# design 1

[src/rtl/wts_mixer_pkg.sv]
// Shared constants, pipeline slot record and frame FSM encoding for the
// wave-table channel mixer.
package wts_mixer_pkg;

  localparam int CH_NUM   = 5;
  localparam int SLOT_NOP = 5;
  localparam int ENV_MAX  = 64;
  localparam int WAVE_W   = 8;
  localparam int ENV_W    = 7;
  localparam int VOL_W    = 4;
  localparam int OUT_W    = 15;
  localparam int CH_W     = 3;
  localparam int P1_W     = 8;
  localparam int P2_W     = 12;

  typedef struct packed {
    logic [CH_W-1:0]        ch;
    logic                   vld;
    logic signed [P2_W-1:0] data;
  } slot_t;

  typedef enum logic {
    WAIT  = 1'b0,
    ACCUM = 1'b1
  } frame_state_e;

endpackage

[src/rtl/wts_channel_scaler.sv]
// Per-slot scaling pipeline: input capture, envelope clamp/scale, then
// channel volume and enable mask. Output is the stage-2 slot record.
module wts_channel_scaler
  import wts_mixer_pkg::*;
#(
  parameter int DATA_W = WAVE_W,
  parameter int COEF_W = ENV_W
) (
  input  logic                      clk,
  input  logic                      reset,
  input  logic [CH_W-1:0]           i_active,
  input  logic [COEF_W-1:0]         i_envelope,
  input  logic signed [DATA_W-1:0]  i_wave_data,
  input  logic [CH_NUM*VOL_W-1:0]   i_volumes,
  input  logic [CH_NUM-1:0]         i_ch_enable,
  output slot_t                     o_slot_p2
);

  function automatic logic [COEF_W-1:0] clamp_env(input logic [COEF_W-1:0] e);
    return (e > COEF_W'(ENV_MAX)) ? COEF_W'(ENV_MAX) : e;
  endfunction

  // Envelope is at most 64, so >>>6 of the product always fits 8 bits signed.
  function automatic logic signed [P1_W-1:0] env_scale(input logic signed [DATA_W-1:0] w,
                                                       input logic [COEF_W-1:0] e);
    logic signed [DATA_W+COEF_W:0] prod;
    prod = w * $signed({1'b0, e});
    return prod[P1_W+5:6];
  endfunction

  function automatic logic signed [P2_W-1:0] vol_scale(input logic signed [P1_W-1:0] p,
                                                       input logic [VOL_W-1:0] v,
                                                       input logic en);
    logic signed [P1_W+VOL_W:0] prod;
    prod = p * $signed({1'b0, v});
    return en ? prod[P2_W-1:0] : '0;
  endfunction

  logic [VOL_W-1:0] w_vol;
  logic             w_en;
  logic             w_vld;

  always_comb begin
    w_vol = '0;
    w_en  = 1'b0;
    w_vld = 1'b0;
    for (int c = 0; c < CH_NUM; c++) begin
      if (i_active == CH_W'(c)) begin
        w_vld = 1'b1;
        w_vol = i_volumes[c*VOL_W +: VOL_W];
        w_en  = i_ch_enable[c];
      end
    end
  end

  logic                     r_vld_p0, r_vld_p1, r_vld_p2;
  logic [CH_W-1:0]          r_ch_p0, r_ch_p1, r_ch_p2;
  logic [COEF_W-1:0]        r_env_p0;
  logic signed [DATA_W-1:0] r_wave_p0;
  logic [VOL_W-1:0]         r_vol_p0, r_vol_p1;
  logic                     r_en_p0, r_en_p1;
  logic signed [P1_W-1:0]   r_data_p1;
  logic signed [P2_W-1:0]   r_data_p2;

  always_ff @(posedge clk) begin
    if (reset) begin
      r_vld_p0 <= 1'b0;
      r_vld_p1 <= 1'b0;
      r_vld_p2 <= 1'b0;
    end else begin
      r_vld_p0 <= w_vld;
      r_vld_p1 <= r_vld_p0;
      r_vld_p2 <= r_vld_p1;
    end
  end

  always_ff @(posedge clk) begin
    // p0: capture slot with its channel's volume and enable
    r_ch_p0   <= i_active;
    r_env_p0  <= i_envelope;
    r_wave_p0 <= i_wave_data;
    r_vol_p0  <= w_vol;
    r_en_p0   <= w_en;
    // p1: envelope clamp and scale
    r_ch_p1   <= r_ch_p0;
    r_data_p1 <= env_scale(r_wave_p0, clamp_env(r_env_p0));
    r_vol_p1  <= r_vol_p0;
    r_en_p1   <= r_en_p0;
    // p2: volume and enable mask
    r_ch_p2   <= r_ch_p1;
    r_data_p2 <= vol_scale(r_data_p1, r_vol_p1, r_en_p1);
  end

  always_comb begin
    o_slot_p2      = '0;
    o_slot_p2.ch   = r_ch_p2;
    o_slot_p2.vld  = r_vld_p2;
    o_slot_p2.data = r_data_p2;
  end

endmodule

[src/rtl/wts_channel_mixer.sv]
// Five-channel mixer: scaler pipeline feeding a frame accumulator FSM.
// Optional WTS_MIXER_CLIP_EN saturates the frame sum to -2048..2047.
module wts_channel_mixer
  import wts_mixer_pkg::*;
(
  input  logic                     clk,
  input  logic                     reset,
  input  logic [CH_W-1:0]          active,
  input  logic [ENV_W-1:0]         envelope,
  input  logic signed [WAVE_W-1:0] wave_data,
  input  logic [VOL_W-1:0]         reg_volume_a,
  input  logic [VOL_W-1:0]         reg_volume_b,
  input  logic [VOL_W-1:0]         reg_volume_c,
  input  logic [VOL_W-1:0]         reg_volume_d,
  input  logic [VOL_W-1:0]         reg_volume_e,
  input  logic [CH_NUM-1:0]        reg_ch_enable,
  output logic signed [OUT_W-1:0]  sound_out,
  output logic                     sound_valid
);

  localparam logic [CH_W-1:0] LAST_CH = CH_W'(CH_NUM - 1);

  function automatic logic signed [OUT_W-1:0] sat_out(input logic signed [OUT_W-1:0] s);
`ifdef WTS_MIXER_CLIP_EN
    if (s > 15'sd2047)       return 15'sd2047;
    else if (s < -15'sd2048) return -15'sd2048;
    else                     return s;
`else
    return s;
`endif
  endfunction

  slot_t w_slot;

  wts_channel_scaler u_scaler (
    .clk         (clk),
    .reset       (reset),
    .i_active    (active),
    .i_envelope  (envelope),
    .i_wave_data (wave_data),
    .i_volumes   ({reg_volume_e, reg_volume_d, reg_volume_c, reg_volume_b, reg_volume_a}),
    .i_ch_enable (reg_ch_enable),
    .o_slot_p2   (w_slot)
  );

  frame_state_e             r_state, w_state_nxt;
  logic [CH_W-1:0]          r_expected, w_exp_nxt;
  logic signed [OUT_W-1:0]  r_acc, w_acc_nxt, w_sum, w_p2_ext;
  logic signed [OUT_W-1:0]  r_sound_out;
  logic                     r_sound_valid, w_strobe;

  assign w_p2_ext = {{(OUT_W-P2_W){w_slot.data[P2_W-1]}}, w_slot.data};
  assign w_sum    = r_acc + w_p2_ext;

  // Invalid slots are bubbles: every default holds state.
  always_comb begin
    w_state_nxt = r_state;
    w_exp_nxt   = r_expected;
    w_acc_nxt   = r_acc;
    w_strobe    = 1'b0;
    if (w_slot.vld) begin
      if (w_slot.ch == '0) begin
        w_acc_nxt   = w_p2_ext;
        w_exp_nxt   = CH_W'(1);
        w_state_nxt = ACCUM;
      end else if (r_state == ACCUM && w_slot.ch == r_expected) begin
        if (r_expected == LAST_CH) begin
          w_strobe    = 1'b1;
          w_exp_nxt   = '0;
          w_state_nxt = WAIT;
        end else begin
          w_acc_nxt = w_sum;
          w_exp_nxt = r_expected + CH_W'(1);
        end
      end else begin
        w_exp_nxt   = '0;
        w_state_nxt = WAIT;
      end
    end
  end

  always_ff @(posedge clk) begin
    if (reset) begin
      r_state       <= WAIT;
      r_expected    <= '0;
      r_acc         <= '0;
      r_sound_out   <= '0;
      r_sound_valid <= 1'b0;
    end else begin
      r_state       <= w_state_nxt;
      r_expected    <= w_exp_nxt;
      r_acc         <= w_acc_nxt;
      r_sound_valid <= w_strobe;
      if (w_strobe) r_sound_out <= sat_out(w_sum);
    end
  end

  assign sound_out   = r_sound_out;
  assign sound_valid = r_sound_valid;

endmodule

[config.mk]
export PLATFORM = sky130hd
export DESIGN_NAME = wts_channel_mixer
export DESIGN_NICKNAME = d
export VERILOG_FILES = /design/src/rtl/wts_mixer_pkg.sv /design/src/rtl/wts_channel_scaler.sv /design/src/rtl/wts_channel_mixer.sv
export SDC_FILE = /design/constraint.sdc
export NUM_CORES = 1
export LEC_CHECK = 0
export ABC_AREA = 1
export CORE_ASPECT_RATIO = 1.25
export CORE_MARGIN = 2
export CORE_UTILIZATION = 50
export DETAILED_ROUTE_END_ITERATION = 16
export DONT_BUFFER_PORTS = 1
export GPL_TIMING_DRIVEN = 0
export HOLD_SLACK_MARGIN = 0.05
export PLACE_DENSITY = 0.75
export SLEW_MARGIN = 10
export SYNTH_ARGS = -nofsm -noshare
export SYNTH_HDL_FRONTEND = slang
export SYNTH_SLANG_ARGS = --single-unit
[constraint.sdc]
create_clock -name clk -period 5.9 [get_ports clk]
set_clock_uncertainty 0.15 [all_clocks]
set_input_delay 0.59 -clock clk [delete_from_list [all_inputs] [get_ports clk]]
set_output_delay 0.59 -clock clk [all_outputs]
set_load 0.02 [all_outputs]
### Supply network, design 1

The bar under the picture is 20 µm long. Pins as bars on the die edge. Tap cells in grey.
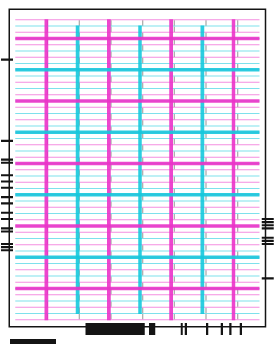
legend:
  magenta:
    net: VSS
  cyan:
    net: VDD
met4 straps: 7
met5 straps: 9
rows: 48
tap cells: 175

### Placed cells, one colour a class, design 1

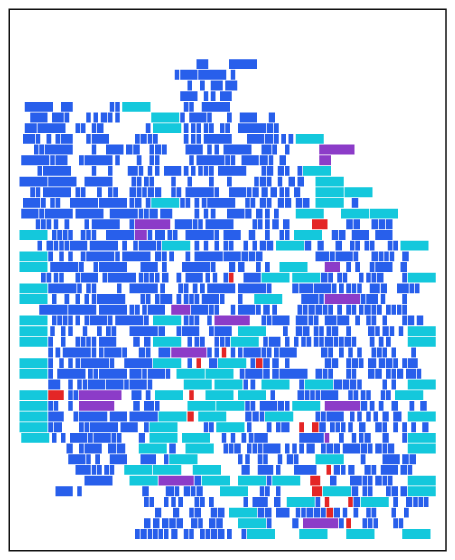
legend:
  cyan:
    class: registers
    cells: 92
  red:
    class: remaining buffers and delay cells
    cells: 17
  purple:
    class: clock drivers and dummy loads
    cells: 15
  blue:
    class: remaining logic cells
    cells: 870

==> Changelog: implementation <==
### Implementation results

* Fp util at 0.514
* Global route hottest layer: met2
* Post-synthesis instance total at 979
* Placed cell count at 1154
* Clkbuf count at 11
* Clock transition at path regs at 0.07 ns
* Critical Path RT at 6.00 ns
* Flop count at 92
* Slowest cell on crit path: fa_1
* Number of tapcells at 175
* Crit path kind: reg -> reg
* RSZ-0062 raised after global routing: no
* Vias/cell at 5.05
* Flop share of the area at 0.241
* Sequential share of the synthesized area at 0.258
* Area share, top type at 0.258
* Largest net degree at the start of global routing at 16
* Post-Layout Inst Area at 7650 µm²
* Status: finished, final reports clean
* Crit share post-route at 0.802
* Num ports at 61
* Most instantiated logic cell after routing: nand2_1
-- worst register-to-register path, cell delays in order (launching register included) --
cell and delay (ns):
dfxtp_1 0.30, buf_6 0.14, inv_6 0.08, nand2_1 0.15
nor2_1 0.29, inv_1 0.10, fa_1 0.62, inv_1 0.09
fa_1 0.49, inv_1 0.06, fa_1 0.51, fa_1 0.55
inv_1 0.04, ha_1 0.33, a21oi_1 0.13, a21boi_0 0.18
nand2_1 0.07, a21oi_1 0.20, inv_1 0.06, nand2_1 0.06
nand2_1 0.04
-- final timing paths --
check | startpoint | to | slack [ns] | depth (start not counted)
setup / recovery | u_scaler.r_env_p0[6]$_DFF_P_ | u_scaler.r_data_p1[7]$_DFF_P_ | 1.17 | 20
hold / removal | wave_data[1] | u_scaler.r_wave_p0[1]$_DFF_P_ | 0.11 | 0
setup reg to reg | u_scaler.r_env_p0[6]$_DFF_P_ | u_scaler.r_data_p1[7]$_DFF_P_ | 1.17 | 20
hold reg to reg | u_scaler.r_vol_p0[0]$_DFF_P_ | u_scaler.r_vol_p1[0]$_DFF_P_ | 0.17 | 0

# design 2

### Supply network, design 2

The bar under the picture is 50 µm long. Pins as bars on the die edge. Tap cells in grey.
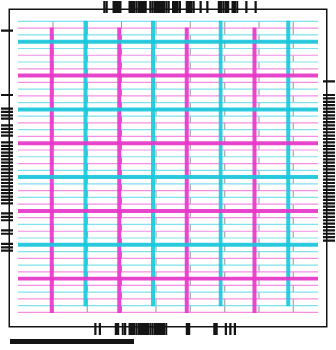
### Placed cells, one colour a class, design 2

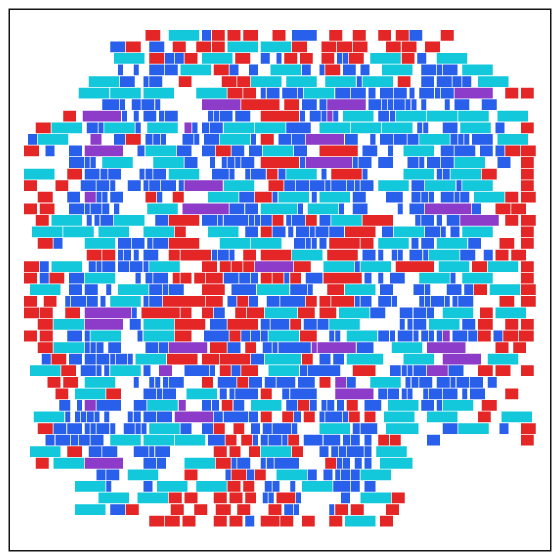
### Clock wires, drivers and flops, design 2

The bar under the picture is 50 µm long.
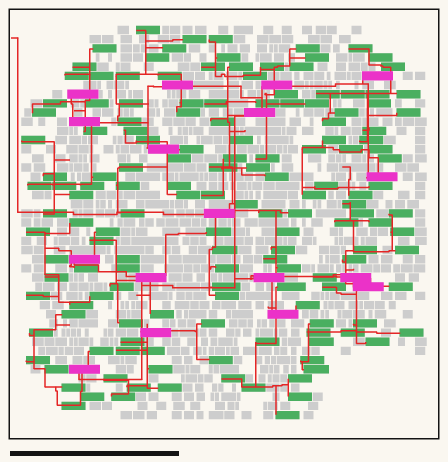
## config.mk

```make
export PLATFORM = sky130hd
export DESIGN_NAME = bellek_ctrl
export DESIGN_NICKNAME = d
export VERILOG_FILES = /design/src/rtl/bellek_pkg.sv /design/src/rtl/bellek_ctrl.sv
export SDC_FILE = /design/constraint.sdc
export NUM_CORES = 1
export LEC_CHECK = 0
export CORE_MARGIN = 3
export CORE_UTILIZATION = 45
export DETAILED_ROUTE_END_ITERATION = 10
export PLACE_DENSITY = 0.74
export SLEW_MARGIN = 15
export SYNTH_ARGS = -nofsm -noshare
export SYNTH_HDL_FRONTEND = slang
export SYNTH_SLANG_ARGS = --single-unit
```

## constraint.sdc

```tcl
create_clock -name clk -period 1.79 [get_ports clk]
set_clock_uncertainty 0.1 [all_clocks]
set_input_delay 0.4475 -clock clk [delete_from_list [all_inputs] [get_ports clk]]
set_output_delay 0.4475 -clock clk [all_outputs]
set_load 0.01 [all_outputs]
```

## src/rtl/bellek_pkg.sv

```systemverilog
// -----------------------------------------------------------------------------
// bellek_pkg
// Shared definitions for the bellek memory controller:
//   - host command opcodes (OP_WRITE, OP_READ, OP_LOAD_KEY, OP_ROTATE)
//   - controller FSM state encoding (state_t)
//   - key_addr(): location of the key slot for a given address width
// Optional build macro BELLEK_AUTOKEY_EN adds the ST_AUTOKEY state.
// -----------------------------------------------------------------------------
package bellek_pkg;

    localparam logic [1:0] OP_WRITE    = 2'b00;
    localparam logic [1:0] OP_READ     = 2'b01;
    localparam logic [1:0] OP_LOAD_KEY = 2'b10;
    localparam logic [1:0] OP_ROTATE   = 2'b11;

    typedef enum logic [3:0] {
        ST_IDLE    = 4'd0,
        ST_WR      = 4'd1,
        ST_KEY     = 4'd2,
        ST_ERR     = 4'd3,
        ST_RD      = 4'd4,
        ST_RD_CAP  = 4'd5,
        ST_ROT_RD  = 4'd6,
        ST_ROT_CAP = 4'd7,
        ST_ROT_WR  = 4'd8,
        ST_ROT_KEY = 4'd9
`ifdef BELLEK_AUTOKEY_EN
        ,
        ST_AUTOKEY = 4'd10
`endif
    } state_t;

    // The top word of the address space is reserved for the key.
    function automatic int key_addr(input int aw);
        return (1 << aw) - 1;
    endfunction

endpackage

```

## src/rtl/bellek_ctrl.sv

```systemverilog
// -----------------------------------------------------------------------------
// bellek_ctrl
// Host-side initiator for the XOR-keyed bellek memory. Converts single host
// commands (WRITE, READ, LOAD_KEY, ROTATE_KEY) into memory cycle sequences.
// ROTATE_KEY walks every data word, re-encrypting it under the new key, then
// writes the new key, so host-visible plaintext is unchanged.
//
// Ports:
//   clk, rst_n            clock, synchronous active-low reset
//   cmd_valid/cmd_ready   host command handshake (ready only in IDLE)
//   cmd_op/addr/data      opcode, word address, write data or new key
//   rsp_valid/err/data    one-cycle completion pulse, error flag, read data
//   busy                  inverse of cmd_ready
//   mem_d/a/we/ke         memory-side drive (registered)
//   mem_q                 memory read data, valid the cycle after a read edge
//
// Build macro: BELLEK_AUTOKEY_EN -- when defined, the controller loads key 0
// into the memory in the first cycle after reset, so the memory key matches
// the internal key shadow without a host LOAD_KEY.
// -----------------------------------------------------------------------------
import bellek_pkg::*;

module bellek_ctrl #(
    parameter int DW = 32,
    parameter int AW = 8
) (
    input  logic          clk,
    input  logic          rst_n,
    input  logic          cmd_valid,
    output logic          cmd_ready,
    input  logic [1:0]    cmd_op,
    input  logic [AW-1:0] cmd_addr,
    input  logic [DW-1:0] cmd_data,
    output logic          rsp_valid,
    output logic          rsp_err,
    output logic [DW-1:0] rsp_data,
    output logic          busy,
    output logic [DW-1:0] mem_d,
    output logic [AW-1:0] mem_a,
    output logic          mem_we,
    output logic          mem_ke,
    input  logic [DW-1:0] mem_q
);

    localparam logic [AW-1:0] KEY_ADDR  = AW'(key_addr(AW));
    localparam logic [AW-1:0] LAST_ADDR = KEY_ADDR - 1'b1;

`ifdef BELLEK_AUTOKEY_EN
    localparam state_t RST_STATE = ST_AUTOKEY;
    localparam logic   RST_READY = 1'b0;
`else
    localparam state_t RST_STATE = ST_IDLE;
    localparam logic   RST_READY = 1'b1;
`endif

    state_t        state_reg, state_next;
    logic [AW-1:0] addr_reg, addr_next;             // rotation word counter
    logic [DW-1:0] k2_reg, k2_next;                 // new key during rotation
    logic [DW-1:0] key_shadow_reg, key_shadow_next; // key currently in memory

    logic [DW-1:0] mem_d_reg, mem_d_next;
    logic [AW-1:0] mem_a_reg, mem_a_next;
    logic          mem_we_reg, mem_we_next;
    logic          mem_ke_reg, mem_ke_next;
    logic          rsp_valid_reg, rsp_valid_next;
    logic          rsp_err_reg, rsp_err_next;
    logic [DW-1:0] rsp_data_reg, rsp_data_next;
    logic          cmd_ready_reg, cmd_ready_next;

    always_comb begin
        state_next      = state_reg;
        addr_next       = addr_reg;
        k2_next         = k2_reg;
        key_shadow_next = key_shadow_reg;
        // Memory strobes and the response default to inactive every cycle;
        // each state only raises what the following cycle needs.
        mem_d_next      = '0;
        mem_a_next      = '0;
        mem_we_next     = 1'b0;
        mem_ke_next     = 1'b0;
        rsp_valid_next  = 1'b0;
        rsp_err_next    = 1'b0;
        rsp_data_next   = '0;

        case (state_reg)
            ST_IDLE: begin
                if (cmd_valid) begin
                    case (cmd_op)
                        OP_WRITE: begin
                            if (cmd_addr == KEY_ADDR) begin
                                state_next = ST_ERR;
                            end else begin
                                state_next  = ST_WR;
                                mem_a_next  = cmd_addr;
                                mem_d_next  = cmd_data;
                                mem_we_next = 1'b1;
                            end
                        end
                        OP_READ: begin
                            if (cmd_addr == KEY_ADDR) begin
                                state_next = ST_ERR;
                            end else begin
                                state_next = ST_RD;
                                mem_a_next = cmd_addr;
                            end
                        end
                        OP_LOAD_KEY: begin
                            state_next  = ST_KEY;
                            mem_d_next  = cmd_data;
                            mem_ke_next = 1'b1;
                        end
                        default: begin
                            state_next = ST_ROT_RD;
                            addr_next  = '0;
                            k2_next    = cmd_data;
                        end
                    endcase
                end
            end
            ST_WR, ST_ERR: begin
                state_next     = ST_IDLE;
                rsp_valid_next = 1'b1;
                rsp_err_next   = (state_reg == ST_ERR);
            end
            ST_KEY: begin
                state_next      = ST_IDLE;
                key_shadow_next = mem_d_reg;
                rsp_valid_next  = 1'b1;
            end
            ST_RD: begin
                state_next = ST_RD_CAP;
            end
            ST_RD_CAP: begin
                state_next     = ST_IDLE;
                rsp_valid_next = 1'b1;
                rsp_data_next  = mem_q;
            end
            ST_ROT_RD: begin
                state_next = ST_ROT_CAP;
                mem_a_next = addr_reg;
            end
            ST_ROT_CAP: begin
                // mem_q is plaintext under K1; the write below is encrypted by
                // the memory with K1 again, so storing q^K1^K2 leaves the
                // word encrypted under K2 once the key is switched.
                state_next  = ST_ROT_WR;
                mem_a_next  = addr_reg;
                mem_d_next  = mem_q ^ key_shadow_reg ^ k2_reg;
                mem_we_next = 1'b1;
            end
            ST_ROT_WR: begin
                // Counter stops at the last data word; the key slot is only
                // ever written through the key strobe.
                if (addr_reg == LAST_ADDR) begin
                    state_next  = ST_ROT_KEY;
                    mem_d_next  = k2_reg;
                    mem_ke_next = 1'b1;
                end else begin
                    state_next = ST_ROT_RD;
                    addr_next  = addr_reg + 1'b1;
                    mem_a_next = addr_reg + 1'b1;
                end
            end
            ST_ROT_KEY: begin
                state_next      = ST_IDLE;
                key_shadow_next = k2_reg;
                rsp_valid_next  = 1'b1;
            end
`ifdef BELLEK_AUTOKEY_EN
            ST_AUTOKEY: begin
                state_next = ST_IDLE;
            end
`endif
            default: begin
                state_next = ST_IDLE;
            end
        endcase

        cmd_ready_next = (state_next == ST_IDLE);
    end

    always_ff @(posedge clk) begin
        if (!rst_n) begin
            state_reg      <= RST_STATE;
            addr_reg       <= '0;
            k2_reg         <= '0;
            key_shadow_reg <= '0;
            mem_d_reg      <= '0;
            mem_a_reg      <= '0;
            mem_we_reg     <= 1'b0;
            mem_ke_reg     <= 1'b0;
            rsp_valid_reg  <= 1'b0;
            rsp_err_reg    <= 1'b0;
            rsp_data_reg   <= '0;
            cmd_ready_reg  <= RST_READY;
        end else begin
            state_reg      <= state_next;
            addr_reg       <= addr_next;
            k2_reg         <= k2_next;
            key_shadow_reg <= key_shadow_next;
            mem_d_reg      <= mem_d_next;
            mem_a_reg      <= mem_a_next;
            mem_we_reg     <= mem_we_next;
            mem_ke_reg     <= mem_ke_next;
            rsp_valid_reg  <= rsp_valid_next;
            rsp_err_reg    <= rsp_err_next;
            rsp_data_reg   <= rsp_data_next;
            cmd_ready_reg  <= cmd_ready_next;
        end
    end

    assign cmd_ready = cmd_ready_reg;
    assign busy      = ~cmd_ready_reg;
    assign rsp_valid = rsp_valid_reg;
    assign rsp_err   = rsp_err_reg;
    assign rsp_data  = rsp_data_reg;
    assign mem_d     = mem_d_reg;
    assign mem_a     = mem_a_reg;
    assign mem_we    = mem_we_reg;

`ifdef BELLEK_AUTOKEY_EN
    // Reset parks the FSM in AUTOKEY; the key strobe is gated by rst_n so the
    // memory is left alone while reset is held and keyed with 0 (mem_d is 0)
    // in exactly the first cycle after release.
    assign mem_ke = mem_ke_reg | ((state_reg == ST_AUTOKEY) & rst_n);
`else
    assign mem_ke = mem_ke_reg;
`endif

endmodule
```

==> Changelog: implementation <==
### Implementation results

* Overall Power at 8.43 mW
* R2R Setup Slk at -0.14 ns
* Status: finished with violations
* Final setup violation count at 58
* Fp util at 0.467
* Total setup buffers inserted after CTS at 13
* CP max FO at 6
* Worst Tran Pin Value at 0.413 ns
* Inverters at 34
* Post-CTS resize count at 113
* Critical path arrival at 2.15 ns
* Vias at 6425
* DRC Markers at 0
* Placed cell count at 1072
* Switching Fraction at 0.240
* Final worst setup slack at -0.140 ns
* Max Cap Viol at 0
* Failing checks: negative setup slack
* Vias in the first global route at 6356
* Critical Path RT at 2.01 ns
Notes on 'Supply network' of design 2 above:
legend:
  cyan:
    net: VDD
  magenta:
    net: VSS
signal pins: 155
met5 straps: 8
total core area: 14100 µm²
chip width: 127 µm
Die H: 127 µm
Peak supply drop: 0.698 mV

Notes on 'Placed cells, one colour a class' of design 2 above:
legend:
  red:
    class: remaining buffers and delay cells
    cells: 244
  purple:
    class: clock drivers and dummy loads
    cells: 32
  blue:
    class: remaining logic cells
    cells: 534
  cyan:
    class: registers
    cells: 153
flop share of the area: 0.306
Post-Layout Inst Area: 10100 µm²
Core Util, Final: 0.713
number of cell rows: 43

Notes on 'Clock wires, drivers and flops' of design 2 above:
legend:
  green:
    item: flip-flops
    count: 153
  red:
    item: clock wires
    length: 1910 µm
  magenta:
    item: clock-net drivers
    count: 17
routed clock nets: 18

per-layer routing:
metal | GRT usage | vias up | wire [µm]
met3 | 0.0656 | 60 | 1580
met2 | 0.417 | 311 | 10800
met1 | 0.289 | 3054 | 8650
li1 | - | 3000 | -
met4 | 0.114 | 0 | 626
met5 | 0 | - | 0
cell usage in the layout, fill, tap and decap left out, types with 29 or more instances in the layout:
cell / count
a21boi_1: 30
a21oi_1: 34
a32oi_1: 29
and2_1: 32
buf_4: 53
clkdlybuf4s50_1: 67
dfxtp_1: 146
dlygate4sd2_1: 84
inv_1: 34
mux2i_1: 30
nand2_1: 105
nor2_1: 42
o211a_1: 32
o21ai_2: 31
xor2_1: 32
worst max-delay path, stage by stage (launching register included):
cell     delay, ns
dfxtp_4       0.37
or3b_4        0.43
nor2_4        0.19
buf_4         0.15
buf_12        0.12
mux2i_1       0.23
nand2_1       0.09
o211a_1       0.14
kinds of logic (layout without fill, tap and decap cells):
| logic type | after synthesis | count (layout) |
|---|---|---|
| buf+inv | 83 | 310 |
| other cells | 0 | 1 |
| xor+xnor | 32 | 32 |
| simple gates | 231 | 231 |
| flops | 153 | 153 |
| mux | 32 | 32 |
| fa+ha+maj | 2 | 2 |
| compound gates | 201 | 203 |

# design 3

==> src/rtl/sevenseg_pkg.sv <==
// Shared types and hex glyph constants for the multiplexed seven-segment driver.
// Glyphs are active-high {g,f,e,d,c,b,a}; output polarity is applied at the pins.
package sevenseg_pkg;

   typedef logic [6:0] seg_t;

   localparam seg_t SEG_BLANK = 7'h00;

   localparam seg_t GLYPH_0 = 7'h3F;
   localparam seg_t GLYPH_1 = 7'h06;
   localparam seg_t GLYPH_2 = 7'h5B;
   localparam seg_t GLYPH_3 = 7'h4F;
   localparam seg_t GLYPH_4 = 7'h66;
   localparam seg_t GLYPH_5 = 7'h6D;
   localparam seg_t GLYPH_6 = 7'h7D;
   localparam seg_t GLYPH_7 = 7'h07;
   localparam seg_t GLYPH_8 = 7'h7F;
   localparam seg_t GLYPH_9 = 7'h6F;
   localparam seg_t GLYPH_A = 7'h77;
   localparam seg_t GLYPH_B = 7'h7C;
   localparam seg_t GLYPH_C = 7'h39;
   localparam seg_t GLYPH_D = 7'h5E;
   localparam seg_t GLYPH_E = 7'h79;
   localparam seg_t GLYPH_F = 7'h71;

endpackage

==> src/rtl/sevenseg_decoder.sv <==
// Combinational hex nibble to active-high segment pattern; a dark digit lights nothing.
module sevenseg_decoder
   import sevenseg_pkg::*;
(
   input  logic [3:0] nibble,
   input  logic       dark,
   output seg_t       seg
);

   always_comb begin
      seg = SEG_BLANK;
      if (!dark) begin
         case (nibble)
            4'h0: seg = GLYPH_0;
            4'h1: seg = GLYPH_1;
            4'h2: seg = GLYPH_2;
            4'h3: seg = GLYPH_3;
            4'h4: seg = GLYPH_4;
            4'h5: seg = GLYPH_5;
            4'h6: seg = GLYPH_6;
            4'h7: seg = GLYPH_7;
            4'h8: seg = GLYPH_8;
            4'h9: seg = GLYPH_9;
            4'hA: seg = GLYPH_A;
            4'hB: seg = GLYPH_B;
            4'hC: seg = GLYPH_C;
            4'hD: seg = GLYPH_D;
            4'hE: seg = GLYPH_E;
            default: seg = GLYPH_F;
         endcase
      end
   end

endmodule

==> src/rtl/sevenseg_mux_n.sv <==
// N-digit time-multiplexed hex display driver with dead time, blanking,
// leading-zero suppression and frame-synchronous (tear-free) display update.
module sevenseg_mux_n
   import sevenseg_pkg::*;
#(
   parameter int NUM_DIGITS     = 4,
   parameter int REFRESH_DIV    = 4096,
   parameter int DEAD_CYCLES    = 64,
   parameter int SEG_ACTIVE_LOW = 1,
   parameter int AN_ACTIVE_LOW  = 1
) (
   input  logic                          clk,
   input  logic                          reset,
   input  logic [4*NUM_DIGITS-1:0]       digits,
   input  logic [NUM_DIGITS-1:0]         blank,
   input  logic                          lz_en,
   input  logic                          load,
   output logic [NUM_DIGITS-1:0]         power,
   output logic [6:0]                    segs,
   output logic [$clog2(NUM_DIGITS)-1:0] digit_idx,
   output logic                          frame_tick
);

   localparam int IDX_W = $clog2(NUM_DIGITS);
   localparam int CNT_W = $clog2(REFRESH_DIV);

   // XOR masks: an inactive pin level doubles as the polarity inversion mask
   localparam logic [NUM_DIGITS-1:0] AN_OFF  = {NUM_DIGITS{AN_ACTIVE_LOW != 0}};
   localparam logic [6:0]            SEG_OFF = {7{SEG_ACTIVE_LOW != 0}};

   logic                    run;
   logic [CNT_W-1:0]        slot_cnt;
   logic [CNT_W-1:0]        slot_nxt;
   logic [IDX_W-1:0]        idx_nxt;
   logic                    frame_start;
   logic [4*NUM_DIGITS-1:0] pend_digits;
   logic [NUM_DIGITS-1:0]   pend_blank;
   logic [4*NUM_DIGITS-1:0] disp_digits;
   logic [NUM_DIGITS-1:0]   disp_blank;
   logic [NUM_DIGITS-1:0]   dark;
   logic                    zero_run;
   logic [NUM_DIGITS-1:0]   an_sel;
   seg_t                    seg_hi;

   // The first cycle out of reset holds position (0,0) so it is a real slot-0 cycle
   always_comb begin
      slot_nxt = slot_cnt;
      idx_nxt  = digit_idx;
      if (run) begin
         if (slot_cnt == CNT_W'(REFRESH_DIV - 1)) begin
            slot_nxt = '0;
            idx_nxt  = (digit_idx == IDX_W'(NUM_DIGITS - 1)) ? '0 : digit_idx + IDX_W'(1);
         end else begin
            slot_nxt = slot_cnt + CNT_W'(1);
         end
      end
      frame_start = (slot_nxt == '0) && (idx_nxt == '0);
   end

   // Leading zeros are counted from the most significant digit down; digit 0 always shows
   always_comb begin
      dark     = '0;
      zero_run = 1'b1;
      for (int i = NUM_DIGITS - 1; i >= 0; i--) begin
         zero_run = zero_run & (disp_digits[4*i +: 4] == 4'h0);
         dark[i]  = disp_blank[i] | (lz_en & zero_run & (i != 0));
      end
   end

   sevenseg_decoder u_dec (
      .nibble (disp_digits[4*digit_idx +: 4]),
      .dark   (dark[digit_idx]),
      .seg    (seg_hi)
   );

   always_comb begin
      an_sel = '0;
      an_sel[digit_idx] = 1'b1;
   end

   // Outputs only move on slot start (all off) and at the end of dead time (glyph on)
   always_ff @(posedge clk) begin
      if (reset) begin
         run         <= 1'b0;
         slot_cnt    <= '0;
         digit_idx   <= '0;
         pend_digits <= '0;
         pend_blank  <= '0;
         disp_digits <= '0;
         disp_blank  <= '0;
         power       <= AN_OFF;
         segs        <= SEG_OFF;
         frame_tick  <= 1'b0;
      end else begin
         run        <= 1'b1;
         slot_cnt   <= slot_nxt;
         digit_idx  <= idx_nxt;
         frame_tick <= frame_start;
         if (load) begin
            pend_digits <= digits;
            pend_blank  <= blank;
         end
         if (frame_start) begin
            disp_digits <= load ? digits : pend_digits;
            disp_blank  <= load ? blank  : pend_blank;
         end
         if (slot_nxt == '0) begin
            power <= AN_OFF;
            segs  <= SEG_OFF;
         end else if (slot_nxt == CNT_W'(DEAD_CYCLES)) begin
            power <= an_sel ^ AN_OFF;
            segs  <= seg_hi ^ SEG_OFF;
         end
      end
   end

endmodule

==> config.mk <==
export PLATFORM = sky130hd
export DESIGN_NAME = sevenseg_mux_n
export DESIGN_NICKNAME = d
export VERILOG_FILES = /design/src/rtl/sevenseg_pkg.sv /design/src/rtl/sevenseg_decoder.sv /design/src/rtl/sevenseg_mux_n.sv
export SDC_FILE = /design/constraint.sdc
export NUM_CORES = 1
export LEC_CHECK = 0
export CELL_PAD_IN_SITES_DETAIL_PLACEMENT = 0
export CELL_PAD_IN_SITES_GLOBAL_PLACEMENT = 2
export CORE_ASPECT_RATIO = 0.8
export CORE_MARGIN = 1
export CORE_UTILIZATION = 36
export CTS_CLUSTER_DIAMETER = 80
export DETAILED_ROUTE_END_ITERATION = 12
export HOLD_SLACK_MARGIN = 0.05
export PLACE_DENSITY_LB_ADDON = 0.1
export SKIP_CTS_REPAIR_TIMING = 1
export SLEW_MARGIN = 20
export SYNTH_ARGS = -nofsm -noshare
export SYNTH_HDL_FRONTEND = slang
export SYNTH_HIERARCHICAL = 1
export SYNTH_SLANG_ARGS = --single-unit
==> constraint.sdc <==
create_clock -name clk -period 2.4 [get_ports clk]
set_input_delay 0.24 -clock clk [delete_from_list [all_inputs] [get_ports clk]]
set_output_delay 0.24 -clock clk [all_outputs]
set_load 0.02 [all_outputs]
### Supply network, design 3

The bar under the picture is 20 µm long. Pins as bars on the die edge. Tap cells in grey.
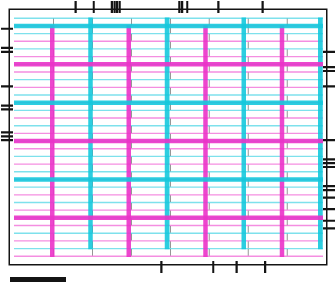
legend:
  cyan:
    net: VDD
  magenta:
    net: VSS
met4 straps: 8
tap cells: 115

==> Changelog: implementation <==
### Implementation results

* Status: finished, final reports clean
* WP depth at 8
* Tally of OpenROAD warnings at 35
* Main logic family: multiplexers
* Internal power at 2.08 mW
* Num ports at 38
* Clock group at 1.15 mW
* Worst slew margin at 0.675
* Largest stage delay, worst path at 0.40 ns
* Chip width at 112 µm
* LEAKAGE at 1.81 nW
* Port bufs at 37
* CP Capture Type: register
* Vias in the first global route at 2314
* Part of the power in registers at 0.439
### Placed cells, one colour a class, design 3

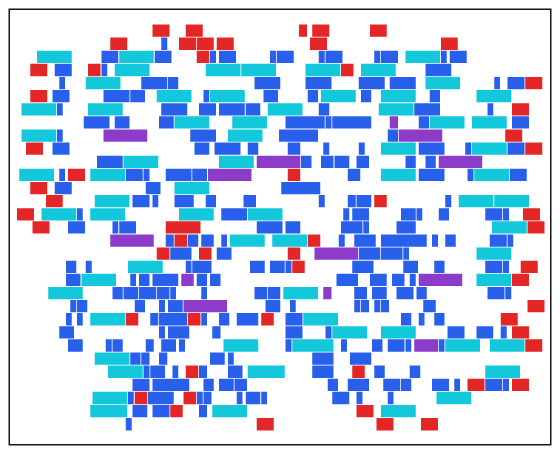
legend:
  red:
    class: remaining buffers and delay cells
    cells: 57
  blue:
    class: remaining logic cells
    cells: 246
  purple:
    class: clock drivers and dummy loads
    cells: 13
  cyan:
    class: registers
    cells: 67
total core area: 9230 µm²
flop share of the area: 0.317
number of cell rows: 31
Core Util, Final: 0.460
Post-Layout Inst Area: 4250 µm²

[cell usage after synthesis, types with 4 or more instances]
library cell / number
and2b_2: 9
dfxtp_1: 67
clkbuf_8: 5
nor2_1: 56
ha_1: 11
xnor2_1: 6
clkbuf_1: 7
nand2_1: 9
mux2_4: 19
mux4_2: 4
inv_1: 9
mux2i_1: 37
buf_6: 5
xor2_1: 6
nor2b_1: 10
nor4_1: 4
and2_1: 12
nor3_1: 6
a211oi_1: 5
[final timing paths]
kind | slack [ns] | start | end
max | 0.12 | slot_cnt[1]$_SDFF_PP0_ | disp_blank[1]$_SDFFE_PP0P_
min reg2reg | 0.51 | segs[2]$_SDFFE_PP1N_ | segs[2]$_SDFFE_PP1N_
max reg2reg | 0.12 | slot_cnt[1]$_SDFF_PP0_ | disp_blank[1]$_SDFFE_PP0P_
min | 0.31 | reset | run$_DFF_P_
[metal layers]
| layer | track usage | share of wire | vias up |
|---|---|---|---|
| met5 | 0 | 0 | - |
| met4 | 0.0467 | 0.011 | 0 |
| met3 | 0.0465 | 0.037 | 9 |
| met2 | 0.211 | 0.40 | 34 |
| met1 | 0.219 | 0.55 | 1066 |
| li1 | - | - | 1242 |

# design 4

### Supply network, design 4

The bar under the picture is 50 µm long. Pins as bars on the die edge. Tap cells in grey.
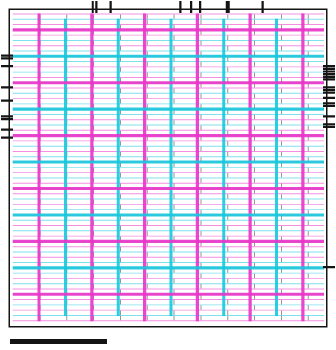
<file path="config.mk">
export PLATFORM = sky130hd
export DESIGN_NAME = best_d_core
export DESIGN_NICKNAME = d
export VERILOG_FILES = /design/src/rtl/best_d_core_pkg.sv /design/src/rtl/best_d_core_pow2_floor_cmp.sv /design/src/rtl/best_d_core.sv
export SDC_FILE = /design/constraint.sdc
export NUM_CORES = 1
export LEC_CHECK = 0
export ABC_AREA = 1
export CAP_MARGIN = 20
export CORE_UTILIZATION = 30
export CTS_CLUSTER_DIAMETER = 40
export DETAILED_ROUTE_END_ITERATION = 10
export MAX_ROUTING_LAYER = met4
export PLACE_DENSITY = 0.47
export SYNTH_ARGS = -nofsm -noshare
export SYNTH_HDL_FRONTEND = slang
export SYNTH_SLANG_ARGS = --single-unit
</file>
<file path="constraint.sdc">
create_clock -name clk -period 12.5 [get_ports clk]
set_clock_uncertainty 0.15 [all_clocks]
set_input_delay 2.5 -clock clk [delete_from_list [all_inputs] [get_ports clk]]
set_output_delay 2.5 -clock clk [all_outputs]
set_load 0.1 [all_outputs]
</file>
<file path="src/rtl/best_d_core_pkg.sv">
// best_d_core_pkg: shared widths and constants for the best_d split-parameter pipeline
package best_d_core_pkg;
  localparam int N_W = 12;
  localparam int T_W = 5;
  localparam int D_W = 11;
  localparam int U_W = 4;
  localparam int M_W = 14;
  localparam int P_W = 30;
  localparam logic [15:0] LN2_Q16 = 16'd45426;
  localparam logic [U_W-1:0] U_MIN = 4'd1;
  localparam logic [U_W-1:0] U_MAX = 4'd10;
endpackage

</file>
<file path="src/rtl/best_d_core_pow2_floor_cmp.sv">
// pow2_floor_cmp: largest k in 2..10 with p >= t<<(k+17), else U_MIN
module pow2_floor_cmp
  import best_d_core_pkg::*;
(
  input  logic [P_W-1:0] p,
  input  logic [T_W-1:0] t,
  output logic [U_W-1:0] u
);
  logic [8:0] hit;
  for (genvar k = 0; k < 9; k++) begin : g_cmp
    assign hit[k] = {2'b0, p} >= ({27'b0, t} << (k + 19));
  end
  always_comb begin
    u = U_MIN;
    for (int i = 0; i < 9; i++) u = hit[i] ? U_W'(i + 2) : u;
  end
endmodule

</file>
<file path="src/rtl/best_d_core.sv">
// best_d_core: two-stage pipeline computing power-of-two split parameter d = 2^u from (n, t)
module best_d_core
  import best_d_core_pkg::*;
(
  input  logic           clk,
  input  logic           rst,
  input  logic [N_W-1:0] n,
  input  logic [T_W-1:0] t,
  output logic [D_W-1:0] d,
  output logic [U_W-1:0] u_minus_1
);
  logic signed [M_W-1:0] m;
  logic [P_W-1:0] p_d, p_q;
  logic [T_W-1:0] t_q;
  logic [U_W-1:0] cmp_u, u;
  logic [D_W-1:0] d_d, d_q;
  logic [U_W-1:0] u_minus_1_d, u_minus_1_q;
  always_comb begin
    m = $signed({1'b0, n, 1'b0}) - $signed({9'b0, t}) + 14'sd1;
    p_d = m > 14'sd0 ? {16'b0, m} * {14'b0, LN2_Q16} : '0;
  end
  pow2_floor_cmp u_cmp (.p(p_q), .t(t_q), .u(cmp_u));
  always_comb begin
    u = t_q == '0 ? U_MAX : cmp_u;
    d_d = {{(D_W-1){1'b0}}, 1'b1} << u;
    u_minus_1_d = u - U_MIN;
  end
  always_ff @(posedge clk) begin
    if (rst) begin
      p_q <= '0;
      t_q <= '0;
      d_q <= '0;
      u_minus_1_q <= '0;
    end else begin
      p_q <= p_d;
      t_q <= t;
      d_q <= d_d;
      u_minus_1_q <= u_minus_1_d;
    end
  end
  assign d = d_q;
  assign u_minus_1 = u_minus_1_q;
endmodule

</file>
==> Changelog: implementation <==
### Implementation results

* Num CTS Buffers at 5
* Chip width at 163 µm
* Syn_area_per_cell at 7.41 µm²
* Min Clock Period, post-route at 9.67 ns
* Post-CTS resize count at 0
* Aoi share at 0.0754
* First-pass DRT Iterations at 4
* Post-synthesis xor/xnor area fraction at 0.0295
* Post-synthesis instance total at 1043
* Met3 routed WL at 539 µm
* Distinct lib cells at 41
* M1 WL at 8930 µm
* Chip Area at 26400 µm²
* HP Class: reg -> reg
* Area after DPL at 8460 µm²
* Top Layout Cells: inv_1 (253), ha_1 (176), nand2_1 (165), nor2_1 (122), fa_1 (59)
* Final setup violation count at 0
* Number of cell rows at 58
* Status: finished, final reports clean
* Ys async rst share at 0
* Hold Vio Cnt, Final at 0
* Post-CTS Hold Buffers at 0
* Port bufs at 33
* Total gr overflow at 0
* Yosys cell count at 1043
* Fmax at 103 MHz
* FF-to-FF path depth at 15
Notes on 'Supply network' of design 4 above:
legend:
  cyan:
    net: VDD
  magenta:
    net: VSS
signal pins: 34
met5 straps: 11
met1 rails: 59

## layout make-up
cell class	instances	share of cell area
Timing Repair Buffer	34	0.0393
Inverter	256	0.112
Tap cell	330	0.0480
Sequential cell	49	0.114
Clock buffer	6	0.0150
Clock inverter	2	0.00160
Multi-Input combinational cell	735	0.670
## cell families (layout without fill, tap and decap cells)
group                    after synthesis  after routing
adder cells (fa/ha/maj)              235            235
buffers and inverters                259            298
XOR/XNOR                              23             23
AND-OR/OR-AND                        104            104
AND/OR/NAND/NOR                      373            373
flip-flops                            49             49
## registers in the layout, indices dropped and copies added (netlist names)
name       count
p_q           29
d             11
t_q            5
u_minus_1      4
## metrics by stage
stage          setup slack (ns)
2_1_floorplan              3.75
4_1_cts                    2.74
5_1_grt                    2.31
3_5_place_dp               2.43
6_report                   2.83
3_3_place_gp               2.61

# design 5

## config.mk

```make
export PLATFORM = sky130hd
export DESIGN_NAME = phy_tx_scheduler
export DESIGN_NICKNAME = d
export VERILOG_FILES = /design/src/rtl/phy_tx_scheduler.sv
export SDC_FILE = /design/constraint.sdc
export NUM_CORES = 1
export LEC_CHECK = 0
export CORE_MARGIN = 2
export CORE_UTILIZATION = 61
export CTS_BUF_LIST = sky130_fd_sc_hd__clkbuf_8 sky130_fd_sc_hd__clkbuf_16
export DETAILED_ROUTE_END_ITERATION = 7
export DONT_BUFFER_PORTS = 1
export PLACE_DENSITY = 0.86
export REMOVE_ABC_BUFFERS = 1
export SLEW_MARGIN = 20
export SYNTH_ARGS = -nofsm -noshare
export SYNTH_HDL_FRONTEND = slang
export SYNTH_SLANG_ARGS = --single-unit
```

## constraint.sdc

```tcl
create_clock -name clk -period 2.03 [get_ports clk]
set_input_delay 0.609 -clock clk [delete_from_list [all_inputs] [get_ports clk]]
set_output_delay 0.609 -clock clk [all_outputs]
set_load 0.02 [all_outputs]
```

## src/rtl/phy_tx_scheduler.sv

```systemverilog
// Round-robin byte-slot scheduler with burst limit feeding the PHY TX serializer.
// Optional `PHY_TX_RETRAIN_EN adds a retrain input that re-enters link training.
module phy_tx_scheduler #(
  parameter int NUM_REQ     = 2,
  parameter int TRAIN_BYTES = 4,
  parameter int BURST_MAX   = 4
) (
  input  logic                 clk,
  input  logic                 reset,
`ifdef PHY_TX_RETRAIN_EN
  input  logic                 retrain,
`endif
  input  logic [NUM_REQ-1:0]   req_valid,
  input  logic [8*NUM_REQ-1:0] req_data,
  output logic [NUM_REQ-1:0]   req_ready,
  output logic [7:0]           tx_data,
  output logic                 tx_valid,
  output logic [NUM_REQ-1:0]   tx_grant,
  output logic [2:0]           bit_cnt,
  output logic                 link_up
);

  localparam int PW = $clog2(NUM_REQ);

  typedef enum logic {TRAIN, ACTIVE} state_e;

  state_e               state_q, state_d;
  logic [2:0]           bit_q, bit_d;
  logic [3:0]           train_q, train_d;
  logic [3:0]           burst_q, burst_d;
  logic [PW-1:0]        rr_q, rr_d;
  logic [PW-1:0]        last_q, last_d;
  logic [7:0]           data_q, data_d;
  logic                 valid_q, valid_d;
  logic [NUM_REQ-1:0]   grant_q, grant_d;
  logic                 link_q, link_d;

  logic                 found;
  logic                 others;
  logic                 arb;
  logic [PW-1:0]        win;
  logic [PW-1:0]        cand;
  logic [NUM_REQ-1:0]   oh_win;
  logic [NUM_REQ-1:0]   rdy;
  logic [3:0]           burst_inc;

  function automatic logic [PW-1:0] nxt(input logic [PW-1:0] p, input int k);
    int s;
    s = (int'(p) + k) % NUM_REQ;
    return PW'(s);
  endfunction

  // Circular search for the first valid requester starting at the pointer
  always_comb begin
    found = 1'b0;
    win   = rr_q;
    cand  = rr_q;
    for (int i = 0; i < NUM_REQ; i++) begin
      cand = nxt(rr_q, i);
      if (!found && req_valid[cand]) begin
        found = 1'b1;
        win   = cand;
      end
    end
    oh_win = NUM_REQ'(1) << win;
    others = |(req_valid & ~oh_win);
    if (win == last_q)
      burst_inc = (burst_q >= 4'(BURST_MAX)) ? 4'(BURST_MAX)
                                              : burst_q + 4'd1;
    else
      burst_inc = 4'd1;
  end

  always_comb begin
    state_d = state_q;
    bit_d   = bit_q + 3'd1;
    train_d = train_q;
    burst_d = burst_q;
    rr_d    = rr_q;
    last_d  = last_q;
    data_d  = data_q;
    valid_d = valid_q;
    grant_d = grant_q;
    link_d  = link_q;
    arb     = 1'b0;
    rdy     = '0;
    if (bit_q == 3'd7) begin
      unique case (state_q)
        TRAIN: begin
          train_d = train_q + 4'd1;
          data_d  = 8'h00;
          valid_d = 1'b0;
          grant_d = '0;
          if (train_q == 4'(TRAIN_BYTES - 1)) begin
            arb     = 1'b1;
            state_d = ACTIVE;
            link_d  = 1'b1;
          end
        end
        ACTIVE: begin
`ifdef PHY_TX_RETRAIN_EN
          if (retrain) begin
            state_d = TRAIN;
            train_d = 4'd0;
            link_d  = 1'b0;
            data_d  = 8'h00;
            valid_d = 1'b0;
            grant_d = '0;
          end else begin
            arb = 1'b1;
          end
`else
          arb = 1'b1;
`endif
        end
        default: ;
      endcase
    end
    if (arb) begin
      if (found) begin
        rdy     = oh_win;
        data_d  = req_data[8*int'(win) +: 8];
        valid_d = 1'b1;
        grant_d = oh_win;
        burst_d = burst_inc;
        last_d  = win;
        // Burst exhausted while someone else waits: hand the pointer on
        rr_d    = (burst_inc >= 4'(BURST_MAX) && others) ? nxt(win, 1) : win;
      end else begin
        data_d  = 8'h00;
        valid_d = 1'b0;
        grant_d = '0;
      end
    end
  end

  always_ff @(posedge clk) begin
    if (!reset) begin
      state_q <= TRAIN;
      bit_q   <= 3'd0;
      train_q <= 4'd0;
      burst_q <= 4'd0;
      rr_q    <= '0;
      last_q  <= '0;
      data_q  <= 8'h00;
      valid_q <= 1'b0;
      grant_q <= '0;
      link_q  <= 1'b0;
    end else begin
      state_q <= state_d;
      bit_q   <= bit_d;
      train_q <= train_d;
      burst_q <= burst_d;
      rr_q    <= rr_d;
      last_q  <= last_d;
      data_q  <= data_d;
      valid_q <= valid_d;
      grant_q <= grant_d;
      link_q  <= link_d;
    end
  end

  assign req_ready = reset ? rdy : '0;
  assign tx_data   = data_q;
  assign tx_valid  = valid_q;
  assign tx_grant  = grant_q;
  assign bit_cnt   = bit_q;
  assign link_up   = link_q;

endmodule

```

==> Changelog: implementation <==
### Implementation results

* Final worst setup slack at -0.153 ns
* Status: finished with violations
* Synth warn at 0
* FF-to-FF path depth at 8
* Post-CTS resize count at 9
* Top-count cell post-synth: dfxtp_1
* Slew Limit Fails at 0
* Clk sinks at 26
* Chip Area at 2490 µm²
* Yosys stat chip area at 1280 µm²
* Final setup violation count at 2
* Hold Vio Cnt, Final at 0
* Main logic family: AND-OR/OR-AND gates
* Post-CTS Hold Buffers at 0
* Die H at 49.9 µm
* Failing checks: negative setup slack
## report_power, final
group / switching [mW] / internal (mW)
combinational: 0.0349 / 0.0225
sequential: 0.00448 / 0.515
clock: 0.157 / 0.263
total: 0.196 / 0.800
## layer usage
layer,share of wire,track usage,routed length [µm],vias up
li1,-,-,-,547
met1,0.42,0.324,1280,538
met2,0.52,0.500,1600,51
met3,0.054,0.0455,165,6
met4,0.010,0.0694,31,0
met5,0,0,0,-
## sequential cells by signal, indices dropped and copies added (netlist names)
signal,count
tx_valid,1
burst_q,4
state_q,1
bit_cnt,3
tx_grant,2
last_q,1
tx_data,8
train_q,4
link_up,1
rr_q,1
## critical path, stage by stage, from the launching register on
cell	delay (ns)
dfxtp_2	0.37
ha_4	0.13
nor3b_4	0.20
buf_4	0.15
o221ai_2	0.10
nor3_2	0.19
buf_4	0.17
## final cells by class
type	instances	area, µm²	share of cell area
Multi-Input combinational cell	98	703	0.466
Sequential cell	26	523	0.347
Timing Repair Buffer	18	135	0.0896
Clock buffer	3	41.3	0.0274
Inverter	11	41.3	0.0274
Tap cell	27	33.8	0.0224
Clock inverter	1	30.0	0.0199
### Supply network, design 5

The bar under the picture is 10 µm long. Pins as bars on the die edge. Tap cells in grey.
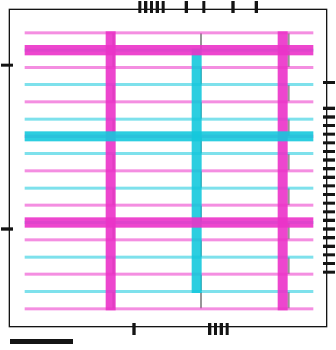
legend:
  magenta:
    net: VSS
  cyan:
    net: VDD
met4 straps: 3
signal pins: 37
met5 straps: 3

### Placed cells, one colour a class, design 5

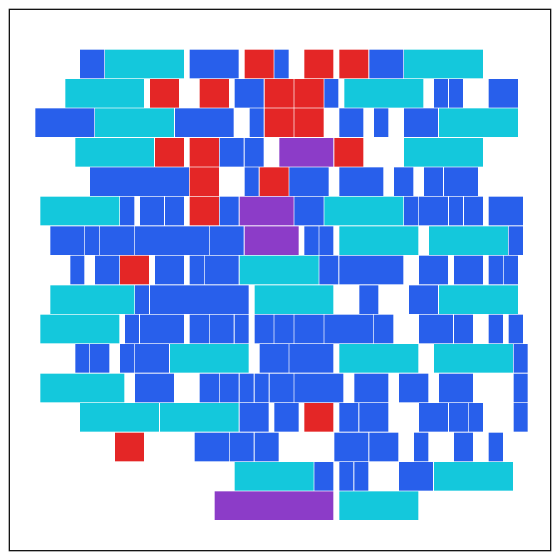
legend:
  cyan:
    class: registers
    cells: 26
  red:
    class: remaining buffers and delay cells
    cells: 18
  blue:
    class: remaining logic cells
    cells: 109
  purple:
    class: clock drivers and dummy loads
    cells: 4
flop share of the area: 0.347
number of cell rows: 16
Core Util, Final: 0.761
Post-Layout Inst Area: 1510 µm²

### Clock wires, drivers and flops, design 5

The bar under the picture is 10 µm long.
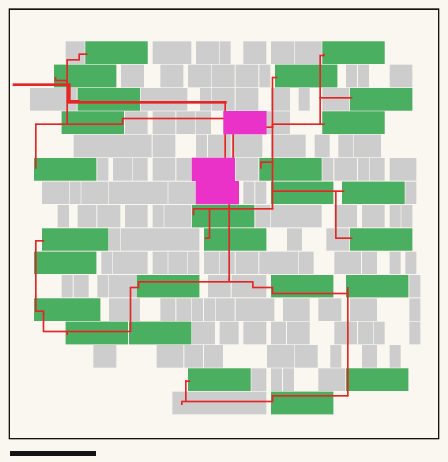
legend:
  red:
    item: clock wires
    length: 267 µm
  green:
    item: flip-flops
    count: 26
  magenta:
    item: clock-net drivers
    count: 3
routed clock nets: 4


# design 6

### Supply network, design 6

The bar under the picture is 20 µm long. Pins as bars on the die edge. Tap cells in grey.
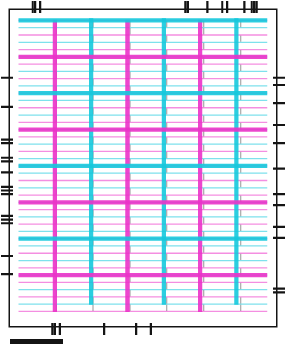
**src/rtl/naca_kbd_pkg.sv**
```systemverilog
// Shared definitions for the PS/2 keyboard source: FSM states, prefix codes
// and the layout of the key event word handed to the register file.
package naca_kbd_pkg;

  typedef enum logic [1:0] {
    ST_IDLE   = 2'd0,
    ST_DATA   = 2'd1,
    ST_PARITY = 2'd2,
    ST_STOP   = 2'd3
  } kbd_state_e;

  localparam logic [7:0] KBD_PFX_EXT = 8'hE0;
  localparam logic [7:0] KBD_PFX_REL = 8'hF0;

  localparam int KBD_VALID_BIT = 31;
  localparam int KBD_REL_BIT   = 9;
  localparam int KBD_EXT_BIT   = 8;

  // Build the event word; the valid bit keeps it non-zero for any scan code.
  function automatic logic [31:0] kbd_event_word(input logic rel, input logic ext,
                                                 input logic [7:0] code);
    logic [31:0] word;
    word                = '0;
    word[KBD_VALID_BIT] = 1'b1;
    word[KBD_REL_BIT]   = rel;
    word[KBD_EXT_BIT]   = ext;
    word[7:0]           = code;
    return word;
  endfunction

endpackage

```
**src/rtl/ps2_line_filter.sv**
```systemverilog
// Synchroniser plus glitch filter for one raw PS/2 line. The filtered level
// only changes after FILTER_LEN consecutive synchronised samples disagree with
// it; fall pulses for one clk when the filtered level goes 1 -> 0.
module ps2_line_filter #(
  parameter int SYNC_STAGES = 2,
  parameter int FILTER_LEN  = 4
) (
  input  logic clk,
  input  logic rst_n,
  input  logic raw,
  output logic level,
  output logic fall
);

  localparam int CW = $clog2(FILTER_LEN + 1);

  logic [SYNC_STAGES-1:0] sync_reg;
  logic [CW-1:0]          cnt_reg;
  logic                   level_reg;
  logic                   fall_reg;
  logic                   sync_out;

  assign sync_out = sync_reg[SYNC_STAGES-1];

  // Synchroniser chain; idles high like an undriven PS/2 line.
  always_ff @(posedge clk or negedge rst_n) begin
    if (!rst_n) begin
      sync_reg <= '1;
    end else begin
      sync_reg <= {sync_reg[SYNC_STAGES-2:0], raw};
    end
  end

  // Accept a new level after FILTER_LEN disagreeing samples in a row.
  always_ff @(posedge clk or negedge rst_n) begin
    if (!rst_n) begin
      cnt_reg   <= '0;
      level_reg <= 1'b1;
      fall_reg  <= 1'b0;
    end else begin
      fall_reg <= 1'b0;
      if (sync_out == level_reg) begin
        cnt_reg <= '0;
      end else if (cnt_reg == CW'(FILTER_LEN - 1)) begin
        cnt_reg   <= '0;
        level_reg <= sync_out;
        fall_reg  <= level_reg & ~sync_out;
      end else begin
        cnt_reg <= cnt_reg + 1'b1;
      end
    end
  end

  assign level = level_reg;
  assign fall  = fall_reg;

endmodule

```
**src/rtl/ps2_keyboard_source.sv**
```systemverilog
// PS/2 keyboard receiver producing the one-clk key event word for the
// register file, with E0/F0 prefix tracking, frame error pulses and a
// saturating error counter.
module ps2_keyboard_source
  import naca_kbd_pkg::*;
#(
  parameter int SYNC_STAGES    = 2,
  parameter int FILTER_LEN     = 4,
  parameter int TIMEOUT_CYC    = 50000,
  parameter bit REPORT_RELEASE = 1'b1
) (
  input  logic        clk,
  input  logic        rst_n,
  input  logic        ps2_clk,
  input  logic        ps2_data,
  output logic [31:0] keyboard,
  output logic        frame_err,
  output logic [7:0]  err_cnt
);

  localparam int TW = $clog2(TIMEOUT_CYC + 1);

  logic        clk_level, clk_fall;
  logic        data_level, data_fall;
  logic        edge_evt, data_bit;

  kbd_state_e  state_reg;
  logic [2:0]  bit_cnt_reg;
  logic [7:0]  shift_reg;
  logic        parity_reg;
  logic [TW-1:0] tcnt_reg;
  logic        ext_reg, rel_reg;
  logic [31:0] keyboard_reg;
  logic        frame_err_reg;
  logic [7:0]  err_cnt_reg;

  logic        timeout, frame_good, stop_bad, err_now;

  ps2_line_filter #(.SYNC_STAGES(SYNC_STAGES), .FILTER_LEN(FILTER_LEN)) u_clk_filter (
    .clk   (clk),
    .rst_n (rst_n),
    .raw   (ps2_clk),
    .level (clk_level),
    .fall  (clk_fall)
  );

  ps2_line_filter #(.SYNC_STAGES(SYNC_STAGES), .FILTER_LEN(FILTER_LEN)) u_data_filter (
    .clk   (clk),
    .rst_n (rst_n),
    .raw   (ps2_data),
    .level (data_level),
    .fall  (data_fall)
  );

  // A fall pulse always coincides with a low filtered level, so these
  // qualifiers do not alter the edge or the sampled bit.
  assign edge_evt = clk_fall & ~clk_level;
  assign data_bit = data_level & ~data_fall;

  assign timeout    = (state_reg != ST_IDLE) && !edge_evt && (tcnt_reg == TW'(TIMEOUT_CYC - 1));
  assign frame_good = ((^shift_reg) ^ parity_reg) & data_bit;
  assign stop_bad   = edge_evt && (state_reg == ST_STOP) && !frame_good;
  assign err_now    = timeout | stop_bad;

  // Frame timeout counter: runs only mid-frame, restarted by every clock edge.
  always_ff @(posedge clk or negedge rst_n) begin
    if (!rst_n) begin
      tcnt_reg <= '0;
    end else if (state_reg == ST_IDLE || edge_evt) begin
      tcnt_reg <= '0;
    end else begin
      tcnt_reg <= tcnt_reg + 1'b1;
    end
  end

  // Frame FSM, prefix tracking and one-clk output registers.
  always_ff @(posedge clk or negedge rst_n) begin
    if (!rst_n) begin
      state_reg     <= ST_IDLE;
      bit_cnt_reg   <= '0;
      shift_reg     <= '0;
      parity_reg    <= 1'b0;
      ext_reg       <= 1'b0;
      rel_reg       <= 1'b0;
      keyboard_reg  <= '0;
      frame_err_reg <= 1'b0;
    end else begin
      keyboard_reg  <= '0;
      frame_err_reg <= err_now;
      if (timeout) begin
        // Partial byte dropped; prefixes survive a stalled frame.
        state_reg <= ST_IDLE;
      end else if (edge_evt) begin
        case (state_reg)
          ST_IDLE: begin
            bit_cnt_reg <= '0;
            if (!data_bit) state_reg <= ST_DATA;
          end
          ST_DATA: begin
            shift_reg   <= {data_bit, shift_reg[7:1]};
            bit_cnt_reg <= bit_cnt_reg + 3'd1;
            if (bit_cnt_reg == 3'd7) state_reg <= ST_PARITY;
          end
          ST_PARITY: begin
            parity_reg <= data_bit;
            state_reg  <= ST_STOP;
          end
          ST_STOP: begin
            state_reg <= ST_IDLE;
            if (!frame_good) begin
              ext_reg <= 1'b0;
              rel_reg <= 1'b0;
            end else if (shift_reg == KBD_PFX_EXT) begin
              ext_reg <= 1'b1;
            end else if (shift_reg == KBD_PFX_REL) begin
              rel_reg <= 1'b1;
            end else begin
              ext_reg <= 1'b0;
              rel_reg <= 1'b0;
              if (REPORT_RELEASE || !rel_reg)
                keyboard_reg <= kbd_event_word(rel_reg, ext_reg, shift_reg);
            end
          end
          default: state_reg <= ST_IDLE;
        endcase
      end
    end
  end

  // Saturating frame error counter.
  always_ff @(posedge clk or negedge rst_n) begin
    if (!rst_n) begin
      err_cnt_reg <= '0;
    end else if (err_now && err_cnt_reg != 8'hFF) begin
      err_cnt_reg <= err_cnt_reg + 8'd1;
    end
  end

  assign keyboard  = keyboard_reg;
  assign frame_err = frame_err_reg;
  assign err_cnt   = err_cnt_reg;

endmodule

```
**config.mk**
```make
export PLATFORM = sky130hd
export DESIGN_NAME = ps2_keyboard_source
export DESIGN_NICKNAME = d
export VERILOG_FILES = /design/src/rtl/naca_kbd_pkg.sv /design/src/rtl/ps2_line_filter.sv /design/src/rtl/ps2_keyboard_source.sv
export SDC_FILE = /design/constraint.sdc
export NUM_CORES = 1
export LEC_CHECK = 0
export CAP_MARGIN = 20
export CORE_ASPECT_RATIO = 1.2
export CORE_MARGIN = 3
export CORE_UTILIZATION = 30
export CTS_BUF_LIST = sky130_fd_sc_hd__clkbuf_8
export CTS_CLUSTER_SIZE = 8
export DETAILED_ROUTE_END_ITERATION = 10
export HOLD_SLACK_MARGIN = 0.05
export PLACE_DENSITY = 0.45
export SYNTH_ARGS = -nofsm -noshare
export SYNTH_HDL_FRONTEND = slang
export SYNTH_SLANG_ARGS = --single-unit
```
**constraint.sdc**
```tcl
create_clock -name clk -period 2.5 [get_ports clk]
set_input_delay 0.5 -clock clk [delete_from_list [all_inputs] [get_ports clk]]
set_output_delay 0.5 -clock clk [all_outputs]
set_load 0.02 [all_outputs]
```
==> Changelog: implementation <==
### Implementation results

* Num ports at 45
* RSZ-0062 raised after global routing: no
* Most instantiated logic cell after routing: dfrtp_1
* Synth warn at 0
* Synth area leader: dfrtp_1
* Layout net count at 335
* # diodes at 0
* Total track usage at 0.100
* Non-clock buffer count at 26
* NonClk Buf Share at 0.0719
* Largest net degree at the start of global routing at 43
* DRC Markers at 0
* Routed Antenna Nets at 0
* Placed cell count at 427
* Buf/Inv on CP at 1
* Chip width at 99.5 µm
* Distinct lib cells at 44
* Status: finished, final reports clean
* Sequential cell area at 1660 µm²
* Global route hottest layer: met2
* Most common reg cell: dfrtp_1
* Power Density at 687 nW/µm²
* Min Clock Period, post-route at 2.31 ns
* CP max FO at 5
About 'Supply network' of design 6:
legend:
  cyan:
    net: VDD
  magenta:
    net: VSS
tap cells: 126
signal pins: 45

[cell families after synthesis]
family,after synthesis,share of synthesized area
xor+xnor,18,0.0545
other cells,1,0.00119
mux,7,0.0255
simple gates,96,0.169
buf+inv,42,0.0824
fa+ha+maj,19,0.0756
compound gates,33,0.0645
flops,66,0.528
[path summary, 6_finish.rpt]
path	slack [ns]	from	cells past startpoint	end
max in group asynchronous	1.67	rst_n	2	u_data_filter.level$_DFFE_PN1P_
worst min register to register	0.36	u_clk_filter.sync_reg[0]$_DFF_PN1_	0	u_clk_filter.sync_reg[1]$_DFF_PN1_
worst max-delay path	0.19	shift_reg[4]$_DFFE_PN0P_	8	err_cnt[6]$_DFFE_PN0P_
worst min-delay path	0.15	rst_n	1	u_data_filter.cnt_reg[2]$_DFF_PN0_
worst max register to register	0.19	shift_reg[4]$_DFFE_PN0P_	8	err_cnt[6]$_DFFE_PN0P_
min in group clk	0.36	u_clk_filter.sync_reg[0]$_DFF_PN1_	0	u_clk_filter.sync_reg[1]$_DFF_PN1_

# design 7

**src/rtl/twiddle_fetch_pkg.sv**
```systemverilog
// Shared FFT definitions: fetch-state encoding, sizing constants and the
// radix-2 DIF twiddle address helper used by the fetch block and butterfly address gen.
package twiddle_fetch_pkg;

  localparam int FFT_ADDR_WIDTH = 5;
  localparam int FFT_DATA_WIDTH = 64;
  localparam int FFT_STG_WIDTH  = 3;
  localparam int HALF_N         = 2 ** (FFT_ADDR_WIDTH - 1);

  typedef enum logic [1:0] {
    ST_IDLE  = 2'd0,
    ST_RUN   = 2'd1,
    ST_DRAIN = 2'd2
  } fetch_state_t;

  // Stage s reuses the first N/2 >> s twiddles, each spaced 2**s apart.
  function automatic logic [FFT_ADDR_WIDTH-1:0] tw_addr(
    input logic [FFT_ADDR_WIDTH-1:0] b,
    input logic [FFT_STG_WIDTH-1:0]  stage
  );
    logic [FFT_ADDR_WIDTH-1:0] mask;
    mask = FFT_ADDR_WIDTH'(HALF_N >> stage) - FFT_ADDR_WIDTH'(1);
    return (b & mask) << stage;
  endfunction

endpackage

```
**src/rtl/twiddle_fetch_if.sv**
```systemverilog
// Twiddle word stream towards the butterfly unit: valid/ready with a last-word marker.
interface twiddle_fetch_if
  import twiddle_fetch_pkg::*;
#(
  parameter int DATA_WIDTH = FFT_DATA_WIDTH
);

  logic                  tw_valid;
  logic                  tw_ready;
  logic [DATA_WIDTH-1:0] tw_data;
  logic                  tw_last;

  modport master (
    output tw_valid,
    input  tw_ready,
    output tw_data,
    output tw_last
  );

  modport slave (
    input  tw_valid,
    output tw_ready,
    input  tw_data,
    input  tw_last
  );

endinterface

```
**src/rtl/twiddle_fetch.sv**
```systemverilog
// Twiddle ROM read controller for one FFT stage: start -> first word 2 cycles later, 1 word/cycle.
// Backpressure stalls the ROM enable so the ROM output register doubles as the only output buffer.
module twiddle_fetch
  import twiddle_fetch_pkg::*;
#(
  parameter int ADDR_WIDTH = FFT_ADDR_WIDTH,
  parameter int DATA_WIDTH = FFT_DATA_WIDTH,
  parameter int STG_WIDTH  = FFT_STG_WIDTH
) (
  input  logic                  clock,
  input  logic                  reset,
  input  logic                  start,
  input  logic [STG_WIDTH-1:0]  stage,
  output logic                  busy,
  output logic                  done,
  output logic                  rom_en,
  output logic [ADDR_WIDTH-1:0] rom_addr,
  input  logic [DATA_WIDTH-1:0] rom_dout,
  twiddle_fetch_if.master       tw
);

  localparam logic [ADDR_WIDTH-1:0] B_LAST = ADDR_WIDTH'(HALF_N - 1);

  fetch_state_t          state_q, state_d;
  logic [STG_WIDTH-1:0]  stage_q;
  logic [ADDR_WIDTH-1:0] b_q;
  logic                  valid_q;
  logic                  last_q;
  logic                  done_q;
  logic                  start_ok;
  logic                  issue;
  logic                  accept;

  assign start_ok = start && (32'(stage) < ADDR_WIDTH);
  assign accept   = valid_q && tw.tw_ready;
  // A new read may go out whenever the ROM output slot is empty or being drained this cycle.
  assign issue    = (state_q == ST_RUN) && (!valid_q || tw.tw_ready);

  always_comb begin
    state_d = state_q;
    case (state_q)
      ST_IDLE:  if (start_ok) state_d = ST_RUN;
      ST_RUN:   if (issue && (b_q == B_LAST)) state_d = ST_DRAIN;
      ST_DRAIN: if (accept && last_q) state_d = ST_IDLE;
      default:  state_d = ST_IDLE;
    endcase
  end

  always_ff @(posedge clock) begin
    if (reset) begin
      state_q <= ST_IDLE;
      stage_q <= '0;
      b_q     <= '0;
      valid_q <= 1'b0;
      last_q  <= 1'b0;
      done_q  <= 1'b0;
    end else begin
      state_q <= state_d;
      if ((state_q == ST_IDLE) && start_ok) begin
        stage_q <= stage;
        b_q     <= '0;
      end else if (issue) begin
        b_q <= b_q + 1'b1;
      end
      if (issue) begin
        valid_q <= 1'b1;
        last_q  <= (b_q == B_LAST);
      end else if (accept) begin
        valid_q <= 1'b0;
        last_q  <= 1'b0;
      end
      done_q <= (state_q == ST_DRAIN) && accept && last_q;
    end
  end

  assign busy        = (state_q != ST_IDLE);
  assign done        = done_q;
  assign rom_en      = issue;
  assign rom_addr    = tw_addr(b_q, stage_q);
  assign tw.tw_valid = valid_q;
  assign tw.tw_data  = rom_dout;
  assign tw.tw_last  = last_q;

endmodule

```
**src/flat_wrapper.sv**
```systemverilog
// flat-port wrapper written by rule: the top's interface ports become plain ports
module twiddle_fetch_flat import twiddle_fetch_pkg::*;
#(
  parameter int ADDR_WIDTH = FFT_ADDR_WIDTH,
  parameter int DATA_WIDTH = FFT_DATA_WIDTH,
  parameter int STG_WIDTH  = FFT_STG_WIDTH
)
  (clock, reset, start, stage, busy, done, rom_en, rom_addr, rom_dout, tw_tw_valid, tw_tw_ready, tw_tw_data, tw_tw_last);
  twiddle_fetch_if #(.DATA_WIDTH(DATA_WIDTH)) tw_i ();
  input  logic clock;
  input  logic reset;
  input  logic start;
  input  logic [STG_WIDTH-1:0] stage;
  output logic busy;
  output logic done;
  output logic rom_en;
  output logic [ADDR_WIDTH-1:0] rom_addr;
  input  logic [DATA_WIDTH-1:0] rom_dout;
  output wire logic [$bits(tw_i.tw_valid)-1:0] tw_tw_valid;
  input wire logic [$bits(tw_i.tw_ready)-1:0] tw_tw_ready;
  output wire logic [$bits(tw_i.tw_data)-1:0] tw_tw_data;
  output wire logic [$bits(tw_i.tw_last)-1:0] tw_tw_last;
  assign tw_tw_valid = tw_i.tw_valid;
  assign tw_i.tw_ready = tw_tw_ready;
  assign tw_tw_data = tw_i.tw_data;
  assign tw_tw_last = tw_i.tw_last;
  twiddle_fetch #(.ADDR_WIDTH(ADDR_WIDTH), .DATA_WIDTH(DATA_WIDTH), .STG_WIDTH(STG_WIDTH)) u_core (.clock(clock), .reset(reset), .start(start), .stage(stage), .busy(busy), .done(done), .rom_en(rom_en), .rom_addr(rom_addr), .rom_dout(rom_dout), .tw(tw_i));
endmodule
```
**config.mk**
```make
export PLATFORM = sky130hd
export DESIGN_NAME = twiddle_fetch_flat
export DESIGN_NICKNAME = d
export VERILOG_FILES = /design/src/rtl/twiddle_fetch_pkg.sv /design/src/rtl/twiddle_fetch_if.sv /design/src/rtl/twiddle_fetch.sv /design/src/flat_wrapper.sv
export SDC_FILE = /design/constraint.sdc
export NUM_CORES = 1
export LEC_CHECK = 0
export ABC_AREA = 1
export CORE_MARGIN = 2
export CORE_UTILIZATION = 27
export DETAILED_ROUTE_END_ITERATION = 10
export GPL_ROUTABILITY_DRIVEN = 0
export PLACE_DENSITY = 0.78
export SYNTH_ARGS = -nofsm -noshare
export SYNTH_HDL_FRONTEND = slang
export SYNTH_SLANG_ARGS = --single-unit
```
**constraint.sdc**
```tcl
create_clock -name clock -period 2.19 [get_ports clock]
set_clock_uncertainty 0.2 [all_clocks]
set_input_delay 0.3285 -clock clock [delete_from_list [all_inputs] [get_ports clock]]
set_output_delay 0.3285 -clock clock [all_outputs]
set_load 0.01 [all_outputs]
```
### Clock routing, design 7

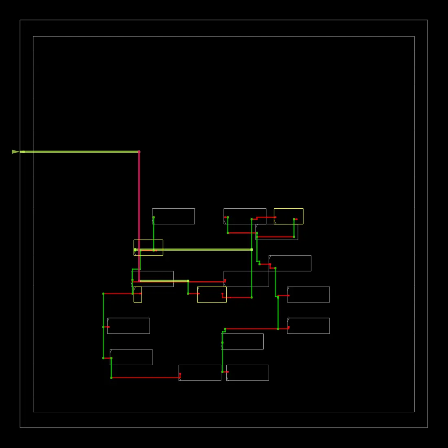
clock latency on the worst-skew pair: 0.24 ns
Clock group: 218 µW
Num CTS Buffers: 3
clk sinks: 13

### Metal layers overlaid, design 7

The bar under the picture is 20 µm long. Two of the layers only.
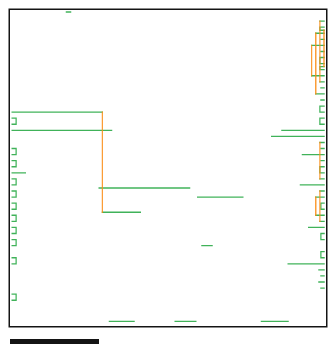
legend:
  green:
    layer: M3
    wire_length: 234 µm
  orange:
    layer: M4
    wire_length: 83.6 µm
total track usage: 0.0802
Routed WL: 1870 µm
WL/cell: 10.9 µm
Vias: 744

==> Changelog: implementation <==
### Implementation results

* Part of the power in registers at 0.443
* Critical Path RT at 1.66 ns
* Slew Limit Fails at 0
* Top-count cell post-synth: buf_4
* CP Capture Type: output port
* DRC Markers at 0
* Vias in the first global route at 716
* Yosys stat chip area at 1210 µm²
* NonClk Buf Share at 0.168
* Num ports at 145
* Non-clock buffer count at 17
* Clkbuf count at 4
* Chip Area at 5020 µm²
* Sequential cell area at 262 µm²
* Htree depth at 1
* Total gr overflow at 0
* CP max FO at 2
* Adder-cell share of the synthesized area at 0.0207
* Worst Setup SP: tw_tw_ready
* CTS tree: done
* Critical path arrival at 1.55 ns
* Most common reg cell: dfxtp_1
* Slowest cell on crit path: clkdlybuf4s50_1
* Status: finished, final reports clean
worst max-delay path, delay by kind of cell:
family | cells | cell delay (ns)
buffers and inverters | 2 | 1.04
AND/OR/NAND/NOR | 2 | 0.18
metrics by stage:
step / hold slack (ns) / instances / power [mW] / setup slack, ns / utilization
2_1_floorplan: 0.198 / 164 / 0.434 / 0.665 / -
3_3_place_gp: 0.263 / 168 / 0.355 / 0.116 / 0.219
3_5_place_dp: 0.274 / 168 / 0.357 / 0.105 / 0.219
4_1_cts: 0.282 / 172 / 0.575 / 0.0601 / 0.230
5_1_grt: 0.321 / 172 / 0.600 / 0.00905 / 0.231
6_report: 0.282 / 172 / 0.570 / 0.110 / 0.231
layer usage:
layer / track usage / routed length [µm] / vias up / part of all wire
met4: 0.0608 / 83 / 0 / 0.044
met3: 0.0584 / 233 / 16 / 0.12
li1: - / - / 360 / -
met1: 0.0810 / 749 / 334 / 0.40
met2: 0.113 / 807 / 34 / 0.43
met5: 0 / 0 / - / 0
state kept, by name (all words and copies together), names as in the netlist:
register            flops
u_core.b_q              5
u_core.stage_q          3
u_core.state_q          2
u_core.done             1
u_core.tw.tw_last       1
u_core.tw.tw_valid      1

# design 8

--- src/rtl/rv_muldiv_unit.sv ---
// rv_muldiv_unit
// Iterative RV32M/RV64M multiply/divide unit for the execute stage.
// A Start pulse (sampled in IDLE or DONE) launches the operation selected by
// Funct3 on operands A and B. Busy stalls the pipeline while the iterative
// datapath runs. Done pulses for one cycle when Result holds the answer.
//
// Ports:
//   CLK     clock, rising edge
//   RST     asynchronous active-low reset
//   Start   launch request
//   Funct3  000 MUL, 001 MULH, 010 MULHSU, 011 MULHU,
//           100 DIV, 101 DIVU, 110 REM, 111 REMU
//   A, B    rs1 / rs2 operands, sampled with Start
//   Flush   synchronous abort; wins over Start
//   Busy    high in RUN and FIX
//   Done    one-cycle completion pulse
//   Result  registered result; holds until the next accepted Start
module rv_muldiv_unit #(
    parameter int XLEN      = 32,
    parameter int EARLY_OUT = 1
) (
    input  logic            CLK,
    input  logic            RST,
    input  logic            Start,
    input  logic [2:0]      Funct3,
    input  logic [XLEN-1:0] A,
    input  logic [XLEN-1:0] B,
    input  logic            Flush,
    output logic            Busy,
    output logic            Done,
    output logic [XLEN-1:0] Result
);

    localparam int CW = $clog2(XLEN);
    localparam logic [XLEN-1:0] MIN_VAL = {1'b1, {(XLEN-1){1'b0}}};

    typedef enum logic [1:0] {
        S_IDLE,
        S_RUN,
        S_FIX,
        S_DONE
    } state_t;

    state_t state, state_next;

    logic [2:0]        op_q;
    logic              sign_a_q;
    logic              sign_b_q;
    logic              b_zero_q;
    logic [XLEN-1:0]   mag_b_q;
    logic [2*XLEN-1:0] acc_q;
    logic [CW-1:0]     cnt_q;
    logic [XLEN-1:0]   result_q;

    // Operand decode at accept time
    logic            in_signed_a;
    logic            in_signed_b;
    logic            in_sign_a;
    logic            in_sign_b;
    logic [XLEN-1:0] in_mag_a;
    logic [XLEN-1:0] in_mag_b;
    logic            in_b_zero;
    logic            accept;
    logic            fast;
    logic [XLEN-1:0] fast_result;

    always_comb begin
        // MULHU, DIVU and REMU are fully unsigned; MULHSU signs only A
        in_signed_a = (Funct3 != 3'b011) && (Funct3 != 3'b101) && (Funct3 != 3'b111);
        in_signed_b = in_signed_a && (Funct3 != 3'b010);
        in_sign_a   = in_signed_a & A[XLEN-1];
        in_sign_b   = in_signed_b & B[XLEN-1];
        in_mag_a    = in_sign_a ? (~A + 1'b1) : A;
        in_mag_b    = in_sign_b ? (~B + 1'b1) : B;
        in_b_zero   = (B == '0);
        accept      = Start && !Flush && ((state == S_IDLE) || (state == S_DONE));
        fast        = (EARLY_OUT != 0) && Funct3[2] &&
                      (in_b_zero || (!Funct3[0] && (A == MIN_VAL) && (B == '1)));
        // Divide-by-zero takes priority; otherwise this is MIN / -1
        if (Funct3[1]) begin
            fast_result = in_b_zero ? A : '0;
        end else begin
            fast_result = in_b_zero ? '1 : MIN_VAL;
        end
    end

    // One iteration of the shared datapath. Both algorithms start from
    // acc = {0, |A|}: multiply accumulates into the upper half while shifting
    // the multiplier out of the bottom; divide treats the upper half as the
    // partial remainder and shifts quotient bits into the bottom.
    logic [XLEN:0]     mul_sum;
    logic [XLEN:0]     div_shift;
    logic [XLEN:0]     div_diff;
    logic [2*XLEN-1:0] step;

    always_comb begin
        mul_sum   = {1'b0, acc_q[2*XLEN-1:XLEN]} + (acc_q[0] ? {1'b0, mag_b_q} : '0);
        div_shift = {acc_q[2*XLEN-1:XLEN], acc_q[XLEN-1]};
        div_diff  = div_shift - {1'b0, mag_b_q};
        if (!op_q[2]) begin
            step = {mul_sum, acc_q[XLEN-1:1]};
        end else if (!div_diff[XLEN]) begin
            // No borrow: divisor fits, keep the difference
            step = {div_diff[XLEN-1:0], acc_q[XLEN-2:0], 1'b1};
        end else begin
            step = {div_shift[XLEN-1:0], acc_q[XLEN-2:0], 1'b0};
        end
    end

    // Sign fix-up and result selection
    logic [2*XLEN-1:0] prod_fix;
    logic [XLEN-1:0]   quo_fix;
    logic [XLEN-1:0]   rem_fix;
    logic [XLEN-1:0]   fix_result;

    always_comb begin
        prod_fix = (sign_a_q ^ sign_b_q) ? (~acc_q + 1'b1) : acc_q;
        quo_fix  = ((sign_a_q ^ sign_b_q) && !b_zero_q) ?
                   (~acc_q[XLEN-1:0] + 1'b1) : acc_q[XLEN-1:0];
        rem_fix  = sign_a_q ? (~acc_q[2*XLEN-1:XLEN] + 1'b1) : acc_q[2*XLEN-1:XLEN];
        case (op_q)
            3'b000:                 fix_result = prod_fix[XLEN-1:0];
            3'b001, 3'b010, 3'b011: fix_result = prod_fix[2*XLEN-1:XLEN];
            3'b100, 3'b101:         fix_result = quo_fix;
            default:                fix_result = rem_fix;
        endcase
    end

    // State register
    always_ff @(posedge CLK or negedge RST) begin
        if (!RST) begin
            state <= S_IDLE;
        end else begin
            state <= state_next;
        end
    end

    // Next-state and outputs
    always_comb begin
        state_next = state;
        Busy       = 1'b0;
        Done       = 1'b0;
        case (state)
            S_IDLE: begin
                if (accept) begin
                    state_next = fast ? S_DONE : S_RUN;
                end
            end
            S_RUN: begin
                Busy = 1'b1;
                if (cnt_q == CW'(XLEN - 1)) begin
                    state_next = S_FIX;
                end
            end
            S_FIX: begin
                Busy       = 1'b1;
                state_next = S_DONE;
            end
            S_DONE: begin
                Done = 1'b1;
                if (accept) begin
                    state_next = fast ? S_DONE : S_RUN;
                end else begin
                    state_next = S_IDLE;
                end
            end
            default: state_next = S_IDLE;
        endcase
        if (Flush) begin
            state_next = S_IDLE;
        end
    end

    // Datapath registers
    always_ff @(posedge CLK or negedge RST) begin
        if (!RST) begin
            op_q     <= '0;
            sign_a_q <= 1'b0;
            sign_b_q <= 1'b0;
            b_zero_q <= 1'b0;
            mag_b_q  <= '0;
            acc_q    <= '0;
            cnt_q    <= '0;
            result_q <= '0;
        end else if (accept) begin
            op_q     <= Funct3;
            sign_a_q <= in_sign_a;
            sign_b_q <= in_sign_b;
            b_zero_q <= in_b_zero;
            mag_b_q  <= in_mag_b;
            acc_q    <= {{XLEN{1'b0}}, in_mag_a};
            cnt_q    <= '0;
            if (fast) begin
                result_q <= fast_result;
            end
        end else if (!Flush) begin
            if (state == S_RUN) begin
                acc_q <= step;
                cnt_q <= cnt_q + CW'(1);
            end else if (state == S_FIX) begin
                result_q <= fix_result;
            end
        end
    end

    assign Result = result_q;

endmodule

--- config.mk ---
export PLATFORM = sky130hd
export DESIGN_NAME = rv_muldiv_unit
export DESIGN_NICKNAME = d
export VERILOG_FILES = /design/src/rtl/rv_muldiv_unit.sv
export SDC_FILE = /design/constraint.sdc
export NUM_CORES = 1
export LEC_CHECK = 0
export CORE_MARGIN = 1
export CORE_UTILIZATION = 45
export CTS_CLUSTER_SIZE = 8
export DETAILED_ROUTE_END_ITERATION = 12
export SYNTH_ARGS = -nofsm -noshare
export SYNTH_HDL_FRONTEND = slang
export SYNTH_SLANG_ARGS = --single-unit
--- constraint.sdc ---
create_clock -name CLK -period 4.7 [get_ports CLK]
set_input_delay 0.94 -clock CLK [delete_from_list [all_inputs] [get_ports CLK]]
set_output_delay 0.94 -clock CLK [all_outputs]
set_load 0.02 [all_outputs]
==> Changelog: implementation <==
### Implementation results

* Port bufs at 104
* Comb gate area at 10100 µm²
* Most common reg cell: dfrtp_1
* GP Congestion at 0.940
* Final setup violation count at 0
* Iter 0 DRT Violations at 1574
* Fillcell total at 3055
* Clk sinks at 141
* Largest net degree at the start of global routing at 80
* Comb pwr at 9.52 mW
* Global-route wire length before repair at 81300 µm
* Syn_area_per_cell at 7.42 µm²
* Max Cap Viol at 0
* Synth area leader: dfrtp_1
* Root Driver: clkbuf_16
* Gate power share at 0.697
* Distinct lib cells at 77
* Routed WL at 52200 µm
* Post-synthesis instance total at 1928
* Overall Power at 13.7 mW
* Buf/Inv on CP at 3
* Status: finished, final reports clean
* Area share, top type at 0.247
* Antenna violations before repair at 1
* Flops after synth at 141
* Main area contributors: dfrtp_1 (25%), o21ai_0 (6.9%), ha_1 (6.6%)
## cell type report
cell class,count,area share
clock inverters,12,0.00706
inverters,64,0.0147
clock buffers,19,0.0272
flip-flops and latches,141,0.217
repair buffers,150,0.0867
well taps,396,0.0304
multi-input cells,1593,0.617
## worst paths after layout
kind / end / slack, ns / depth (start not counted)
max: Result[15]$_DFFE_PN0P_ / 0.52 / 14
min: mag_b_q[19]$_DFFE_PN0P_ / 0.48 / 2
max reg2reg: acc_q[63]$_DFFE_PN0P_ / 0.58 / 14
min reg2reg: mag_b_q[19]$_DFFE_PN0P_ / 0.48 / 2
max in group asynchronous: acc_q[12]$_DFFE_PN0P_ / 3.15 / 2
min in group asynchronous: acc_q[40]$_DFFE_PN0P_ / 0.52 / 1
## logic make-up (layout without fill, tap and decap cells)
family                     count (synthesis)  after routing  synth area share
AOI/OAI and AO/OA                        665            665             0.290
and+or+nand+nor                          642            642             0.210
muxes                                     48             48            0.0339
xor gates and xnor gates                 161            161            0.0986
adders and majority gates                 77             77            0.0684
DFF                                      141            141             0.247
buffers and inverters                    194            245            0.0517
### Supply network, design 8

The bar under the picture is 50 µm long. Pins as bars on the die edge. Tap cells in grey.
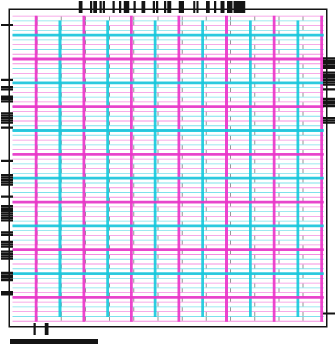
legend:
  cyan:
    net: VDD
  magenta:
    net: VSS
met1 rails: 65
rows: 64
tap cells: 396
signal pins: 105
met4 straps: 13

### Placed cells, one colour a class, design 8

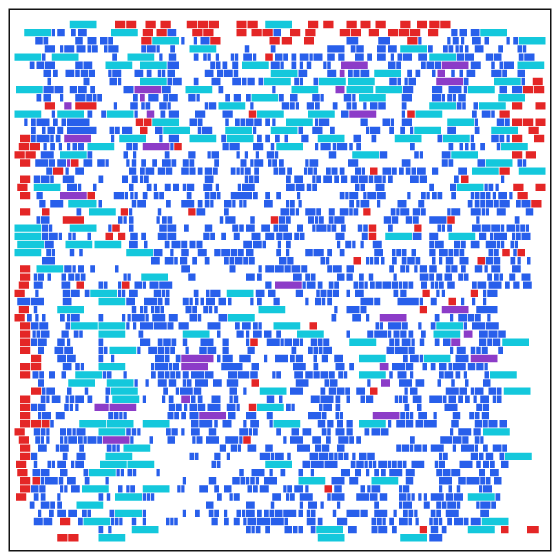
legend:
  cyan:
    class: registers
    cells: 141
  purple:
    class: clock drivers and dummy loads
    cells: 31
  blue:
    class: remaining logic cells
    cells: 1657
  red:
    class: remaining buffers and delay cells
    cells: 150
Core Util, Final: 0.527
Post-Layout Inst Area: 16300 µm²
number of cell rows: 64
total core area: 30900 µm²

### Clock wires, drivers and flops, design 8

The bar under the picture is 50 µm long.
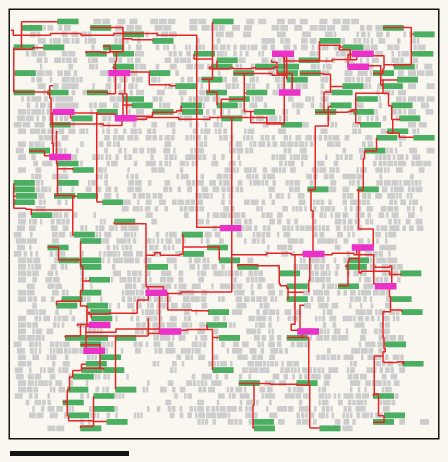
legend:
  magenta:
    item: clock-net drivers
    count: 17
  green:
    item: flip-flops
    count: 141
  red:
    item: clock wires
    length: 2580 µm
flops lie: widely spread
Clock group: 1.36 mW
Clk network pwr share: 0.100
Setup Skew: 0.0113 ns
clock latency on the worst-skew pair: 0.46 ns


# design 9

<file path="config.mk">
export PLATFORM = sky130hd
export DESIGN_NAME = shift_pipelined
export DESIGN_NICKNAME = d
export VERILOG_FILES = /design/src/rtl/shift_pipelined.sv
export SDC_FILE = /design/constraint.sdc
export NUM_CORES = 1
export LEC_CHECK = 0
export CAP_MARGIN = 20
export CORE_ASPECT_RATIO = 0.6
export CORE_MARGIN = 2
export CORE_UTILIZATION = 35
export CTS_CLUSTER_SIZE = 24
export DETAILED_ROUTE_END_ITERATION = 12
export GPL_TIMING_DRIVEN = 0
export PLACE_DENSITY = 0.52
export SYNTH_ARGS = -nofsm -noshare
export SYNTH_HDL_FRONTEND = slang
export SYNTH_SLANG_ARGS = --single-unit
</file>
<file path="constraint.sdc">
create_clock -name clk -period 9 [get_ports clk]
set_input_delay 1.8 -clock clk [delete_from_list [all_inputs] [get_ports clk]]
set_output_delay 1.8 -clock clk [all_outputs]
set_load 0.02 [all_outputs]
</file>
<file path="src/rtl/shift_pipelined.sv">
// Pipelined shifter (SLL/SRL/SRA/ROL): an amount-normalising front stage followed by one power-of-two shift stage per cycle.
// Defining SHIFT_CARRY_EN adds the out_carry port (last bit shifted out) and its pipeline registers.
module shift_pipelined #(
    parameter int WIDTH = 32,
    parameter int NW    = 32
) (
    input  logic             clk,
    input  logic             rst_n,
    input  logic             in_valid,
    output logic             in_ready,
    input  logic [WIDTH-1:0] in_a,
    input  logic [NW-1:0]    in_n,
    input  logic [1:0]       in_op,
    output logic             out_valid,
    input  logic             out_ready,
    output logic [WIDTH-1:0] out_rezultat,
    output logic             out_zero
`ifdef SHIFT_CARRY_EN
    ,
    output logic             out_carry
`endif
);
    localparam int L = $clog2(WIDTH);
    localparam logic [1:0]  OP_SLL = 2'b00;
    localparam logic [1:0]  OP_SRL = 2'b01;
    localparam logic [1:0]  OP_SRA = 2'b10;
    localparam logic [1:0]  OP_ROL = 2'b11;
    localparam logic [NW:0] WLIM   = (NW + 1)'(WIDTH);

    // Index 0 holds the normalised operation; index k+1 holds the output of shift stage k.
    logic             val_r [0:L];
    logic [WIDTH-1:0] a_r   [0:L-1];
    logic [L-1:0]     eff_r [0:L-1];
    logic [1:0]       op_r  [0:L-1];
    logic             sat_r [0:L-1];
    logic [WIDTH-1:0] res_r;
    logic             zero_r;

    logic             adv_s;
    logic [NW:0]      n_ext_s;
    logic [L-1:0]     eff0_s;
    logic             sat0_s;
    logic [WIDTH-1:0] nxt_a_s [0:L-1];
    logic [WIDTH-1:0] res_s;
    logic             zero_s;

`ifdef SHIFT_CARRY_EN
    logic             over_r  [0:L-1];
    logic             cy_r    [0:L-1];
    logic             nxt_c_s [0:L-1];
    logic             over0_s;
    logic             carry_s;
    logic             carry_r;
`endif

    assign in_ready     = !(val_r[L] && !out_ready);
    assign adv_s        = in_ready;
    assign out_valid    = val_r[L];
    assign out_rezultat = res_r;
    assign out_zero     = zero_r;

    // Normalise the amount: rotates wrap modulo WIDTH, shifts clamp at WIDTH into a saturate flag
    always_comb begin
        n_ext_s = {1'b0, in_n};
        eff0_s  = in_n[L-1:0];
        sat0_s  = 1'b0;
        if (in_op == OP_ROL) begin
            eff0_s = in_n[L-1:0];
            sat0_s = 1'b0;
        end else if (n_ext_s >= WLIM) begin
            eff0_s = {L{1'b0}};
            sat0_s = 1'b1;
        end else begin
            eff0_s = in_n[L-1:0];
            sat0_s = 1'b0;
        end
    end

    // Stage k shifts by 2^k when bit k of the normalised amount is set
    always_comb begin
        for (int k = 0; k < L; k++) begin
            nxt_a_s[k] = a_r[k];
            if (|(eff_r[k] & (L'(32'd1) << k))) begin
                case (op_r[k])
                    OP_SLL:  nxt_a_s[k] = a_r[k] << (32'd1 << k);
                    OP_SRL:  nxt_a_s[k] = a_r[k] >> (32'd1 << k);
                    OP_SRA:  nxt_a_s[k] = WIDTH'($signed(a_r[k]) >>> (32'd1 << k));
                    OP_ROL:  nxt_a_s[k] = (a_r[k] << (32'd1 << k)) | (a_r[k] >> (WIDTH - (32'd1 << k)));
                    default: nxt_a_s[k] = a_r[k];
                endcase
            end else begin
                nxt_a_s[k] = a_r[k];
            end
        end
    end

    // Saturated shifts have an all-zero amount, so the last stage still sees the original operand
    always_comb begin
        res_s = nxt_a_s[L-1];
        if (sat_r[L-1]) begin
            case (op_r[L-1])
                OP_SRA:  res_s = {WIDTH{a_r[L-1][WIDTH-1]}};
                default: res_s = {WIDTH{1'b0}};
            endcase
        end else begin
            res_s = nxt_a_s[L-1];
        end
        zero_s = (res_s == {WIDTH{1'b0}});
    end

    // Pipeline registers: all stages advance together, or all hold while the output is blocked
    always_ff @(posedge clk) begin
        if (!rst_n) begin
            for (int k = 0; k <= L; k++) begin
                val_r[k] <= 1'b0;
            end
            for (int k = 0; k < L; k++) begin
                a_r[k]   <= {WIDTH{1'b0}};
                eff_r[k] <= {L{1'b0}};
                op_r[k]  <= 2'b00;
                sat_r[k] <= 1'b0;
            end
            res_r  <= {WIDTH{1'b0}};
            zero_r <= 1'b0;
        end else if (adv_s) begin
            val_r[0] <= in_valid;
            a_r[0]   <= in_a;
            eff_r[0] <= eff0_s;
            op_r[0]  <= in_op;
            sat_r[0] <= sat0_s;
            for (int k = 1; k <= L; k++) begin
                val_r[k] <= val_r[k-1];
            end
            for (int k = 1; k < L; k++) begin
                a_r[k]   <= nxt_a_s[k-1];
                eff_r[k] <= eff_r[k-1];
                op_r[k]  <= op_r[k-1];
                sat_r[k] <= sat_r[k-1];
            end
            res_r  <= res_s;
            zero_r <= zero_s;
        end
    end

`ifdef SHIFT_CARRY_EN
    assign over0_s   = (in_op != OP_ROL) && (n_ext_s > WLIM);
    assign out_carry = carry_r;

    // Carry tracks the last bit leaving the word; later, larger shifts overwrite earlier ones
    always_comb begin
        for (int k = 0; k < L; k++) begin
            nxt_c_s[k] = cy_r[k];
            if (|(eff_r[k] & (L'(32'd1) << k))) begin
                case (op_r[k])
                    OP_SLL:  nxt_c_s[k] = (a_r[k] << ((32'd1 << k) - 32'd1)) >> (WIDTH - 1) != {WIDTH{1'b0}};
                    OP_SRL:  nxt_c_s[k] = ((a_r[k] >> ((32'd1 << k) - 32'd1)) & {{(WIDTH-1){1'b0}}, 1'b1}) != {WIDTH{1'b0}};
                    OP_SRA:  nxt_c_s[k] = ((a_r[k] >> ((32'd1 << k) - 32'd1)) & {{(WIDTH-1){1'b0}}, 1'b1}) != {WIDTH{1'b0}};
                    default: nxt_c_s[k] = cy_r[k];
                endcase
            end else begin
                nxt_c_s[k] = cy_r[k];
            end
        end
        carry_s = nxt_c_s[L-1];
        if (sat_r[L-1]) begin
            case (op_r[L-1])
                OP_SRA:  carry_s = a_r[L-1][WIDTH-1];
                OP_SLL:  carry_s = over_r[L-1] ? 1'b0 : a_r[L-1][0];
                OP_SRL:  carry_s = over_r[L-1] ? 1'b0 : a_r[L-1][WIDTH-1];
                default: carry_s = 1'b0;
            endcase
        end else if (op_r[L-1] == OP_ROL) begin
            carry_s = (eff_r[L-1] != {L{1'b0}}) ? res_s[0] : 1'b0;
        end else begin
            carry_s = nxt_c_s[L-1];
        end
    end

    // Carry pipeline, stalled and reset in step with the data path
    always_ff @(posedge clk) begin
        if (!rst_n) begin
            for (int k = 0; k < L; k++) begin
                over_r[k] <= 1'b0;
                cy_r[k]   <= 1'b0;
            end
            carry_r <= 1'b0;
        end else if (adv_s) begin
            over_r[0] <= over0_s;
            cy_r[0]   <= 1'b0;
            for (int k = 1; k < L; k++) begin
                over_r[k] <= over_r[k-1];
                cy_r[k]   <= nxt_c_s[k-1];
            end
            carry_r <= carry_s;
        end
    end
`endif

endmodule

</file>
### Clock routing, design 9

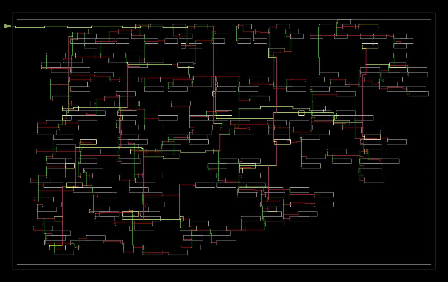
Setup Skew: 0.0157 ns
Num CTS Buffers: 23
clock latency on the worst-skew pair: 0.54 ns
clk sinks: 229

==> Changelog: implementation <==
### Implementation results

* Crit share post-route at 0.685
* Fp util at 0.357
* Port bufs at 103
* Critical path arrival at 4.37 ns
* Final Non-Filler Cells at 1586
* Overall Power at 2.46 mW
* Yosys simple share at 0.127
* M1 WL at 18100 µm
* Worst Min Path Start: out_rezultat[7]$_SDFFE_PN0N_
* Top cells by count: edfxtp_1 (196), nor2_1 (144), a211oi_1 (115), mux2i_1 (99), and3_1 (71)
* Tally of OpenROAD warnings at 26
* Reg2reg end: out_rezultat[29]$_SDFFE_PN0N_
* Most instantiated logic cell after routing: edfxtp_1
* Most flops, register: a_r
* Post-DP HPWL at 25600 µm
* Max Cap Viol at 0
* LEAKAGE at 5.59 nW
* Clock transition at path regs at 0.06 ns
* Max clock buf depth at 3
* CP endpoint: in_ready
* Largest net degree at the start of global routing at 61
* Root Driver: clkbuf_16
* Number of cell rows at 51
* Vias in the first global route at 8355
* Top Layout Cells: edfxtp_1 (196), nor2_1 (144), a211oi_1 (115), clkdlybuf4s50_1 (103), mux2i_1 (99)
* Status: finished, final reports clean
## worst max-delay path: stages
cell and delay, ns:
clkdlybuf4s50_1 0.45, nor2b_1 0.04, clkbuf_1 0.22, inv_2 0.23, clkbuf_1 0.48, clkbuf_1 0.43, clkdlybuf4s50_1 0.70
## layout make-up
| type | count | area, µm² | area share |
|---|---|---|---|
| Tap cell | 424 | 531 | 0.0377 |
| Sequential cell | 229 | 6550 | 0.466 |
| Timing Repair Buffer | 106 | 1110 | 0.0792 |
| Buffer | 96 | 440 | 0.0313 |
| Inverter | 5 | 18.8 | 0.00134 |
| Clock inverter | 10 | 113 | 0.00801 |
| Clock buffer | 32 | 659 | 0.0469 |
| Multi-Input combinational cell | 684 | 4630 | 0.330 |
## through the flow
| stage | instance area, µm² | setup TNS, ns |
|---|---|---|
| 3_3_place_gp | 13200 | -221.45 |
| 3_5_place_dp | 13300 | 0 |
| 4_1_cts | 14100 | 0 |
| 5_1_grt | 14100 | 0 |
| 6_report | 14100 | 0 |
| 2_1_floorplan | 11600 | 0 |
## power by group
part           internal (mW)  switching, mW  leakage (nW)
registers               1.19         0.0421          2.62
logic                  0.107          0.116          2.59
clock network          0.572          0.427         0.377
total                   1.87          0.585          5.59

# design 10

<file path="src/rtl/gpr_ctrl_pkg.sv">
// Shared definitions for the gpr bus controller: FSM state encoding,
// operation codes and a small width helper.
package gpr_ctrl_pkg;

  typedef enum logic [1:0] {
    IDLE  = 2'd0,
    DRIVE = 2'd1,
    WRITE = 2'd2,
    DONE  = 2'd3
  } state_t;

  localparam logic OP_MOVE  = 1'b0;
  localparam logic OP_CLEAR = 1'b1;

  // Width of an index into n items, never less than one bit.
  function automatic int idx_width(input int n);
    return (n > 1) ? $clog2(n) : 1;
  endfunction

endpackage

</file>
<file path="src/rtl/gpr_bus_ctrl_if.sv">
// Request/grant handshake plus the per-register strobes of the gpr bus.
// The controller is the bus master; requesters and gpr instances sit on
// the slave side.
interface gpr_bus_ctrl_if
  import gpr_ctrl_pkg::*;
#(
  parameter int NUM_REGS = 4,
  parameter int NUM_REQ  = 2,
  parameter int IDX_W    = idx_width(NUM_REGS)
);

  logic [NUM_REQ-1:0]       req;
  logic [NUM_REQ-1:0]       req_op;
  logic [NUM_REQ*IDX_W-1:0] req_src;
  logic [NUM_REQ*IDX_W-1:0] req_dst;
  logic [NUM_REQ-1:0]       gnt;
  logic                     done;
  logic                     err;
  logic                     busy;
  logic [NUM_REGS-1:0]      gpr_oa;
  logic [NUM_REGS-1:0]      gpr_wa;
  logic [NUM_REGS-1:0]      gpr_clr;

  modport master (
    input  req, req_op, req_src, req_dst,
    output gnt, done, err, busy, gpr_oa, gpr_wa, gpr_clr
  );

  modport slave (
    output req, req_op, req_src, req_dst,
    input  gnt, done, err, busy, gpr_oa, gpr_wa, gpr_clr
  );

endinterface

</file>
<file path="src/rtl/rr_arbiter.sv">
// Combinational round-robin arbiter: the search starts one past the last
// winner (ptr) and wraps, so the most recent winner has lowest priority.
module rr_arbiter
  import gpr_ctrl_pkg::*;
#(
  parameter int NUM_REQ = 2,
  parameter int PTR_W   = idx_width(NUM_REQ)
) (
  input  logic [NUM_REQ-1:0] req,
  input  logic [PTR_W-1:0]   ptr,
  output logic [NUM_REQ-1:0] win,
  output logic [PTR_W-1:0]   win_idx
);

  // First requesting index found walking upward from ptr+1 modulo NUM_REQ.
  always_comb begin
    logic             found;
    logic [PTR_W-1:0] cand;
    win     = '0;
    win_idx = '0;
    found   = 1'b0;
    cand    = '0;
    for (int k = 1; k <= NUM_REQ; k++) begin
      cand = PTR_W'((int'(ptr) + k) % NUM_REQ);
      if (!found && req[cand]) begin
        found      = 1'b1;
        win[cand]  = 1'b1;
        win_idx    = cand;
      end
    end
  end

endmodule

</file>
<file path="src/rtl/gpr_bus_ctrl.sv">
// Sequences MOVE/CLEAR transfers between gpr instances sharing one 8-bit
// tri-state bus. Every output is a flop loaded from the next-state decode,
// so strobes are glitch-free and at most one gpr drives the bus per cycle.
module gpr_bus_ctrl
  import gpr_ctrl_pkg::*;
#(
  parameter int NUM_REGS = 4,
  parameter int NUM_REQ  = 2,
  parameter int IDX_W    = idx_width(NUM_REGS)
) (
  input  logic           clk,
  input  logic           clr_n,
  gpr_bus_ctrl_if.master bus
);

  localparam int               PTR_W   = idx_width(NUM_REQ);
  localparam logic [PTR_W-1:0] PTR_RST = PTR_W'(NUM_REQ - 1);

  // Exact range check; constant-true when NUM_REGS is a power of two.
  function automatic logic idx_ok(input logic [IDX_W-1:0] idx);
    return {1'b0, idx} < (IDX_W + 1)'(NUM_REGS);
  endfunction

  state_t              state_q, state_d;
  logic                op_q, op_d;
  logic [IDX_W-1:0]    src_q, src_d;
  logic [IDX_W-1:0]    dst_q, dst_d;
  logic                bad_q, bad_d;
  logic [PTR_W-1:0]    ptr_q, ptr_d;
  logic [NUM_REQ-1:0]  gnt_q, gnt_d;
  logic                done_q, done_d;
  logic                err_q, err_d;
  logic                busy_q, busy_d;
  logic [NUM_REGS-1:0] oa_q, oa_d;
  logic [NUM_REGS-1:0] wa_q, wa_d;
  logic [NUM_REGS-1:0] clr_q, clr_d;

  logic [NUM_REQ-1:0]  win;
  logic [PTR_W-1:0]    win_idx;
  logic                sel_op;
  logic [IDX_W-1:0]    sel_src;
  logic [IDX_W-1:0]    sel_dst;
  logic                sel_bad;

  rr_arbiter #(
    .NUM_REQ (NUM_REQ),
    .PTR_W   (PTR_W)
  ) u_arb (
    .req     (bus.req),
    .ptr     (ptr_q),
    .win     (win),
    .win_idx (win_idx)
  );

  // Pick the winner's command fields and range-check the indices it uses.
  always_comb begin
    sel_op  = bus.req_op[win_idx];
    sel_src = bus.req_src[int'(win_idx) * IDX_W +: IDX_W];
    sel_dst = bus.req_dst[int'(win_idx) * IDX_W +: IDX_W];
    if (sel_op == OP_MOVE) sel_bad = !(idx_ok(sel_src) && idx_ok(sel_dst));
    else                   sel_bad = !idx_ok(sel_dst);
  end

  // Next state and command capture; the command is latched once in IDLE.
  always_comb begin
    state_d = state_q;
    op_d    = op_q;
    src_d   = src_q;
    dst_d   = dst_q;
    bad_d   = bad_q;
    ptr_d   = ptr_q;
    gnt_d   = gnt_q;
    case (state_q)
      IDLE: begin
        if (|bus.req) begin
          op_d  = sel_op;
          src_d = sel_src;
          dst_d = sel_dst;
          bad_d = sel_bad;
          ptr_d = win_idx;
          gnt_d = win;
          if (sel_bad)                 state_d = DONE;
          else if (sel_op == OP_CLEAR) state_d = WRITE;
          else                         state_d = DRIVE;
        end
      end
      DRIVE: state_d = WRITE;
      WRITE: state_d = DONE;
      DONE: begin
        state_d = IDLE;
        gnt_d   = '0;
        bad_d   = 1'b0;
      end
      default: state_d = IDLE;
    endcase
  end

  // Output decode from the next state, so the output flops line up with it.
  always_comb begin
    oa_d   = '0;
    wa_d   = '0;
    clr_d  = '0;
    done_d = (state_d == DONE);
    err_d  = (state_d == DONE) && bad_d;
    busy_d = (state_d != IDLE);
    case (state_d)
      DRIVE: oa_d[src_d] = 1'b1;
      WRITE: begin
        if (op_d == OP_MOVE) begin
          oa_d[src_d] = 1'b1;
          wa_d[dst_d] = 1'b1;
        end else begin
          clr_d[dst_d] = 1'b1;
        end
      end
      default: ;
    endcase
  end

  // Control and output flops; reset aborts any transfer and drops strobes.
  always_ff @(posedge clk or negedge clr_n) begin
    if (!clr_n) begin
      state_q <= IDLE;
      bad_q   <= 1'b0;
      ptr_q   <= PTR_RST;
      gnt_q   <= '0;
      done_q  <= 1'b0;
      err_q   <= 1'b0;
      busy_q  <= 1'b0;
      oa_q    <= '0;
      wa_q    <= '0;
      clr_q   <= '0;
    end else begin
      state_q <= state_d;
      bad_q   <= bad_d;
      ptr_q   <= ptr_d;
      gnt_q   <= gnt_d;
      done_q  <= done_d;
      err_q   <= err_d;
      busy_q  <= busy_d;
      oa_q    <= oa_d;
      wa_q    <= wa_d;
      clr_q   <= clr_d;
    end
  end

  // Captured command data; only meaningful while state is not IDLE.
  always_ff @(posedge clk) begin
    op_q  <= op_d;
    src_q <= src_d;
    dst_q <= dst_d;
  end

  assign bus.gnt     = gnt_q;
  assign bus.done    = done_q;
  assign bus.err     = err_q;
  assign bus.busy    = busy_q;
  assign bus.gpr_oa  = oa_q;
  assign bus.gpr_wa  = wa_q;
  assign bus.gpr_clr = clr_q;

endmodule

</file>
<file path="src/flat_wrapper.sv">
// flat-port wrapper written by rule: the top's interface ports become plain ports
module gpr_bus_ctrl_flat import gpr_ctrl_pkg::*;
#(
  parameter int NUM_REGS = 4,
  parameter int NUM_REQ  = 2,
  parameter int IDX_W    = idx_width(NUM_REGS)
)
  (clk, clr_n, bus_req, bus_req_op, bus_req_src, bus_req_dst, bus_gnt, bus_done, bus_err, bus_busy, bus_gpr_oa, bus_gpr_wa, bus_gpr_clr);
  gpr_bus_ctrl_if #(.NUM_REGS(NUM_REGS), .NUM_REQ(NUM_REQ), .IDX_W(IDX_W)) bus_i ();
  input  logic clk;
  input  logic clr_n;
  input wire logic [$bits(bus_i.req)-1:0] bus_req;
  input wire logic [$bits(bus_i.req_op)-1:0] bus_req_op;
  input wire logic [$bits(bus_i.req_src)-1:0] bus_req_src;
  input wire logic [$bits(bus_i.req_dst)-1:0] bus_req_dst;
  output wire logic [$bits(bus_i.gnt)-1:0] bus_gnt;
  output wire logic [$bits(bus_i.done)-1:0] bus_done;
  output wire logic [$bits(bus_i.err)-1:0] bus_err;
  output wire logic [$bits(bus_i.busy)-1:0] bus_busy;
  output wire logic [$bits(bus_i.gpr_oa)-1:0] bus_gpr_oa;
  output wire logic [$bits(bus_i.gpr_wa)-1:0] bus_gpr_wa;
  output wire logic [$bits(bus_i.gpr_clr)-1:0] bus_gpr_clr;
  assign bus_i.req = bus_req;
  assign bus_i.req_op = bus_req_op;
  assign bus_i.req_src = bus_req_src;
  assign bus_i.req_dst = bus_req_dst;
  assign bus_gnt = bus_i.gnt;
  assign bus_done = bus_i.done;
  assign bus_err = bus_i.err;
  assign bus_busy = bus_i.busy;
  assign bus_gpr_oa = bus_i.gpr_oa;
  assign bus_gpr_wa = bus_i.gpr_wa;
  assign bus_gpr_clr = bus_i.gpr_clr;
  gpr_bus_ctrl #(.NUM_REGS(NUM_REGS), .NUM_REQ(NUM_REQ), .IDX_W(IDX_W)) u_core (.clk(clk), .clr_n(clr_n), .bus(bus_i));
endmodule
</file>
<file path="config.mk">
export PLATFORM = sky130hd
export DESIGN_NAME = gpr_bus_ctrl_flat
export DESIGN_NICKNAME = d
export VERILOG_FILES = /design/src/rtl/gpr_ctrl_pkg.sv /design/src/rtl/gpr_bus_ctrl_if.sv /design/src/rtl/rr_arbiter.sv /design/src/rtl/gpr_bus_ctrl.sv /design/src/flat_wrapper.sv
export SDC_FILE = /design/constraint.sdc
export NUM_CORES = 1
export LEC_CHECK = 0
export CORE_MARGIN = 2
export CORE_UTILIZATION = 50
export CTS_BUF_LIST = sky130_fd_sc_hd__clkbuf_16
export DETAILED_ROUTE_END_ITERATION = 10
export DONT_BUFFER_PORTS = 1
export SYNTH_ARGS = -nofsm -noshare
export SYNTH_HDL_FRONTEND = slang
export SYNTH_SLANG_ARGS = --single-unit
export TNS_END_PERCENT = 30
</file>
<file path="constraint.sdc">
create_clock -name clk -period 2.4 [get_ports clk]
set_input_delay 0.48 -clock clk [delete_from_list [all_inputs] [get_ports clk]]
set_output_delay 0.48 -clock clk [all_outputs]
set_load 0.02 [all_outputs]
</file>
### Supply network, design 10

The bar under the picture is 20 µm long. Pins as bars on the die edge. Tap cells in grey.
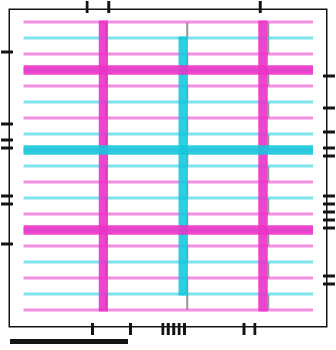
legend:
  magenta:
    net: VSS
  cyan:
    net: VDD
met4 straps: 3
rows: 18
signal pins: 31
tap cells: 30
met1 rails: 19
total core area: 2410 µm²
Peak supply drop: 0.816 mV

### Placed cells, one colour a class, design 10

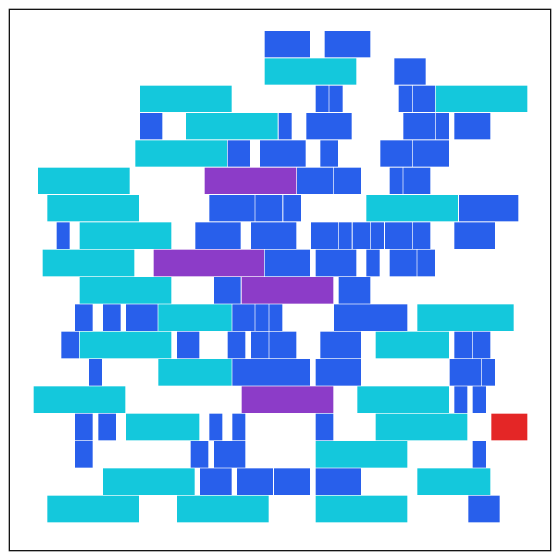
legend:
  red:
    class: remaining buffers and delay cells
    cells: 1
  blue:
    class: remaining logic cells
    cells: 79
  purple:
    class: clock drivers and dummy loads
    cells: 4
  cyan:
    class: registers
    cells: 26

### Clock wires, drivers and flops, design 10

The bar under the picture is 20 µm long.
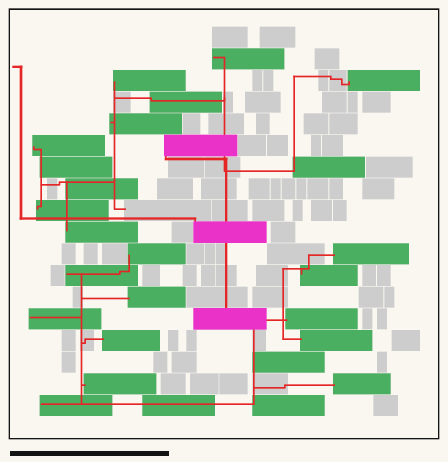
legend:
  magenta:
    item: clock-net drivers
    count: 3
  green:
    item: flip-flops
    count: 26
  red:
    item: clock wires
    length: 295 µm
flops lie: widely spread
Setup Skew: 0.00227 ns
Clock group: 477 µW
clock latency on the worst-skew pair: 0.26 ns
Clk network pwr share: 0.222

==> Changelog: implementation <==
### Implementation results

* # diodes at 0
* Fp util at 0.513
* Crit share post-route at 0.853
* Final setup violation count at 0
* Post-Layout Inst Area at 1370 µm²
* Worst Tran Pin Value at 0.898 ns
* Ys async rst share at 0.808
* CTS tree: done
* Top Layout Cells: dfrtp_1 (20), nor3_1 (8), ha_1 (8), nor2_1 (7), a21oi_1 (7)
* Clk sinks at 26
* Syn_area_per_cell at 11.6 µm²
* Post-CTS resize count at 0
* Comb/total area at 0.411
* Total gr overflow at 0
* CP max FO at 5
* Status: finished, final reports clean
* Vias in the first global route at 818
* Min Clock Period, post-route at 2.05 ns
* Distinct lib cells at 40
* Synth area leader: dfrtp_1
* Slowest cell on crit path: dfstp_2
* Buf/Inv on CP at 0
* Max power group: combinational logic
==> cell families after synthesis <==
kind of cell,Yosys count,synth area share
AND-OR/OR-AND,29,0.203
buffers and inverters,9,0.0364
flip-flops,26,0.507
multiplexers,5,0.0415
AND/OR/NAND/NOR,30,0.131
adder cells (fa/ha/maj),8,0.0810
==> worst max path at each step <==
stage,startpoint,endpoint,slack (ns)
2_1_floorplan,bus_req[1],u_core.bus.gpr_oa[2]$_DFF_PN0_,0.39
3_3_place_gp,u_core.ptr_q$_DFFE_PN1P_,u_core.bus.gpr_oa[2]$_DFF_PN0_,0.41
3_5_place_dp,bus_req[1],u_core.bus.gpr_oa[2]$_DFF_PN0_,0.34
4_1_cts,u_core.ptr_q$_DFFE_PN1P_,u_core.bus.gpr_oa[2]$_DFF_PN0_,0.33
5_1_grt,u_core.ptr_q$_DFFE_PN1P_,u_core.bus.gpr_oa[2]$_DFF_PN0_,0.16
6_report,u_core.ptr_q$_DFFE_PN1P_,u_core.bus.gpr_oa[2]$_DFF_PN0_,0.35
==> what timing repair did <==
item	CTS	global route
hold buffers	1	0
hold endpoints to repair	20	0
setup buffers	0	0
setup endpoints to repair	0	0

# design 11

### Supply network, design 11

The bar under the picture is 20 µm long. Pins as bars on the die edge. Tap cells in grey.
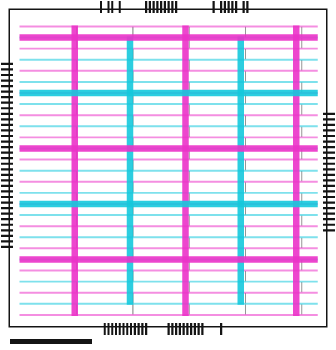
--- src/rtl/proc_pkg.sv ---
// Shared processor definitions: datapath widths and the
// memory access controller state encoding.
package proc_pkg;

    localparam int ADDR_W = 13;
    localparam int DATA_W = 16;

    typedef enum logic [1:0] {
        ST_IDLE   = 2'd0,
        ST_ACCESS = 2'd1,
        ST_DONE   = 2'd2,
        ST_ERR    = 2'd3
    } state_t;

endpackage

--- src/rtl/mem_timeout_cnt.sv ---
// Wait counter for the memory handshake; flags the cycle in which
// the limit is reached without an acknowledge.
module mem_timeout_cnt #(
    parameter logic [7:0] LIMIT = 8'd15
) (
    input  logic clk,
    input  logic rst,
    input  logic i_clr,
    input  logic i_inc,
    output logic o_hit
);

    logic [7:0] r_cnt;

    always_ff @(posedge clk or posedge rst) begin
        if (rst) begin
            r_cnt <= 8'd0;
        end else if (i_clr) begin
            r_cnt <= 8'd0;
        end else if (i_inc) begin
            r_cnt <= r_cnt + 8'd1;
        end
    end

    // r_cnt counts completed idle cycles, so this one is number LIMIT
    assign o_hit = i_inc && (r_cnt == LIMIT - 8'd1);

endmodule

--- src/rtl/mem_access_ctrl.sv ---
// Memory access controller: req/ack handshake plus memory data register.
// Define MEM_TIMEOUT_EN to add the ack timeout and the ERR state.
module mem_access_ctrl #(
    parameter int ADDR_W      = proc_pkg::ADDR_W,
    parameter int DATA_W      = proc_pkg::DATA_W,
    parameter int TIMEOUT_CYC = 15
) (
    input  logic              clk,
    input  logic              rst,
    input  logic              start_rd,
    input  logic              start_wr,
    input  logic [ADDR_W-1:0] addr_in,
    input  logic [DATA_W-1:0] wdata_in,
    output logic              busy,
    output logic              done,
    output logic              err,
    output logic [DATA_W-1:0] rdata_out,
    output logic              mem_req,
    output logic              mem_we,
    output logic [ADDR_W-1:0] mem_addr,
    output logic [DATA_W-1:0] mem_wdata,
    input  logic              mem_ack,
    input  logic [DATA_W-1:0] mem_rdata
);

    import proc_pkg::*;

    state_t r_state;
    state_t w_next;
    logic   w_start;
    logic   w_timeout;

    assign w_start = start_rd || start_wr;

`ifdef MEM_TIMEOUT_EN
    mem_timeout_cnt #(
        .LIMIT (8'(TIMEOUT_CYC))
    ) u_timeout (
        .clk   (clk),
        .rst   (rst),
        .i_clr (r_state != ST_ACCESS),
        .i_inc ((r_state == ST_ACCESS) && !mem_ack),
        .o_hit (w_timeout)
    );

    assign err = (r_state == ST_ERR);
`else
    // The limit has no effect when the timeout is compiled out
    logic [7:0] w_unused_timeout;
    assign w_unused_timeout = 8'(TIMEOUT_CYC);
    assign w_timeout        = 1'b0;
    assign err              = 1'b0;
`endif

    always_ff @(posedge clk or posedge rst) begin
        if (rst) begin
            r_state <= ST_IDLE;
        end else begin
            r_state <= w_next;
        end
    end

    always_comb begin
        w_next = r_state;
        unique case (r_state)
            ST_IDLE: begin
                if (w_start) begin
                    w_next = ST_ACCESS;
                end
            end
            ST_ACCESS: begin
                if (mem_ack) begin
                    w_next = ST_DONE;
                end else if (w_timeout) begin
                    w_next = ST_ERR;
                end
            end
            ST_DONE: w_next = ST_IDLE;
            ST_ERR:  w_next = ST_IDLE;
        endcase
    end

    // Request bundle is only loaded in IDLE, so it is frozen across ACCESS
    always_ff @(posedge clk or posedge rst) begin
        if (rst) begin
            mem_addr  <= '0;
            mem_wdata <= '0;
            mem_we    <= 1'b0;
            rdata_out <= '0;
        end else begin
            if (r_state == ST_IDLE && w_start) begin
                mem_addr  <= addr_in;
                mem_wdata <= wdata_in;
                mem_we    <= start_wr && !start_rd;
            end
            if (r_state == ST_ACCESS && mem_ack && !mem_we) begin
                rdata_out <= mem_rdata;
            end
        end
    end

    assign busy    = (r_state != ST_IDLE);
    assign done    = (r_state == ST_DONE);
    assign mem_req = (r_state == ST_ACCESS);

endmodule

--- config.mk ---
export PLATFORM = sky130hd
export DESIGN_NAME = mem_access_ctrl
export DESIGN_NICKNAME = d
export VERILOG_FILES = /design/src/rtl/proc_pkg.sv /design/src/rtl/mem_timeout_cnt.sv /design/src/rtl/mem_access_ctrl.sv
export SDC_FILE = /design/constraint.sdc
export NUM_CORES = 1
export LEC_CHECK = 0
export CORE_MARGIN = 2
export CORE_UTILIZATION = 35
export CTS_BUF_LIST = sky130_fd_sc_hd__clkbuf_16
export CTS_CLUSTER_DIAMETER = 150
export CTS_CLUSTER_SIZE = 20
export DETAILED_ROUTE_END_ITERATION = 10
export GPL_TIMING_DRIVEN = 0
export HOLD_SLACK_MARGIN = 0.02
export PLACE_DENSITY = 0.76
export SYNTH_ARGS = -nofsm -noshare
export SYNTH_HDL_FRONTEND = slang
export SYNTH_SLANG_ARGS = --single-unit
--- constraint.sdc ---
create_clock -name clk -period 1.5 [get_ports clk]
set_input_delay 0.225 -clock clk [delete_from_list [all_inputs] [get_ports clk]]
set_output_delay 0.225 -clock clk [all_outputs]
set_load 0.02 [all_outputs]
==> Changelog: implementation <==
### Implementation results

* Final Hold Slack at 0.265 ns
* Status: finished, final reports clean
* Worst-path cell chain: and3b_1 -> nor2b_4 -> buf_12 -> mux2_2
* Chip Area at 6000 µm²
* Final Non-Filler Cells at 290
* Htree depth at 2
* Clk sinks at 48
* Peak supply drop at 0.962 mV
* Setup WS pre-CTS at -0.247 ns
* Crit share post-route at 0.974
* R2R Setup Slk at 0.04 ns
* Total gr overflow at 0
* Area delta synth->final at 70.3%
* Worst r2r src: r_state[1]$_DFFE_PP0P_
* Num ports at 100
* Clock transition at path regs at 0.07 ns
## Picture notes: 'Supply network' of design 11
legend:
  cyan:
    net: VDD
  magenta:
    net: VSS
signal pins: 100
met4 straps: 5
tap cells: 70

==> kinds of logic after synthesis <==
| logic type | share of synthesized area |
|---|---|
| muxes | 0.288 |
| AOI/OAI and AO/OA | 0.0132 |
| other | 0.00198 |
| DFF | 0.636 |
| and+or+nand+nor | 0.0238 |
| buffers and inverters | 0.0371 |
==> area by class of cell <==
type                            instances  area (µm²)
Buffer                                  4        58.8
Timing Repair Buffer                  102        1070
Clock buffer                            5         125
Sequential cell                        48        1200
Multi-Input combinational cell         56         622
Fill cell                             409        1950
Inverter                                2        7.51
Tap cell                               70        87.6
Clock inverter                          3        42.5
==> sequential cells by signal, indices dropped and copies added (netlist names) <==
| name | cells |
|---|---|
| mem_addr | 13 |
| mem_wdata | 16 |
| mem_we | 1 |
| rdata_out | 16 |
| r_state | 2 |
==> routing by layer <==
| layer | wire [µm] | track usage | share of wire |
|---|---|---|---|
| met2 | 1930 | 0.221 | 0.47 |
| met1 | 1710 | 0.166 | 0.41 |
| met5 | 0 | 0 | 0 |
| met3 | 468 | 0.0767 | 0.11 |
| met4 | 13 | 0.0375 | 0.0032 |
==> repair_timing <==
item                                    CTS  global route
setup buffers                             2             1
pin swaps                                 1             1
gates resized                             8            36
endpoints found under the setup margin   27            73

# design 12

$ cat config.mk
export PLATFORM = sky130hd
export DESIGN_NAME = eclair_datapath_core
export DESIGN_NICKNAME = d
export VERILOG_FILES = /design/src/rtl/eclair_datapath_core.sv
export SDC_FILE = /design/constraint.sdc
export NUM_CORES = 1
export LEC_CHECK = 0
export CAP_MARGIN = 20
export CORE_ASPECT_RATIO = 1.5
export CORE_MARGIN = 1.5
export CORE_UTILIZATION = 55
export CTS_BUF_LIST = sky130_fd_sc_hd__clkbuf_2
export CTS_CLUSTER_DIAMETER = 150
export DETAILED_ROUTE_END_ITERATION = 8
export HOLD_SLACK_MARGIN = 0.05
export PLACE_DENSITY = 0.82
export SLEW_MARGIN = 0
export SYNTH_ARGS = -nofsm -noshare
export SYNTH_HDL_FRONTEND = slang
export SYNTH_SLANG_ARGS = --single-unit
$ cat constraint.sdc
create_clock -name clk -period 8.39 [get_ports clk]
set_input_delay 1.678 -clock clk [delete_from_list [all_inputs] [get_ports clk]]
set_output_delay 1.678 -clock clk [all_outputs]
set_load 0.005 [all_outputs]
$ cat src/rtl/eclair_datapath_core.sv
`default_nettype none
// ============================================================================
// Module   : eclair_datapath_core
// Brief    : ECLair datapath slice: ALU, Z register, loadable PC and
//            active-low register-load decoder. ALU_FLAGS_EN adds a flags reg.
// Revision : 1.0 - initial release
// ============================================================================
module eclair_datapath_core #(
    parameter int               WIDTH    = 16,
    parameter logic [WIDTH-1:0] PC_RESET = '0
) (
    input  logic             clk,
    input  logic             _reset,
    input  logic             alu_mode,
    input  logic [3:0]       alu_op,
    input  logic             c_in,
    input  logic [WIDTH-1:0] x,
    input  logic [WIDTH-1:0] y,
    output logic [WIDTH-1:0] alu_z,
    input  logic             z_load,
    output logic [WIDTH-1:0] reg_z,
    input  logic             pc_ce,
    input  logic             pc_load,
    output logic [WIDTH-1:0] pc,
    input  logic             dmx_en,
    input  logic [2:0]       dmx_sel,
    output logic [7:0]       dmx_out,
    output logic [3:0]       flags
);

    localparam logic [WIDTH-1:0] C_PC_STEP = {{(WIDTH-1){1'b0}}, 1'b1};

    logic [WIDTH-1:0] w_op_a;
    logic [WIDTH-1:0] w_op_b;
    logic [WIDTH-1:0] w_sum_lo;
    logic [WIDTH-1:0] w_logic;
    logic [WIDTH-1:0] w_alu_z;
    logic             w_arith_valid;
    logic [7:0]       w_dmx;
    logic [WIDTH-1:0] r_z;
    logic [WIDTH-1:0] r_pc;

    // Arithmetic operand pair selection; ops 8-15 are reserved
    always_comb begin
        w_op_a = '0;
        w_op_b = '0;
        case (alu_op[2:0])
            3'd0: w_op_a = x;
            3'd1: begin w_op_a = x;  w_op_b = y;  end
            3'd2: begin w_op_a = x;  w_op_b = ~y; end
            3'd3: begin w_op_a = x;  w_op_b = '1; end
            3'd4: w_op_a = y;
            3'd5: begin w_op_a = ~x; w_op_b = y;  end
            3'd6: begin w_op_a = x;  w_op_b = x;  end
            default: ;
        endcase
    end

    assign w_arith_valid = ~alu_op[3];

`ifdef ALU_FLAGS_EN
    logic [WIDTH:0] w_sum;
    logic           w_carry;
    logic           w_ovf;
    logic [3:0]     r_flags;

    assign w_sum    = {1'b0, w_op_a} + {1'b0, w_op_b} + {{WIDTH{1'b0}}, c_in};
    assign w_sum_lo = w_sum[WIDTH-1:0];
    assign w_carry  = ~alu_mode & w_arith_valid & w_sum[WIDTH];
    assign w_ovf    = ~alu_mode & w_arith_valid
                    & (w_op_a[WIDTH-1] == w_op_b[WIDTH-1])
                    & (w_sum[WIDTH-1] != w_op_a[WIDTH-1]);

    always_ff @(posedge clk or negedge _reset) begin
        if (!_reset) begin
            r_flags <= 4'b0000;
        end else if (z_load) begin
            r_flags <= {w_ovf, w_alu_z[WIDTH-1], (w_alu_z == '0), w_carry};
        end
    end

    assign flags = r_flags;
`else
    assign w_sum_lo = w_op_a + w_op_b + {{(WIDTH-1){1'b0}}, c_in};
    assign flags    = 4'b0000;
`endif

    // 74181 logic functions, active-high data
    always_comb begin
        w_logic = '0;
        case (alu_op)
            4'd0:  w_logic = ~x;
            4'd1:  w_logic = ~(x | y);
            4'd2:  w_logic = ~x & y;
            4'd3:  w_logic = '0;
            4'd4:  w_logic = ~(x & y);
            4'd5:  w_logic = ~y;
            4'd6:  w_logic = x ^ y;
            4'd7:  w_logic = x & ~y;
            4'd8:  w_logic = ~x | y;
            4'd9:  w_logic = ~(x ^ y);
            4'd10: w_logic = y;
            4'd11: w_logic = x & y;
            4'd12: w_logic = '1;
            4'd13: w_logic = x | ~y;
            4'd14: w_logic = x | y;
            4'd15: w_logic = x;
            default: w_logic = '0;
        endcase
    end

    assign w_alu_z = alu_mode ? w_logic : (w_arith_valid ? w_sum_lo : '0);
    assign alu_z   = w_alu_z;

    always_ff @(posedge clk or negedge _reset) begin
        if (!_reset) begin
            r_z <= '0;
        end else if (z_load) begin
            r_z <= w_alu_z;
        end
    end

    // Load takes the pre-edge Z, so a same-edge z_load is not seen by the PC
    always_ff @(posedge clk or negedge _reset) begin
        if (!_reset) begin
            r_pc <= PC_RESET;
        end else if (pc_load) begin
            r_pc <= r_z;
        end else if (pc_ce) begin
            r_pc <= r_pc + C_PC_STEP;
        end
    end

    assign reg_z = r_z;
    assign pc    = r_pc;

    always_comb begin
        w_dmx = 8'hFF;
        if (dmx_en) begin
            w_dmx[dmx_sel] = 1'b0;
        end
    end

    assign dmx_out = w_dmx;

endmodule

`default_nettype wire

### Supply network, design 12

The bar under the picture is 20 µm long. Pins as bars on the die edge. Tap cells in grey.
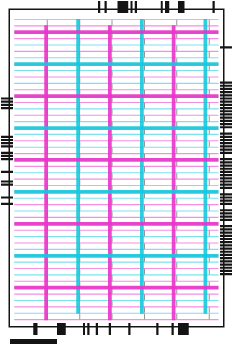
legend:
  magenta:
    net: VSS
  cyan:
    net: VDD
signal pins: 107
met1 rails: 48
met4 straps: 6
met5 straps: 9
total core area: 11100 µm²
Die H: 135 µm
Peak supply drop: 0.0553 mV

==> Changelog: implementation <==
### Implementation results

* # diodes at 0
* Routed WL at 22800 µm
* Worst Min Path Start: reg_z[9]$_DFFE_PN0P_
* Status: finished, final reports clean
* Max clock buf depth at 2
* Global-route wire length before repair at 35500 µm
* Htree depth at 2
* Sequential cell area at 801 µm²
* GP Congestion at 1.04
* CP max FO at 6
* Area after DPL at 7320 µm²
* Setup Skew at 0.0297 ns
* Slew Limit Fails at 0
* Critical Path Start Type: input port
* Num ports at 107
* Area share, top type at 0.156
* Max Cap Viol at 0
* Vias in the first global route at 6621
* Number of tapcells at 147
* Min Clock Period, post-route at 7.13 ns
* Post-CTS resize count at 0
* Clkbuf count at 5
* Clock latency on the worst-skew pair at 0.39 ns
### Placed cells, one colour a class, design 12

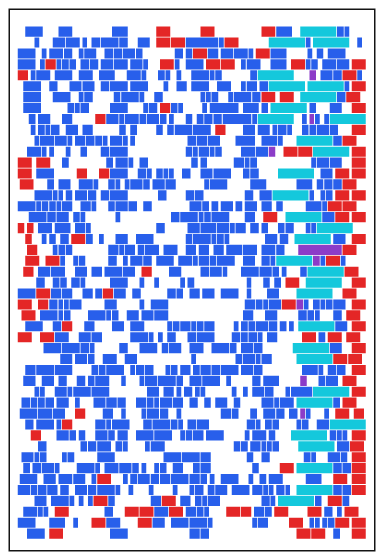
legend:
  blue:
    class: remaining logic cells
    cells: 754
  purple:
    class: clock drivers and dummy loads
    cells: 8
  red:
    class: remaining buffers and delay cells
    cells: 119
  cyan:
    class: registers
    cells: 32
Post-Layout Inst Area: 7380 µm²
number of cell rows: 47

registers in the layout, indices dropped and copies added (netlist names):
signal  cells
reg_z      16
pc         16
power by group:
part / switching (mW) / internal [mW]
clock: 0.0521 / 0.0486
sequential: 0.0300 / 0.184
combinational: 0.261 / 0.236
total: 0.343 / 0.469
layer usage:
| metal | vias up | routed length, µm | track usage |
|---|---|---|---|
| met1 | 3347 | 8590 | 0.452 |
| li1 | 3288 | - | - |
| met5 | - | 0 | 0 |
| met2 | 439 | 10700 | 0.591 |
| met4 | 0 | 1540 | 0.241 |
| met3 | 106 | 2070 | 0.0501 |
kinds of logic (layout without fill, tap and decap cells):
family,Yosys count,in the layout,synth area share
adders and majority gates,81,81,0.162
AOI/OAI and AO/OA,298,298,0.324
DFF,32,32,0.126
other,1,4,0.000591
and+or+nand+nor,263,263,0.204
buffers and inverters,114,171,0.0822
xor gates and xnor gates,22,22,0.0303
muxes,42,42,0.0715
worst reg2reg max path: cells and delay by family (launching register included):
family           cells  cell delay (ns)
AND-OR/OR-AND        1             0.16
XOR/XNOR             1             0.18
flip-flops           1             0.48
AND/OR/NAND/NOR      4             0.93

# design 13

### Supply network, design 13

The bar under the picture is 50 µm long. Pins as bars on the die edge. Tap cells in grey.
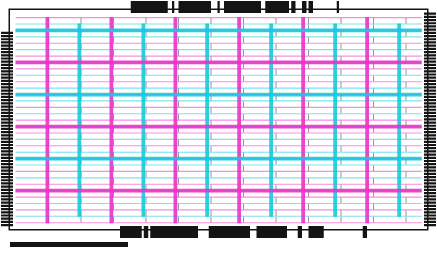
### config.mk
export PLATFORM = sky130hd
export DESIGN_NAME = mem_port_arbiter
export DESIGN_NICKNAME = d
export VERILOG_FILES = /design/src/rtl/mem_port_arbiter_pkg.sv /design/src/rtl/mem_port_arbiter_rr.sv /design/src/rtl/mem_port_arbiter.sv
export SDC_FILE = /design/constraint.sdc
export NUM_CORES = 1
export LEC_CHECK = 0
export CAP_MARGIN = 15
export CORE_AREA = 2 2 175 91
export CTS_BUF_LIST = sky130_fd_sc_hd__clkbuf_4
export DETAILED_ROUTE_END_ITERATION = 10
export DIE_AREA = 0 0 177 93
export GPL_TIMING_DRIVEN = 0
export PLACE_DENSITY = 0.79
export SLEW_MARGIN = 20
export SYNTH_ARGS = -nofsm -noshare
export SYNTH_HDL_FRONTEND = slang
export SYNTH_SLANG_ARGS = --single-unit
export TNS_END_PERCENT = 20
### constraint.sdc
create_clock -name clk -period 4.13 [get_ports clk]
set_input_delay 0.413 -clock clk [delete_from_list [all_inputs] [get_ports clk]]
set_output_delay 0.413 -clock clk [all_outputs]
set_load 0.05 [all_outputs]
### src/rtl/mem_port_arbiter_pkg.sv
// Shared types for the memory-port arbiter.
//   arb_state_t : controller states (IDLE, INST, DATA, RESP)
//   arb_owner_t : which requester owns the port (OWN_INST, OWN_DATA)
//   owner_mask  : helper that decodes an owner into a one-hot request slot
package arb_types;

    typedef enum logic [1:0] {
        IDLE = 2'd0,
        INST = 2'd1,
        DATA = 2'd2,
        RESP = 2'd3
    } arb_state_t;

    // OWN_INST encodes as 0 so the owner flop resets to the fetch side.
    typedef enum logic {
        OWN_INST = 1'b0,
        OWN_DATA = 1'b1
    } arb_owner_t;

    // Bit 0 is the fetch slot, bit 1 the data slot.
    function automatic logic [1:0] owner_mask(input arb_owner_t who);
        return (who == OWN_INST) ? 2'b01 : 2'b10;
    endfunction

endpackage

### src/rtl/mem_port_arbiter_rr.sv
// Two-way round-robin grant logic (purely combinational).
//   req[1:0]    : pending requests, bit 0 = fetch, bit 1 = data
//   last_grant  : owner of the most recent grant
//   grant_valid : at least one request is pending
//   grant       : selected owner; meaningful only when grant_valid=1
module rr_arbiter2
    import arb_types::*;
(
    input  logic [1:0] req,
    input  arb_owner_t last_grant,
    output logic       grant_valid,
    output arb_owner_t grant
);

    always_comb begin
        // NOTE: every output gets a default before any branch, otherwise an
        // uncovered path would infer a latch.
        grant_valid = |req;
        grant       = OWN_INST;
        if (req == 2'b11) begin
            // Contention: hand the port to whoever did not have it last.
            grant = (last_grant == OWN_INST) ? OWN_DATA : OWN_INST;
        end else if (req[1]) begin
            grant = OWN_DATA;
        end
    end

endmodule

### src/rtl/mem_port_arbiter.sv
// Shares one memory port between the instruction-fetch and data requesters.
// A granted request is latched into the mem_* registers, held until the
// downstream mem_resp, and the result is returned to the owner as a one-cycle
// resp pulse. Contention is resolved round-robin.
//   clk, rst                : clock, asynchronous active-high reset
//   inst_read/inst_addr     : fetch request (held until inst_resp)
//   inst_resp/inst_rdata    : fetch completion pulse and word
//   data_read/data_write    : data request (held until data_resp); write wins
//   data_mbe/addr/wdata     : data byte enables, address, write data
//   data_resp/data_rdata    : data completion pulse and load word
//   mem_read/write/addr/... : registered downstream request
//   mem_resp/mem_rdata      : downstream completion pulse and read data
//   busy                    : controller is not in IDLE
module mem_port_arbiter
    import arb_types::*;
#(
    parameter int ADDR_W = 32,
    parameter int DATA_W = 32,
    parameter int MBE_W  = DATA_W / 8
) (
    input  logic              clk,
    input  logic              rst,

    input  logic              inst_read,
    input  logic [ADDR_W-1:0] inst_addr,
    output logic              inst_resp,
    output logic [DATA_W-1:0] inst_rdata,

    input  logic              data_read,
    input  logic              data_write,
    input  logic [MBE_W-1:0]  data_mbe,
    input  logic [ADDR_W-1:0] data_addr,
    input  logic [DATA_W-1:0] data_wdata,
    output logic              data_resp,
    output logic [DATA_W-1:0] data_rdata,

    output logic              mem_read,
    output logic              mem_write,
    output logic [ADDR_W-1:0] mem_addr,
    output logic [DATA_W-1:0] mem_wdata,
    output logic [MBE_W-1:0]  mem_mbe,
    input  logic              mem_resp,
    input  logic [DATA_W-1:0] mem_rdata,

    output logic              busy
);

    arb_state_t state;
    arb_owner_t owner;
    arb_owner_t last_grant;

    logic [1:0] req;
    logic       grant_valid;
    arb_owner_t grant;

    assign req = {data_read | data_write, inst_read};

    rr_arbiter2 u_rr (
        .req         (req),
        .last_grant  (last_grant),
        .grant_valid (grant_valid),
        .grant       (grant)
    );

    always_ff @(posedge clk or posedge rst) begin
        if (rst) begin
            state      <= IDLE;
            owner      <= OWN_INST;
            last_grant <= OWN_DATA;
            inst_resp  <= 1'b0;
            inst_rdata <= '0;
            data_resp  <= 1'b0;
            data_rdata <= '0;
            mem_read   <= 1'b0;
            mem_write  <= 1'b0;
            mem_addr   <= '0;
            mem_wdata  <= '0;
            mem_mbe    <= '0;
            busy       <= 1'b0;
        end else begin
            // NOTE: sequential state uses non-blocking assignments so every
            // register samples pre-edge values regardless of statement order.
            // resp is a pulse: cleared every cycle unless set below.
            inst_resp <= 1'b0;
            data_resp <= 1'b0;

            unique case (state)
                IDLE: begin
                    if (grant_valid) begin
                        owner      <= grant;
                        last_grant <= grant;
                        busy       <= 1'b1;
                        if (grant == OWN_INST) begin
                            state     <= INST;
                            mem_addr  <= inst_addr;
                            mem_wdata <= '0;
                            mem_mbe   <= '1;
                            mem_read  <= 1'b1;
                            mem_write <= 1'b0;
                        end else begin
                            state     <= DATA;
                            mem_addr  <= data_addr;
                            mem_wdata <= data_wdata;
                            mem_mbe   <= data_mbe;
                            // A simultaneous read+write is treated as a write.
                            mem_write <= data_write;
                            mem_read  <= data_read & ~data_write;
                        end
                    end
                end

                INST, DATA: begin
                    if (mem_resp) begin
                        mem_read  <= 1'b0;
                        mem_write <= 1'b0;
                        state     <= RESP;
                        if (owner == OWN_INST) begin
                            inst_rdata <= mem_rdata;
                            inst_resp  <= 1'b1;
                        end else begin
                            data_rdata <= mem_rdata;
                            data_resp  <= 1'b1;
                        end
                    end
                end

                RESP: begin
                    state <= IDLE;
                    busy  <= 1'b0;
                end

                default: begin
                    state <= IDLE;
                    busy  <= 1'b0;
                end
            endcase
        end
    end

endmodule

==> Changelog: implementation <==
### Implementation results

* Status: finished, final reports clean
* Root Driver: clkbuf_4
* Reg2reg end: inst_rdata[26]$_DFFE_PP0P_
* Routed WL at 16400 µm
* Critical path arrival at 1.76 ns
* Vias/cell at 4.90
* Largest net degree at the start of global routing at 38
* Setup TNS at 0 ns
* Setup WS pre-CTS at 1.76 ns
* Most instantiated logic cell after routing: clkdlybuf4s50_1
* Inverters at 6
* CP endpoint: mem_read
* Iter 0 DRT Violations at 229
* Final Hold Slack at 0.274 ns
* FF-to-FF path depth at 6
* Area share, top type at 0.625
* CTS tree: done
* Clkbuf count at 18
* Chip width at 177 µm
* Worst Min Path Start: data_write
* Top Layout Cells: clkdlybuf4s50_1 (272), dfrtp_1 (140), nand2_1 (69), mux2_2 (65), nor2_1 (34)
* Hold Vio Cnt, Final at 0
* RSZ-0062 raised after global routing: no
* MI comb cells at 260
* Chip Area at 16500 µm²
* ClkCell Share at 0.0316
* M1 GR Usage at 0.267
* Max Cap Viol at 0
## Picture notes: 'Supply network' of design 13
legend:
  magenta:
    net: VSS
  cyan:
    net: VDD
signal pins: 275
rows: 32

-- synthesized netlist by cell type --
cell,instances
nand3b_1,1
a21boi_0,1
mux2i_1,3
nand3_1,2
buf_6,6
a2bb2oi_4,1
nor2_1,34
and2_1,1
clkbuf_1,2
o22a_1,4
nor3_1,2
inv_1,6
nand2_1,69
a22oi_1,1
o2bb2ai_1,2
o21ai_0,1
buf_4,1
a22o_1,33
dfstp_2,1
o31ai_4,1
dfrtp_1,140
nor3b_1,1
clkbuf_2,1
o31a_1,1
ha_1,3
a211o_1,1
a21oi_1,1
buf_2,21
mux2_2,65
a31oi_1,32
-- cells by family after synthesis --
logic type,share of synthesized area
buffers and inverters,0.0384
adder cells (fa/ha/maj),0.00670
AND-OR/OR-AND,0.113
flip-flops,0.630
AND/OR/NAND/NOR,0.0764
multiplexers,0.136
-- power breakdown --
group / internal [mW] / total (mW) / leakage, nW / switching, mW
Clock: 0.330 / 0.902 / 0.147 / 0.572
Combinational: 1.97 / 5.37 / 2.00 / 3.41
Sequential: 2.06 / 2.44 / 1.68 / 0.386
Total: 4.35 / 8.72 / 3.82 / 4.37

# design 14

## config.mk

```make
export PLATFORM = sky130hd
export DESIGN_NAME = store_queue_flat
export DESIGN_NICKNAME = d
export VERILOG_FILES = /design/src/rtl/store_queue_if.sv /design/src/rtl/store_queue.sv /design/src/flat_wrapper.sv
export SDC_FILE = /design/constraint.sdc
export NUM_CORES = 1
export LEC_CHECK = 0
export CAP_MARGIN = 15
export CORE_UTILIZATION = 59
export CTS_CLUSTER_DIAMETER = 40
export DETAILED_ROUTE_END_ITERATION = 8
export HOLD_SLACK_MARGIN = 0.02
export PLACE_DENSITY = 0.9
export SYNTH_ARGS = -nofsm -noshare
export SYNTH_HDL_FRONTEND = slang
export SYNTH_SLANG_ARGS = --single-unit
```

## constraint.sdc

```tcl
create_clock -name clock -period 5.1 [get_ports clock]
set_clock_uncertainty 0.15 [all_clocks]
set_input_delay 1.02 -clock clock [delete_from_list [all_inputs] [get_ports clock]]
set_output_delay 1.02 -clock clock [all_outputs]
set_load 0.02 [all_outputs]
```

## src/rtl/store_queue_if.sv

```systemverilog
// Store queue port bundle: dispatch alloc, resolve, retire/flush, dcache drain and status.
// master = the surrounding pipeline/dcache, slave = the store queue.
interface store_queue_if #(
  parameter int SQ_DEPTH = 8,
  parameter int ADDR_W   = 32,
  parameter int DATA_W   = 32
);
  logic                alloc_valid;
  logic                alloc_ready;
  logic [SQ_DEPTH-1:0] alloc_sq_mask;
  logic                resolve_valid;
  logic [SQ_DEPTH-1:0] resolve_sq_mask;
  logic [ADDR_W-1:0]   resolve_addr;
  logic [DATA_W-1:0]   resolve_data;
  logic [3:0]          resolve_byte_mask;
  logic                retire_valid;
  logic                flush;
  logic                mem_req_valid;
  logic [ADDR_W-1:0]   mem_req_addr;
  logic [DATA_W-1:0]   mem_req_data;
  logic [3:0]          mem_req_byte_mask;
  logic                mem_req_ready;
  logic [SQ_DEPTH-1:0] unresolved_mask;
  logic                sq_empty;

  modport master (
    output alloc_valid, resolve_valid, resolve_sq_mask, resolve_addr, resolve_data,
           resolve_byte_mask, retire_valid, flush, mem_req_ready,
    input  alloc_ready, alloc_sq_mask, mem_req_valid, mem_req_addr, mem_req_data,
           mem_req_byte_mask, unresolved_mask, sq_empty
  );

  modport slave (
    input  alloc_valid, resolve_valid, resolve_sq_mask, resolve_addr, resolve_data,
           resolve_byte_mask, retire_valid, flush, mem_req_ready,
    output alloc_ready, alloc_sq_mask, mem_req_valid, mem_req_addr, mem_req_data,
           mem_req_byte_mask, unresolved_mask, sq_empty
  );
endinterface

```

## src/rtl/store_queue.sv

```systemverilog
// Circular store queue: in-order alloc, out-of-order resolve, in-order retire and drain.
// Pointers carry a wrap bit above the index so full/empty need no separate counter.
module store_queue #(
  parameter int SQ_DEPTH = 8,
  parameter int ADDR_W   = 32,
  parameter int DATA_W   = 32
) (
  input  logic          clock,
  input  logic          reset_n,
  store_queue_if.slave  sq
);
  localparam int IDX_W = (SQ_DEPTH > 1) ? $clog2(SQ_DEPTH) : 1;
  localparam int PTR_W = IDX_W + 1;

  typedef enum logic [1:0] {ST_FREE, ST_ALLOC, ST_RESOLVED, ST_COMMITTED} ent_state_e;

  typedef struct packed {
    logic [ADDR_W-1:0] addr;
    logic [DATA_W-1:0] data;
    logic [3:0]        bm;
  } ent_t;

  ent_state_e          st_q [SQ_DEPTH];
  ent_state_e          st_d [SQ_DEPTH];
  ent_t                ent_q [SQ_DEPTH];
  logic [PTR_W-1:0]    head_q, commit_q, tail_q;
  logic [PTR_W-1:0]    head_d, commit_d, tail_d;
  logic [SQ_DEPTH-1:0] res_hit;

  wire [IDX_W-1:0] head_idx   = head_q[IDX_W-1:0];
  wire [IDX_W-1:0] commit_idx = commit_q[IDX_W-1:0];
  wire [IDX_W-1:0] tail_idx   = tail_q[IDX_W-1:0];

  wire full = (head_idx == tail_idx) && (head_q[IDX_W] != tail_q[IDX_W]);

  wire [SQ_DEPTH-1:0] rmask_m1 = sq.resolve_sq_mask - SQ_DEPTH'(1);
  wire rmask_onehot = (|sq.resolve_sq_mask) && ~|(sq.resolve_sq_mask & rmask_m1);

  wire alloc_fire = sq.alloc_valid && !full && !sq.flush;
  // Retire looks only at start-of-cycle state; a same-cycle resolve cannot enable it.
  wire retire_ok  = sq.retire_valid && (commit_q != tail_q) && (st_q[commit_idx] == ST_RESOLVED);
  wire req_valid  = (st_q[head_idx] == ST_COMMITTED);
  wire drain_fire = req_valid && sq.mem_req_ready;

  always_comb begin
    head_d   = head_q + PTR_W'(drain_fire);
    commit_d = commit_q + PTR_W'(retire_ok);
    tail_d   = sq.flush ? commit_d : tail_q + PTR_W'(alloc_fire);
    res_hit  = '0;
    for (int i = 0; i < SQ_DEPTH; i++) begin
      st_d[i]    = st_q[i];
      res_hit[i] = sq.resolve_valid && rmask_onehot && sq.resolve_sq_mask[i] &&
                   (st_q[i] == ST_ALLOC) && !sq.flush;
      if (drain_fire && (IDX_W'(i) == head_idx))
        st_d[i] = ST_FREE;
      else if (retire_ok && (IDX_W'(i) == commit_idx))
        st_d[i] = ST_COMMITTED;
      else if (sq.flush && (st_q[i] == ST_ALLOC || st_q[i] == ST_RESOLVED))
        st_d[i] = ST_FREE;
      else if (res_hit[i])
        st_d[i] = ST_RESOLVED;
      else if (alloc_fire && (IDX_W'(i) == tail_idx))
        st_d[i] = ST_ALLOC;
    end
  end

  always_ff @(posedge clock) begin
    if (!reset_n) begin
      head_q   <= '0;
      commit_q <= '0;
      tail_q   <= '0;
      for (int i = 0; i < SQ_DEPTH; i++) begin
        st_q[i]  <= ST_FREE;
        ent_q[i] <= '0;
      end
    end else begin
      head_q   <= head_d;
      commit_q <= commit_d;
      tail_q   <= tail_d;
      for (int i = 0; i < SQ_DEPTH; i++) begin
        st_q[i] <= st_d[i];
        if (res_hit[i])
          ent_q[i] <= '{addr: sq.resolve_addr, data: sq.resolve_data, bm: sq.resolve_byte_mask};
      end
    end
  end

  always_comb begin
    sq.unresolved_mask = '0;
    for (int i = 0; i < SQ_DEPTH; i++)
      sq.unresolved_mask[i] = (st_q[i] == ST_ALLOC);
  end

  assign sq.alloc_ready       = !full;
  assign sq.alloc_sq_mask     = SQ_DEPTH'(1) << tail_idx;
  assign sq.sq_empty          = (head_q == tail_q);
  assign sq.mem_req_valid     = req_valid;
  // Request fields read as zero while idle so nothing stale leaks onto the dcache bus.
  assign sq.mem_req_addr      = req_valid ? (ent_q[head_idx].addr & ~ADDR_W'(3)) : '0;
  assign sq.mem_req_data      = req_valid ? ent_q[head_idx].data : '0;
  assign sq.mem_req_byte_mask = req_valid ? ent_q[head_idx].bm : '0;

  always_ff @(posedge clock) begin
    if (reset_n) begin
      if (sq.resolve_valid) assert (rmask_onehot);
      if (sq.retire_valid)  assert (retire_ok);
    end
  end
endmodule

```

## src/flat_wrapper.sv

```systemverilog
// flat-port wrapper written by rule: the top's interface ports become plain ports
module store_queue_flat 
#(
  parameter int SQ_DEPTH = 8,
  parameter int ADDR_W   = 32,
  parameter int DATA_W   = 32
)
  (clock, reset_n, sq_alloc_valid, sq_resolve_valid, sq_resolve_sq_mask, sq_resolve_addr, sq_resolve_data, sq_resolve_byte_mask, sq_retire_valid, sq_flush, sq_mem_req_ready, sq_alloc_ready, sq_alloc_sq_mask, sq_mem_req_valid, sq_mem_req_addr, sq_mem_req_data, sq_mem_req_byte_mask, sq_unresolved_mask, sq_sq_empty);
  store_queue_if #(.SQ_DEPTH(SQ_DEPTH), .ADDR_W(ADDR_W), .DATA_W(DATA_W)) sq_i ();
  input  logic clock;
  input  logic reset_n;
  input wire logic [$bits(sq_i.alloc_valid)-1:0] sq_alloc_valid;
  input wire logic [$bits(sq_i.resolve_valid)-1:0] sq_resolve_valid;
  input wire logic [$bits(sq_i.resolve_sq_mask)-1:0] sq_resolve_sq_mask;
  input wire logic [$bits(sq_i.resolve_addr)-1:0] sq_resolve_addr;
  input wire logic [$bits(sq_i.resolve_data)-1:0] sq_resolve_data;
  input wire logic [$bits(sq_i.resolve_byte_mask)-1:0] sq_resolve_byte_mask;
  input wire logic [$bits(sq_i.retire_valid)-1:0] sq_retire_valid;
  input wire logic [$bits(sq_i.flush)-1:0] sq_flush;
  input wire logic [$bits(sq_i.mem_req_ready)-1:0] sq_mem_req_ready;
  output wire logic [$bits(sq_i.alloc_ready)-1:0] sq_alloc_ready;
  output wire logic [$bits(sq_i.alloc_sq_mask)-1:0] sq_alloc_sq_mask;
  output wire logic [$bits(sq_i.mem_req_valid)-1:0] sq_mem_req_valid;
  output wire logic [$bits(sq_i.mem_req_addr)-1:0] sq_mem_req_addr;
  output wire logic [$bits(sq_i.mem_req_data)-1:0] sq_mem_req_data;
  output wire logic [$bits(sq_i.mem_req_byte_mask)-1:0] sq_mem_req_byte_mask;
  output wire logic [$bits(sq_i.unresolved_mask)-1:0] sq_unresolved_mask;
  output wire logic [$bits(sq_i.sq_empty)-1:0] sq_sq_empty;
  assign sq_i.alloc_valid = sq_alloc_valid;
  assign sq_i.resolve_valid = sq_resolve_valid;
  assign sq_i.resolve_sq_mask = sq_resolve_sq_mask;
  assign sq_i.resolve_addr = sq_resolve_addr;
  assign sq_i.resolve_data = sq_resolve_data;
  assign sq_i.resolve_byte_mask = sq_resolve_byte_mask;
  assign sq_i.retire_valid = sq_retire_valid;
  assign sq_i.flush = sq_flush;
  assign sq_i.mem_req_ready = sq_mem_req_ready;
  assign sq_alloc_ready = sq_i.alloc_ready;
  assign sq_alloc_sq_mask = sq_i.alloc_sq_mask;
  assign sq_mem_req_valid = sq_i.mem_req_valid;
  assign sq_mem_req_addr = sq_i.mem_req_addr;
  assign sq_mem_req_data = sq_i.mem_req_data;
  assign sq_mem_req_byte_mask = sq_i.mem_req_byte_mask;
  assign sq_unresolved_mask = sq_i.unresolved_mask;
  assign sq_sq_empty = sq_i.sq_empty;
  store_queue #(.SQ_DEPTH(SQ_DEPTH), .ADDR_W(ADDR_W), .DATA_W(DATA_W)) u_core (.clock(clock), .reset_n(reset_n), .sq(sq_i));
endmodule
```

### Supply network, design 14

The bar under the picture is 50 µm long. Pins as bars on the die edge. Tap cells in grey.
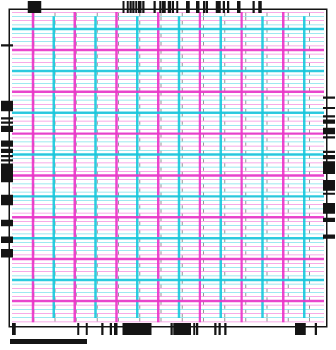
legend:
  cyan:
    net: VDD
  magenta:
    net: VSS
met1 rails: 75
rows: 74
met4 straps: 14
signal pins: 170

==> Changelog: implementation <==
### Implementation results

* Status: finished, final reports clean
* Critical Path Start Type: register
* Global route hottest layer: met2
* Final setup violation count at 0
* Comb/total area at 0.254
* Comb gate area at 7370 µm²
* Flop share of the area at 0.567
* Total gr overflow at 0
* Num CTS Buffers at 67
* Num ports at 170
* Critical Path RT at 3.93 ns
* Area share, top type at 0.649
* # diodes at 2
* Core Util, Final at 0.710
* LEAKAGE at 10.1 nW
* Ys async rst share at 0
* Routed Antenna Nets at 0
* Multiplexer share at 0.153
* Total track usage at 0.305
* Placed cell count at 2322
### Placed cells, one colour a class, design 14

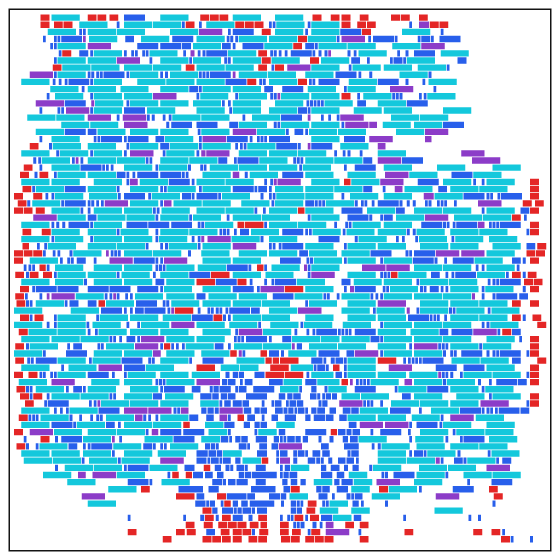
legend:
  purple:
    class: clock drivers and dummy loads
    cells: 119
  red:
    class: remaining buffers and delay cells
    cells: 200
  cyan:
    class: registers
    cells: 556
  blue:
    class: remaining logic cells
    cells: 1034

==> critical path, stage by stage (launching register included) <==
cell and delay, ns:
dfxtp_4 0.72, buf_4 0.53, mux4_2 0.59, mux2i_1 0.30
nor2_1 0.09, clkdlybuf4s50_1 0.59
==> registers in the layout, summed over array words and instances, names as in the netlist <==
name	flops
u_core.tail_q	4
u_core.st_q	16
u_core.head_q	4
u_core.commit_q	4
u_core.ent_q	528
==> layout by cell type (no fill, tap or decap), drive strengths merged, types with 10 or more instances in the layout <==
master / synthesis / layout
ha: 14 / 14
clkbuf: 67 / 83
clkdlybuf4s50: 0 / 164
xnor2: 10 / 10
nor2: 483 / 483
nand2: 97 / 97
a31oi: 11 / 11
edfxtp: 528 / 528
nand2b: 14 / 14
inv: 85 / 97
clkinv: 0 / 16
dfxtp: 28 / 28
mux4: 135 / 135
mux2i: 68 / 68
buf: 47 / 36
==> report_power, final <==
group | internal, mW | total [mW] | switching [mW]
clock | 2.71 | 4.59 | 1.88
sequential | 5.19 | 5.25 | 0.0638
combinational | 0.163 | 0.445 | 0.282
total | 8.07 | 10.3 | 2.22

# design 15

### Clock wires, drivers and flops, design 15

The bar under the picture is 10 µm long.
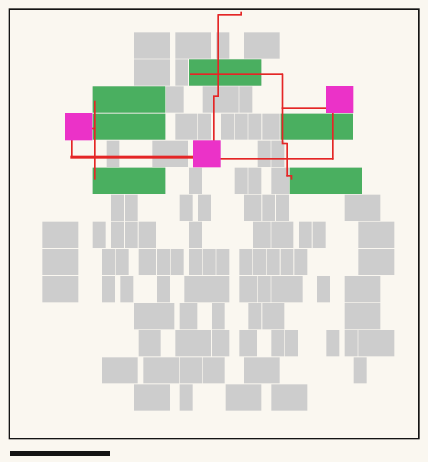
### Placed cells, one colour a class, design 15

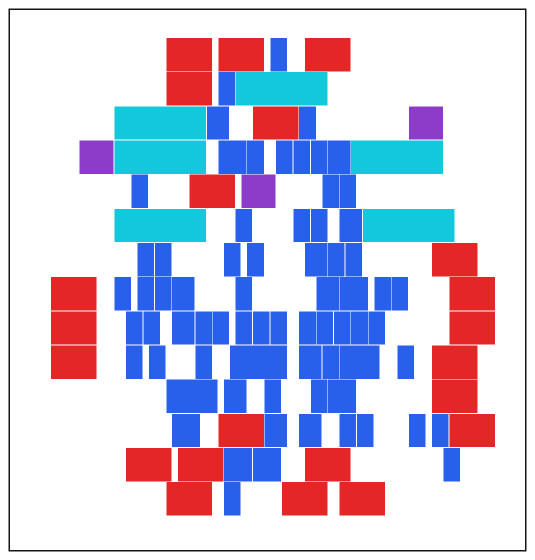
## config.mk

```make
export PLATFORM = sky130hd
export DESIGN_NAME = down_counter_163
export DESIGN_NICKNAME = d
export VERILOG_FILES = /design/src/rtl/down_counter_163.sv
export SDC_FILE = /design/constraint.sdc
export NUM_CORES = 1
export LEC_CHECK = 0
export ABC_AREA = 1
export CAP_MARGIN = 20
export CORE_AREA = 2 2 39 41
export CTS_CLUSTER_DIAMETER = 120
export DETAILED_ROUTE_END_ITERATION = 6
export DIE_AREA = 0 0 41 43
export PLACE_DENSITY = 0.68
export SYNTH_ARGS = -nofsm -noshare
export SYNTH_HDL_FRONTEND = slang
export SYNTH_SLANG_ARGS = --single-unit
```

## constraint.sdc

```tcl
create_clock -name clk -period 3.26 [get_ports clk]
set_input_delay 0.326 -clock clk [delete_from_list [all_inputs] [get_ports clk]]
set_output_delay 0.326 -clock clk [all_outputs]
set_load 0.005 [all_outputs]
```

## src/rtl/down_counter_163.sv

```systemverilog
// Synchronous cascadable down-counter with 74163-style controls, borrow ripple,
// optional auto-reload, a registered terminal-count pulse and a sticky underflow flag.
module down_counter_163 #(
    parameter int              WIDTH   = 4,
    parameter logic [WIDTH-1:0] RST_VAL = '0
) (
    input  logic             clk,
    input  logic             rst,
    input  logic             clr_l,
    input  logic             ld_l,
    input  logic [WIDTH-1:0] d,
    input  logic             enp,
    input  logic             ent,
    input  logic             reload_en,
    input  logic [WIDTH-1:0] reload_val,
    input  logic             sticky_clr,
    output logic [WIDTH-1:0] q,
    output logic             rco,
    output logic             tc_pulse,
    output logic             uf_sticky
);

    localparam logic [WIDTH-1:0] ONE = {{(WIDTH-1){1'b0}}, 1'b1};

    logic [WIDTH-1:0] r_q;
    logic             r_tc;
    logic             r_uf;

    logic             w_zero;
    logic             w_count;
    logic             w_uf_event;
    logic [WIDTH-1:0] w_q_next_count;

    assign w_zero     = (r_q == '0);
    assign w_count    = clr_l & ld_l & enp & ent;
    assign w_uf_event = w_count & w_zero;

    // Underflow either reloads the programmed modulus or wraps to all-ones.
    assign w_q_next_count = w_zero ? (reload_en ? reload_val : {WIDTH{1'b1}})
                                   : (r_q - ONE);

    always_ff @(posedge clk) begin
        if (rst) begin
            r_q  <= RST_VAL;
            r_tc <= 1'b0;
            r_uf <= 1'b0;
        end else begin
            if (!clr_l) begin
                r_q  <= '0;
                r_tc <= 1'b0;
            end else if (!ld_l) begin
                r_q  <= d;
                r_tc <= 1'b0;
            end else if (w_count) begin
                r_q  <= w_q_next_count;
                r_tc <= w_zero;
            end else begin
                r_tc <= 1'b0;
            end

            // A new underflow outranks a simultaneous clear request.
            if (w_uf_event) begin
                r_uf <= 1'b1;
            end else if (sticky_clr) begin
                r_uf <= 1'b0;
            end
        end
    end

    assign q         = r_q;
    assign rco       = ent & w_zero;
    assign tc_pulse  = r_tc;
    assign uf_sticky = r_uf;

endmodule

```

==> Changelog: implementation <==
### Implementation results

* Status: finished, final reports clean
* Htree depth at 1
* Largest net degree at the start of global routing at 8
* Clock transition at path regs at 0.04 ns
* Total setup buffers inserted after CTS at 0
* Chip width at 41 µm
* Worst Tran Pin Value at 0.262 ns
* Iter 0 DRT Violations at 0
* Post-synthesis instance total at 76
* Synthesized area at 433 µm²
* Slowest cell on crit path: clkdlybuf4s50_1
* # diodes at 0
* Final Hold Slack at 0.462 ns
* First-pass DRT Iterations at 1
* Syn Nets at 93
* Routed WL at 1020 µm
* Crit path kind: reg -> out
* Worst r2r src: q[0]$_SDFFE_PP0P_
* Top Layout Cells: clkdlybuf4s50_1 (22), nor2_1 (20), nand2_1 (17), inv_1 (11), nand3_1 (7)
* Global route hottest layer: met2
* Total gr overflow at 0
* CP Capture Type: output port
About 'Clock wires, drivers and flops' of design 15:
legend:
  green:
    item: flip-flops
    count: 6
  red:
    item: clock wires
    length: 87.7 µm
  magenta:
    item: clock-net drivers
    count: 3
routed clock nets: 4
clock latency on the worst-skew pair: 0.24 ns
Setup Skew: 0.00636 ns
Clock group: 65.7 µW
Clk network pwr share: 0.328

About 'Placed cells, one colour a class' of design 15:
legend:
  cyan:
    class: registers
    cells: 6
  purple:
    class: clock-net drivers
    cells: 3
  blue:
    class: remaining logic cells
    cells: 70
  red:
    class: remaining buffers and delay cells
    cells: 22
flop share of the area: 0.173
Core Util, Final: 0.503
total core area: 1380 µm²
number of cell rows: 14

-- cells in the mapped netlist (all sizes together) --
cell	count	area, µm²
and3	1	6.26
dfxtp	6	120
nand3	7	35.0
nor2	22	92.6
clkinv	1	3.75
or2	1	6.26
o21ai	2	10.0
nand2	19	76.3
inv	12	45.0
a21oi	3	18.8
nand4	1	6.26
ha	1	12.5
-- layout make-up --
type	instances	area share
inverter	13	0.0701
timing repair buffer	22	0.317
tap	16	0.0288
multi-input combinational	57	0.379
sequential	6	0.173
clock buffer	3	0.0324
-- flip-flops by register name (all words and copies together) (netlist names) --
| signal | flops |
|---|---|
| q | 4 |
| tc_pulse | 1 |
| uf_sticky | 1 |
-- report_power, final --
group	total (mW)	internal, mW	leakage (nW)	switching [mW]
combinational	0.0563	0.0321	0.242	0.0242
clock	0.0657	0.0415	0.0138	0.0242
sequential	0.0785	0.0760	0.0488	0.00253
total	0.200	0.150	0.305	0.0509
-- metal layers --
| metal | share of wire | wire [µm] |
|---|---|---|
| met1 | 0.45 | 454 |
| met3 | 0.048 | 49 |
| met4 | 0 | 0 |
| met5 | 0 | 0 |
| met2 | 0.50 | 511 |

# design 16

File: config.mk
export PLATFORM = sky130hd
export DESIGN_NAME = booth_datapath
export DESIGN_NICKNAME = d
export VERILOG_FILES = /design/src/rtl/booth_pkg.sv /design/src/rtl/booth_step.sv /design/src/rtl/booth_datapath.sv
export SDC_FILE = /design/constraint.sdc
export NUM_CORES = 1
export LEC_CHECK = 0
export ABC_AREA = 1
export CORE_ASPECT_RATIO = 1.2
export CORE_UTILIZATION = 54
export DETAILED_ROUTE_END_ITERATION = 8
export GPL_ROUTABILITY_DRIVEN = 0
export PLACE_DENSITY = 0.8
export SYNTH_ARGS = -nofsm -noshare
export SYNTH_HDL_FRONTEND = slang
export SYNTH_SLANG_ARGS = --single-unit
File: constraint.sdc
create_clock -name clk -period 3 [get_ports clk]
set_input_delay 0.9 -clock clk [delete_from_list [all_inputs] [get_ports clk]]
set_output_delay 0.9 -clock clk [all_outputs]
set_load 0.01 [all_outputs]
File: src/rtl/booth_pkg.sv
// Shared types and helpers for the radix-2 Booth multiplier datapath.
package booth_pkg;

  localparam int unsigned BoothWidth = 8;

  typedef enum logic [1:0] {
    BOOTH_NOP,
    BOOTH_ADD,
    BOOTH_SUB
  } booth_op_t;

  // {q0, q_m1}: 01 -> add M, 10 -> subtract M, 00/11 -> nothing.
  function automatic booth_op_t booth_decode(input logic q0, input logic q_m1);
    booth_op_t op;
    case ({q0, q_m1})
      2'b01:   op = BOOTH_ADD;
      2'b10:   op = BOOTH_SUB;
      default: op = BOOTH_NOP;
    endcase
    return op;
  endfunction

endpackage

File: src/rtl/booth_step.sv
// One combinational Booth iteration: optional add/sub of M, then arithmetic right shift.
module booth_step
  import booth_pkg::*;
#(
  parameter int unsigned Width = BoothWidth
) (
  input  logic [Width:0]   a_i,
  input  logic [Width:0]   m_i,
  input  logic [Width-1:0] q_i,
  input  logic             q_m1_i,
  input  booth_op_t        op_i,
  output logic [Width:0]   a_o,
  output logic [Width-1:0] q_o,
  output logic             q_m1_o
);

  logic [Width:0] sum;

  always_comb begin
    sum = a_i;
    case (op_i)
      BOOTH_ADD: sum = a_i + m_i;
      BOOTH_SUB: sum = a_i - m_i;
      default:   sum = a_i;
    endcase
  end

  // Old q_m1 falls off the bottom; the sign bit of the sum is replicated at the top.
  always_comb begin
    {a_o, q_o, q_m1_o} = {sum[Width], sum, q_i};
  end

  logic unused_q_m1;
  assign unused_q_m1 = q_m1_i;

endmodule

File: src/rtl/booth_datapath.sv
// Radix-2 Booth multiplier datapath driven by controller enables (load / iterate / capture).
module booth_datapath
  import booth_pkg::*;
#(
  parameter int unsigned WIDTH = BoothWidth
) (
  input  logic               clk,
  input  logic               reset,
  input  logic [WIDTH-1:0]   multiplicand,
  input  logic [WIDTH-1:0]   multiplier,
  input  logic               en_i,
  input  logic               en_pp,
  input  logic               en_fp,
  output logic               count,
  output logic [2*WIDTH-1:0] product,
  output logic               valid
);

  localparam int unsigned CntW = $clog2(WIDTH + 1);
  localparam logic [CntW-1:0] CntMax = CntW'(WIDTH);

  logic [WIDTH:0]     m_q, m_d;
  logic [WIDTH:0]     a_q, a_d;
  logic [WIDTH-1:0]   q_q, q_d;
  logic               q_m1_q, q_m1_d;
  logic [CntW-1:0]    cnt_q, cnt_d;
  logic [2*WIDTH-1:0] product_q, product_d;
  logic               valid_q, valid_d;

  logic [WIDTH:0]     step_a;
  logic [WIDTH-1:0]   step_q;
  logic               step_q_m1;
  booth_op_t          step_op;

  assign step_op = booth_decode(q_q[0], q_m1_q);

  booth_step #(
    .Width (WIDTH)
  ) u_step (
    .a_i    (a_q),
    .m_i    (m_q),
    .q_i    (q_q),
    .q_m1_i (q_m1_q),
    .op_i   (step_op),
    .a_o    (step_a),
    .q_o    (step_q),
    .q_m1_o (step_q_m1)
  );

  assign count   = (cnt_q == CntMax);
  assign product = product_q;
  assign valid   = valid_q;

  // Only the highest-priority enable acts: en_i > en_pp > en_fp.
  always_comb begin
    m_d       = m_q;
    a_d       = a_q;
    q_d       = q_q;
    q_m1_d    = q_m1_q;
    cnt_d     = cnt_q;
    product_d = product_q;
    valid_d   = 1'b0;
    if (en_i) begin
      m_d    = {multiplicand[WIDTH-1], multiplicand};
      q_d    = multiplier;
      a_d    = '0;
      q_m1_d = 1'b0;
      cnt_d  = '0;
    end else if (en_pp) begin
      if (!count) begin
        a_d    = step_a;
        q_d    = step_q;
        q_m1_d = step_q_m1;
        cnt_d  = cnt_q + 1'b1;
      end
    end else if (en_fp) begin
      product_d = {a_q[WIDTH-1:0], q_q};
      valid_d   = 1'b1;
    end
  end

  always_ff @(posedge clk or posedge reset) begin
    if (reset) begin
      m_q       <= '0;
      a_q       <= '0;
      q_q       <= '0;
      q_m1_q    <= 1'b0;
      cnt_q     <= '0;
      product_q <= '0;
      valid_q   <= 1'b0;
    end else begin
      m_q       <= m_d;
      a_q       <= a_d;
      q_q       <= q_d;
      q_m1_q    <= q_m1_d;
      cnt_q     <= cnt_d;
      product_q <= product_d;
      valid_q   <= valid_d;
    end
  end

endmodule

### Clock wires, drivers and flops, design 16

The bar under the picture is 20 µm long.
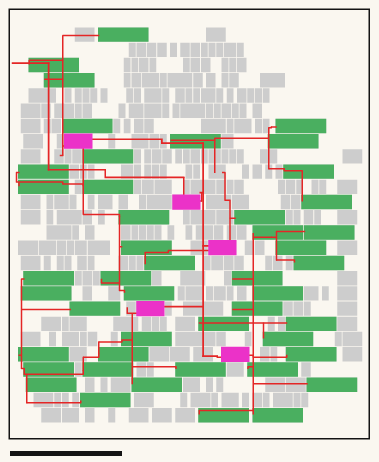
legend:
  magenta:
    item: clock-net drivers
    count: 5
  green:
    item: flip-flops
    count: 46
  red:
    item: clock wires
    length: 518 µm
routed clock nets: 6
Clk network pwr share: 0.218
clock latency on the worst-skew pair: 0.30 ns
Clock group: 377 µW

### Placed cells, one colour a class, design 16

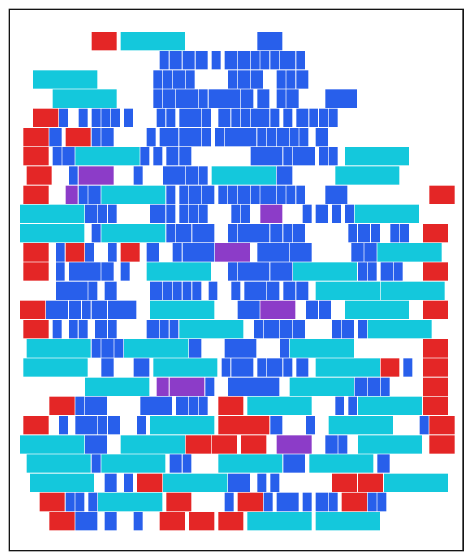
legend:
  blue:
    class: remaining logic cells
    cells: 249
  cyan:
    class: registers
    cells: 46
  red:
    class: remaining buffers and delay cells
    cells: 42
  purple:
    class: clock drivers and dummy loads
    cells: 8
number of cell rows: 26
flop share of the area: 0.382

## where the power goes
part	switching [mW]	internal, mW	leakage, nW
Clock	0.213	0.164	0.0483
Sequential	0.0516	0.705	0.595
Combinational	0.338	0.261	0.844
Total	0.603	1.13	1.49
## cells in the final DEF (no fill, tap or decap)
cell type,instances
nand2_1,82
dfrtp_1,46
inv_1,42
clkdlybuf4s50_1,38
o21ai_0,35
nand3_1,16
a21oi_1,14
ha_1,12
nor2_1,9
o221ai_1,8
xor2_1,7
clkbuf_8,5
inv_2,4
nand4_1,4
o21ai_2,3
o22ai_1,3
buf_4,3
clkinv_2,2
nand2_4,1
or2_1,1
a21oi_2,1
o21a_1,1
o31ai_1,1
xnor2_1,1
a31oi_1,1
clkinv_1,1
nor3_2,1
fa_1,1
inv_6,1
buf_12,1
## state kept, by name, indices dropped and copies added (netlist names)
name,count
a_q,8
q_q,8
m_q,8
valid,1
cnt_q,4
q_m1_q,1
product,16
## cells by family after synthesis
kind of cell    synth area share
fa+ha+maj                 0.0682
xor+xnor                  0.0281
buf+inv                   0.0962
flops                      0.461
simple gates               0.190
compound gates             0.156
==> Changelog: implementation <==
### Implementation results

* Status: finished, final reports clean
* Hold Path Sink: product[3]$_DFFE_PP0P_
* Final Hold Slack at 0.489 ns
* Comb/total area at 0.367
* Largest net degree at the start of global routing at 27
* Worst-path cell chain: inv_1 -> ha_1 -> nand2_1 -> nor2_1 -> clkdlybuf4s50_1
* Met3 routed WL at 255 µm
* Sequential share of the synthesized area at 0.461
* Total track usage at 0.233
* Port bufs at 38
* Yosys stat chip area at 2500 µm²
* Power Density at 575 nW/µm²
* R2R Setup Slk at 0.46 ns
* Distinct lib cells at 28
* Synth warn at 0
* Clkbuf count at 5
* Buf/Inv on CP at 2
* Critical path arrival at 1.65 ns
* Synthesized area at 2500 µm²
* Routed Antenna Nets at 0
* Final Non-Filler Cells at 401
* Inverters at 47
* Synth area leader: dfrtp_1
* Non-clock buffer count at 42
* Number of tapcells at 56
* Slowest cell on crit path: clkdlybuf4s50_1

# design 17

<file path="src/rtl/seg_perimeter_rotator.sv">
// Snake animation around the outer perimeter of N_DIGITS active-low 7-segment digits,
// with its own step prescaler, run/hold/idle sequencing, direction and tail length.
//
// state  | meaning
// IDLE   | display blank, head parked at 0, prescaler cleared
// RUN    | prescaler counting, head advances every DIV cycles
// HOLD   | prescaler and image frozen, step pulses advance one cell
module seg_perimeter_rotator #(
    parameter int N_DIGITS = 4,
    parameter int DIV      = 12500000,
    parameter int TAIL_LEN = 1
) (
    input  logic                                clk,
    input  logic                                rst_n,
    input  logic                                start_i,
    input  logic                                stop_i,
    input  logic                                en_i,
    input  logic                                dir_i,
    input  logic                                step_i,
    output logic [7*N_DIGITS-1:0]               seg_n_o,
    output logic [$clog2(2*N_DIGITS+4)-1:0]     pos_o,
    output logic                                wrap_o
);

    localparam int P  = 2*N_DIGITS + 4;
    localparam int PW = $clog2(P);
    localparam int CW = (DIV > 1) ? $clog2(DIV) : 1;
    localparam int SW = 7*N_DIGITS;
    localparam int LW = $clog2(SW);

    typedef enum logic [1:0] {S_IDLE, S_RUN, S_HOLD} state_t;

    state_t          state_q, state_d;
    logic [PW-1:0]   pos_q, pos_d;
    logic            dir_q, dir_d;
    logic [CW-1:0]   cnt_q, cnt_d;
    logic [SW-1:0]   seg_q, seg_d;
    logic            wrap_q, wrap_d;
    logic            adv;
    logic [SW-1:0]   lit;

    // Flat bit index of a perimeter cell; digit k occupies [7k+6:7k] with a at the top.
    function automatic int cell_bit(input int c);
        int b;
        if (c < N_DIGITS)                b = 7*c + 6;
        else if (c == N_DIGITS)          b = 7*(N_DIGITS-1) + 5;
        else if (c == N_DIGITS+1)        b = 7*(N_DIGITS-1) + 4;
        else if (c <= 2*N_DIGITS+1)      b = 7*(2*N_DIGITS+1-c) + 3;
        else if (c == 2*N_DIGITS+2)      b = 2;
        else                             b = 1;
        return b;
    endfunction

    function automatic int tail_cell(input logic [PW-1:0] p, input logic d, input int k);
        int c;
        c = d ? int'(p) + k : int'(p) - k;
        if (c >= P)     c = c - P;
        else if (c < 0) c = c + P;
        return c;
    endfunction

    always_comb begin
        state_d = state_q;
        pos_d   = pos_q;
        dir_d   = dir_q;
        cnt_d   = cnt_q;
        wrap_d  = 1'b0;
        adv     = 1'b0;
        case (state_q)
            S_IDLE: begin
                pos_d = '0;
                cnt_d = '0;
                if (start_i) state_d = en_i ? S_RUN : S_HOLD;
            end
            S_RUN: begin
                if (!en_i) begin
                    state_d = S_HOLD;
                end else if (cnt_q == CW'(DIV-1)) begin
                    cnt_d = '0;
                    adv   = 1'b1;
                end else begin
                    cnt_d = cnt_q + 1'b1;
                end
            end
            S_HOLD: begin
                if (step_i) adv = 1'b1;
                if (en_i)   state_d = S_RUN;
            end
            default: state_d = S_IDLE;
        endcase

        if (adv) begin
            dir_d = dir_i;
            if (dir_i) begin
                pos_d  = (pos_q == '0) ? PW'(P-1) : pos_q - 1'b1;
                wrap_d = (pos_q == '0);
            end else begin
                pos_d  = (pos_q == PW'(P-1)) ? '0 : pos_q + 1'b1;
                wrap_d = (pos_q == PW'(P-1));
            end
        end

        // stop overrides every other request in the same cycle
        if (stop_i) begin
            state_d = S_IDLE;
            pos_d   = '0;
            cnt_d   = '0;
            dir_d   = dir_q;
            wrap_d  = 1'b0;
        end
    end

    // Image is built from next-state values so it lands together with pos and wrap.
    always_comb begin
        lit = '0;
        for (int k = 0; k < TAIL_LEN; k++) begin
            lit[LW'(cell_bit(tail_cell(pos_d, dir_d, k)))] = 1'b1;
        end
        seg_d = (state_d == S_IDLE) ? '1 : ~lit;
    end

    always_ff @(posedge clk or negedge rst_n) begin
        if (!rst_n) begin
            state_q <= S_IDLE;
            pos_q   <= '0;
            dir_q   <= 1'b0;
            cnt_q   <= '0;
            seg_q   <= '1;
            wrap_q  <= 1'b0;
        end else begin
            state_q <= state_d;
            pos_q   <= pos_d;
            dir_q   <= dir_d;
            cnt_q   <= cnt_d;
            seg_q   <= seg_d;
            wrap_q  <= wrap_d;
        end
    end

    assign seg_n_o = seg_q;
    assign pos_o   = pos_q;
    assign wrap_o  = wrap_q;

endmodule

</file>
<file path="config.mk">
export PLATFORM = sky130hd
export DESIGN_NAME = seg_perimeter_rotator
export DESIGN_NICKNAME = d
export VERILOG_FILES = /design/src/rtl/seg_perimeter_rotator.sv
export SDC_FILE = /design/constraint.sdc
export NUM_CORES = 1
export LEC_CHECK = 0
export CORE_ASPECT_RATIO = 0.9
export CORE_MARGIN = 4
export CORE_UTILIZATION = 57
export DETAILED_ROUTE_END_ITERATION = 7
export PLACE_DENSITY = 0.81
export SYNTH_ARGS = -nofsm -noshare
export SYNTH_HDL_FRONTEND = slang
export SYNTH_SLANG_ARGS = --single-unit
</file>
<file path="constraint.sdc">
create_clock -name clk -period 8.6 [get_ports clk]
set_input_delay 0.86 -clock clk [delete_from_list [all_inputs] [get_ports clk]]
set_output_delay 0.86 -clock clk [all_outputs]
set_load 0.01 [all_outputs]
</file>
==> Changelog: implementation <==
### Implementation results

* Slew Limit Fails at 0
* Vias/cell at 5.68
* Total core area at 6150 µm²
* Fillcell total at 471
* LEAKAGE at 1.84 nW
* Reg2reg end: seg_n_o[1]$_DFF_PN1_
* Status: finished, final reports clean
* Clock transition at path regs at 0.07 ns
* Num ports at 40
* Sequential share of the synthesized area at 0.417
* FF-to-FF path depth at 19
* Most instantiated logic cell after routing: clkdlybuf4s50_1
* Max Used Layer: met4
* ClkCell Share at 0.0403
* Vias at 2954
* HP Class: reg -> reg
-- cells by family (layout without fill, tap and decap cells) --
family | Yosys count | after routing | share of synthesized area
AND-OR/OR-AND | 75 | 75 | 0.156
XOR/XNOR | 24 | 24 | 0.0580
adder cells (fa/ha/maj) | 26 | 26 | 0.0960
buffers and inverters | 28 | 78 | 0.0290
flip-flops | 59 | 59 | 0.417
multiplexers | 11 | 11 | 0.0311
other | 1 | 13 | 0.00103
AND/OR/NAND/NOR | 147 | 147 | 0.212
-- critical path, delay by kind of cell --
| family | cells | cell delay (ns) |
|---|---|---|
| and+or+nand+nor | 7 | 1.66 |
| AOI/OAI and AO/OA | 4 | 1.49 |
| adders and majority gates | 4 | 1.38 |
| buffers and inverters | 2 | 0.70 |
| muxes | 2 | 0.61 |
| xor gates and xnor gates | 1 | 0.47 |
-- where the power goes --
| group | total, mW | internal (mW) | switching (mW) | leakage [nW] |
|---|---|---|---|---|
| clock | 0.224 | 0.106 | 0.118 | 0.0943 |
| combinational | 0.0926 | 0.0358 | 0.0567 | 1.02 |
| sequential | 0.292 | 0.288 | 0.00425 | 0.726 |
| total | 0.609 | 0.430 | 0.179 | 1.84 |
### Clock wires, drivers and flops, design 17

The bar under the picture is 20 µm long.
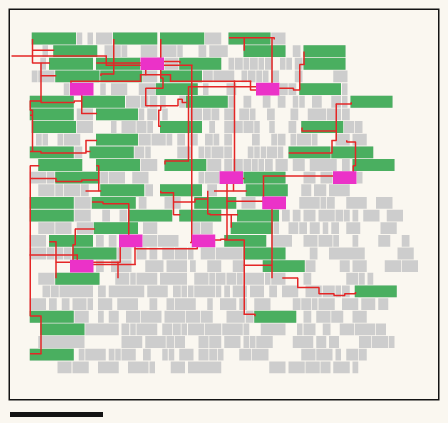
legend:
  magenta:
    item: clock-net drivers
    count: 9
  red:
    item: clock wires
    length: 760 µm
  green:
    item: flip-flops
    count: 59
routed clock nets: 10
Clock group: 224 µW
Setup Skew: 0.00889 ns
Clk network pwr share: 0.368
clock latency on the worst-skew pair: 0.34 ns

### Placed cells, one colour a class, design 17

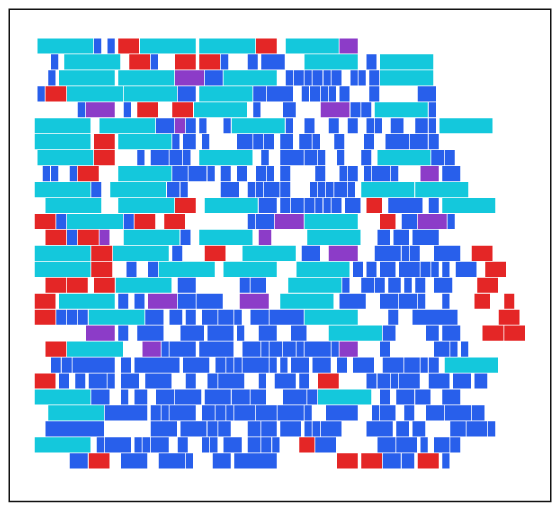
legend:
  cyan:
    class: registers
    cells: 59
  purple:
    class: clock drivers and dummy loads
    cells: 16
  red:
    class: remaining buffers and delay cells
    cells: 43
  blue:
    class: remaining logic cells
    cells: 315


# design 18

File: src/rtl/hazard_fwd_ctrl.sv
// Decode-stage hazard and forwarding controller.
// Tracks in-flight writers and derives stall, forward selects and stall count.
module hazard_fwd_ctrl #(
  parameter int NSRC = 3,
  parameter int NSTG = 4,
  parameter int AW   = 5,
  parameter int TW   = 2,
  parameter int SW   = 3,
  parameter int CW   = 32
) (
  input  logic              clk,
  input  logic              rst,
  input  logic              id_valid,
  input  logic [NSRC*AW-1:0] id_src,
  input  logic [NSRC*TW-1:0] id_tuse,
  input  logic [AW-1:0]     id_dst,
  input  logic [TW-1:0]     id_tnew,
  input  logic              id_md,
  input  logic              md_busy,
  input  logic              flush,
  output logic              stall,
  output logic [NSRC*SW-1:0] fwd_sel,
  output logic [NSTG-1:0]   stg_valid,
  output logic [CW-1:0]     stall_cnt
);

  logic [NSTG-1:0] vld_q, vld_d;
  logic [AW-1:0]   dst_q  [NSTG];
  logic [AW-1:0]   dst_d  [NSTG];
  logic [TW-1:0]   tnew_q [NSTG];
  logic [TW-1:0]   tnew_d [NSTG];
  logic [CW-1:0]   cnt_q, cnt_d;
  logic [NSRC-1:0] haz;
  logic            load1;

  // Youngest matching stage decides hazard and forward source per operand
  always_comb begin
    haz     = '0;
    fwd_sel = '0;
    for (int j = 0; j < NSRC; j++) begin
      for (int k = NSTG - 1; k >= 0; k--) begin
        if (id_src[j*AW +: AW] != '0 && vld_q[k] &&
            dst_q[k] == id_src[j*AW +: AW]) begin
          haz[j] = tnew_q[k] > id_tuse[j*TW +: TW];
          fwd_sel[j*SW +: SW] = (tnew_q[k] == '0) ?
                                SW'(k + 1) : '0;
        end
      end
    end
  end

  assign stall = id_valid & ~flush &
                 ((|haz) | (id_md & md_busy));

  assign load1     = id_valid & ~stall & ~flush;
  assign stg_valid = vld_q;
  assign stall_cnt = cnt_q;

  // Scoreboard advance: stage 1 loads decode, flush kills stages 1 and 2
  always_comb begin
    vld_d     = '0;
    dst_d[0]  = '0;
    tnew_d[0] = '0;
    if (load1) begin
      vld_d[0]  = 1'b1;
      dst_d[0]  = id_dst;
      tnew_d[0] = id_tnew;
    end
    for (int k = 1; k < NSTG; k++) begin
      vld_d[k]  = vld_q[k-1];
      dst_d[k]  = dst_q[k-1];
      tnew_d[k] = (tnew_q[k-1] == '0) ? '0 :
                  tnew_q[k-1] - 1'b1;
      if (k == 1 && flush) begin
        vld_d[k]  = 1'b0;
        dst_d[k]  = '0;
        tnew_d[k] = '0;
      end
    end
  end

  // Saturating stall-cycle counter
  always_comb begin
    cnt_d = cnt_q;
    if (stall && cnt_q != '1)
      cnt_d = cnt_q + 1'b1;
  end

  // Scoreboard and counter registers
  always_ff @(posedge clk or negedge rst) begin
    if (!rst) begin
      vld_q <= '0;
      cnt_q <= '0;
      for (int k = 0; k < NSTG; k++) begin
        dst_q[k]  <= '0;
        tnew_q[k] <= '0;
      end
    end else begin
      vld_q <= vld_d;
      cnt_q <= cnt_d;
      for (int k = 0; k < NSTG; k++) begin
        dst_q[k]  <= dst_d[k];
        tnew_q[k] <= tnew_d[k];
      end
    end
  end

endmodule

File: config.mk
export PLATFORM = sky130hd
export DESIGN_NAME = hazard_fwd_ctrl
export DESIGN_NICKNAME = d
export VERILOG_FILES = /design/src/rtl/hazard_fwd_ctrl.sv
export SDC_FILE = /design/constraint.sdc
export NUM_CORES = 1
export LEC_CHECK = 0
export CAP_MARGIN = 20
export CORE_MARGIN = 3
export CORE_UTILIZATION = 40
export DETAILED_ROUTE_END_ITERATION = 7
export GPL_ROUTABILITY_DRIVEN = 0
export PLACE_DENSITY = 0.66
export REMOVE_ABC_BUFFERS = 1
export SLEW_MARGIN = 20
export SYNTH_ARGS = -nofsm -noshare
export SYNTH_HDL_FRONTEND = slang
export SYNTH_SLANG_ARGS = --single-unit
File: constraint.sdc
create_clock -name clk -period 2.6 [get_ports clk]
set_input_delay 0.26 -clock clk [delete_from_list [all_inputs] [get_ports clk]]
set_output_delay 0.26 -clock clk [all_outputs]
set_load 0.01 [all_outputs]
==> Changelog: implementation <==
### Implementation results

* Final setup violation count at 39
* M2 GR Usage at 0.352
* Routed WL at 12900 µm
* HP Class: in -> async
* Port bufs at 79
* Final worst setup slack at -0.174 ns
* Share of cells above drive strength 1 at 0.315
* Max clock buf depth at 2
* Crit share post-route at 1.07
* Non-clock buffer count at 179
* Met3 routed WL at 811 µm
* Sequential share of the synthesized area at 0.379
* Failing checks: negative setup slack
* Status: finished with violations
* Clkbuf count at 13
* Met3 Track Usage GR at 0.0527
* Clock latency on the worst-skew pair at 0.35 ns
* Setup Skew at 0.0126 ns
* Syn_area_per_cell at 9.85 µm²
* Distinct lib cells at 43
* Die H at 109 µm
* Post-synth EDFFs at 0
* Inverters at 16
* Fmax at 360 MHz
* Critical path arrival at 2.51 ns
==> cells in the final DEF, fill, tap and decap left out, types with 5 or more instances in the layout <==
cell type         n
inv_1            16
xnor2_1          40
nor4_2            5
xor2_1           46
a21oi_1          15
nand3_1          12
clkbuf_8         10
buf_4            86
dlygate4sd2_1    10
nor3_4            7
nor3_2           13
and3_1           19
nor4_4           15
dfrtp_1          63
nand2_1          28
nor2_1            8
ha_1             25
nor2b_1          12
or4_4             5
nand4_1          19
buf_6             5
clkdlybuf4s50_1  57
clkbuf_2          5
==> final timing paths <==
path,start,endpoint,slack (ns)
min,rst,stall_cnt[31]$_DFFE_PN0P_,0.36
max in group asynchronous,rst,dst_d[4]$_DFF_PN0_,1.62
max reg2reg,dst_q[17]$_DFF_PN0_,stall_cnt[15]$_DFFE_PN0P_,-0.15
min reg2reg,tnew_q[6]$_DFF_PN0_,tnew_q[4]$_DFF_PN0_,0.45
max,dst_q[17]$_DFF_PN0_,stall,-0.17
min in group clk,tnew_q[6]$_DFF_PN0_,tnew_q[4]$_DFF_PN0_,0.45
==> state kept, by name (all words and copies together) (netlist names) <==
signal,cells
stg_valid,4
dst_d,10
dst_q,10
stall_cnt,32
tnew_q,8
### Supply network, design 18

The bar under the picture is 20 µm long. Pins as bars on the die edge. Tap cells in grey.
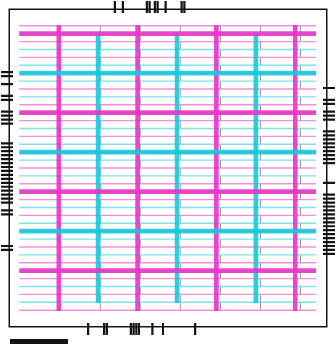
legend:
  magenta:
    net: VSS
  cyan:
    net: VDD
met4 straps: 7
tap cells: 133
met1 rails: 37

### Placed cells, one colour a class, design 18

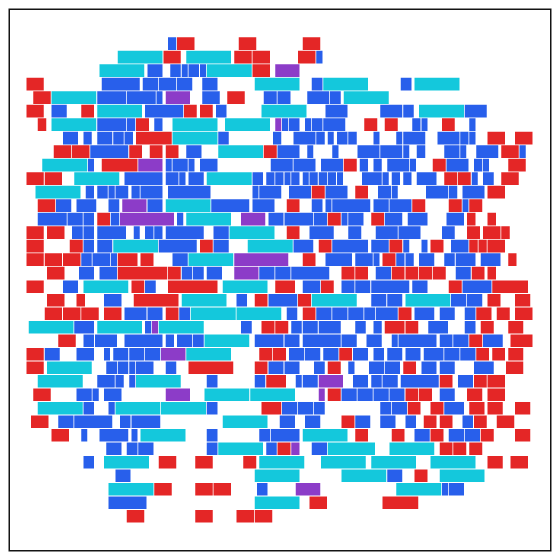
legend:
  cyan:
    class: registers
    cells: 64
  purple:
    class: clock drivers and dummy loads
    cells: 16
  blue:
    class: remaining logic cells
    cells: 338
  red:
    class: remaining buffers and delay cells
    cells: 179
Core Util, Final: 0.653
total core area: 10000 µm²


# design 19

### Supply network, design 19

The bar under the picture is 50 µm long. Pins as bars on the die edge. Tap cells in grey.
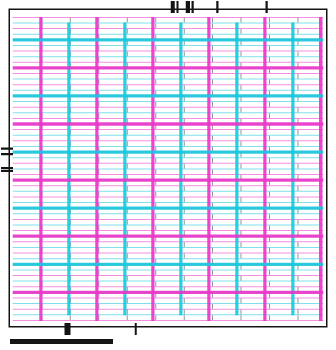
### Placed cells, one colour a class, design 19

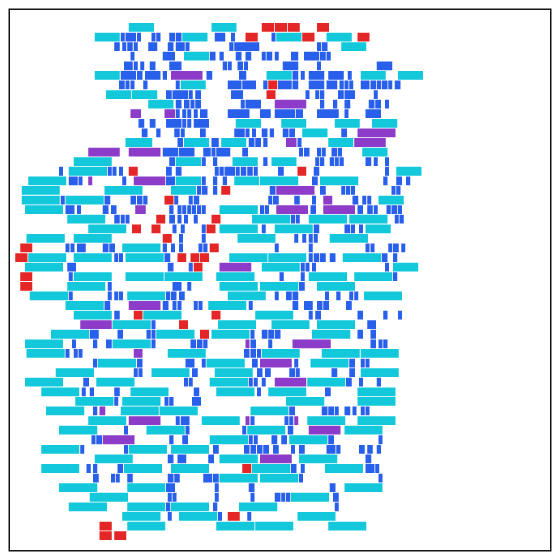
===== src/rtl/uart_pkg.sv =====
// Shared types and bit-rate arithmetic for the buffered UART transmitter.
// The receive path uses the same arithmetic, so both ends agree on the bit period.
package uart_pkg;

    typedef enum logic [1:0] {IDLE, START, DATA, STOP} uart_tx_state_t;

    function automatic int clk_per_bit(input real sysclk, input real baud);
        return int'(sysclk / baud);
    endfunction

endpackage


===== src/rtl/uart_tx_fifo.sv =====
// Single-clock byte FIFO. Pointers carry one extra wrap bit so that full and
// empty are told apart. A reset flushes all stored entries.
module uart_tx_fifo
    import uart_pkg::*;
#(
    parameter int DEPTH = 16,
    parameter int WIDTH = 8
) (
    input  logic             clk,
    input  logic             rst,
    input  logic             push,
    input  logic [WIDTH-1:0] push_data,
    input  logic             pop,
    output logic [WIDTH-1:0] pop_data,
    output logic             full,
    output logic             empty
);

    localparam int AW = $clog2(DEPTH);

    logic [WIDTH-1:0] mem [DEPTH];
    logic [AW:0]      wr_ptr;
    logic [AW:0]      rd_ptr;
    logic             do_push;
    logic             do_pop;

    // Pushes while full and pops while empty are dropped here.
    assign do_push  = push && !full;
    assign do_pop   = pop && !empty;
    assign empty    = (wr_ptr == rd_ptr);
    assign full     = (wr_ptr[AW] != rd_ptr[AW]) && (wr_ptr[AW-1:0] == rd_ptr[AW-1:0]);
    assign pop_data = mem[rd_ptr[AW-1:0]];

    always_ff @(posedge clk) begin
        if (rst) begin
            wr_ptr <= '0;
            rd_ptr <= '0;
        end else begin
            if (do_push) wr_ptr <= wr_ptr + 1'b1;
            if (do_pop)  rd_ptr <= rd_ptr + 1'b1;
        end
    end

    always_ff @(posedge clk) begin
        if (do_push) mem[wr_ptr[AW-1:0]] <= push_data;
    end

endmodule


===== src/rtl/uart_tx_fifo_ser.sv =====
// Buffered UART transmitter: bytes pushed via valid/ready land in a FIFO and
// leave LSB first as 8N1/8N2 frames, back-to-back while the FIFO has data.
module uart_tx_fifo_ser
    import uart_pkg::*;
#(
    parameter real SYSCLOCK   = 27.0,
    parameter real BAUDRATE   = 1.0,
    parameter int  FIFO_DEPTH = 16,
    parameter int  STOP_BITS  = 1
) (
    input  logic       clk,
    input  logic       rst,
    input  logic [7:0] data_in,
    input  logic       data_valid,
    output logic       data_ready,
    output logic       tx,
    output logic       tx_bsy,
    output logic       tx_done,
    output logic       fifo_empty
);

    localparam int CLKPERBIT = clk_per_bit(SYSCLOCK, BAUDRATE);
    localparam int TW        = $clog2(CLKPERBIT * STOP_BITS) + 1;
    localparam logic [TW-1:0] BIT_END  = TW'(CLKPERBIT - 1);
    localparam logic [TW-1:0] STOP_END = TW'(CLKPERBIT * STOP_BITS - 1);

    if (CLKPERBIT < 2) begin : g_bad_rate
        $error("uart_tx_fifo_ser: SYSCLOCK/BAUDRATE gives fewer than 2 clocks per bit");
    end
    if (STOP_BITS != 1 && STOP_BITS != 2) begin : g_bad_stop
        $error("uart_tx_fifo_ser: STOP_BITS must be 1 or 2");
    end

    uart_tx_state_t state;
    logic [TW-1:0]  timer;
    logic [2:0]     bit_idx;
    logic [7:0]     shreg;
    logic [7:0]     head;
    logic           full;
    logic           empty;
    logic           pop;

    // A pop happens on the IDLE->START edge and on the last stop-bit edge,
    // so consecutive frames start with no idle cycle in between.
    assign pop        = !empty && ((state == IDLE) || (state == STOP && timer == STOP_END));
    assign data_ready = !full;
    assign fifo_empty = empty;

    uart_tx_fifo #(
        .DEPTH (FIFO_DEPTH),
        .WIDTH (8)
    ) u_fifo (
        .clk       (clk),
        .rst       (rst),
        .push      (data_valid),
        .push_data (data_in),
        .pop       (pop),
        .pop_data  (head),
        .full      (full),
        .empty     (empty)
    );

    always_ff @(posedge clk) begin
        if (rst) begin
            state   <= IDLE;
            timer   <= '0;
            bit_idx <= '0;
            shreg   <= '0;
            tx      <= 1'b1;
            tx_bsy  <= 1'b0;
            tx_done <= 1'b0;
        end else begin
            tx_done <= 1'b0;
            case (state)
                IDLE: begin
                    if (!empty) begin
                        shreg  <= head;
                        tx     <= 1'b0;
                        tx_bsy <= 1'b1;
                        timer  <= '0;
                        state  <= START;
                    end
                end
                START: begin
                    if (timer == BIT_END) begin
                        timer   <= '0;
                        tx      <= shreg[0];
                        shreg   <= {1'b0, shreg[7:1]};
                        bit_idx <= '0;
                        state   <= DATA;
                    end else begin
                        timer <= timer + 1'b1;
                    end
                end
                DATA: begin
                    if (timer == BIT_END) begin
                        timer   <= '0;
                        bit_idx <= bit_idx + 1'b1;
                        if (bit_idx == 3'd7) begin
                            tx    <= 1'b1;
                            state <= STOP;
                        end else begin
                            tx    <= shreg[0];
                            shreg <= {1'b0, shreg[7:1]};
                        end
                    end else begin
                        timer <= timer + 1'b1;
                    end
                end
                STOP: begin
                    if (timer == STOP_END) begin
                        timer   <= '0;
                        tx_done <= 1'b1;
                        if (!empty) begin
                            shreg <= head;
                            tx    <= 1'b0;
                            state <= START;
                        end else begin
                            tx_bsy <= 1'b0;
                            state  <= IDLE;
                        end
                    end else begin
                        timer <= timer + 1'b1;
                    end
                end
                default: state <= IDLE;
            endcase
        end
    end

endmodule

===== config.mk =====
export PLATFORM = sky130hd
export DESIGN_NAME = uart_tx_fifo_ser
export DESIGN_NICKNAME = d
export VERILOG_FILES = /design/src/rtl/uart_pkg.sv /design/src/rtl/uart_tx_fifo.sv /design/src/rtl/uart_tx_fifo_ser.sv
export SDC_FILE = /design/constraint.sdc
export NUM_CORES = 1
export LEC_CHECK = 0
export ABC_AREA = 1
export CAP_MARGIN = 25
export CORE_UTILIZATION = 31
export DETAILED_ROUTE_END_ITERATION = 8
export PLACE_DENSITY_LB_ADDON = 0.3
export SYNTH_ARGS = -nofsm -noshare
export SYNTH_HDL_FRONTEND = slang
export SYNTH_SLANG_ARGS = --single-unit

===== constraint.sdc =====
create_clock -name clk -period 3.25 [get_ports clk]
set_clock_uncertainty 0.15 [all_clocks]
set_input_delay 0.8125 -clock clk [delete_from_list [all_inputs] [get_ports clk]]
set_output_delay 0.8125 -clock clk [all_outputs]
set_load 0.005 [all_outputs]

==> Changelog: implementation <==
### Implementation results

* Status: finished, final reports clean
* Die H at 153 µm
* Post-DP HPWL at 9990 µm
* Synth warn at 0
* Slowest cell on crit path: clkdlybuf4s50_1
* Min Clock Period, post-route at 2.98 ns
* Worst Setup SP: u_fifo.wr_ptr[2]$_SDFFE_PP0P_
* Main logic family: simple AND/OR/NAND/NOR gates
* Ys async rst share at 0
* Sequential share of the synthesized area at 0.644
* Vias/cell at 4.77
* Total track usage at 0.145
* WP depth at 7
* Critical Path Start Type: register
* Slew Limit Fails at 0
* Overall Power at 5.88 mW
* Area share, top type at 0.542
* Top-count cell post-synth: edfxtp_1
* CP top delay family: buffers and inverters
* Setup WS pre-CTS at 0.589 ns
* Main area contributors: edfxtp_1 (54%), dfxtp_1 (10%), nor2_1 (6.1%)
* Total core area at 22100 µm²
* # diodes at 0
* Top Layout Cells: edfxtp_1 (128), nor2_1 (115), nand2_1 (101), nand3_1 (62), o21ai_0 (52)
* Min-Delay Path Depth at 2
* CP endpoint: fifo_empty
About 'Supply network' of design 19:
legend:
  magenta:
    net: VSS
  cyan:
    net: VDD
signal pins: 16
tap cells: 280
rows: 54

About 'Placed cells, one colour a class' of design 19:
legend:
  purple:
    class: clock drivers and dummy loads
    cells: 31
  red:
    class: remaining buffers and delay cells
    cells: 37
  blue:
    class: remaining logic cells
    cells: 482
  cyan:
    class: registers
    cells: 164
Post-Layout Inst Area: 8190 µm²
number of cell rows: 54

==> flip-flops by register name, indices dropped and copies added (netlist names), named ones only <==
signal	cells
tx	1
shreg	8
bit_idx	3
u_fifo.wr_ptr	5
u_fifo.mem	128
u_fifo.rd_ptr	5
tx_bsy	1
state	2
tx_done	1
timer	6
==> report_power, final <==
part	total, mW	internal [mW]	switching (mW)
registers	2.43	2.36	0.0662
clock network	2.01	1.20	0.812
logic	1.44	0.463	0.980
total	5.88	4.03	1.86
==> cell families (layout without fill, tap and decap cells) <==
group / after synthesis / count (layout)
compound gates: 115 / 115
simple gates: 300 / 300
flops: 164 / 164
xor+xnor: 5 / 5
buf+inv: 78 / 116
fa+ha+maj: 14 / 14
==> layout make-up <==
type / instances / area [µm²] / share of cell area
flip-flops and latches: 164 / 4570 / 0.558
multi-input cells: 434 / 2190 / 0.268
clock buffers: 18 / 429 / 0.0524
well taps: 280 / 350 / 0.0428
repair buffers: 37 / 315 / 0.0385
inverters: 48 / 180 / 0.0220
clock inverters: 13 / 156 / 0.0191
==> metal layers <==
metal  vias to the layer above  share of wire
met1                      2250           0.48
met4                         0          0.019
met2                        96           0.46
li1                       2376              -
met5                         -              0
met3                        20          0.038

# design 20

### Supply network, design 20

The bar under the picture is 20 µm long. Pins as bars on the die edge. Tap cells in grey.
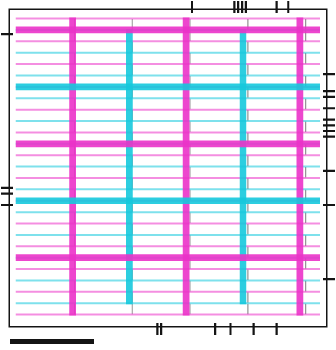
### Placed cells, one colour a class, design 20

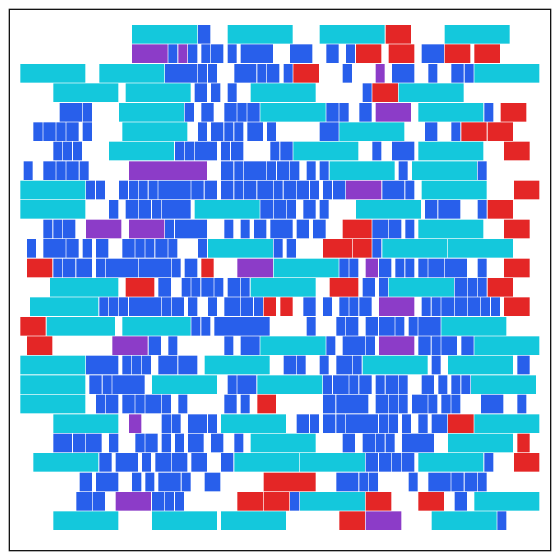
File: config.mk
export PLATFORM = sky130hd
export DESIGN_NAME = vga_timing_rx
export DESIGN_NICKNAME = d
export VERILOG_FILES = /design/src/rtl/vga_timing_pkg.sv /design/src/rtl/sync_edge_det.sv /design/src/rtl/vga_timing_rx.sv
export SDC_FILE = /design/constraint.sdc
export NUM_CORES = 1
export LEC_CHECK = 0
export ABC_AREA = 1
export ABC_CLOCK_PERIOD_IN_PS = 5970
export CORE_UTILIZATION = 62
export DETAILED_ROUTE_END_ITERATION = 8
export GPL_TIMING_DRIVEN = 0
export HOLD_SLACK_MARGIN = 0.12
export PLACE_DENSITY_LB_ADDON = 0.2
export SETUP_SLACK_MARGIN = 0.4
export SYNTH_ARGS = -nofsm -noshare
export SYNTH_HDL_FRONTEND = slang
export SYNTH_SLANG_ARGS = --single-unit
File: constraint.sdc
create_clock -name clk -period 5.97 [get_ports clk]
set_input_delay 0.8955 -clock clk [delete_from_list [all_inputs] [get_ports clk]]
set_output_delay 0.8955 -clock clk [all_outputs]
set_load 0.03 [all_outputs]
File: src/rtl/vga_timing_pkg.sv
// ============================================================================
// Module      : vga_timing_pkg
// Description : 640x480 VGA timing constants shared by the sync generator and
//               the sync receiver, plus the receiver lock state encoding.
// Revision    : 1.0 - initial release
// ============================================================================
`default_nettype none

package vga_timing_pkg;

  localparam int VGA_H_TOTAL      = 800;
  localparam int VGA_V_TOTAL      = 525;
  localparam int VGA_H_DISPLAY    = 640;
  localparam int VGA_V_DISPLAY    = 480;
  localparam int VGA_H_SYNC_START = 656;
  localparam int VGA_V_SYNC_START = 490;
  localparam int RX_LOCK_LINES    = 2;

  typedef enum logic [1:0] {
    SEARCH   = 2'd0,
    HSYNC_OK = 2'd1,
    LOCKED   = 2'd2
  } rx_state_t;

endpackage

`default_nettype wire

File: src/rtl/sync_edge_det.sv
// ============================================================================
// Module      : sync_edge_det
// Description : Registers an active-low sync input, keeps a delayed copy and
//               flags the high-to-low (assertion) transition.
// Revision    : 1.0 - initial release
// ============================================================================
`default_nettype none

module sync_edge_det (
  input  logic clk,
  input  logic reset,
  input  logic sync_n,
  output logic assert_edge
);

  logic r_sample;
  logic r_delay;

  // Idle level is high, so resetting to 1 avoids a false edge after reset
  always_ff @(posedge clk or posedge reset) begin
    if (reset) begin
      r_sample <= 1'b1;
      r_delay  <= 1'b1;
    end else begin
      r_sample <= sync_n;
      r_delay  <= r_sample;
    end
  end

  assign assert_edge = r_delay & ~r_sample;

endmodule

`default_nettype wire

File: src/rtl/vga_timing_rx.sv
// ============================================================================
// Module      : vga_timing_rx
// Description : Recovers hpos/vpos/display_on from raw active-low hsync/vsync,
//               locking after verified line periods and a vsync alignment.
//               Optional TIMING_RX_STATS_EN adds line_len / frame_lines.
// Revision    : 1.0 - initial release
// ============================================================================
`default_nettype none

module vga_timing_rx
  import vga_timing_pkg::*;
#(
  parameter int H_TOTAL      = VGA_H_TOTAL,
  parameter int V_TOTAL      = VGA_V_TOTAL,
  parameter int H_DISPLAY    = VGA_H_DISPLAY,
  parameter int V_DISPLAY    = VGA_V_DISPLAY,
  parameter int H_SYNC_START = VGA_H_SYNC_START,
  parameter int V_SYNC_START = VGA_V_SYNC_START,
  parameter int LOCK_LINES   = RX_LOCK_LINES
) (
  input  logic       clk,
  input  logic       reset,
  input  logic       hsync,
  input  logic       vsync,
  output logic [9:0] hpos,
  output logic [9:0] vpos,
  output logic       display_on,
  output logic       locked,
  output logic       frame_start,
  output logic       sync_err
`ifdef TIMING_RX_STATS_EN
  ,
  output logic [9:0] line_len,
  output logic [9:0] frame_lines
`endif
);

  localparam logic [9:0] c_h_last    = 10'(H_TOTAL - 1);
  localparam logic [9:0] c_h_total   = 10'(H_TOTAL);
  localparam logic [9:0] c_h_miss    = 10'(H_TOTAL + 1);
  localparam logic [9:0] c_h_sync    = 10'(H_SYNC_START);
  localparam logic [9:0] c_h_align   = 10'(H_SYNC_START + 1);
  localparam logic [9:0] c_v_last    = 10'(V_TOTAL - 1);
  localparam logic [9:0] c_v_sync    = 10'(V_SYNC_START);
  localparam logic [9:0] c_h_disp    = 10'(H_DISPLAY);
  localparam logic [9:0] c_v_disp    = 10'(V_DISPLAY);
  localparam logic [9:0] c_cnt_max   = 10'd1023;
  localparam logic [3:0] c_good_last = 4'(LOCK_LINES - 1);

  rx_state_t  r_state;
  logic [9:0] r_lcnt;
  logic [3:0] r_good;
  logic [9:0] r_hcnt;
  logic [9:0] r_vcnt;

  logic       w_h_edge;
  logic       w_v_edge;
  logic       w_h_wrap;
  logic [9:0] w_h_next;
  logic [9:0] w_v_next;
  logic       w_fail;

  sync_edge_det u_hsync_det (
    .clk         (clk),
    .reset       (reset),
    .sync_n      (hsync),
    .assert_edge (w_h_edge)
  );

  sync_edge_det u_vsync_det (
    .clk         (clk),
    .reset       (reset),
    .sync_n      (vsync),
    .assert_edge (w_v_edge)
  );

  // r_hcnt lags the generator by one clock, so an edge lands exactly on the
  // generator position at which the sync was first seen low.
  assign w_h_wrap = (r_hcnt == c_h_last);
  assign w_h_next = w_h_wrap ? 10'd0 : r_hcnt + 10'd1;
  assign w_v_next = (r_vcnt == c_v_last) ? 10'd0 : r_vcnt + 10'd1;

  assign w_fail = (r_state == LOCKED) &&
                  ((w_h_edge && (r_hcnt != c_h_sync)) ||
                   (w_v_edge != ((r_hcnt == 10'd0) && (r_vcnt == c_v_sync))) ||
                   (!w_h_edge && (r_lcnt == c_h_miss)));

  always_ff @(posedge clk or posedge reset) begin
    if (reset) begin
      r_state     <= SEARCH;
      r_lcnt      <= '0;
      r_good      <= '0;
      r_hcnt      <= '0;
      r_vcnt      <= '0;
      hpos        <= '0;
      vpos        <= '0;
      display_on  <= 1'b0;
      locked      <= 1'b0;
      frame_start <= 1'b0;
      sync_err    <= 1'b0;
    end else begin
      r_lcnt <= w_h_edge ? 10'd1 : ((r_lcnt == c_cnt_max) ? r_lcnt : r_lcnt + 10'd1);

      case (r_state)
        SEARCH: begin
          r_hcnt <= w_h_edge ? c_h_align : w_h_next;
          if (w_h_edge) begin
            if (r_lcnt == c_h_total) begin
              if (r_good == c_good_last) begin
                r_good  <= '0;
                r_state <= HSYNC_OK;
              end else begin
                r_good <= r_good + 4'd1;
              end
            end else begin
              r_good <= '0;
            end
          end
        end
        HSYNC_OK: begin
          r_hcnt <= w_h_edge ? c_h_align : w_h_next;
          if (w_h_edge && (r_lcnt != c_h_total)) begin
            r_good  <= '0;
            r_state <= SEARCH;
          end else if (w_v_edge) begin
            r_vcnt  <= c_v_sync;
            r_state <= LOCKED;
          end
        end
        LOCKED: begin
          r_hcnt <= w_h_next;
          if (w_h_wrap) r_vcnt <= w_v_next;
          if (w_fail) begin
            r_good  <= '0;
            r_state <= SEARCH;
          end
        end
        default: r_state <= SEARCH;
      endcase

      // Outputs follow the counters only while locked; otherwise they freeze
      if ((r_state == LOCKED) && !w_fail) begin
        hpos        <= r_hcnt;
        vpos        <= r_vcnt;
        locked      <= 1'b1;
        display_on  <= (r_hcnt < c_h_disp) && (r_vcnt < c_v_disp);
        frame_start <= (r_hcnt == 10'd0) && (r_vcnt == 10'd0);
      end else begin
        locked      <= 1'b0;
        display_on  <= 1'b0;
        frame_start <= 1'b0;
      end

      sync_err <= sync_err | w_fail;
    end
  end

`ifdef TIMING_RX_STATS_EN
  logic [9:0] r_line_cnt;

  always_ff @(posedge clk or posedge reset) begin
    if (reset) begin
      r_line_cnt  <= '0;
      line_len    <= '0;
      frame_lines <= '0;
    end else begin
      if (w_h_edge) line_len <= r_lcnt;
      if (w_v_edge) begin
        frame_lines <= r_line_cnt;
        r_line_cnt  <= w_h_edge ? 10'd1 : 10'd0;
      end else if (w_h_edge && (r_line_cnt != c_cnt_max)) begin
        r_line_cnt <= r_line_cnt + 10'd1;
      end
    end
  end
`endif

endmodule

`default_nettype wire

==> Changelog: implementation <==
### Implementation results

* Share of cells above drive strength 1 at 0.107
* Reg2reg end: r_vcnt[4]$_DFFE_PP0P_
* Iter 0 DRT Violations at 174
* Flops after synth at 64
* Routed WL at 7480 µm
* Status: finished, final reports clean
* Part of the power in registers at 0.500
* Largest class: registers
* Largest net degree at the start of global routing at 42
* Critical path arrival at 1.39 ns
* Most common reg cell: dfrtp_1
* Crit path kind: reg -> out
* CP top delay family: buffers and inverters
* Num ports at 28
* Post-synth EDFFs at 0
* Sequential share of the synthesized area at 0.480
* Clock latency on the worst-skew pair at 0.35 ns
* Clk sinks at 64
* Comb pwr at 104 µW
* WL/cell at 14.5 µm
* Total core area at 5140 µm²
* Global route hottest layer: met2
Notes on 'Supply network' of design 20 above:
legend:
  cyan:
    net: VDD
  magenta:
    net: VSS
tap cells: 70
met4 straps: 5
rows: 26
met5 straps: 5
met1 rails: 27

Notes on 'Placed cells, one colour a class' of design 20 above:
legend:
  blue:
    class: remaining logic cells
    cells: 329
  red:
    class: remaining buffers and delay cells
    cells: 38
  cyan:
    class: registers
    cells: 64
  purple:
    class: clock drivers and dummy loads
    cells: 16
Core Util, Final: 0.764
flop share of the area: 0.409

[flip-flops by register name, summed over array words and instances (netlist names), 2 cells and up]
signal   flops
r_lcnt      10
r_state      2
r_good       4
r_hcnt      10
r_vcnt      10
vpos        10
hpos        10
[cells in the final DEF (no fill, tap or decap), types with 2 or more instances in the layout]
cell type	instances
nand3_1	34
dfrtp_1	60
clkbuf_8	11
buf_2	3
inv_1	41
xor2_1	9
ha_1	12
nand4_1	10
o21ai_0	27
a31oi_1	5
clkinv_2	2
nor3_1	7
clkbuf_1	2
a211oi_1	2
buf_6	4
buf_4	2
o21ai_2	10
dfstp_2	4
a21oi_1	13
nand2_1	86
nand3b_1	3
clkdlybuf4s50_1	27
o21ai_1	11
inv_2	3
nor2_1	44
[metrics by stage]
step | util | cell area [µm²] | hold slack [ns] | power, mW
final | 0.764 | 3930 | 0.366 | 0.973
after CTS | 0.764 | 3930 | 0.368 | 0.971
after global placement | 0.721 | 3710 | 0.356 | 0.585
after global routing | 0.764 | 3930 | 0.371 | 1.01
after floorplan | - | 3350 | 0.354 | 0.563
after detailed placement | 0.725 | 3730 | 0.358 | 0.595

# design 21

==> src/rtl/delay_arbiter.sv <==
// Shared prescaled delay timer: one prescaler and one down-counter serve N_REQ
// requesters one at a time, granted round-robin, with a done pulse to the owner.
module delay_arbiter #(
  parameter int N_REQ    = 4,
  parameter int TICK_MAX = 13500000,
  parameter int DELAY_W  = 8
) (
  input  logic                       clk,
  input  logic                       rst,
  input  logic [N_REQ-1:0]           req_valid,
  input  logic [N_REQ*DELAY_W-1:0]   req_delay,
  output logic [N_REQ-1:0]           req_ready,
  input  logic                       cancel,
  output logic [N_REQ-1:0]           done,
  output logic                       busy,
  output logic [$clog2(N_REQ)-1:0]   grant_id
);

  localparam int IDW = $clog2(N_REQ);
  localparam int PSW = (TICK_MAX > 0) ? $clog2(TICK_MAX + 1) : 1;
  localparam logic [PSW-1:0] PS_TERM  = PSW'(TICK_MAX);
  localparam logic [IDW-1:0] LAST_RST = IDW'(N_REQ - 1);

  localparam logic [1:0] ST_IDLE = 2'd0;
  localparam logic [1:0] ST_RUN  = 2'd1;
  localparam logic [1:0] ST_DONE = 2'd2;

  // Handshake: a requester is accepted in the cycle where req_valid[i] and
  // req_ready[i] are both high at the rising edge; req_ready never depends on
  // anything other than state, last pointer, rst and req_valid.
  logic [1:0]         state;
  logic [IDW-1:0]     last_ptr;
  logic [PSW-1:0]     prescaler;
  logic [DELAY_W-1:0] remaining;
  logic [N_REQ-1:0]   done_r;

  logic [IDW-1:0]     winner;
  logic               found;
  logic               accept;

  // Round-robin search starting just after the last owner, wrapping around.
  always_comb begin
    logic [IDW-1:0] cand;
    cand   = '0;
    winner = '0;
    found  = 1'b0;
    for (int k = 1; k <= N_REQ; k++) begin
      cand = IDW'((int'(last_ptr) + k) % N_REQ);
      if (!found && req_valid[cand]) begin
        found  = 1'b1;
        winner = cand;
      end
    end
  end

  always_comb begin
    req_ready = '0;
    if (state == ST_IDLE && !rst && found) begin
      req_ready = N_REQ'(1) << winner;
    end
  end

  assign accept = |(req_valid & req_ready);
  assign busy   = (state != ST_IDLE);

  // A DONE cycle that coincides with rst must not reach the owner.
  always_comb begin
    done = done_r;
    if (rst) begin
      done = '0;
    end
  end

  always_ff @(posedge clk) begin
    if (rst) begin
      state     <= ST_IDLE;
      last_ptr  <= LAST_RST;
      prescaler <= '0;
      remaining <= '0;
      grant_id  <= '0;
      done_r    <= '0;
    end else begin
      done_r <= '0;
      case (state)
        ST_IDLE: begin
          if (accept) begin
            remaining <= req_delay[int'(winner)*DELAY_W +: DELAY_W];
            grant_id  <= winner;
            last_ptr  <= winner;
            prescaler <= '0;
            state     <= ST_RUN;
          end
        end
        ST_RUN: begin
          // cancel outranks both expiry and a tick landing in the same cycle
          if (cancel) begin
            prescaler <= '0;
            state     <= ST_IDLE;
          end else if (remaining == '0) begin
            done_r <= N_REQ'(1) << grant_id;
            state  <= ST_DONE;
          end else if (prescaler == PS_TERM) begin
            prescaler <= '0;
            remaining <= remaining - DELAY_W'(1);
          end else begin
            prescaler <= prescaler + PSW'(1);
          end
        end
        ST_DONE: begin
          state <= ST_IDLE;
        end
        default: begin
          state <= ST_IDLE;
        end
      endcase
    end
  end

endmodule

==> config.mk <==
export PLATFORM = sky130hd
export DESIGN_NAME = delay_arbiter
export DESIGN_NICKNAME = d
export VERILOG_FILES = /design/src/rtl/delay_arbiter.sv
export SDC_FILE = /design/constraint.sdc
export NUM_CORES = 1
export LEC_CHECK = 0
export ABC_AREA = 1
export CAP_MARGIN = 40
export CORE_MARGIN = 2
export CORE_UTILIZATION = 58
export CTS_BUF_LIST = sky130_fd_sc_hd__clkbuf_4
export CTS_CLUSTER_DIAMETER = 200
export DETAILED_ROUTE_END_ITERATION = 12
export DONT_BUFFER_PORTS = 1
export PLACE_DENSITY = 0.74
export SLEW_MARGIN = 20
export SYNTH_ARGS = -nofsm -noshare
export SYNTH_HDL_FRONTEND = slang
export SYNTH_SLANG_ARGS = --single-unit
==> constraint.sdc <==
create_clock -name clk -period 2.51 [get_ports clk]
set_input_delay 0.502 -clock clk [delete_from_list [all_inputs] [get_ports clk]]
set_output_delay 0.502 -clock clk [all_outputs]
set_load 0.1 [all_outputs]
### Clock wires, drivers and flops, design 21

The bar under the picture is 20 µm long.
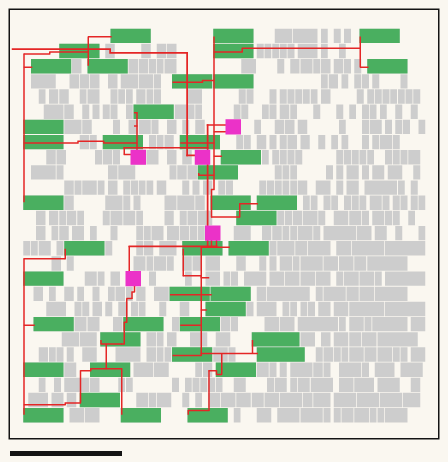
legend:
  green:
    item: flip-flops
    count: 42
  magenta:
    item: clock-net drivers
    count: 5
  red:
    item: clock wires
    length: 480 µm
routed clock nets: 6
clock latency on the worst-skew pair: 0.34 ns
Setup Skew: 0.00956 ns

==> Changelog: implementation <==
### Implementation results

* Comb pwr at 2.84 mW
* Ys async rst share at 0
* Final setup violation count at 4
* Failing checks: negative setup slack
* Yosys cell count at 496
* Status: finished with violations
* Htree depth at 2
* Final Hold Slack at 0.211 ns
* Final worst setup slack at -0.152 ns
* Critical path arrival at 2.16 ns
* Post-Layout Inst Area at 3660 µm²
* Layout net count at 570
* Critical Path Start Type: register
* Sequential share of the synthesized area at 0.274
* First-pass DRT Iterations at 4
* WP depth at 11
* CP top delay family: simple AND/OR/NAND/NOR gates
* Post-CTS resize count at 10
* Slew Limit Fails at 0
* Total setup buffers inserted after CTS at 11
==> layout make-up <==
| type | instances | area [µm²] | share of cell area |
|---|---|---|---|
| clock buffer | 6 | 45.0 | 0.0123 |
| clock inverter | 2 | 8.76 | 0.00239 |
| multi-input combinational | 378 | 2040 | 0.556 |
| timing repair buffer | 44 | 388 | 0.106 |
| tap | 70 | 87.6 | 0.0239 |
| sequential | 42 | 848 | 0.232 |
| inverter | 57 | 246 | 0.0673 |
==> logic make-up (layout without fill, tap and decap cells) <==
kind of cell	count (synthesis)	count (layout)	synth area share
compound gates	71	71	0.131
xor+xnor	9	9	0.0257
simple gates	295	295	0.442
fa+ha+maj	3	3	0.0122
flops	42	42	0.274
buf+inv	76	109	0.115
==> cell usage after synthesis, drive strengths merged, types with 2 or more instances <==
library cell and instances:
nor2 58, o21ai 29, xor2 7, dfxtp 42, o211ai 3, nor4 5
or2 3, a21oi 30, nor3 14, buf 15, nand3b 2, xnor2 2
nand3 27, clkbuf 4, ha 3, a211oi 5, nand4 22, nand2 162
inv 57
==> state kept, by name, summed over array words and instances, names as in the netlist <==
register   count
state          2
grant_id       2
remaining      8
last_ptr       2
done_r         4
prescaler     24

# design 22

**config.mk**
```make
export PLATFORM = sky130hd
export DESIGN_NAME = if_fetch_stage
export DESIGN_NICKNAME = d
export VERILOG_FILES = /design/src/rtl/risc_v_defines_pkg.sv /design/src/rtl/if_skid_buf.sv /design/src/rtl/if_fetch_stage.sv
export SDC_FILE = /design/constraint.sdc
export NUM_CORES = 1
export LEC_CHECK = 0
export ABC_AREA = 1
export CAP_MARGIN = 20
export CORE_MARGIN = 10
export CORE_UTILIZATION = 28
export DETAILED_ROUTE_END_ITERATION = 7
export PLACE_DENSITY = 0.48
export SKIP_LAST_GASP = 1
export SLEW_MARGIN = 30
export SYNTH_ARGS = -nofsm -noshare
export SYNTH_HDL_FRONTEND = slang
export SYNTH_SLANG_ARGS = --single-unit
```
**constraint.sdc**
```tcl
create_clock -name clk -period 4.3 [get_ports clk]
set_clock_uncertainty 0.15 [all_clocks]
set_input_delay 0.43 -clock clk [delete_from_list [all_inputs] [get_ports clk]]
set_output_delay 0.43 -clock clk [all_outputs]
set_load 0.03 [all_outputs]
```
**src/rtl/risc_v_defines_pkg.sv**
```systemverilog
// Shared RISC-V front-end definitions: NOP encoding, PC increment and fetch FSM encoding.
package risc_v_defines_pkg;

   localparam logic [31:0] NOP_INST = 32'h0000_0013;
   localparam int unsigned PC_INC   = 4;

   typedef enum logic [1:0] {
      IDLE    = 2'd0,
      WAIT    = 2'd1,
      DISCARD = 2'd2
   } fetch_state_e;

endpackage

```
**src/rtl/if_skid_buf.sv**
```systemverilog
// One-entry skid buffer holding a fetched instruction and its PC while IF/ID is stalled.
module if_skid_buf
   import risc_v_defines_pkg::*;
#(
   parameter int unsigned PC_WIDTH   = 32,
   parameter int unsigned INST_WIDTH = 32
) (
   input  logic                  clk,
   input  logic                  rst_n,
   input  logic                  push,
   input  logic                  pop,
   input  logic                  clr,
   input  logic [INST_WIDTH-1:0] in_inst,
   input  logic [PC_WIDTH-1:0]   in_pc,
   output logic                  full,
   output logic [INST_WIDTH-1:0] out_inst,
   output logic [PC_WIDTH-1:0]   out_pc
);

   logic                  full_q, full_d;
   logic [INST_WIDTH-1:0] inst_q, inst_d;
   logic [PC_WIDTH-1:0]   pc_q, pc_d;

   always_comb begin
      full_d = full_q;
      inst_d = inst_q;
      pc_d   = pc_q;
      if (clr || pop) begin
         full_d = 1'b0;
      end else if (push) begin
         full_d = 1'b1;
         inst_d = in_inst;
         pc_d   = in_pc;
      end
   end

   always_ff @(posedge clk or negedge rst_n) begin
      if (!rst_n) begin
         full_q <= 1'b0;
         inst_q <= '0;
         pc_q   <= '0;
      end else begin
         full_q <= full_d;
         inst_q <= inst_d;
         pc_q   <= pc_d;
      end
   end

   assign full     = full_q;
   assign out_inst = inst_q;
   assign out_pc   = pc_q;

endmodule

```
**src/rtl/if_fetch_stage.sv**
```systemverilog
// Instruction fetch stage: one outstanding imem request, skid buffer and IF/ID register.
// Define IF_PERF_CNT_EN to add the perf_fetch_cnt / perf_stall_cnt counters.
module if_fetch_stage
   import risc_v_defines_pkg::*;
#(
   parameter int unsigned         PC_WIDTH   = 32,
   parameter int unsigned         INST_WIDTH = 32,
   parameter logic [PC_WIDTH-1:0] RESET_PC   = '0
) (
   input  logic                  clk,
   input  logic                  rst_n,
   input  logic                  pc_write,
   input  logic                  IF_ID_write,
   input  logic                  IF_ID_flush,
   input  logic                  branch_taken,
   input  logic [PC_WIDTH-1:0]   branch_target,
   output logic                  imem_req,
   output logic [PC_WIDTH-1:0]   imem_addr,
   input  logic                  imem_rvalid,
   input  logic [INST_WIDTH-1:0] imem_rdata,
   output logic [PC_WIDTH-1:0]   IF_ID_pc,
   output logic [INST_WIDTH-1:0] IF_ID_inst,
   output logic                  IF_ID_valid
`ifdef IF_PERF_CNT_EN
  ,output logic [31:0]           perf_fetch_cnt,
   output logic [31:0]           perf_stall_cnt
`endif
);

   localparam logic [INST_WIDTH-1:0] NOP = INST_WIDTH'(NOP_INST);

   fetch_state_e          state_q, state_d;
   logic [PC_WIDTH-1:0]   pc_q, pc_d, req_pc_q, req_pc_d;
   logic [PC_WIDTH-1:0]   id_pc_q, id_pc_d;
   logic [INST_WIDTH-1:0] id_inst_q, id_inst_d;
   logic                  id_valid_q, id_valid_d;
   logic                  rsp_live, id_load_valid;
   logic                  skid_push, skid_pop, skid_clr, skid_full;
   logic [INST_WIDTH-1:0] skid_inst;
   logic [PC_WIDTH-1:0]   skid_pc;

   // Only a response to our own WAIT request is live; stray ones after reset are ignored.
   assign rsp_live = (state_q == WAIT) && imem_rvalid;

   always_ff @(posedge clk or negedge rst_n) begin
      if (!rst_n) state_q <= IDLE;
      else        state_q <= state_d;
   end

   always_comb begin
      state_d = state_q;
      unique case (state_q)
         IDLE:    if (imem_req) state_d = WAIT;
         WAIT:    if (imem_rvalid) state_d = IDLE;
                  else if (branch_taken) state_d = DISCARD;
         DISCARD: if (imem_rvalid) state_d = IDLE;
         default: state_d = IDLE;
      endcase
   end

   always_comb begin
      imem_req  = rst_n && (state_q == IDLE) && pc_write && !skid_full && !branch_taken;
      imem_addr = pc_q;
   end

   always_comb begin
      pc_d          = pc_q;
      req_pc_d      = imem_req ? pc_q : req_pc_q;
      id_pc_d       = id_pc_q;
      id_inst_d     = id_inst_q;
      id_valid_d    = id_valid_q;
      skid_push     = 1'b0;
      skid_pop      = 1'b0;
      skid_clr      = 1'b0;
      id_load_valid = 1'b0;
      if (branch_taken) begin
         pc_d       = branch_target & ~PC_WIDTH'(3);
         id_pc_d    = '0;
         id_inst_d  = NOP;
         id_valid_d = 1'b0;
         skid_clr   = 1'b1;
      end else begin
         if (imem_req) pc_d = pc_q + PC_WIDTH'(PC_INC);
         if (IF_ID_write) begin
            id_pc_d    = '0;
            id_inst_d  = NOP;
            id_valid_d = 1'b0;
            if (IF_ID_flush) begin
               skid_clr = 1'b1;
            end else if (skid_full) begin
               id_pc_d       = skid_pc;
               id_inst_d     = skid_inst;
               id_valid_d    = 1'b1;
               skid_pop      = 1'b1;
               id_load_valid = 1'b1;
            end else if (rsp_live) begin
               id_pc_d       = req_pc_q;
               id_inst_d     = imem_rdata;
               id_valid_d    = 1'b1;
               id_load_valid = 1'b1;
            end
         end else if (rsp_live) begin
            skid_push = 1'b1;
         end
      end
   end

   always_ff @(posedge clk or negedge rst_n) begin
      if (!rst_n) begin
         pc_q       <= RESET_PC;
         req_pc_q   <= RESET_PC;
         id_pc_q    <= '0;
         id_inst_q  <= NOP;
         id_valid_q <= 1'b0;
      end else begin
         pc_q       <= pc_d;
         req_pc_q   <= req_pc_d;
         id_pc_q    <= id_pc_d;
         id_inst_q  <= id_inst_d;
         id_valid_q <= id_valid_d;
      end
   end

   assign IF_ID_pc    = id_pc_q;
   assign IF_ID_inst  = id_inst_q;
   assign IF_ID_valid = id_valid_q;

   if_skid_buf #(
      .PC_WIDTH   (PC_WIDTH),
      .INST_WIDTH (INST_WIDTH)
   ) u_skid (
      .clk      (clk),
      .rst_n    (rst_n),
      .push     (skid_push),
      .pop      (skid_pop),
      .clr      (skid_clr),
      .in_inst  (imem_rdata),
      .in_pc    (req_pc_q),
      .full     (skid_full),
      .out_inst (skid_inst),
      .out_pc   (skid_pc)
   );

`ifdef IF_PERF_CNT_EN
   logic [31:0] fetch_cnt_q, fetch_cnt_d, stall_cnt_q, stall_cnt_d;

   always_comb begin
      fetch_cnt_d = fetch_cnt_q + (id_load_valid ? 32'd1 : 32'd0);
      stall_cnt_d = stall_cnt_q + (IF_ID_write ? 32'd0 : 32'd1);
   end

   always_ff @(posedge clk or negedge rst_n) begin
      if (!rst_n) begin
         fetch_cnt_q <= '0;
         stall_cnt_q <= '0;
      end else begin
         fetch_cnt_q <= fetch_cnt_d;
         stall_cnt_q <= stall_cnt_d;
      end
   end

   assign perf_fetch_cnt = fetch_cnt_q;
   assign perf_stall_cnt = stall_cnt_q;
`endif

endmodule

```
==> Changelog: implementation <==
### Implementation results

* R2R Setup Slk at 1.70 ns
* Aoi share at 0.157
* Htree depth at 4
* CP endpoint: imem_req
* Main area contributors: dfrtp_1 (53%), nand2_1 (11%), o21ai_0 (7.0%)
* Clk sinks at 189
* Tally of OpenROAD warnings at 30
* Fillcell total at 3170
* Status: finished, final reports clean
* Clock transition at path regs at 0.07 ns
* Min Clock Period, post-route at 3.02 ns
* Worst Setup SP: rst_n
* Sequential share of the synthesized area at 0.538
* Post-synthesis xor/xnor area fraction at 0.00199
* Worst r2r src: u_skid.full$_DFFE_PN0P_
worst max-delay path: stages:
cell and delay, ns:
dlygate4sd3_1 0.54, clkbuf_8 0.37, nand2_1 0.11, inv_1 0.10, nand3_2 0.24, nor2_2 0.19
buf_4 0.21, buf_4 0.18
area by class of cell:
cell class | instances | area share
clock buffer | 18 | 0.0386
multi-input combinational | 708 | 0.297
sequential | 189 | 0.416
clock inverter | 14 | 0.0143
timing repair buffer | 178 | 0.156
tap | 396 | 0.0435
inverter | 106 | 0.0349
layer usage:
layer  part of all wire  up-vias
li1                   -     3742
met2               0.43      166
met5                  0        -
met4             0.0079        0
met3              0.059       12
met1               0.51     3503
through the flow:
step                      worst slack (ns)  std cells  hold slack [ns]
final                                 1.28       1609            0.336
after global routing                  1.09       1609            0.356
after CTS                             1.24       1609            0.344
after detailed placement              1.50       1576            0.267
after global placement                1.48       1576            0.266
after floorplan                       2.42       1066          -0.0156
power breakdown:
group	switching, mW	internal (mW)	total [mW]
clock network	0.835	0.804	1.64
registers	0.166	2.04	2.20
logic	0.446	0.301	0.747
total	1.45	3.14	4.59
### Supply network, design 22

The bar under the picture is 50 µm long. Pins as bars on the die edge. Tap cells in grey.
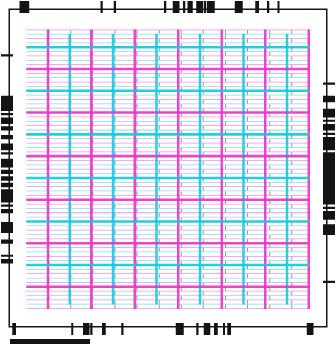
legend:
  cyan:
    net: VDD
  magenta:
    net: VSS
tap cells: 396
met1 rails: 65
signal pins: 169
chip width: 197 µm
Peak supply drop: 0.272 mV
Die H: 197 µm
total core area: 30800 µm²

### Placed cells, one colour a class, design 22

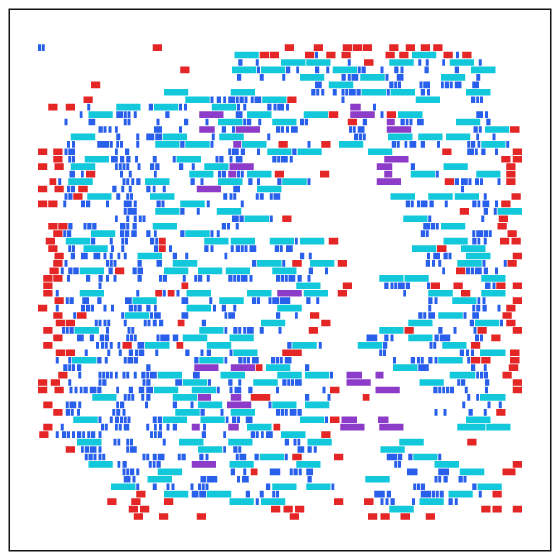
legend:
  cyan:
    class: registers
    cells: 189
  red:
    class: remaining buffers and delay cells
    cells: 178
  purple:
    class: clock drivers and dummy loads
    cells: 32
  blue:
    class: remaining logic cells
    cells: 814
flop share of the area: 0.416
Core Util, Final: 0.370


# design 23

### Placed cells, one colour a class, design 23

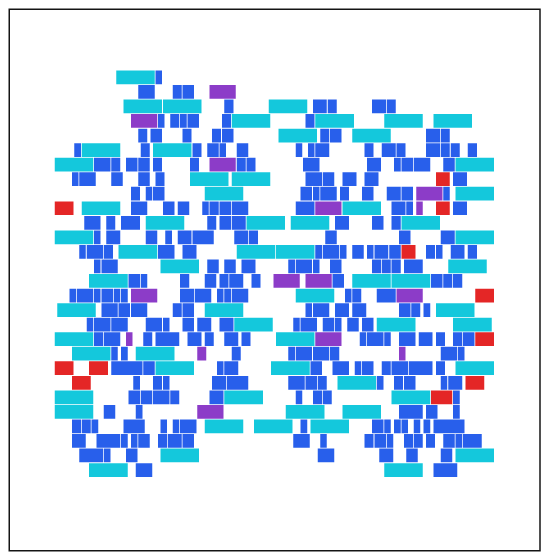
--- config.mk ---
export PLATFORM = sky130hd
export DESIGN_NAME = traffic_light_timer
export DESIGN_NICKNAME = d
export VERILOG_FILES = /design/src/rtl/traffic_light_timer.sv
export SDC_FILE = /design/constraint.sdc
export NUM_CORES = 1
export LEC_CHECK = 0
export CORE_AREA = 8 8 91 93
export CTS_CLUSTER_DIAMETER = 200
export DETAILED_ROUTE_END_ITERATION = 12
export DIE_AREA = 0 0 99 101
export GPL_TIMING_DRIVEN = 0
export PLACE_DENSITY = 0.66
export REMOVE_ABC_BUFFERS = 1
export SLEW_MARGIN = 5
export SYNTH_ARGS = -nofsm -noshare
export SYNTH_HDL_FRONTEND = slang
export SYNTH_SLANG_ARGS = --single-unit
--- constraint.sdc ---
create_clock -name clk -period 2.4 [get_ports clk]
set_input_delay 0.24 -clock clk [delete_from_list [all_inputs] [get_ports clk]]
set_output_delay 0.24 -clock clk [all_outputs]
set_load 0.01 [all_outputs]
--- src/rtl/traffic_light_timer.sv ---
// Dual independent green/yellow interval timer answering the intersection controller's start strobes.
// Optional countdown outputs remain_g_o/remain_y_o are enabled by defining TLT_REMAIN_OUT_EN.
module traffic_light_timer #(
    parameter int TICK_DIV     = 50_000_000,
    parameter int GREEN_TICKS  = 5,
    parameter int YELLOW_TICKS = 2,
    localparam int PW = (TICK_DIV > 1) ? $clog2(TICK_DIV) : 1,
    localparam int TW = $clog2(((GREEN_TICKS > YELLOW_TICKS) ? GREEN_TICKS : YELLOW_TICKS) + 1)
) (
    input  logic          clk,
    input  logic          reset,
    input  logic          start_g_i,
    input  logic          start_y_i,
    output logic          done_g_o,
    output logic          done_y_o,
    output logic          busy_g_o,
    output logic          busy_y_o
`ifdef TLT_REMAIN_OUT_EN
    ,
    output logic [TW-1:0] remain_g_o,
    output logic [TW-1:0] remain_y_o
`endif
);

    typedef enum logic {
        IDLE = 1'b0,
        RUN  = 1'b1
    } state_e;

    if (TICK_DIV == 0)     $error("traffic_light_timer: TICK_DIV must be >= 1");
    if (GREEN_TICKS == 0)  $error("traffic_light_timer: GREEN_TICKS must be >= 1");
    if (YELLOW_TICKS == 0) $error("traffic_light_timer: YELLOW_TICKS must be >= 1");

    logic [1:0] start_v;
    logic [1:0] done_v;
    logic [1:0] busy_v;

    assign start_v  = {start_y_i, start_g_i};
    assign done_g_o = done_v[0];
    assign done_y_o = done_v[1];
    assign busy_g_o = busy_v[0];
    assign busy_y_o = busy_v[1];

    // Channel 0 times green, channel 1 times yellow; they share nothing but the clock.
    for (genvar ch = 0; ch < 2; ch++) begin : g_chan
        localparam int TICKS = (ch == 0) ? GREEN_TICKS : YELLOW_TICKS;

        state_e        state_q, state_d;
        logic [PW-1:0] pre_q,   pre_d;
        logic [TW-1:0] rem_q,   rem_d;
        logic          done_q,  done_d;
        logic          busy;

        // NOTE: sequential state uses non-blocking assignments so every flop samples pre-edge values.
        always_ff @(posedge clk) begin
            if (reset) begin
                state_q <= IDLE;
                pre_q   <= '0;
                rem_q   <= '0;
                done_q  <= 1'b0;
            end else begin
                state_q <= state_d;
                pre_q   <= pre_d;
                rem_q   <= rem_d;
                done_q  <= done_d;
            end
        end

        // A start always wins, including over an expiry on the same edge.
        always_comb begin
            // NOTE: defaults first so no path leaves a variable unassigned and infers a latch.
            state_d = state_q;
            pre_d   = pre_q;
            rem_d   = rem_q;
            done_d  = 1'b0;
            if (start_v[ch]) begin
                state_d = RUN;
                pre_d   = '0;
                rem_d   = TW'(TICKS);
            end else if (state_q == RUN) begin
                if (pre_q == PW'(TICK_DIV - 1)) begin
                    pre_d = '0;
                    if (rem_q == TW'(1)) begin
                        rem_d   = '0;
                        done_d  = 1'b1;
                        state_d = IDLE;
                    end else begin
                        rem_d = rem_q - 1'b1;
                    end
                end else begin
                    pre_d = pre_q + 1'b1;
                end
            end
        end

        always_comb begin
            busy = (state_q == RUN);
        end

        assign busy_v[ch] = busy;
        assign done_v[ch] = done_q;

`ifdef TLT_REMAIN_OUT_EN
        if (ch == 0) begin : g_rem_g
            assign remain_g_o = rem_q;
        end else begin : g_rem_y
            assign remain_y_o = rem_q;
        end
`endif
    end

endmodule

==> Changelog: implementation <==
### Implementation results

* Status: finished, final reports clean
* M1 WL at 3120 µm
* M2 GR Usage at 0.235
* Worst Min Path Start: g_chan[1].rem_q[2]$_SDFFE_PP0P_
* LEAKAGE at 1.08 nW
* Layout net count at 387
* Aoi share at 0.149
* Vias/cell at 5.90
* Reg2reg end: g_chan[0].rem_q[0]$_SDFFE_PP0P_
* Final setup violation count at 0
* Comb gate area at 1760 µm²
* Worst Setup SP: g_chan[0].pre_q[7]$_SDFFE_PP0P_
* Num CTS Buffers at 9
* Met3 routed WL at 251 µm
* Adder-cell share of the synthesized area at 0.0242
* Yosys simple share at 0.322
* Fmax at 442 MHz
* Final worst setup slack at 0.135 ns
* Worst slew margin at 0.650
* Clock transition at path regs at 0.07 ns
* Post-DP HPWL at 4560 µm
* Max Used Layer: met4
* Total track usage at 0.142
* Setup WS pre-CTS at -0.235 ns
* Final Non-Filler Cells at 463
## Picture notes: 'Placed cells, one colour a class' of design 23
legend:
  cyan:
    class: registers
    cells: 62
  purple:
    class: clock drivers and dummy loads
    cells: 15
  blue:
    class: remaining logic cells
    cells: 293
  red:
    class: remaining buffers and delay cells
    cells: 11
total core area: 6940 µm²
Core Util, Final: 0.494
Post-Layout Inst Area: 3430 µm²
number of cell rows: 31

==> power breakdown <==
group          leakage, nW  internal, mW  switching (mW)  total (mW)
combinational        0.494        0.0271          0.0367      0.0638
sequential           0.501          1.04          0.0116        1.05
clock               0.0865         0.425           0.390       0.816
==> placed cells by master, fill, tap and decap left out, types with 2 or more instances in the layout <==
cell             Yosys  routed
o21ai_4              0       2
xor2_1              16      16
nand4_1             19      19
o311ai_0             4       4
and3_1              15      15
clkbuf_1            18       3
nor3_1               7       7
nand2_1             27      27
and2_1               2       2
clkdlybuf4s50_1      0       7
or4_1               18      17
nand3b_1             2       2
clkbuf_8             0      11
or2_2                2       2
ha_1                 6       6
dfxtp_1             62      62
nand2b_1             5       5
o31ai_1             15      15
a31oi_1              2       2
or3_1               12      12
nor2_1              29      29
inv_1               13      13
and4_1               9       9
o41a_1               2       2
buf_4                0       3
o21ai_0             16      14
a21oi_1             31      31
a311oi_1             2       2
xnor2_1              5       5
nor2b_1              3       3
nand3_1             17      17
==> registers in the layout, indices dropped and copies added, names as in the netlist <==
| name | count |
|---|---|
| g_chan.pre_q | 52 |
| g_chan.rem_q | 6 |
| busy_g_o | 1 |
| busy_y_o | 1 |
| done_g_o | 1 |
| done_y_o | 1 |


==> layout pictures side by side <==
Clock routing.
shot_01.png
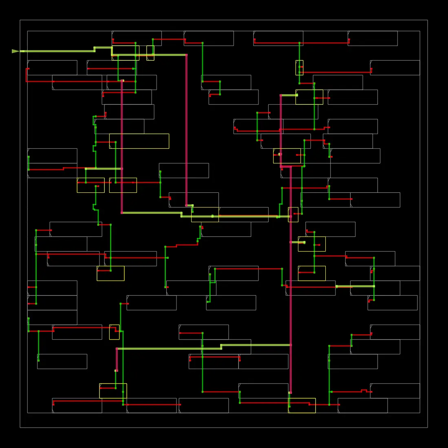
shot_02.png
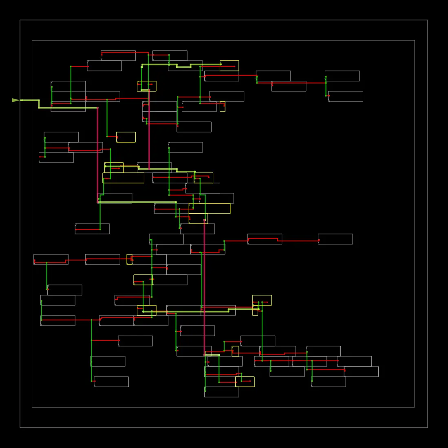
shot_03.png
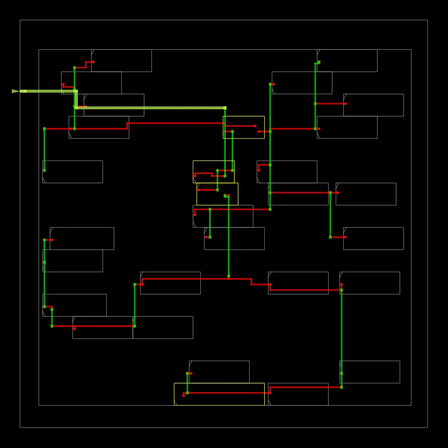
shot_04.png
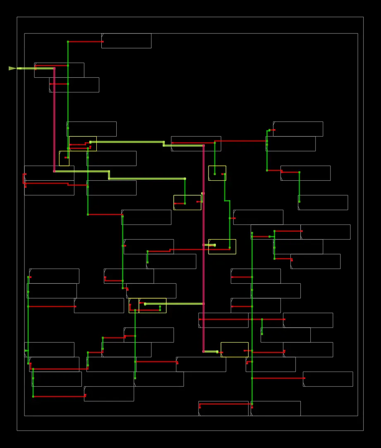
shot_05.png
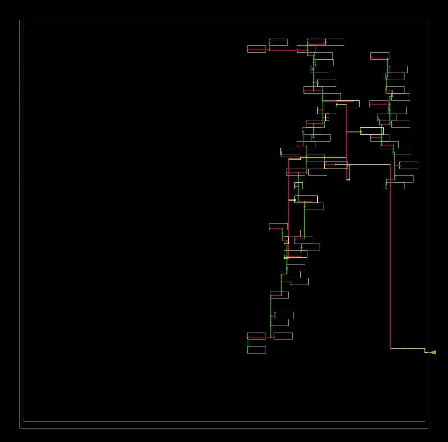
shot_06.png
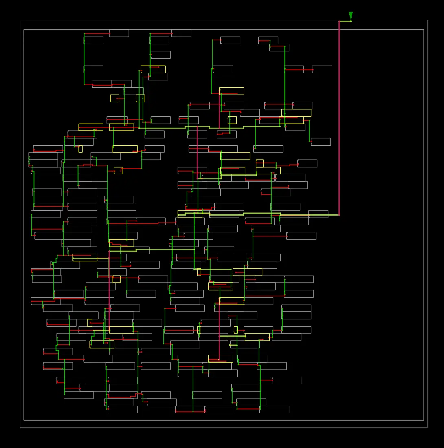
For design 16, see shot_04.png.
For design 18, see shot_02.png.
For design 19, see shot_06.png.
For design 5, see shot_03.png.
For design 4, see shot_05.png.
For design 20, see shot_01.png.
Of these, most clock buffers: shot_06.png
Of these, fewest sequential cells: shot_03.png


==> layout pictures side by side <==
Supply network.
image #1
The bar under the picture is 20 µm long. Pins as bars on the die edge. Tap cells in grey.
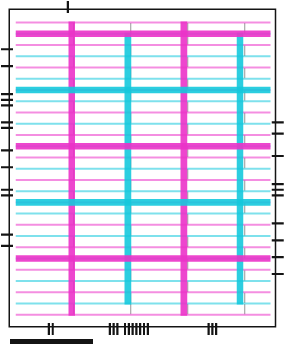
image #2
The bar under the picture is 20 µm long. Pins as bars on the die edge. Tap cells in grey.
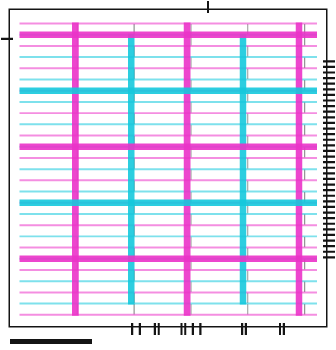
image #3
The bar under the picture is 20 µm long. Pins as bars on the die edge. Tap cells in grey.
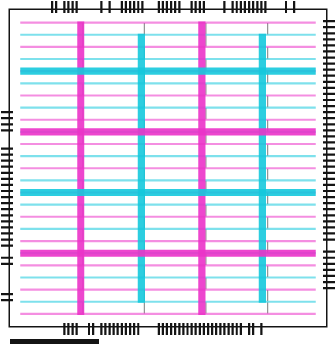
image #4
The bar under the picture is 10 µm long. Pins as bars on the die edge. Tap cells in grey.
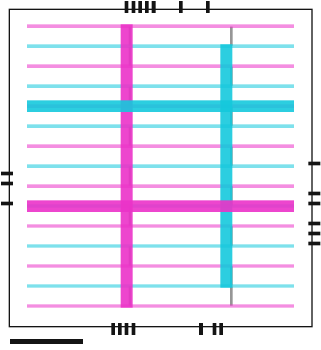
image #5
The bar under the picture is 20 µm long. Pins as bars on the die edge. Tap cells in grey.
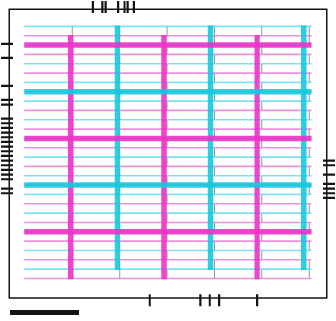
image #6
The bar under the picture is 50 µm long. Pins as bars on the die edge. Tap cells in grey.
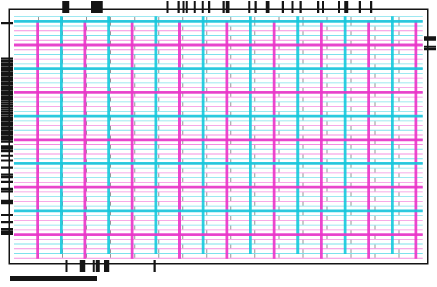
Image #6 is design 9.
Image #4 is design 15.
Image #5 is design 17.
Image #1 is design 16.
Image #2 is design 21.
Image #3 is design 7.
The one with the most pins is image #3.
The one with the smallest die is image #4.

Power and IR drop assume default switching activity.
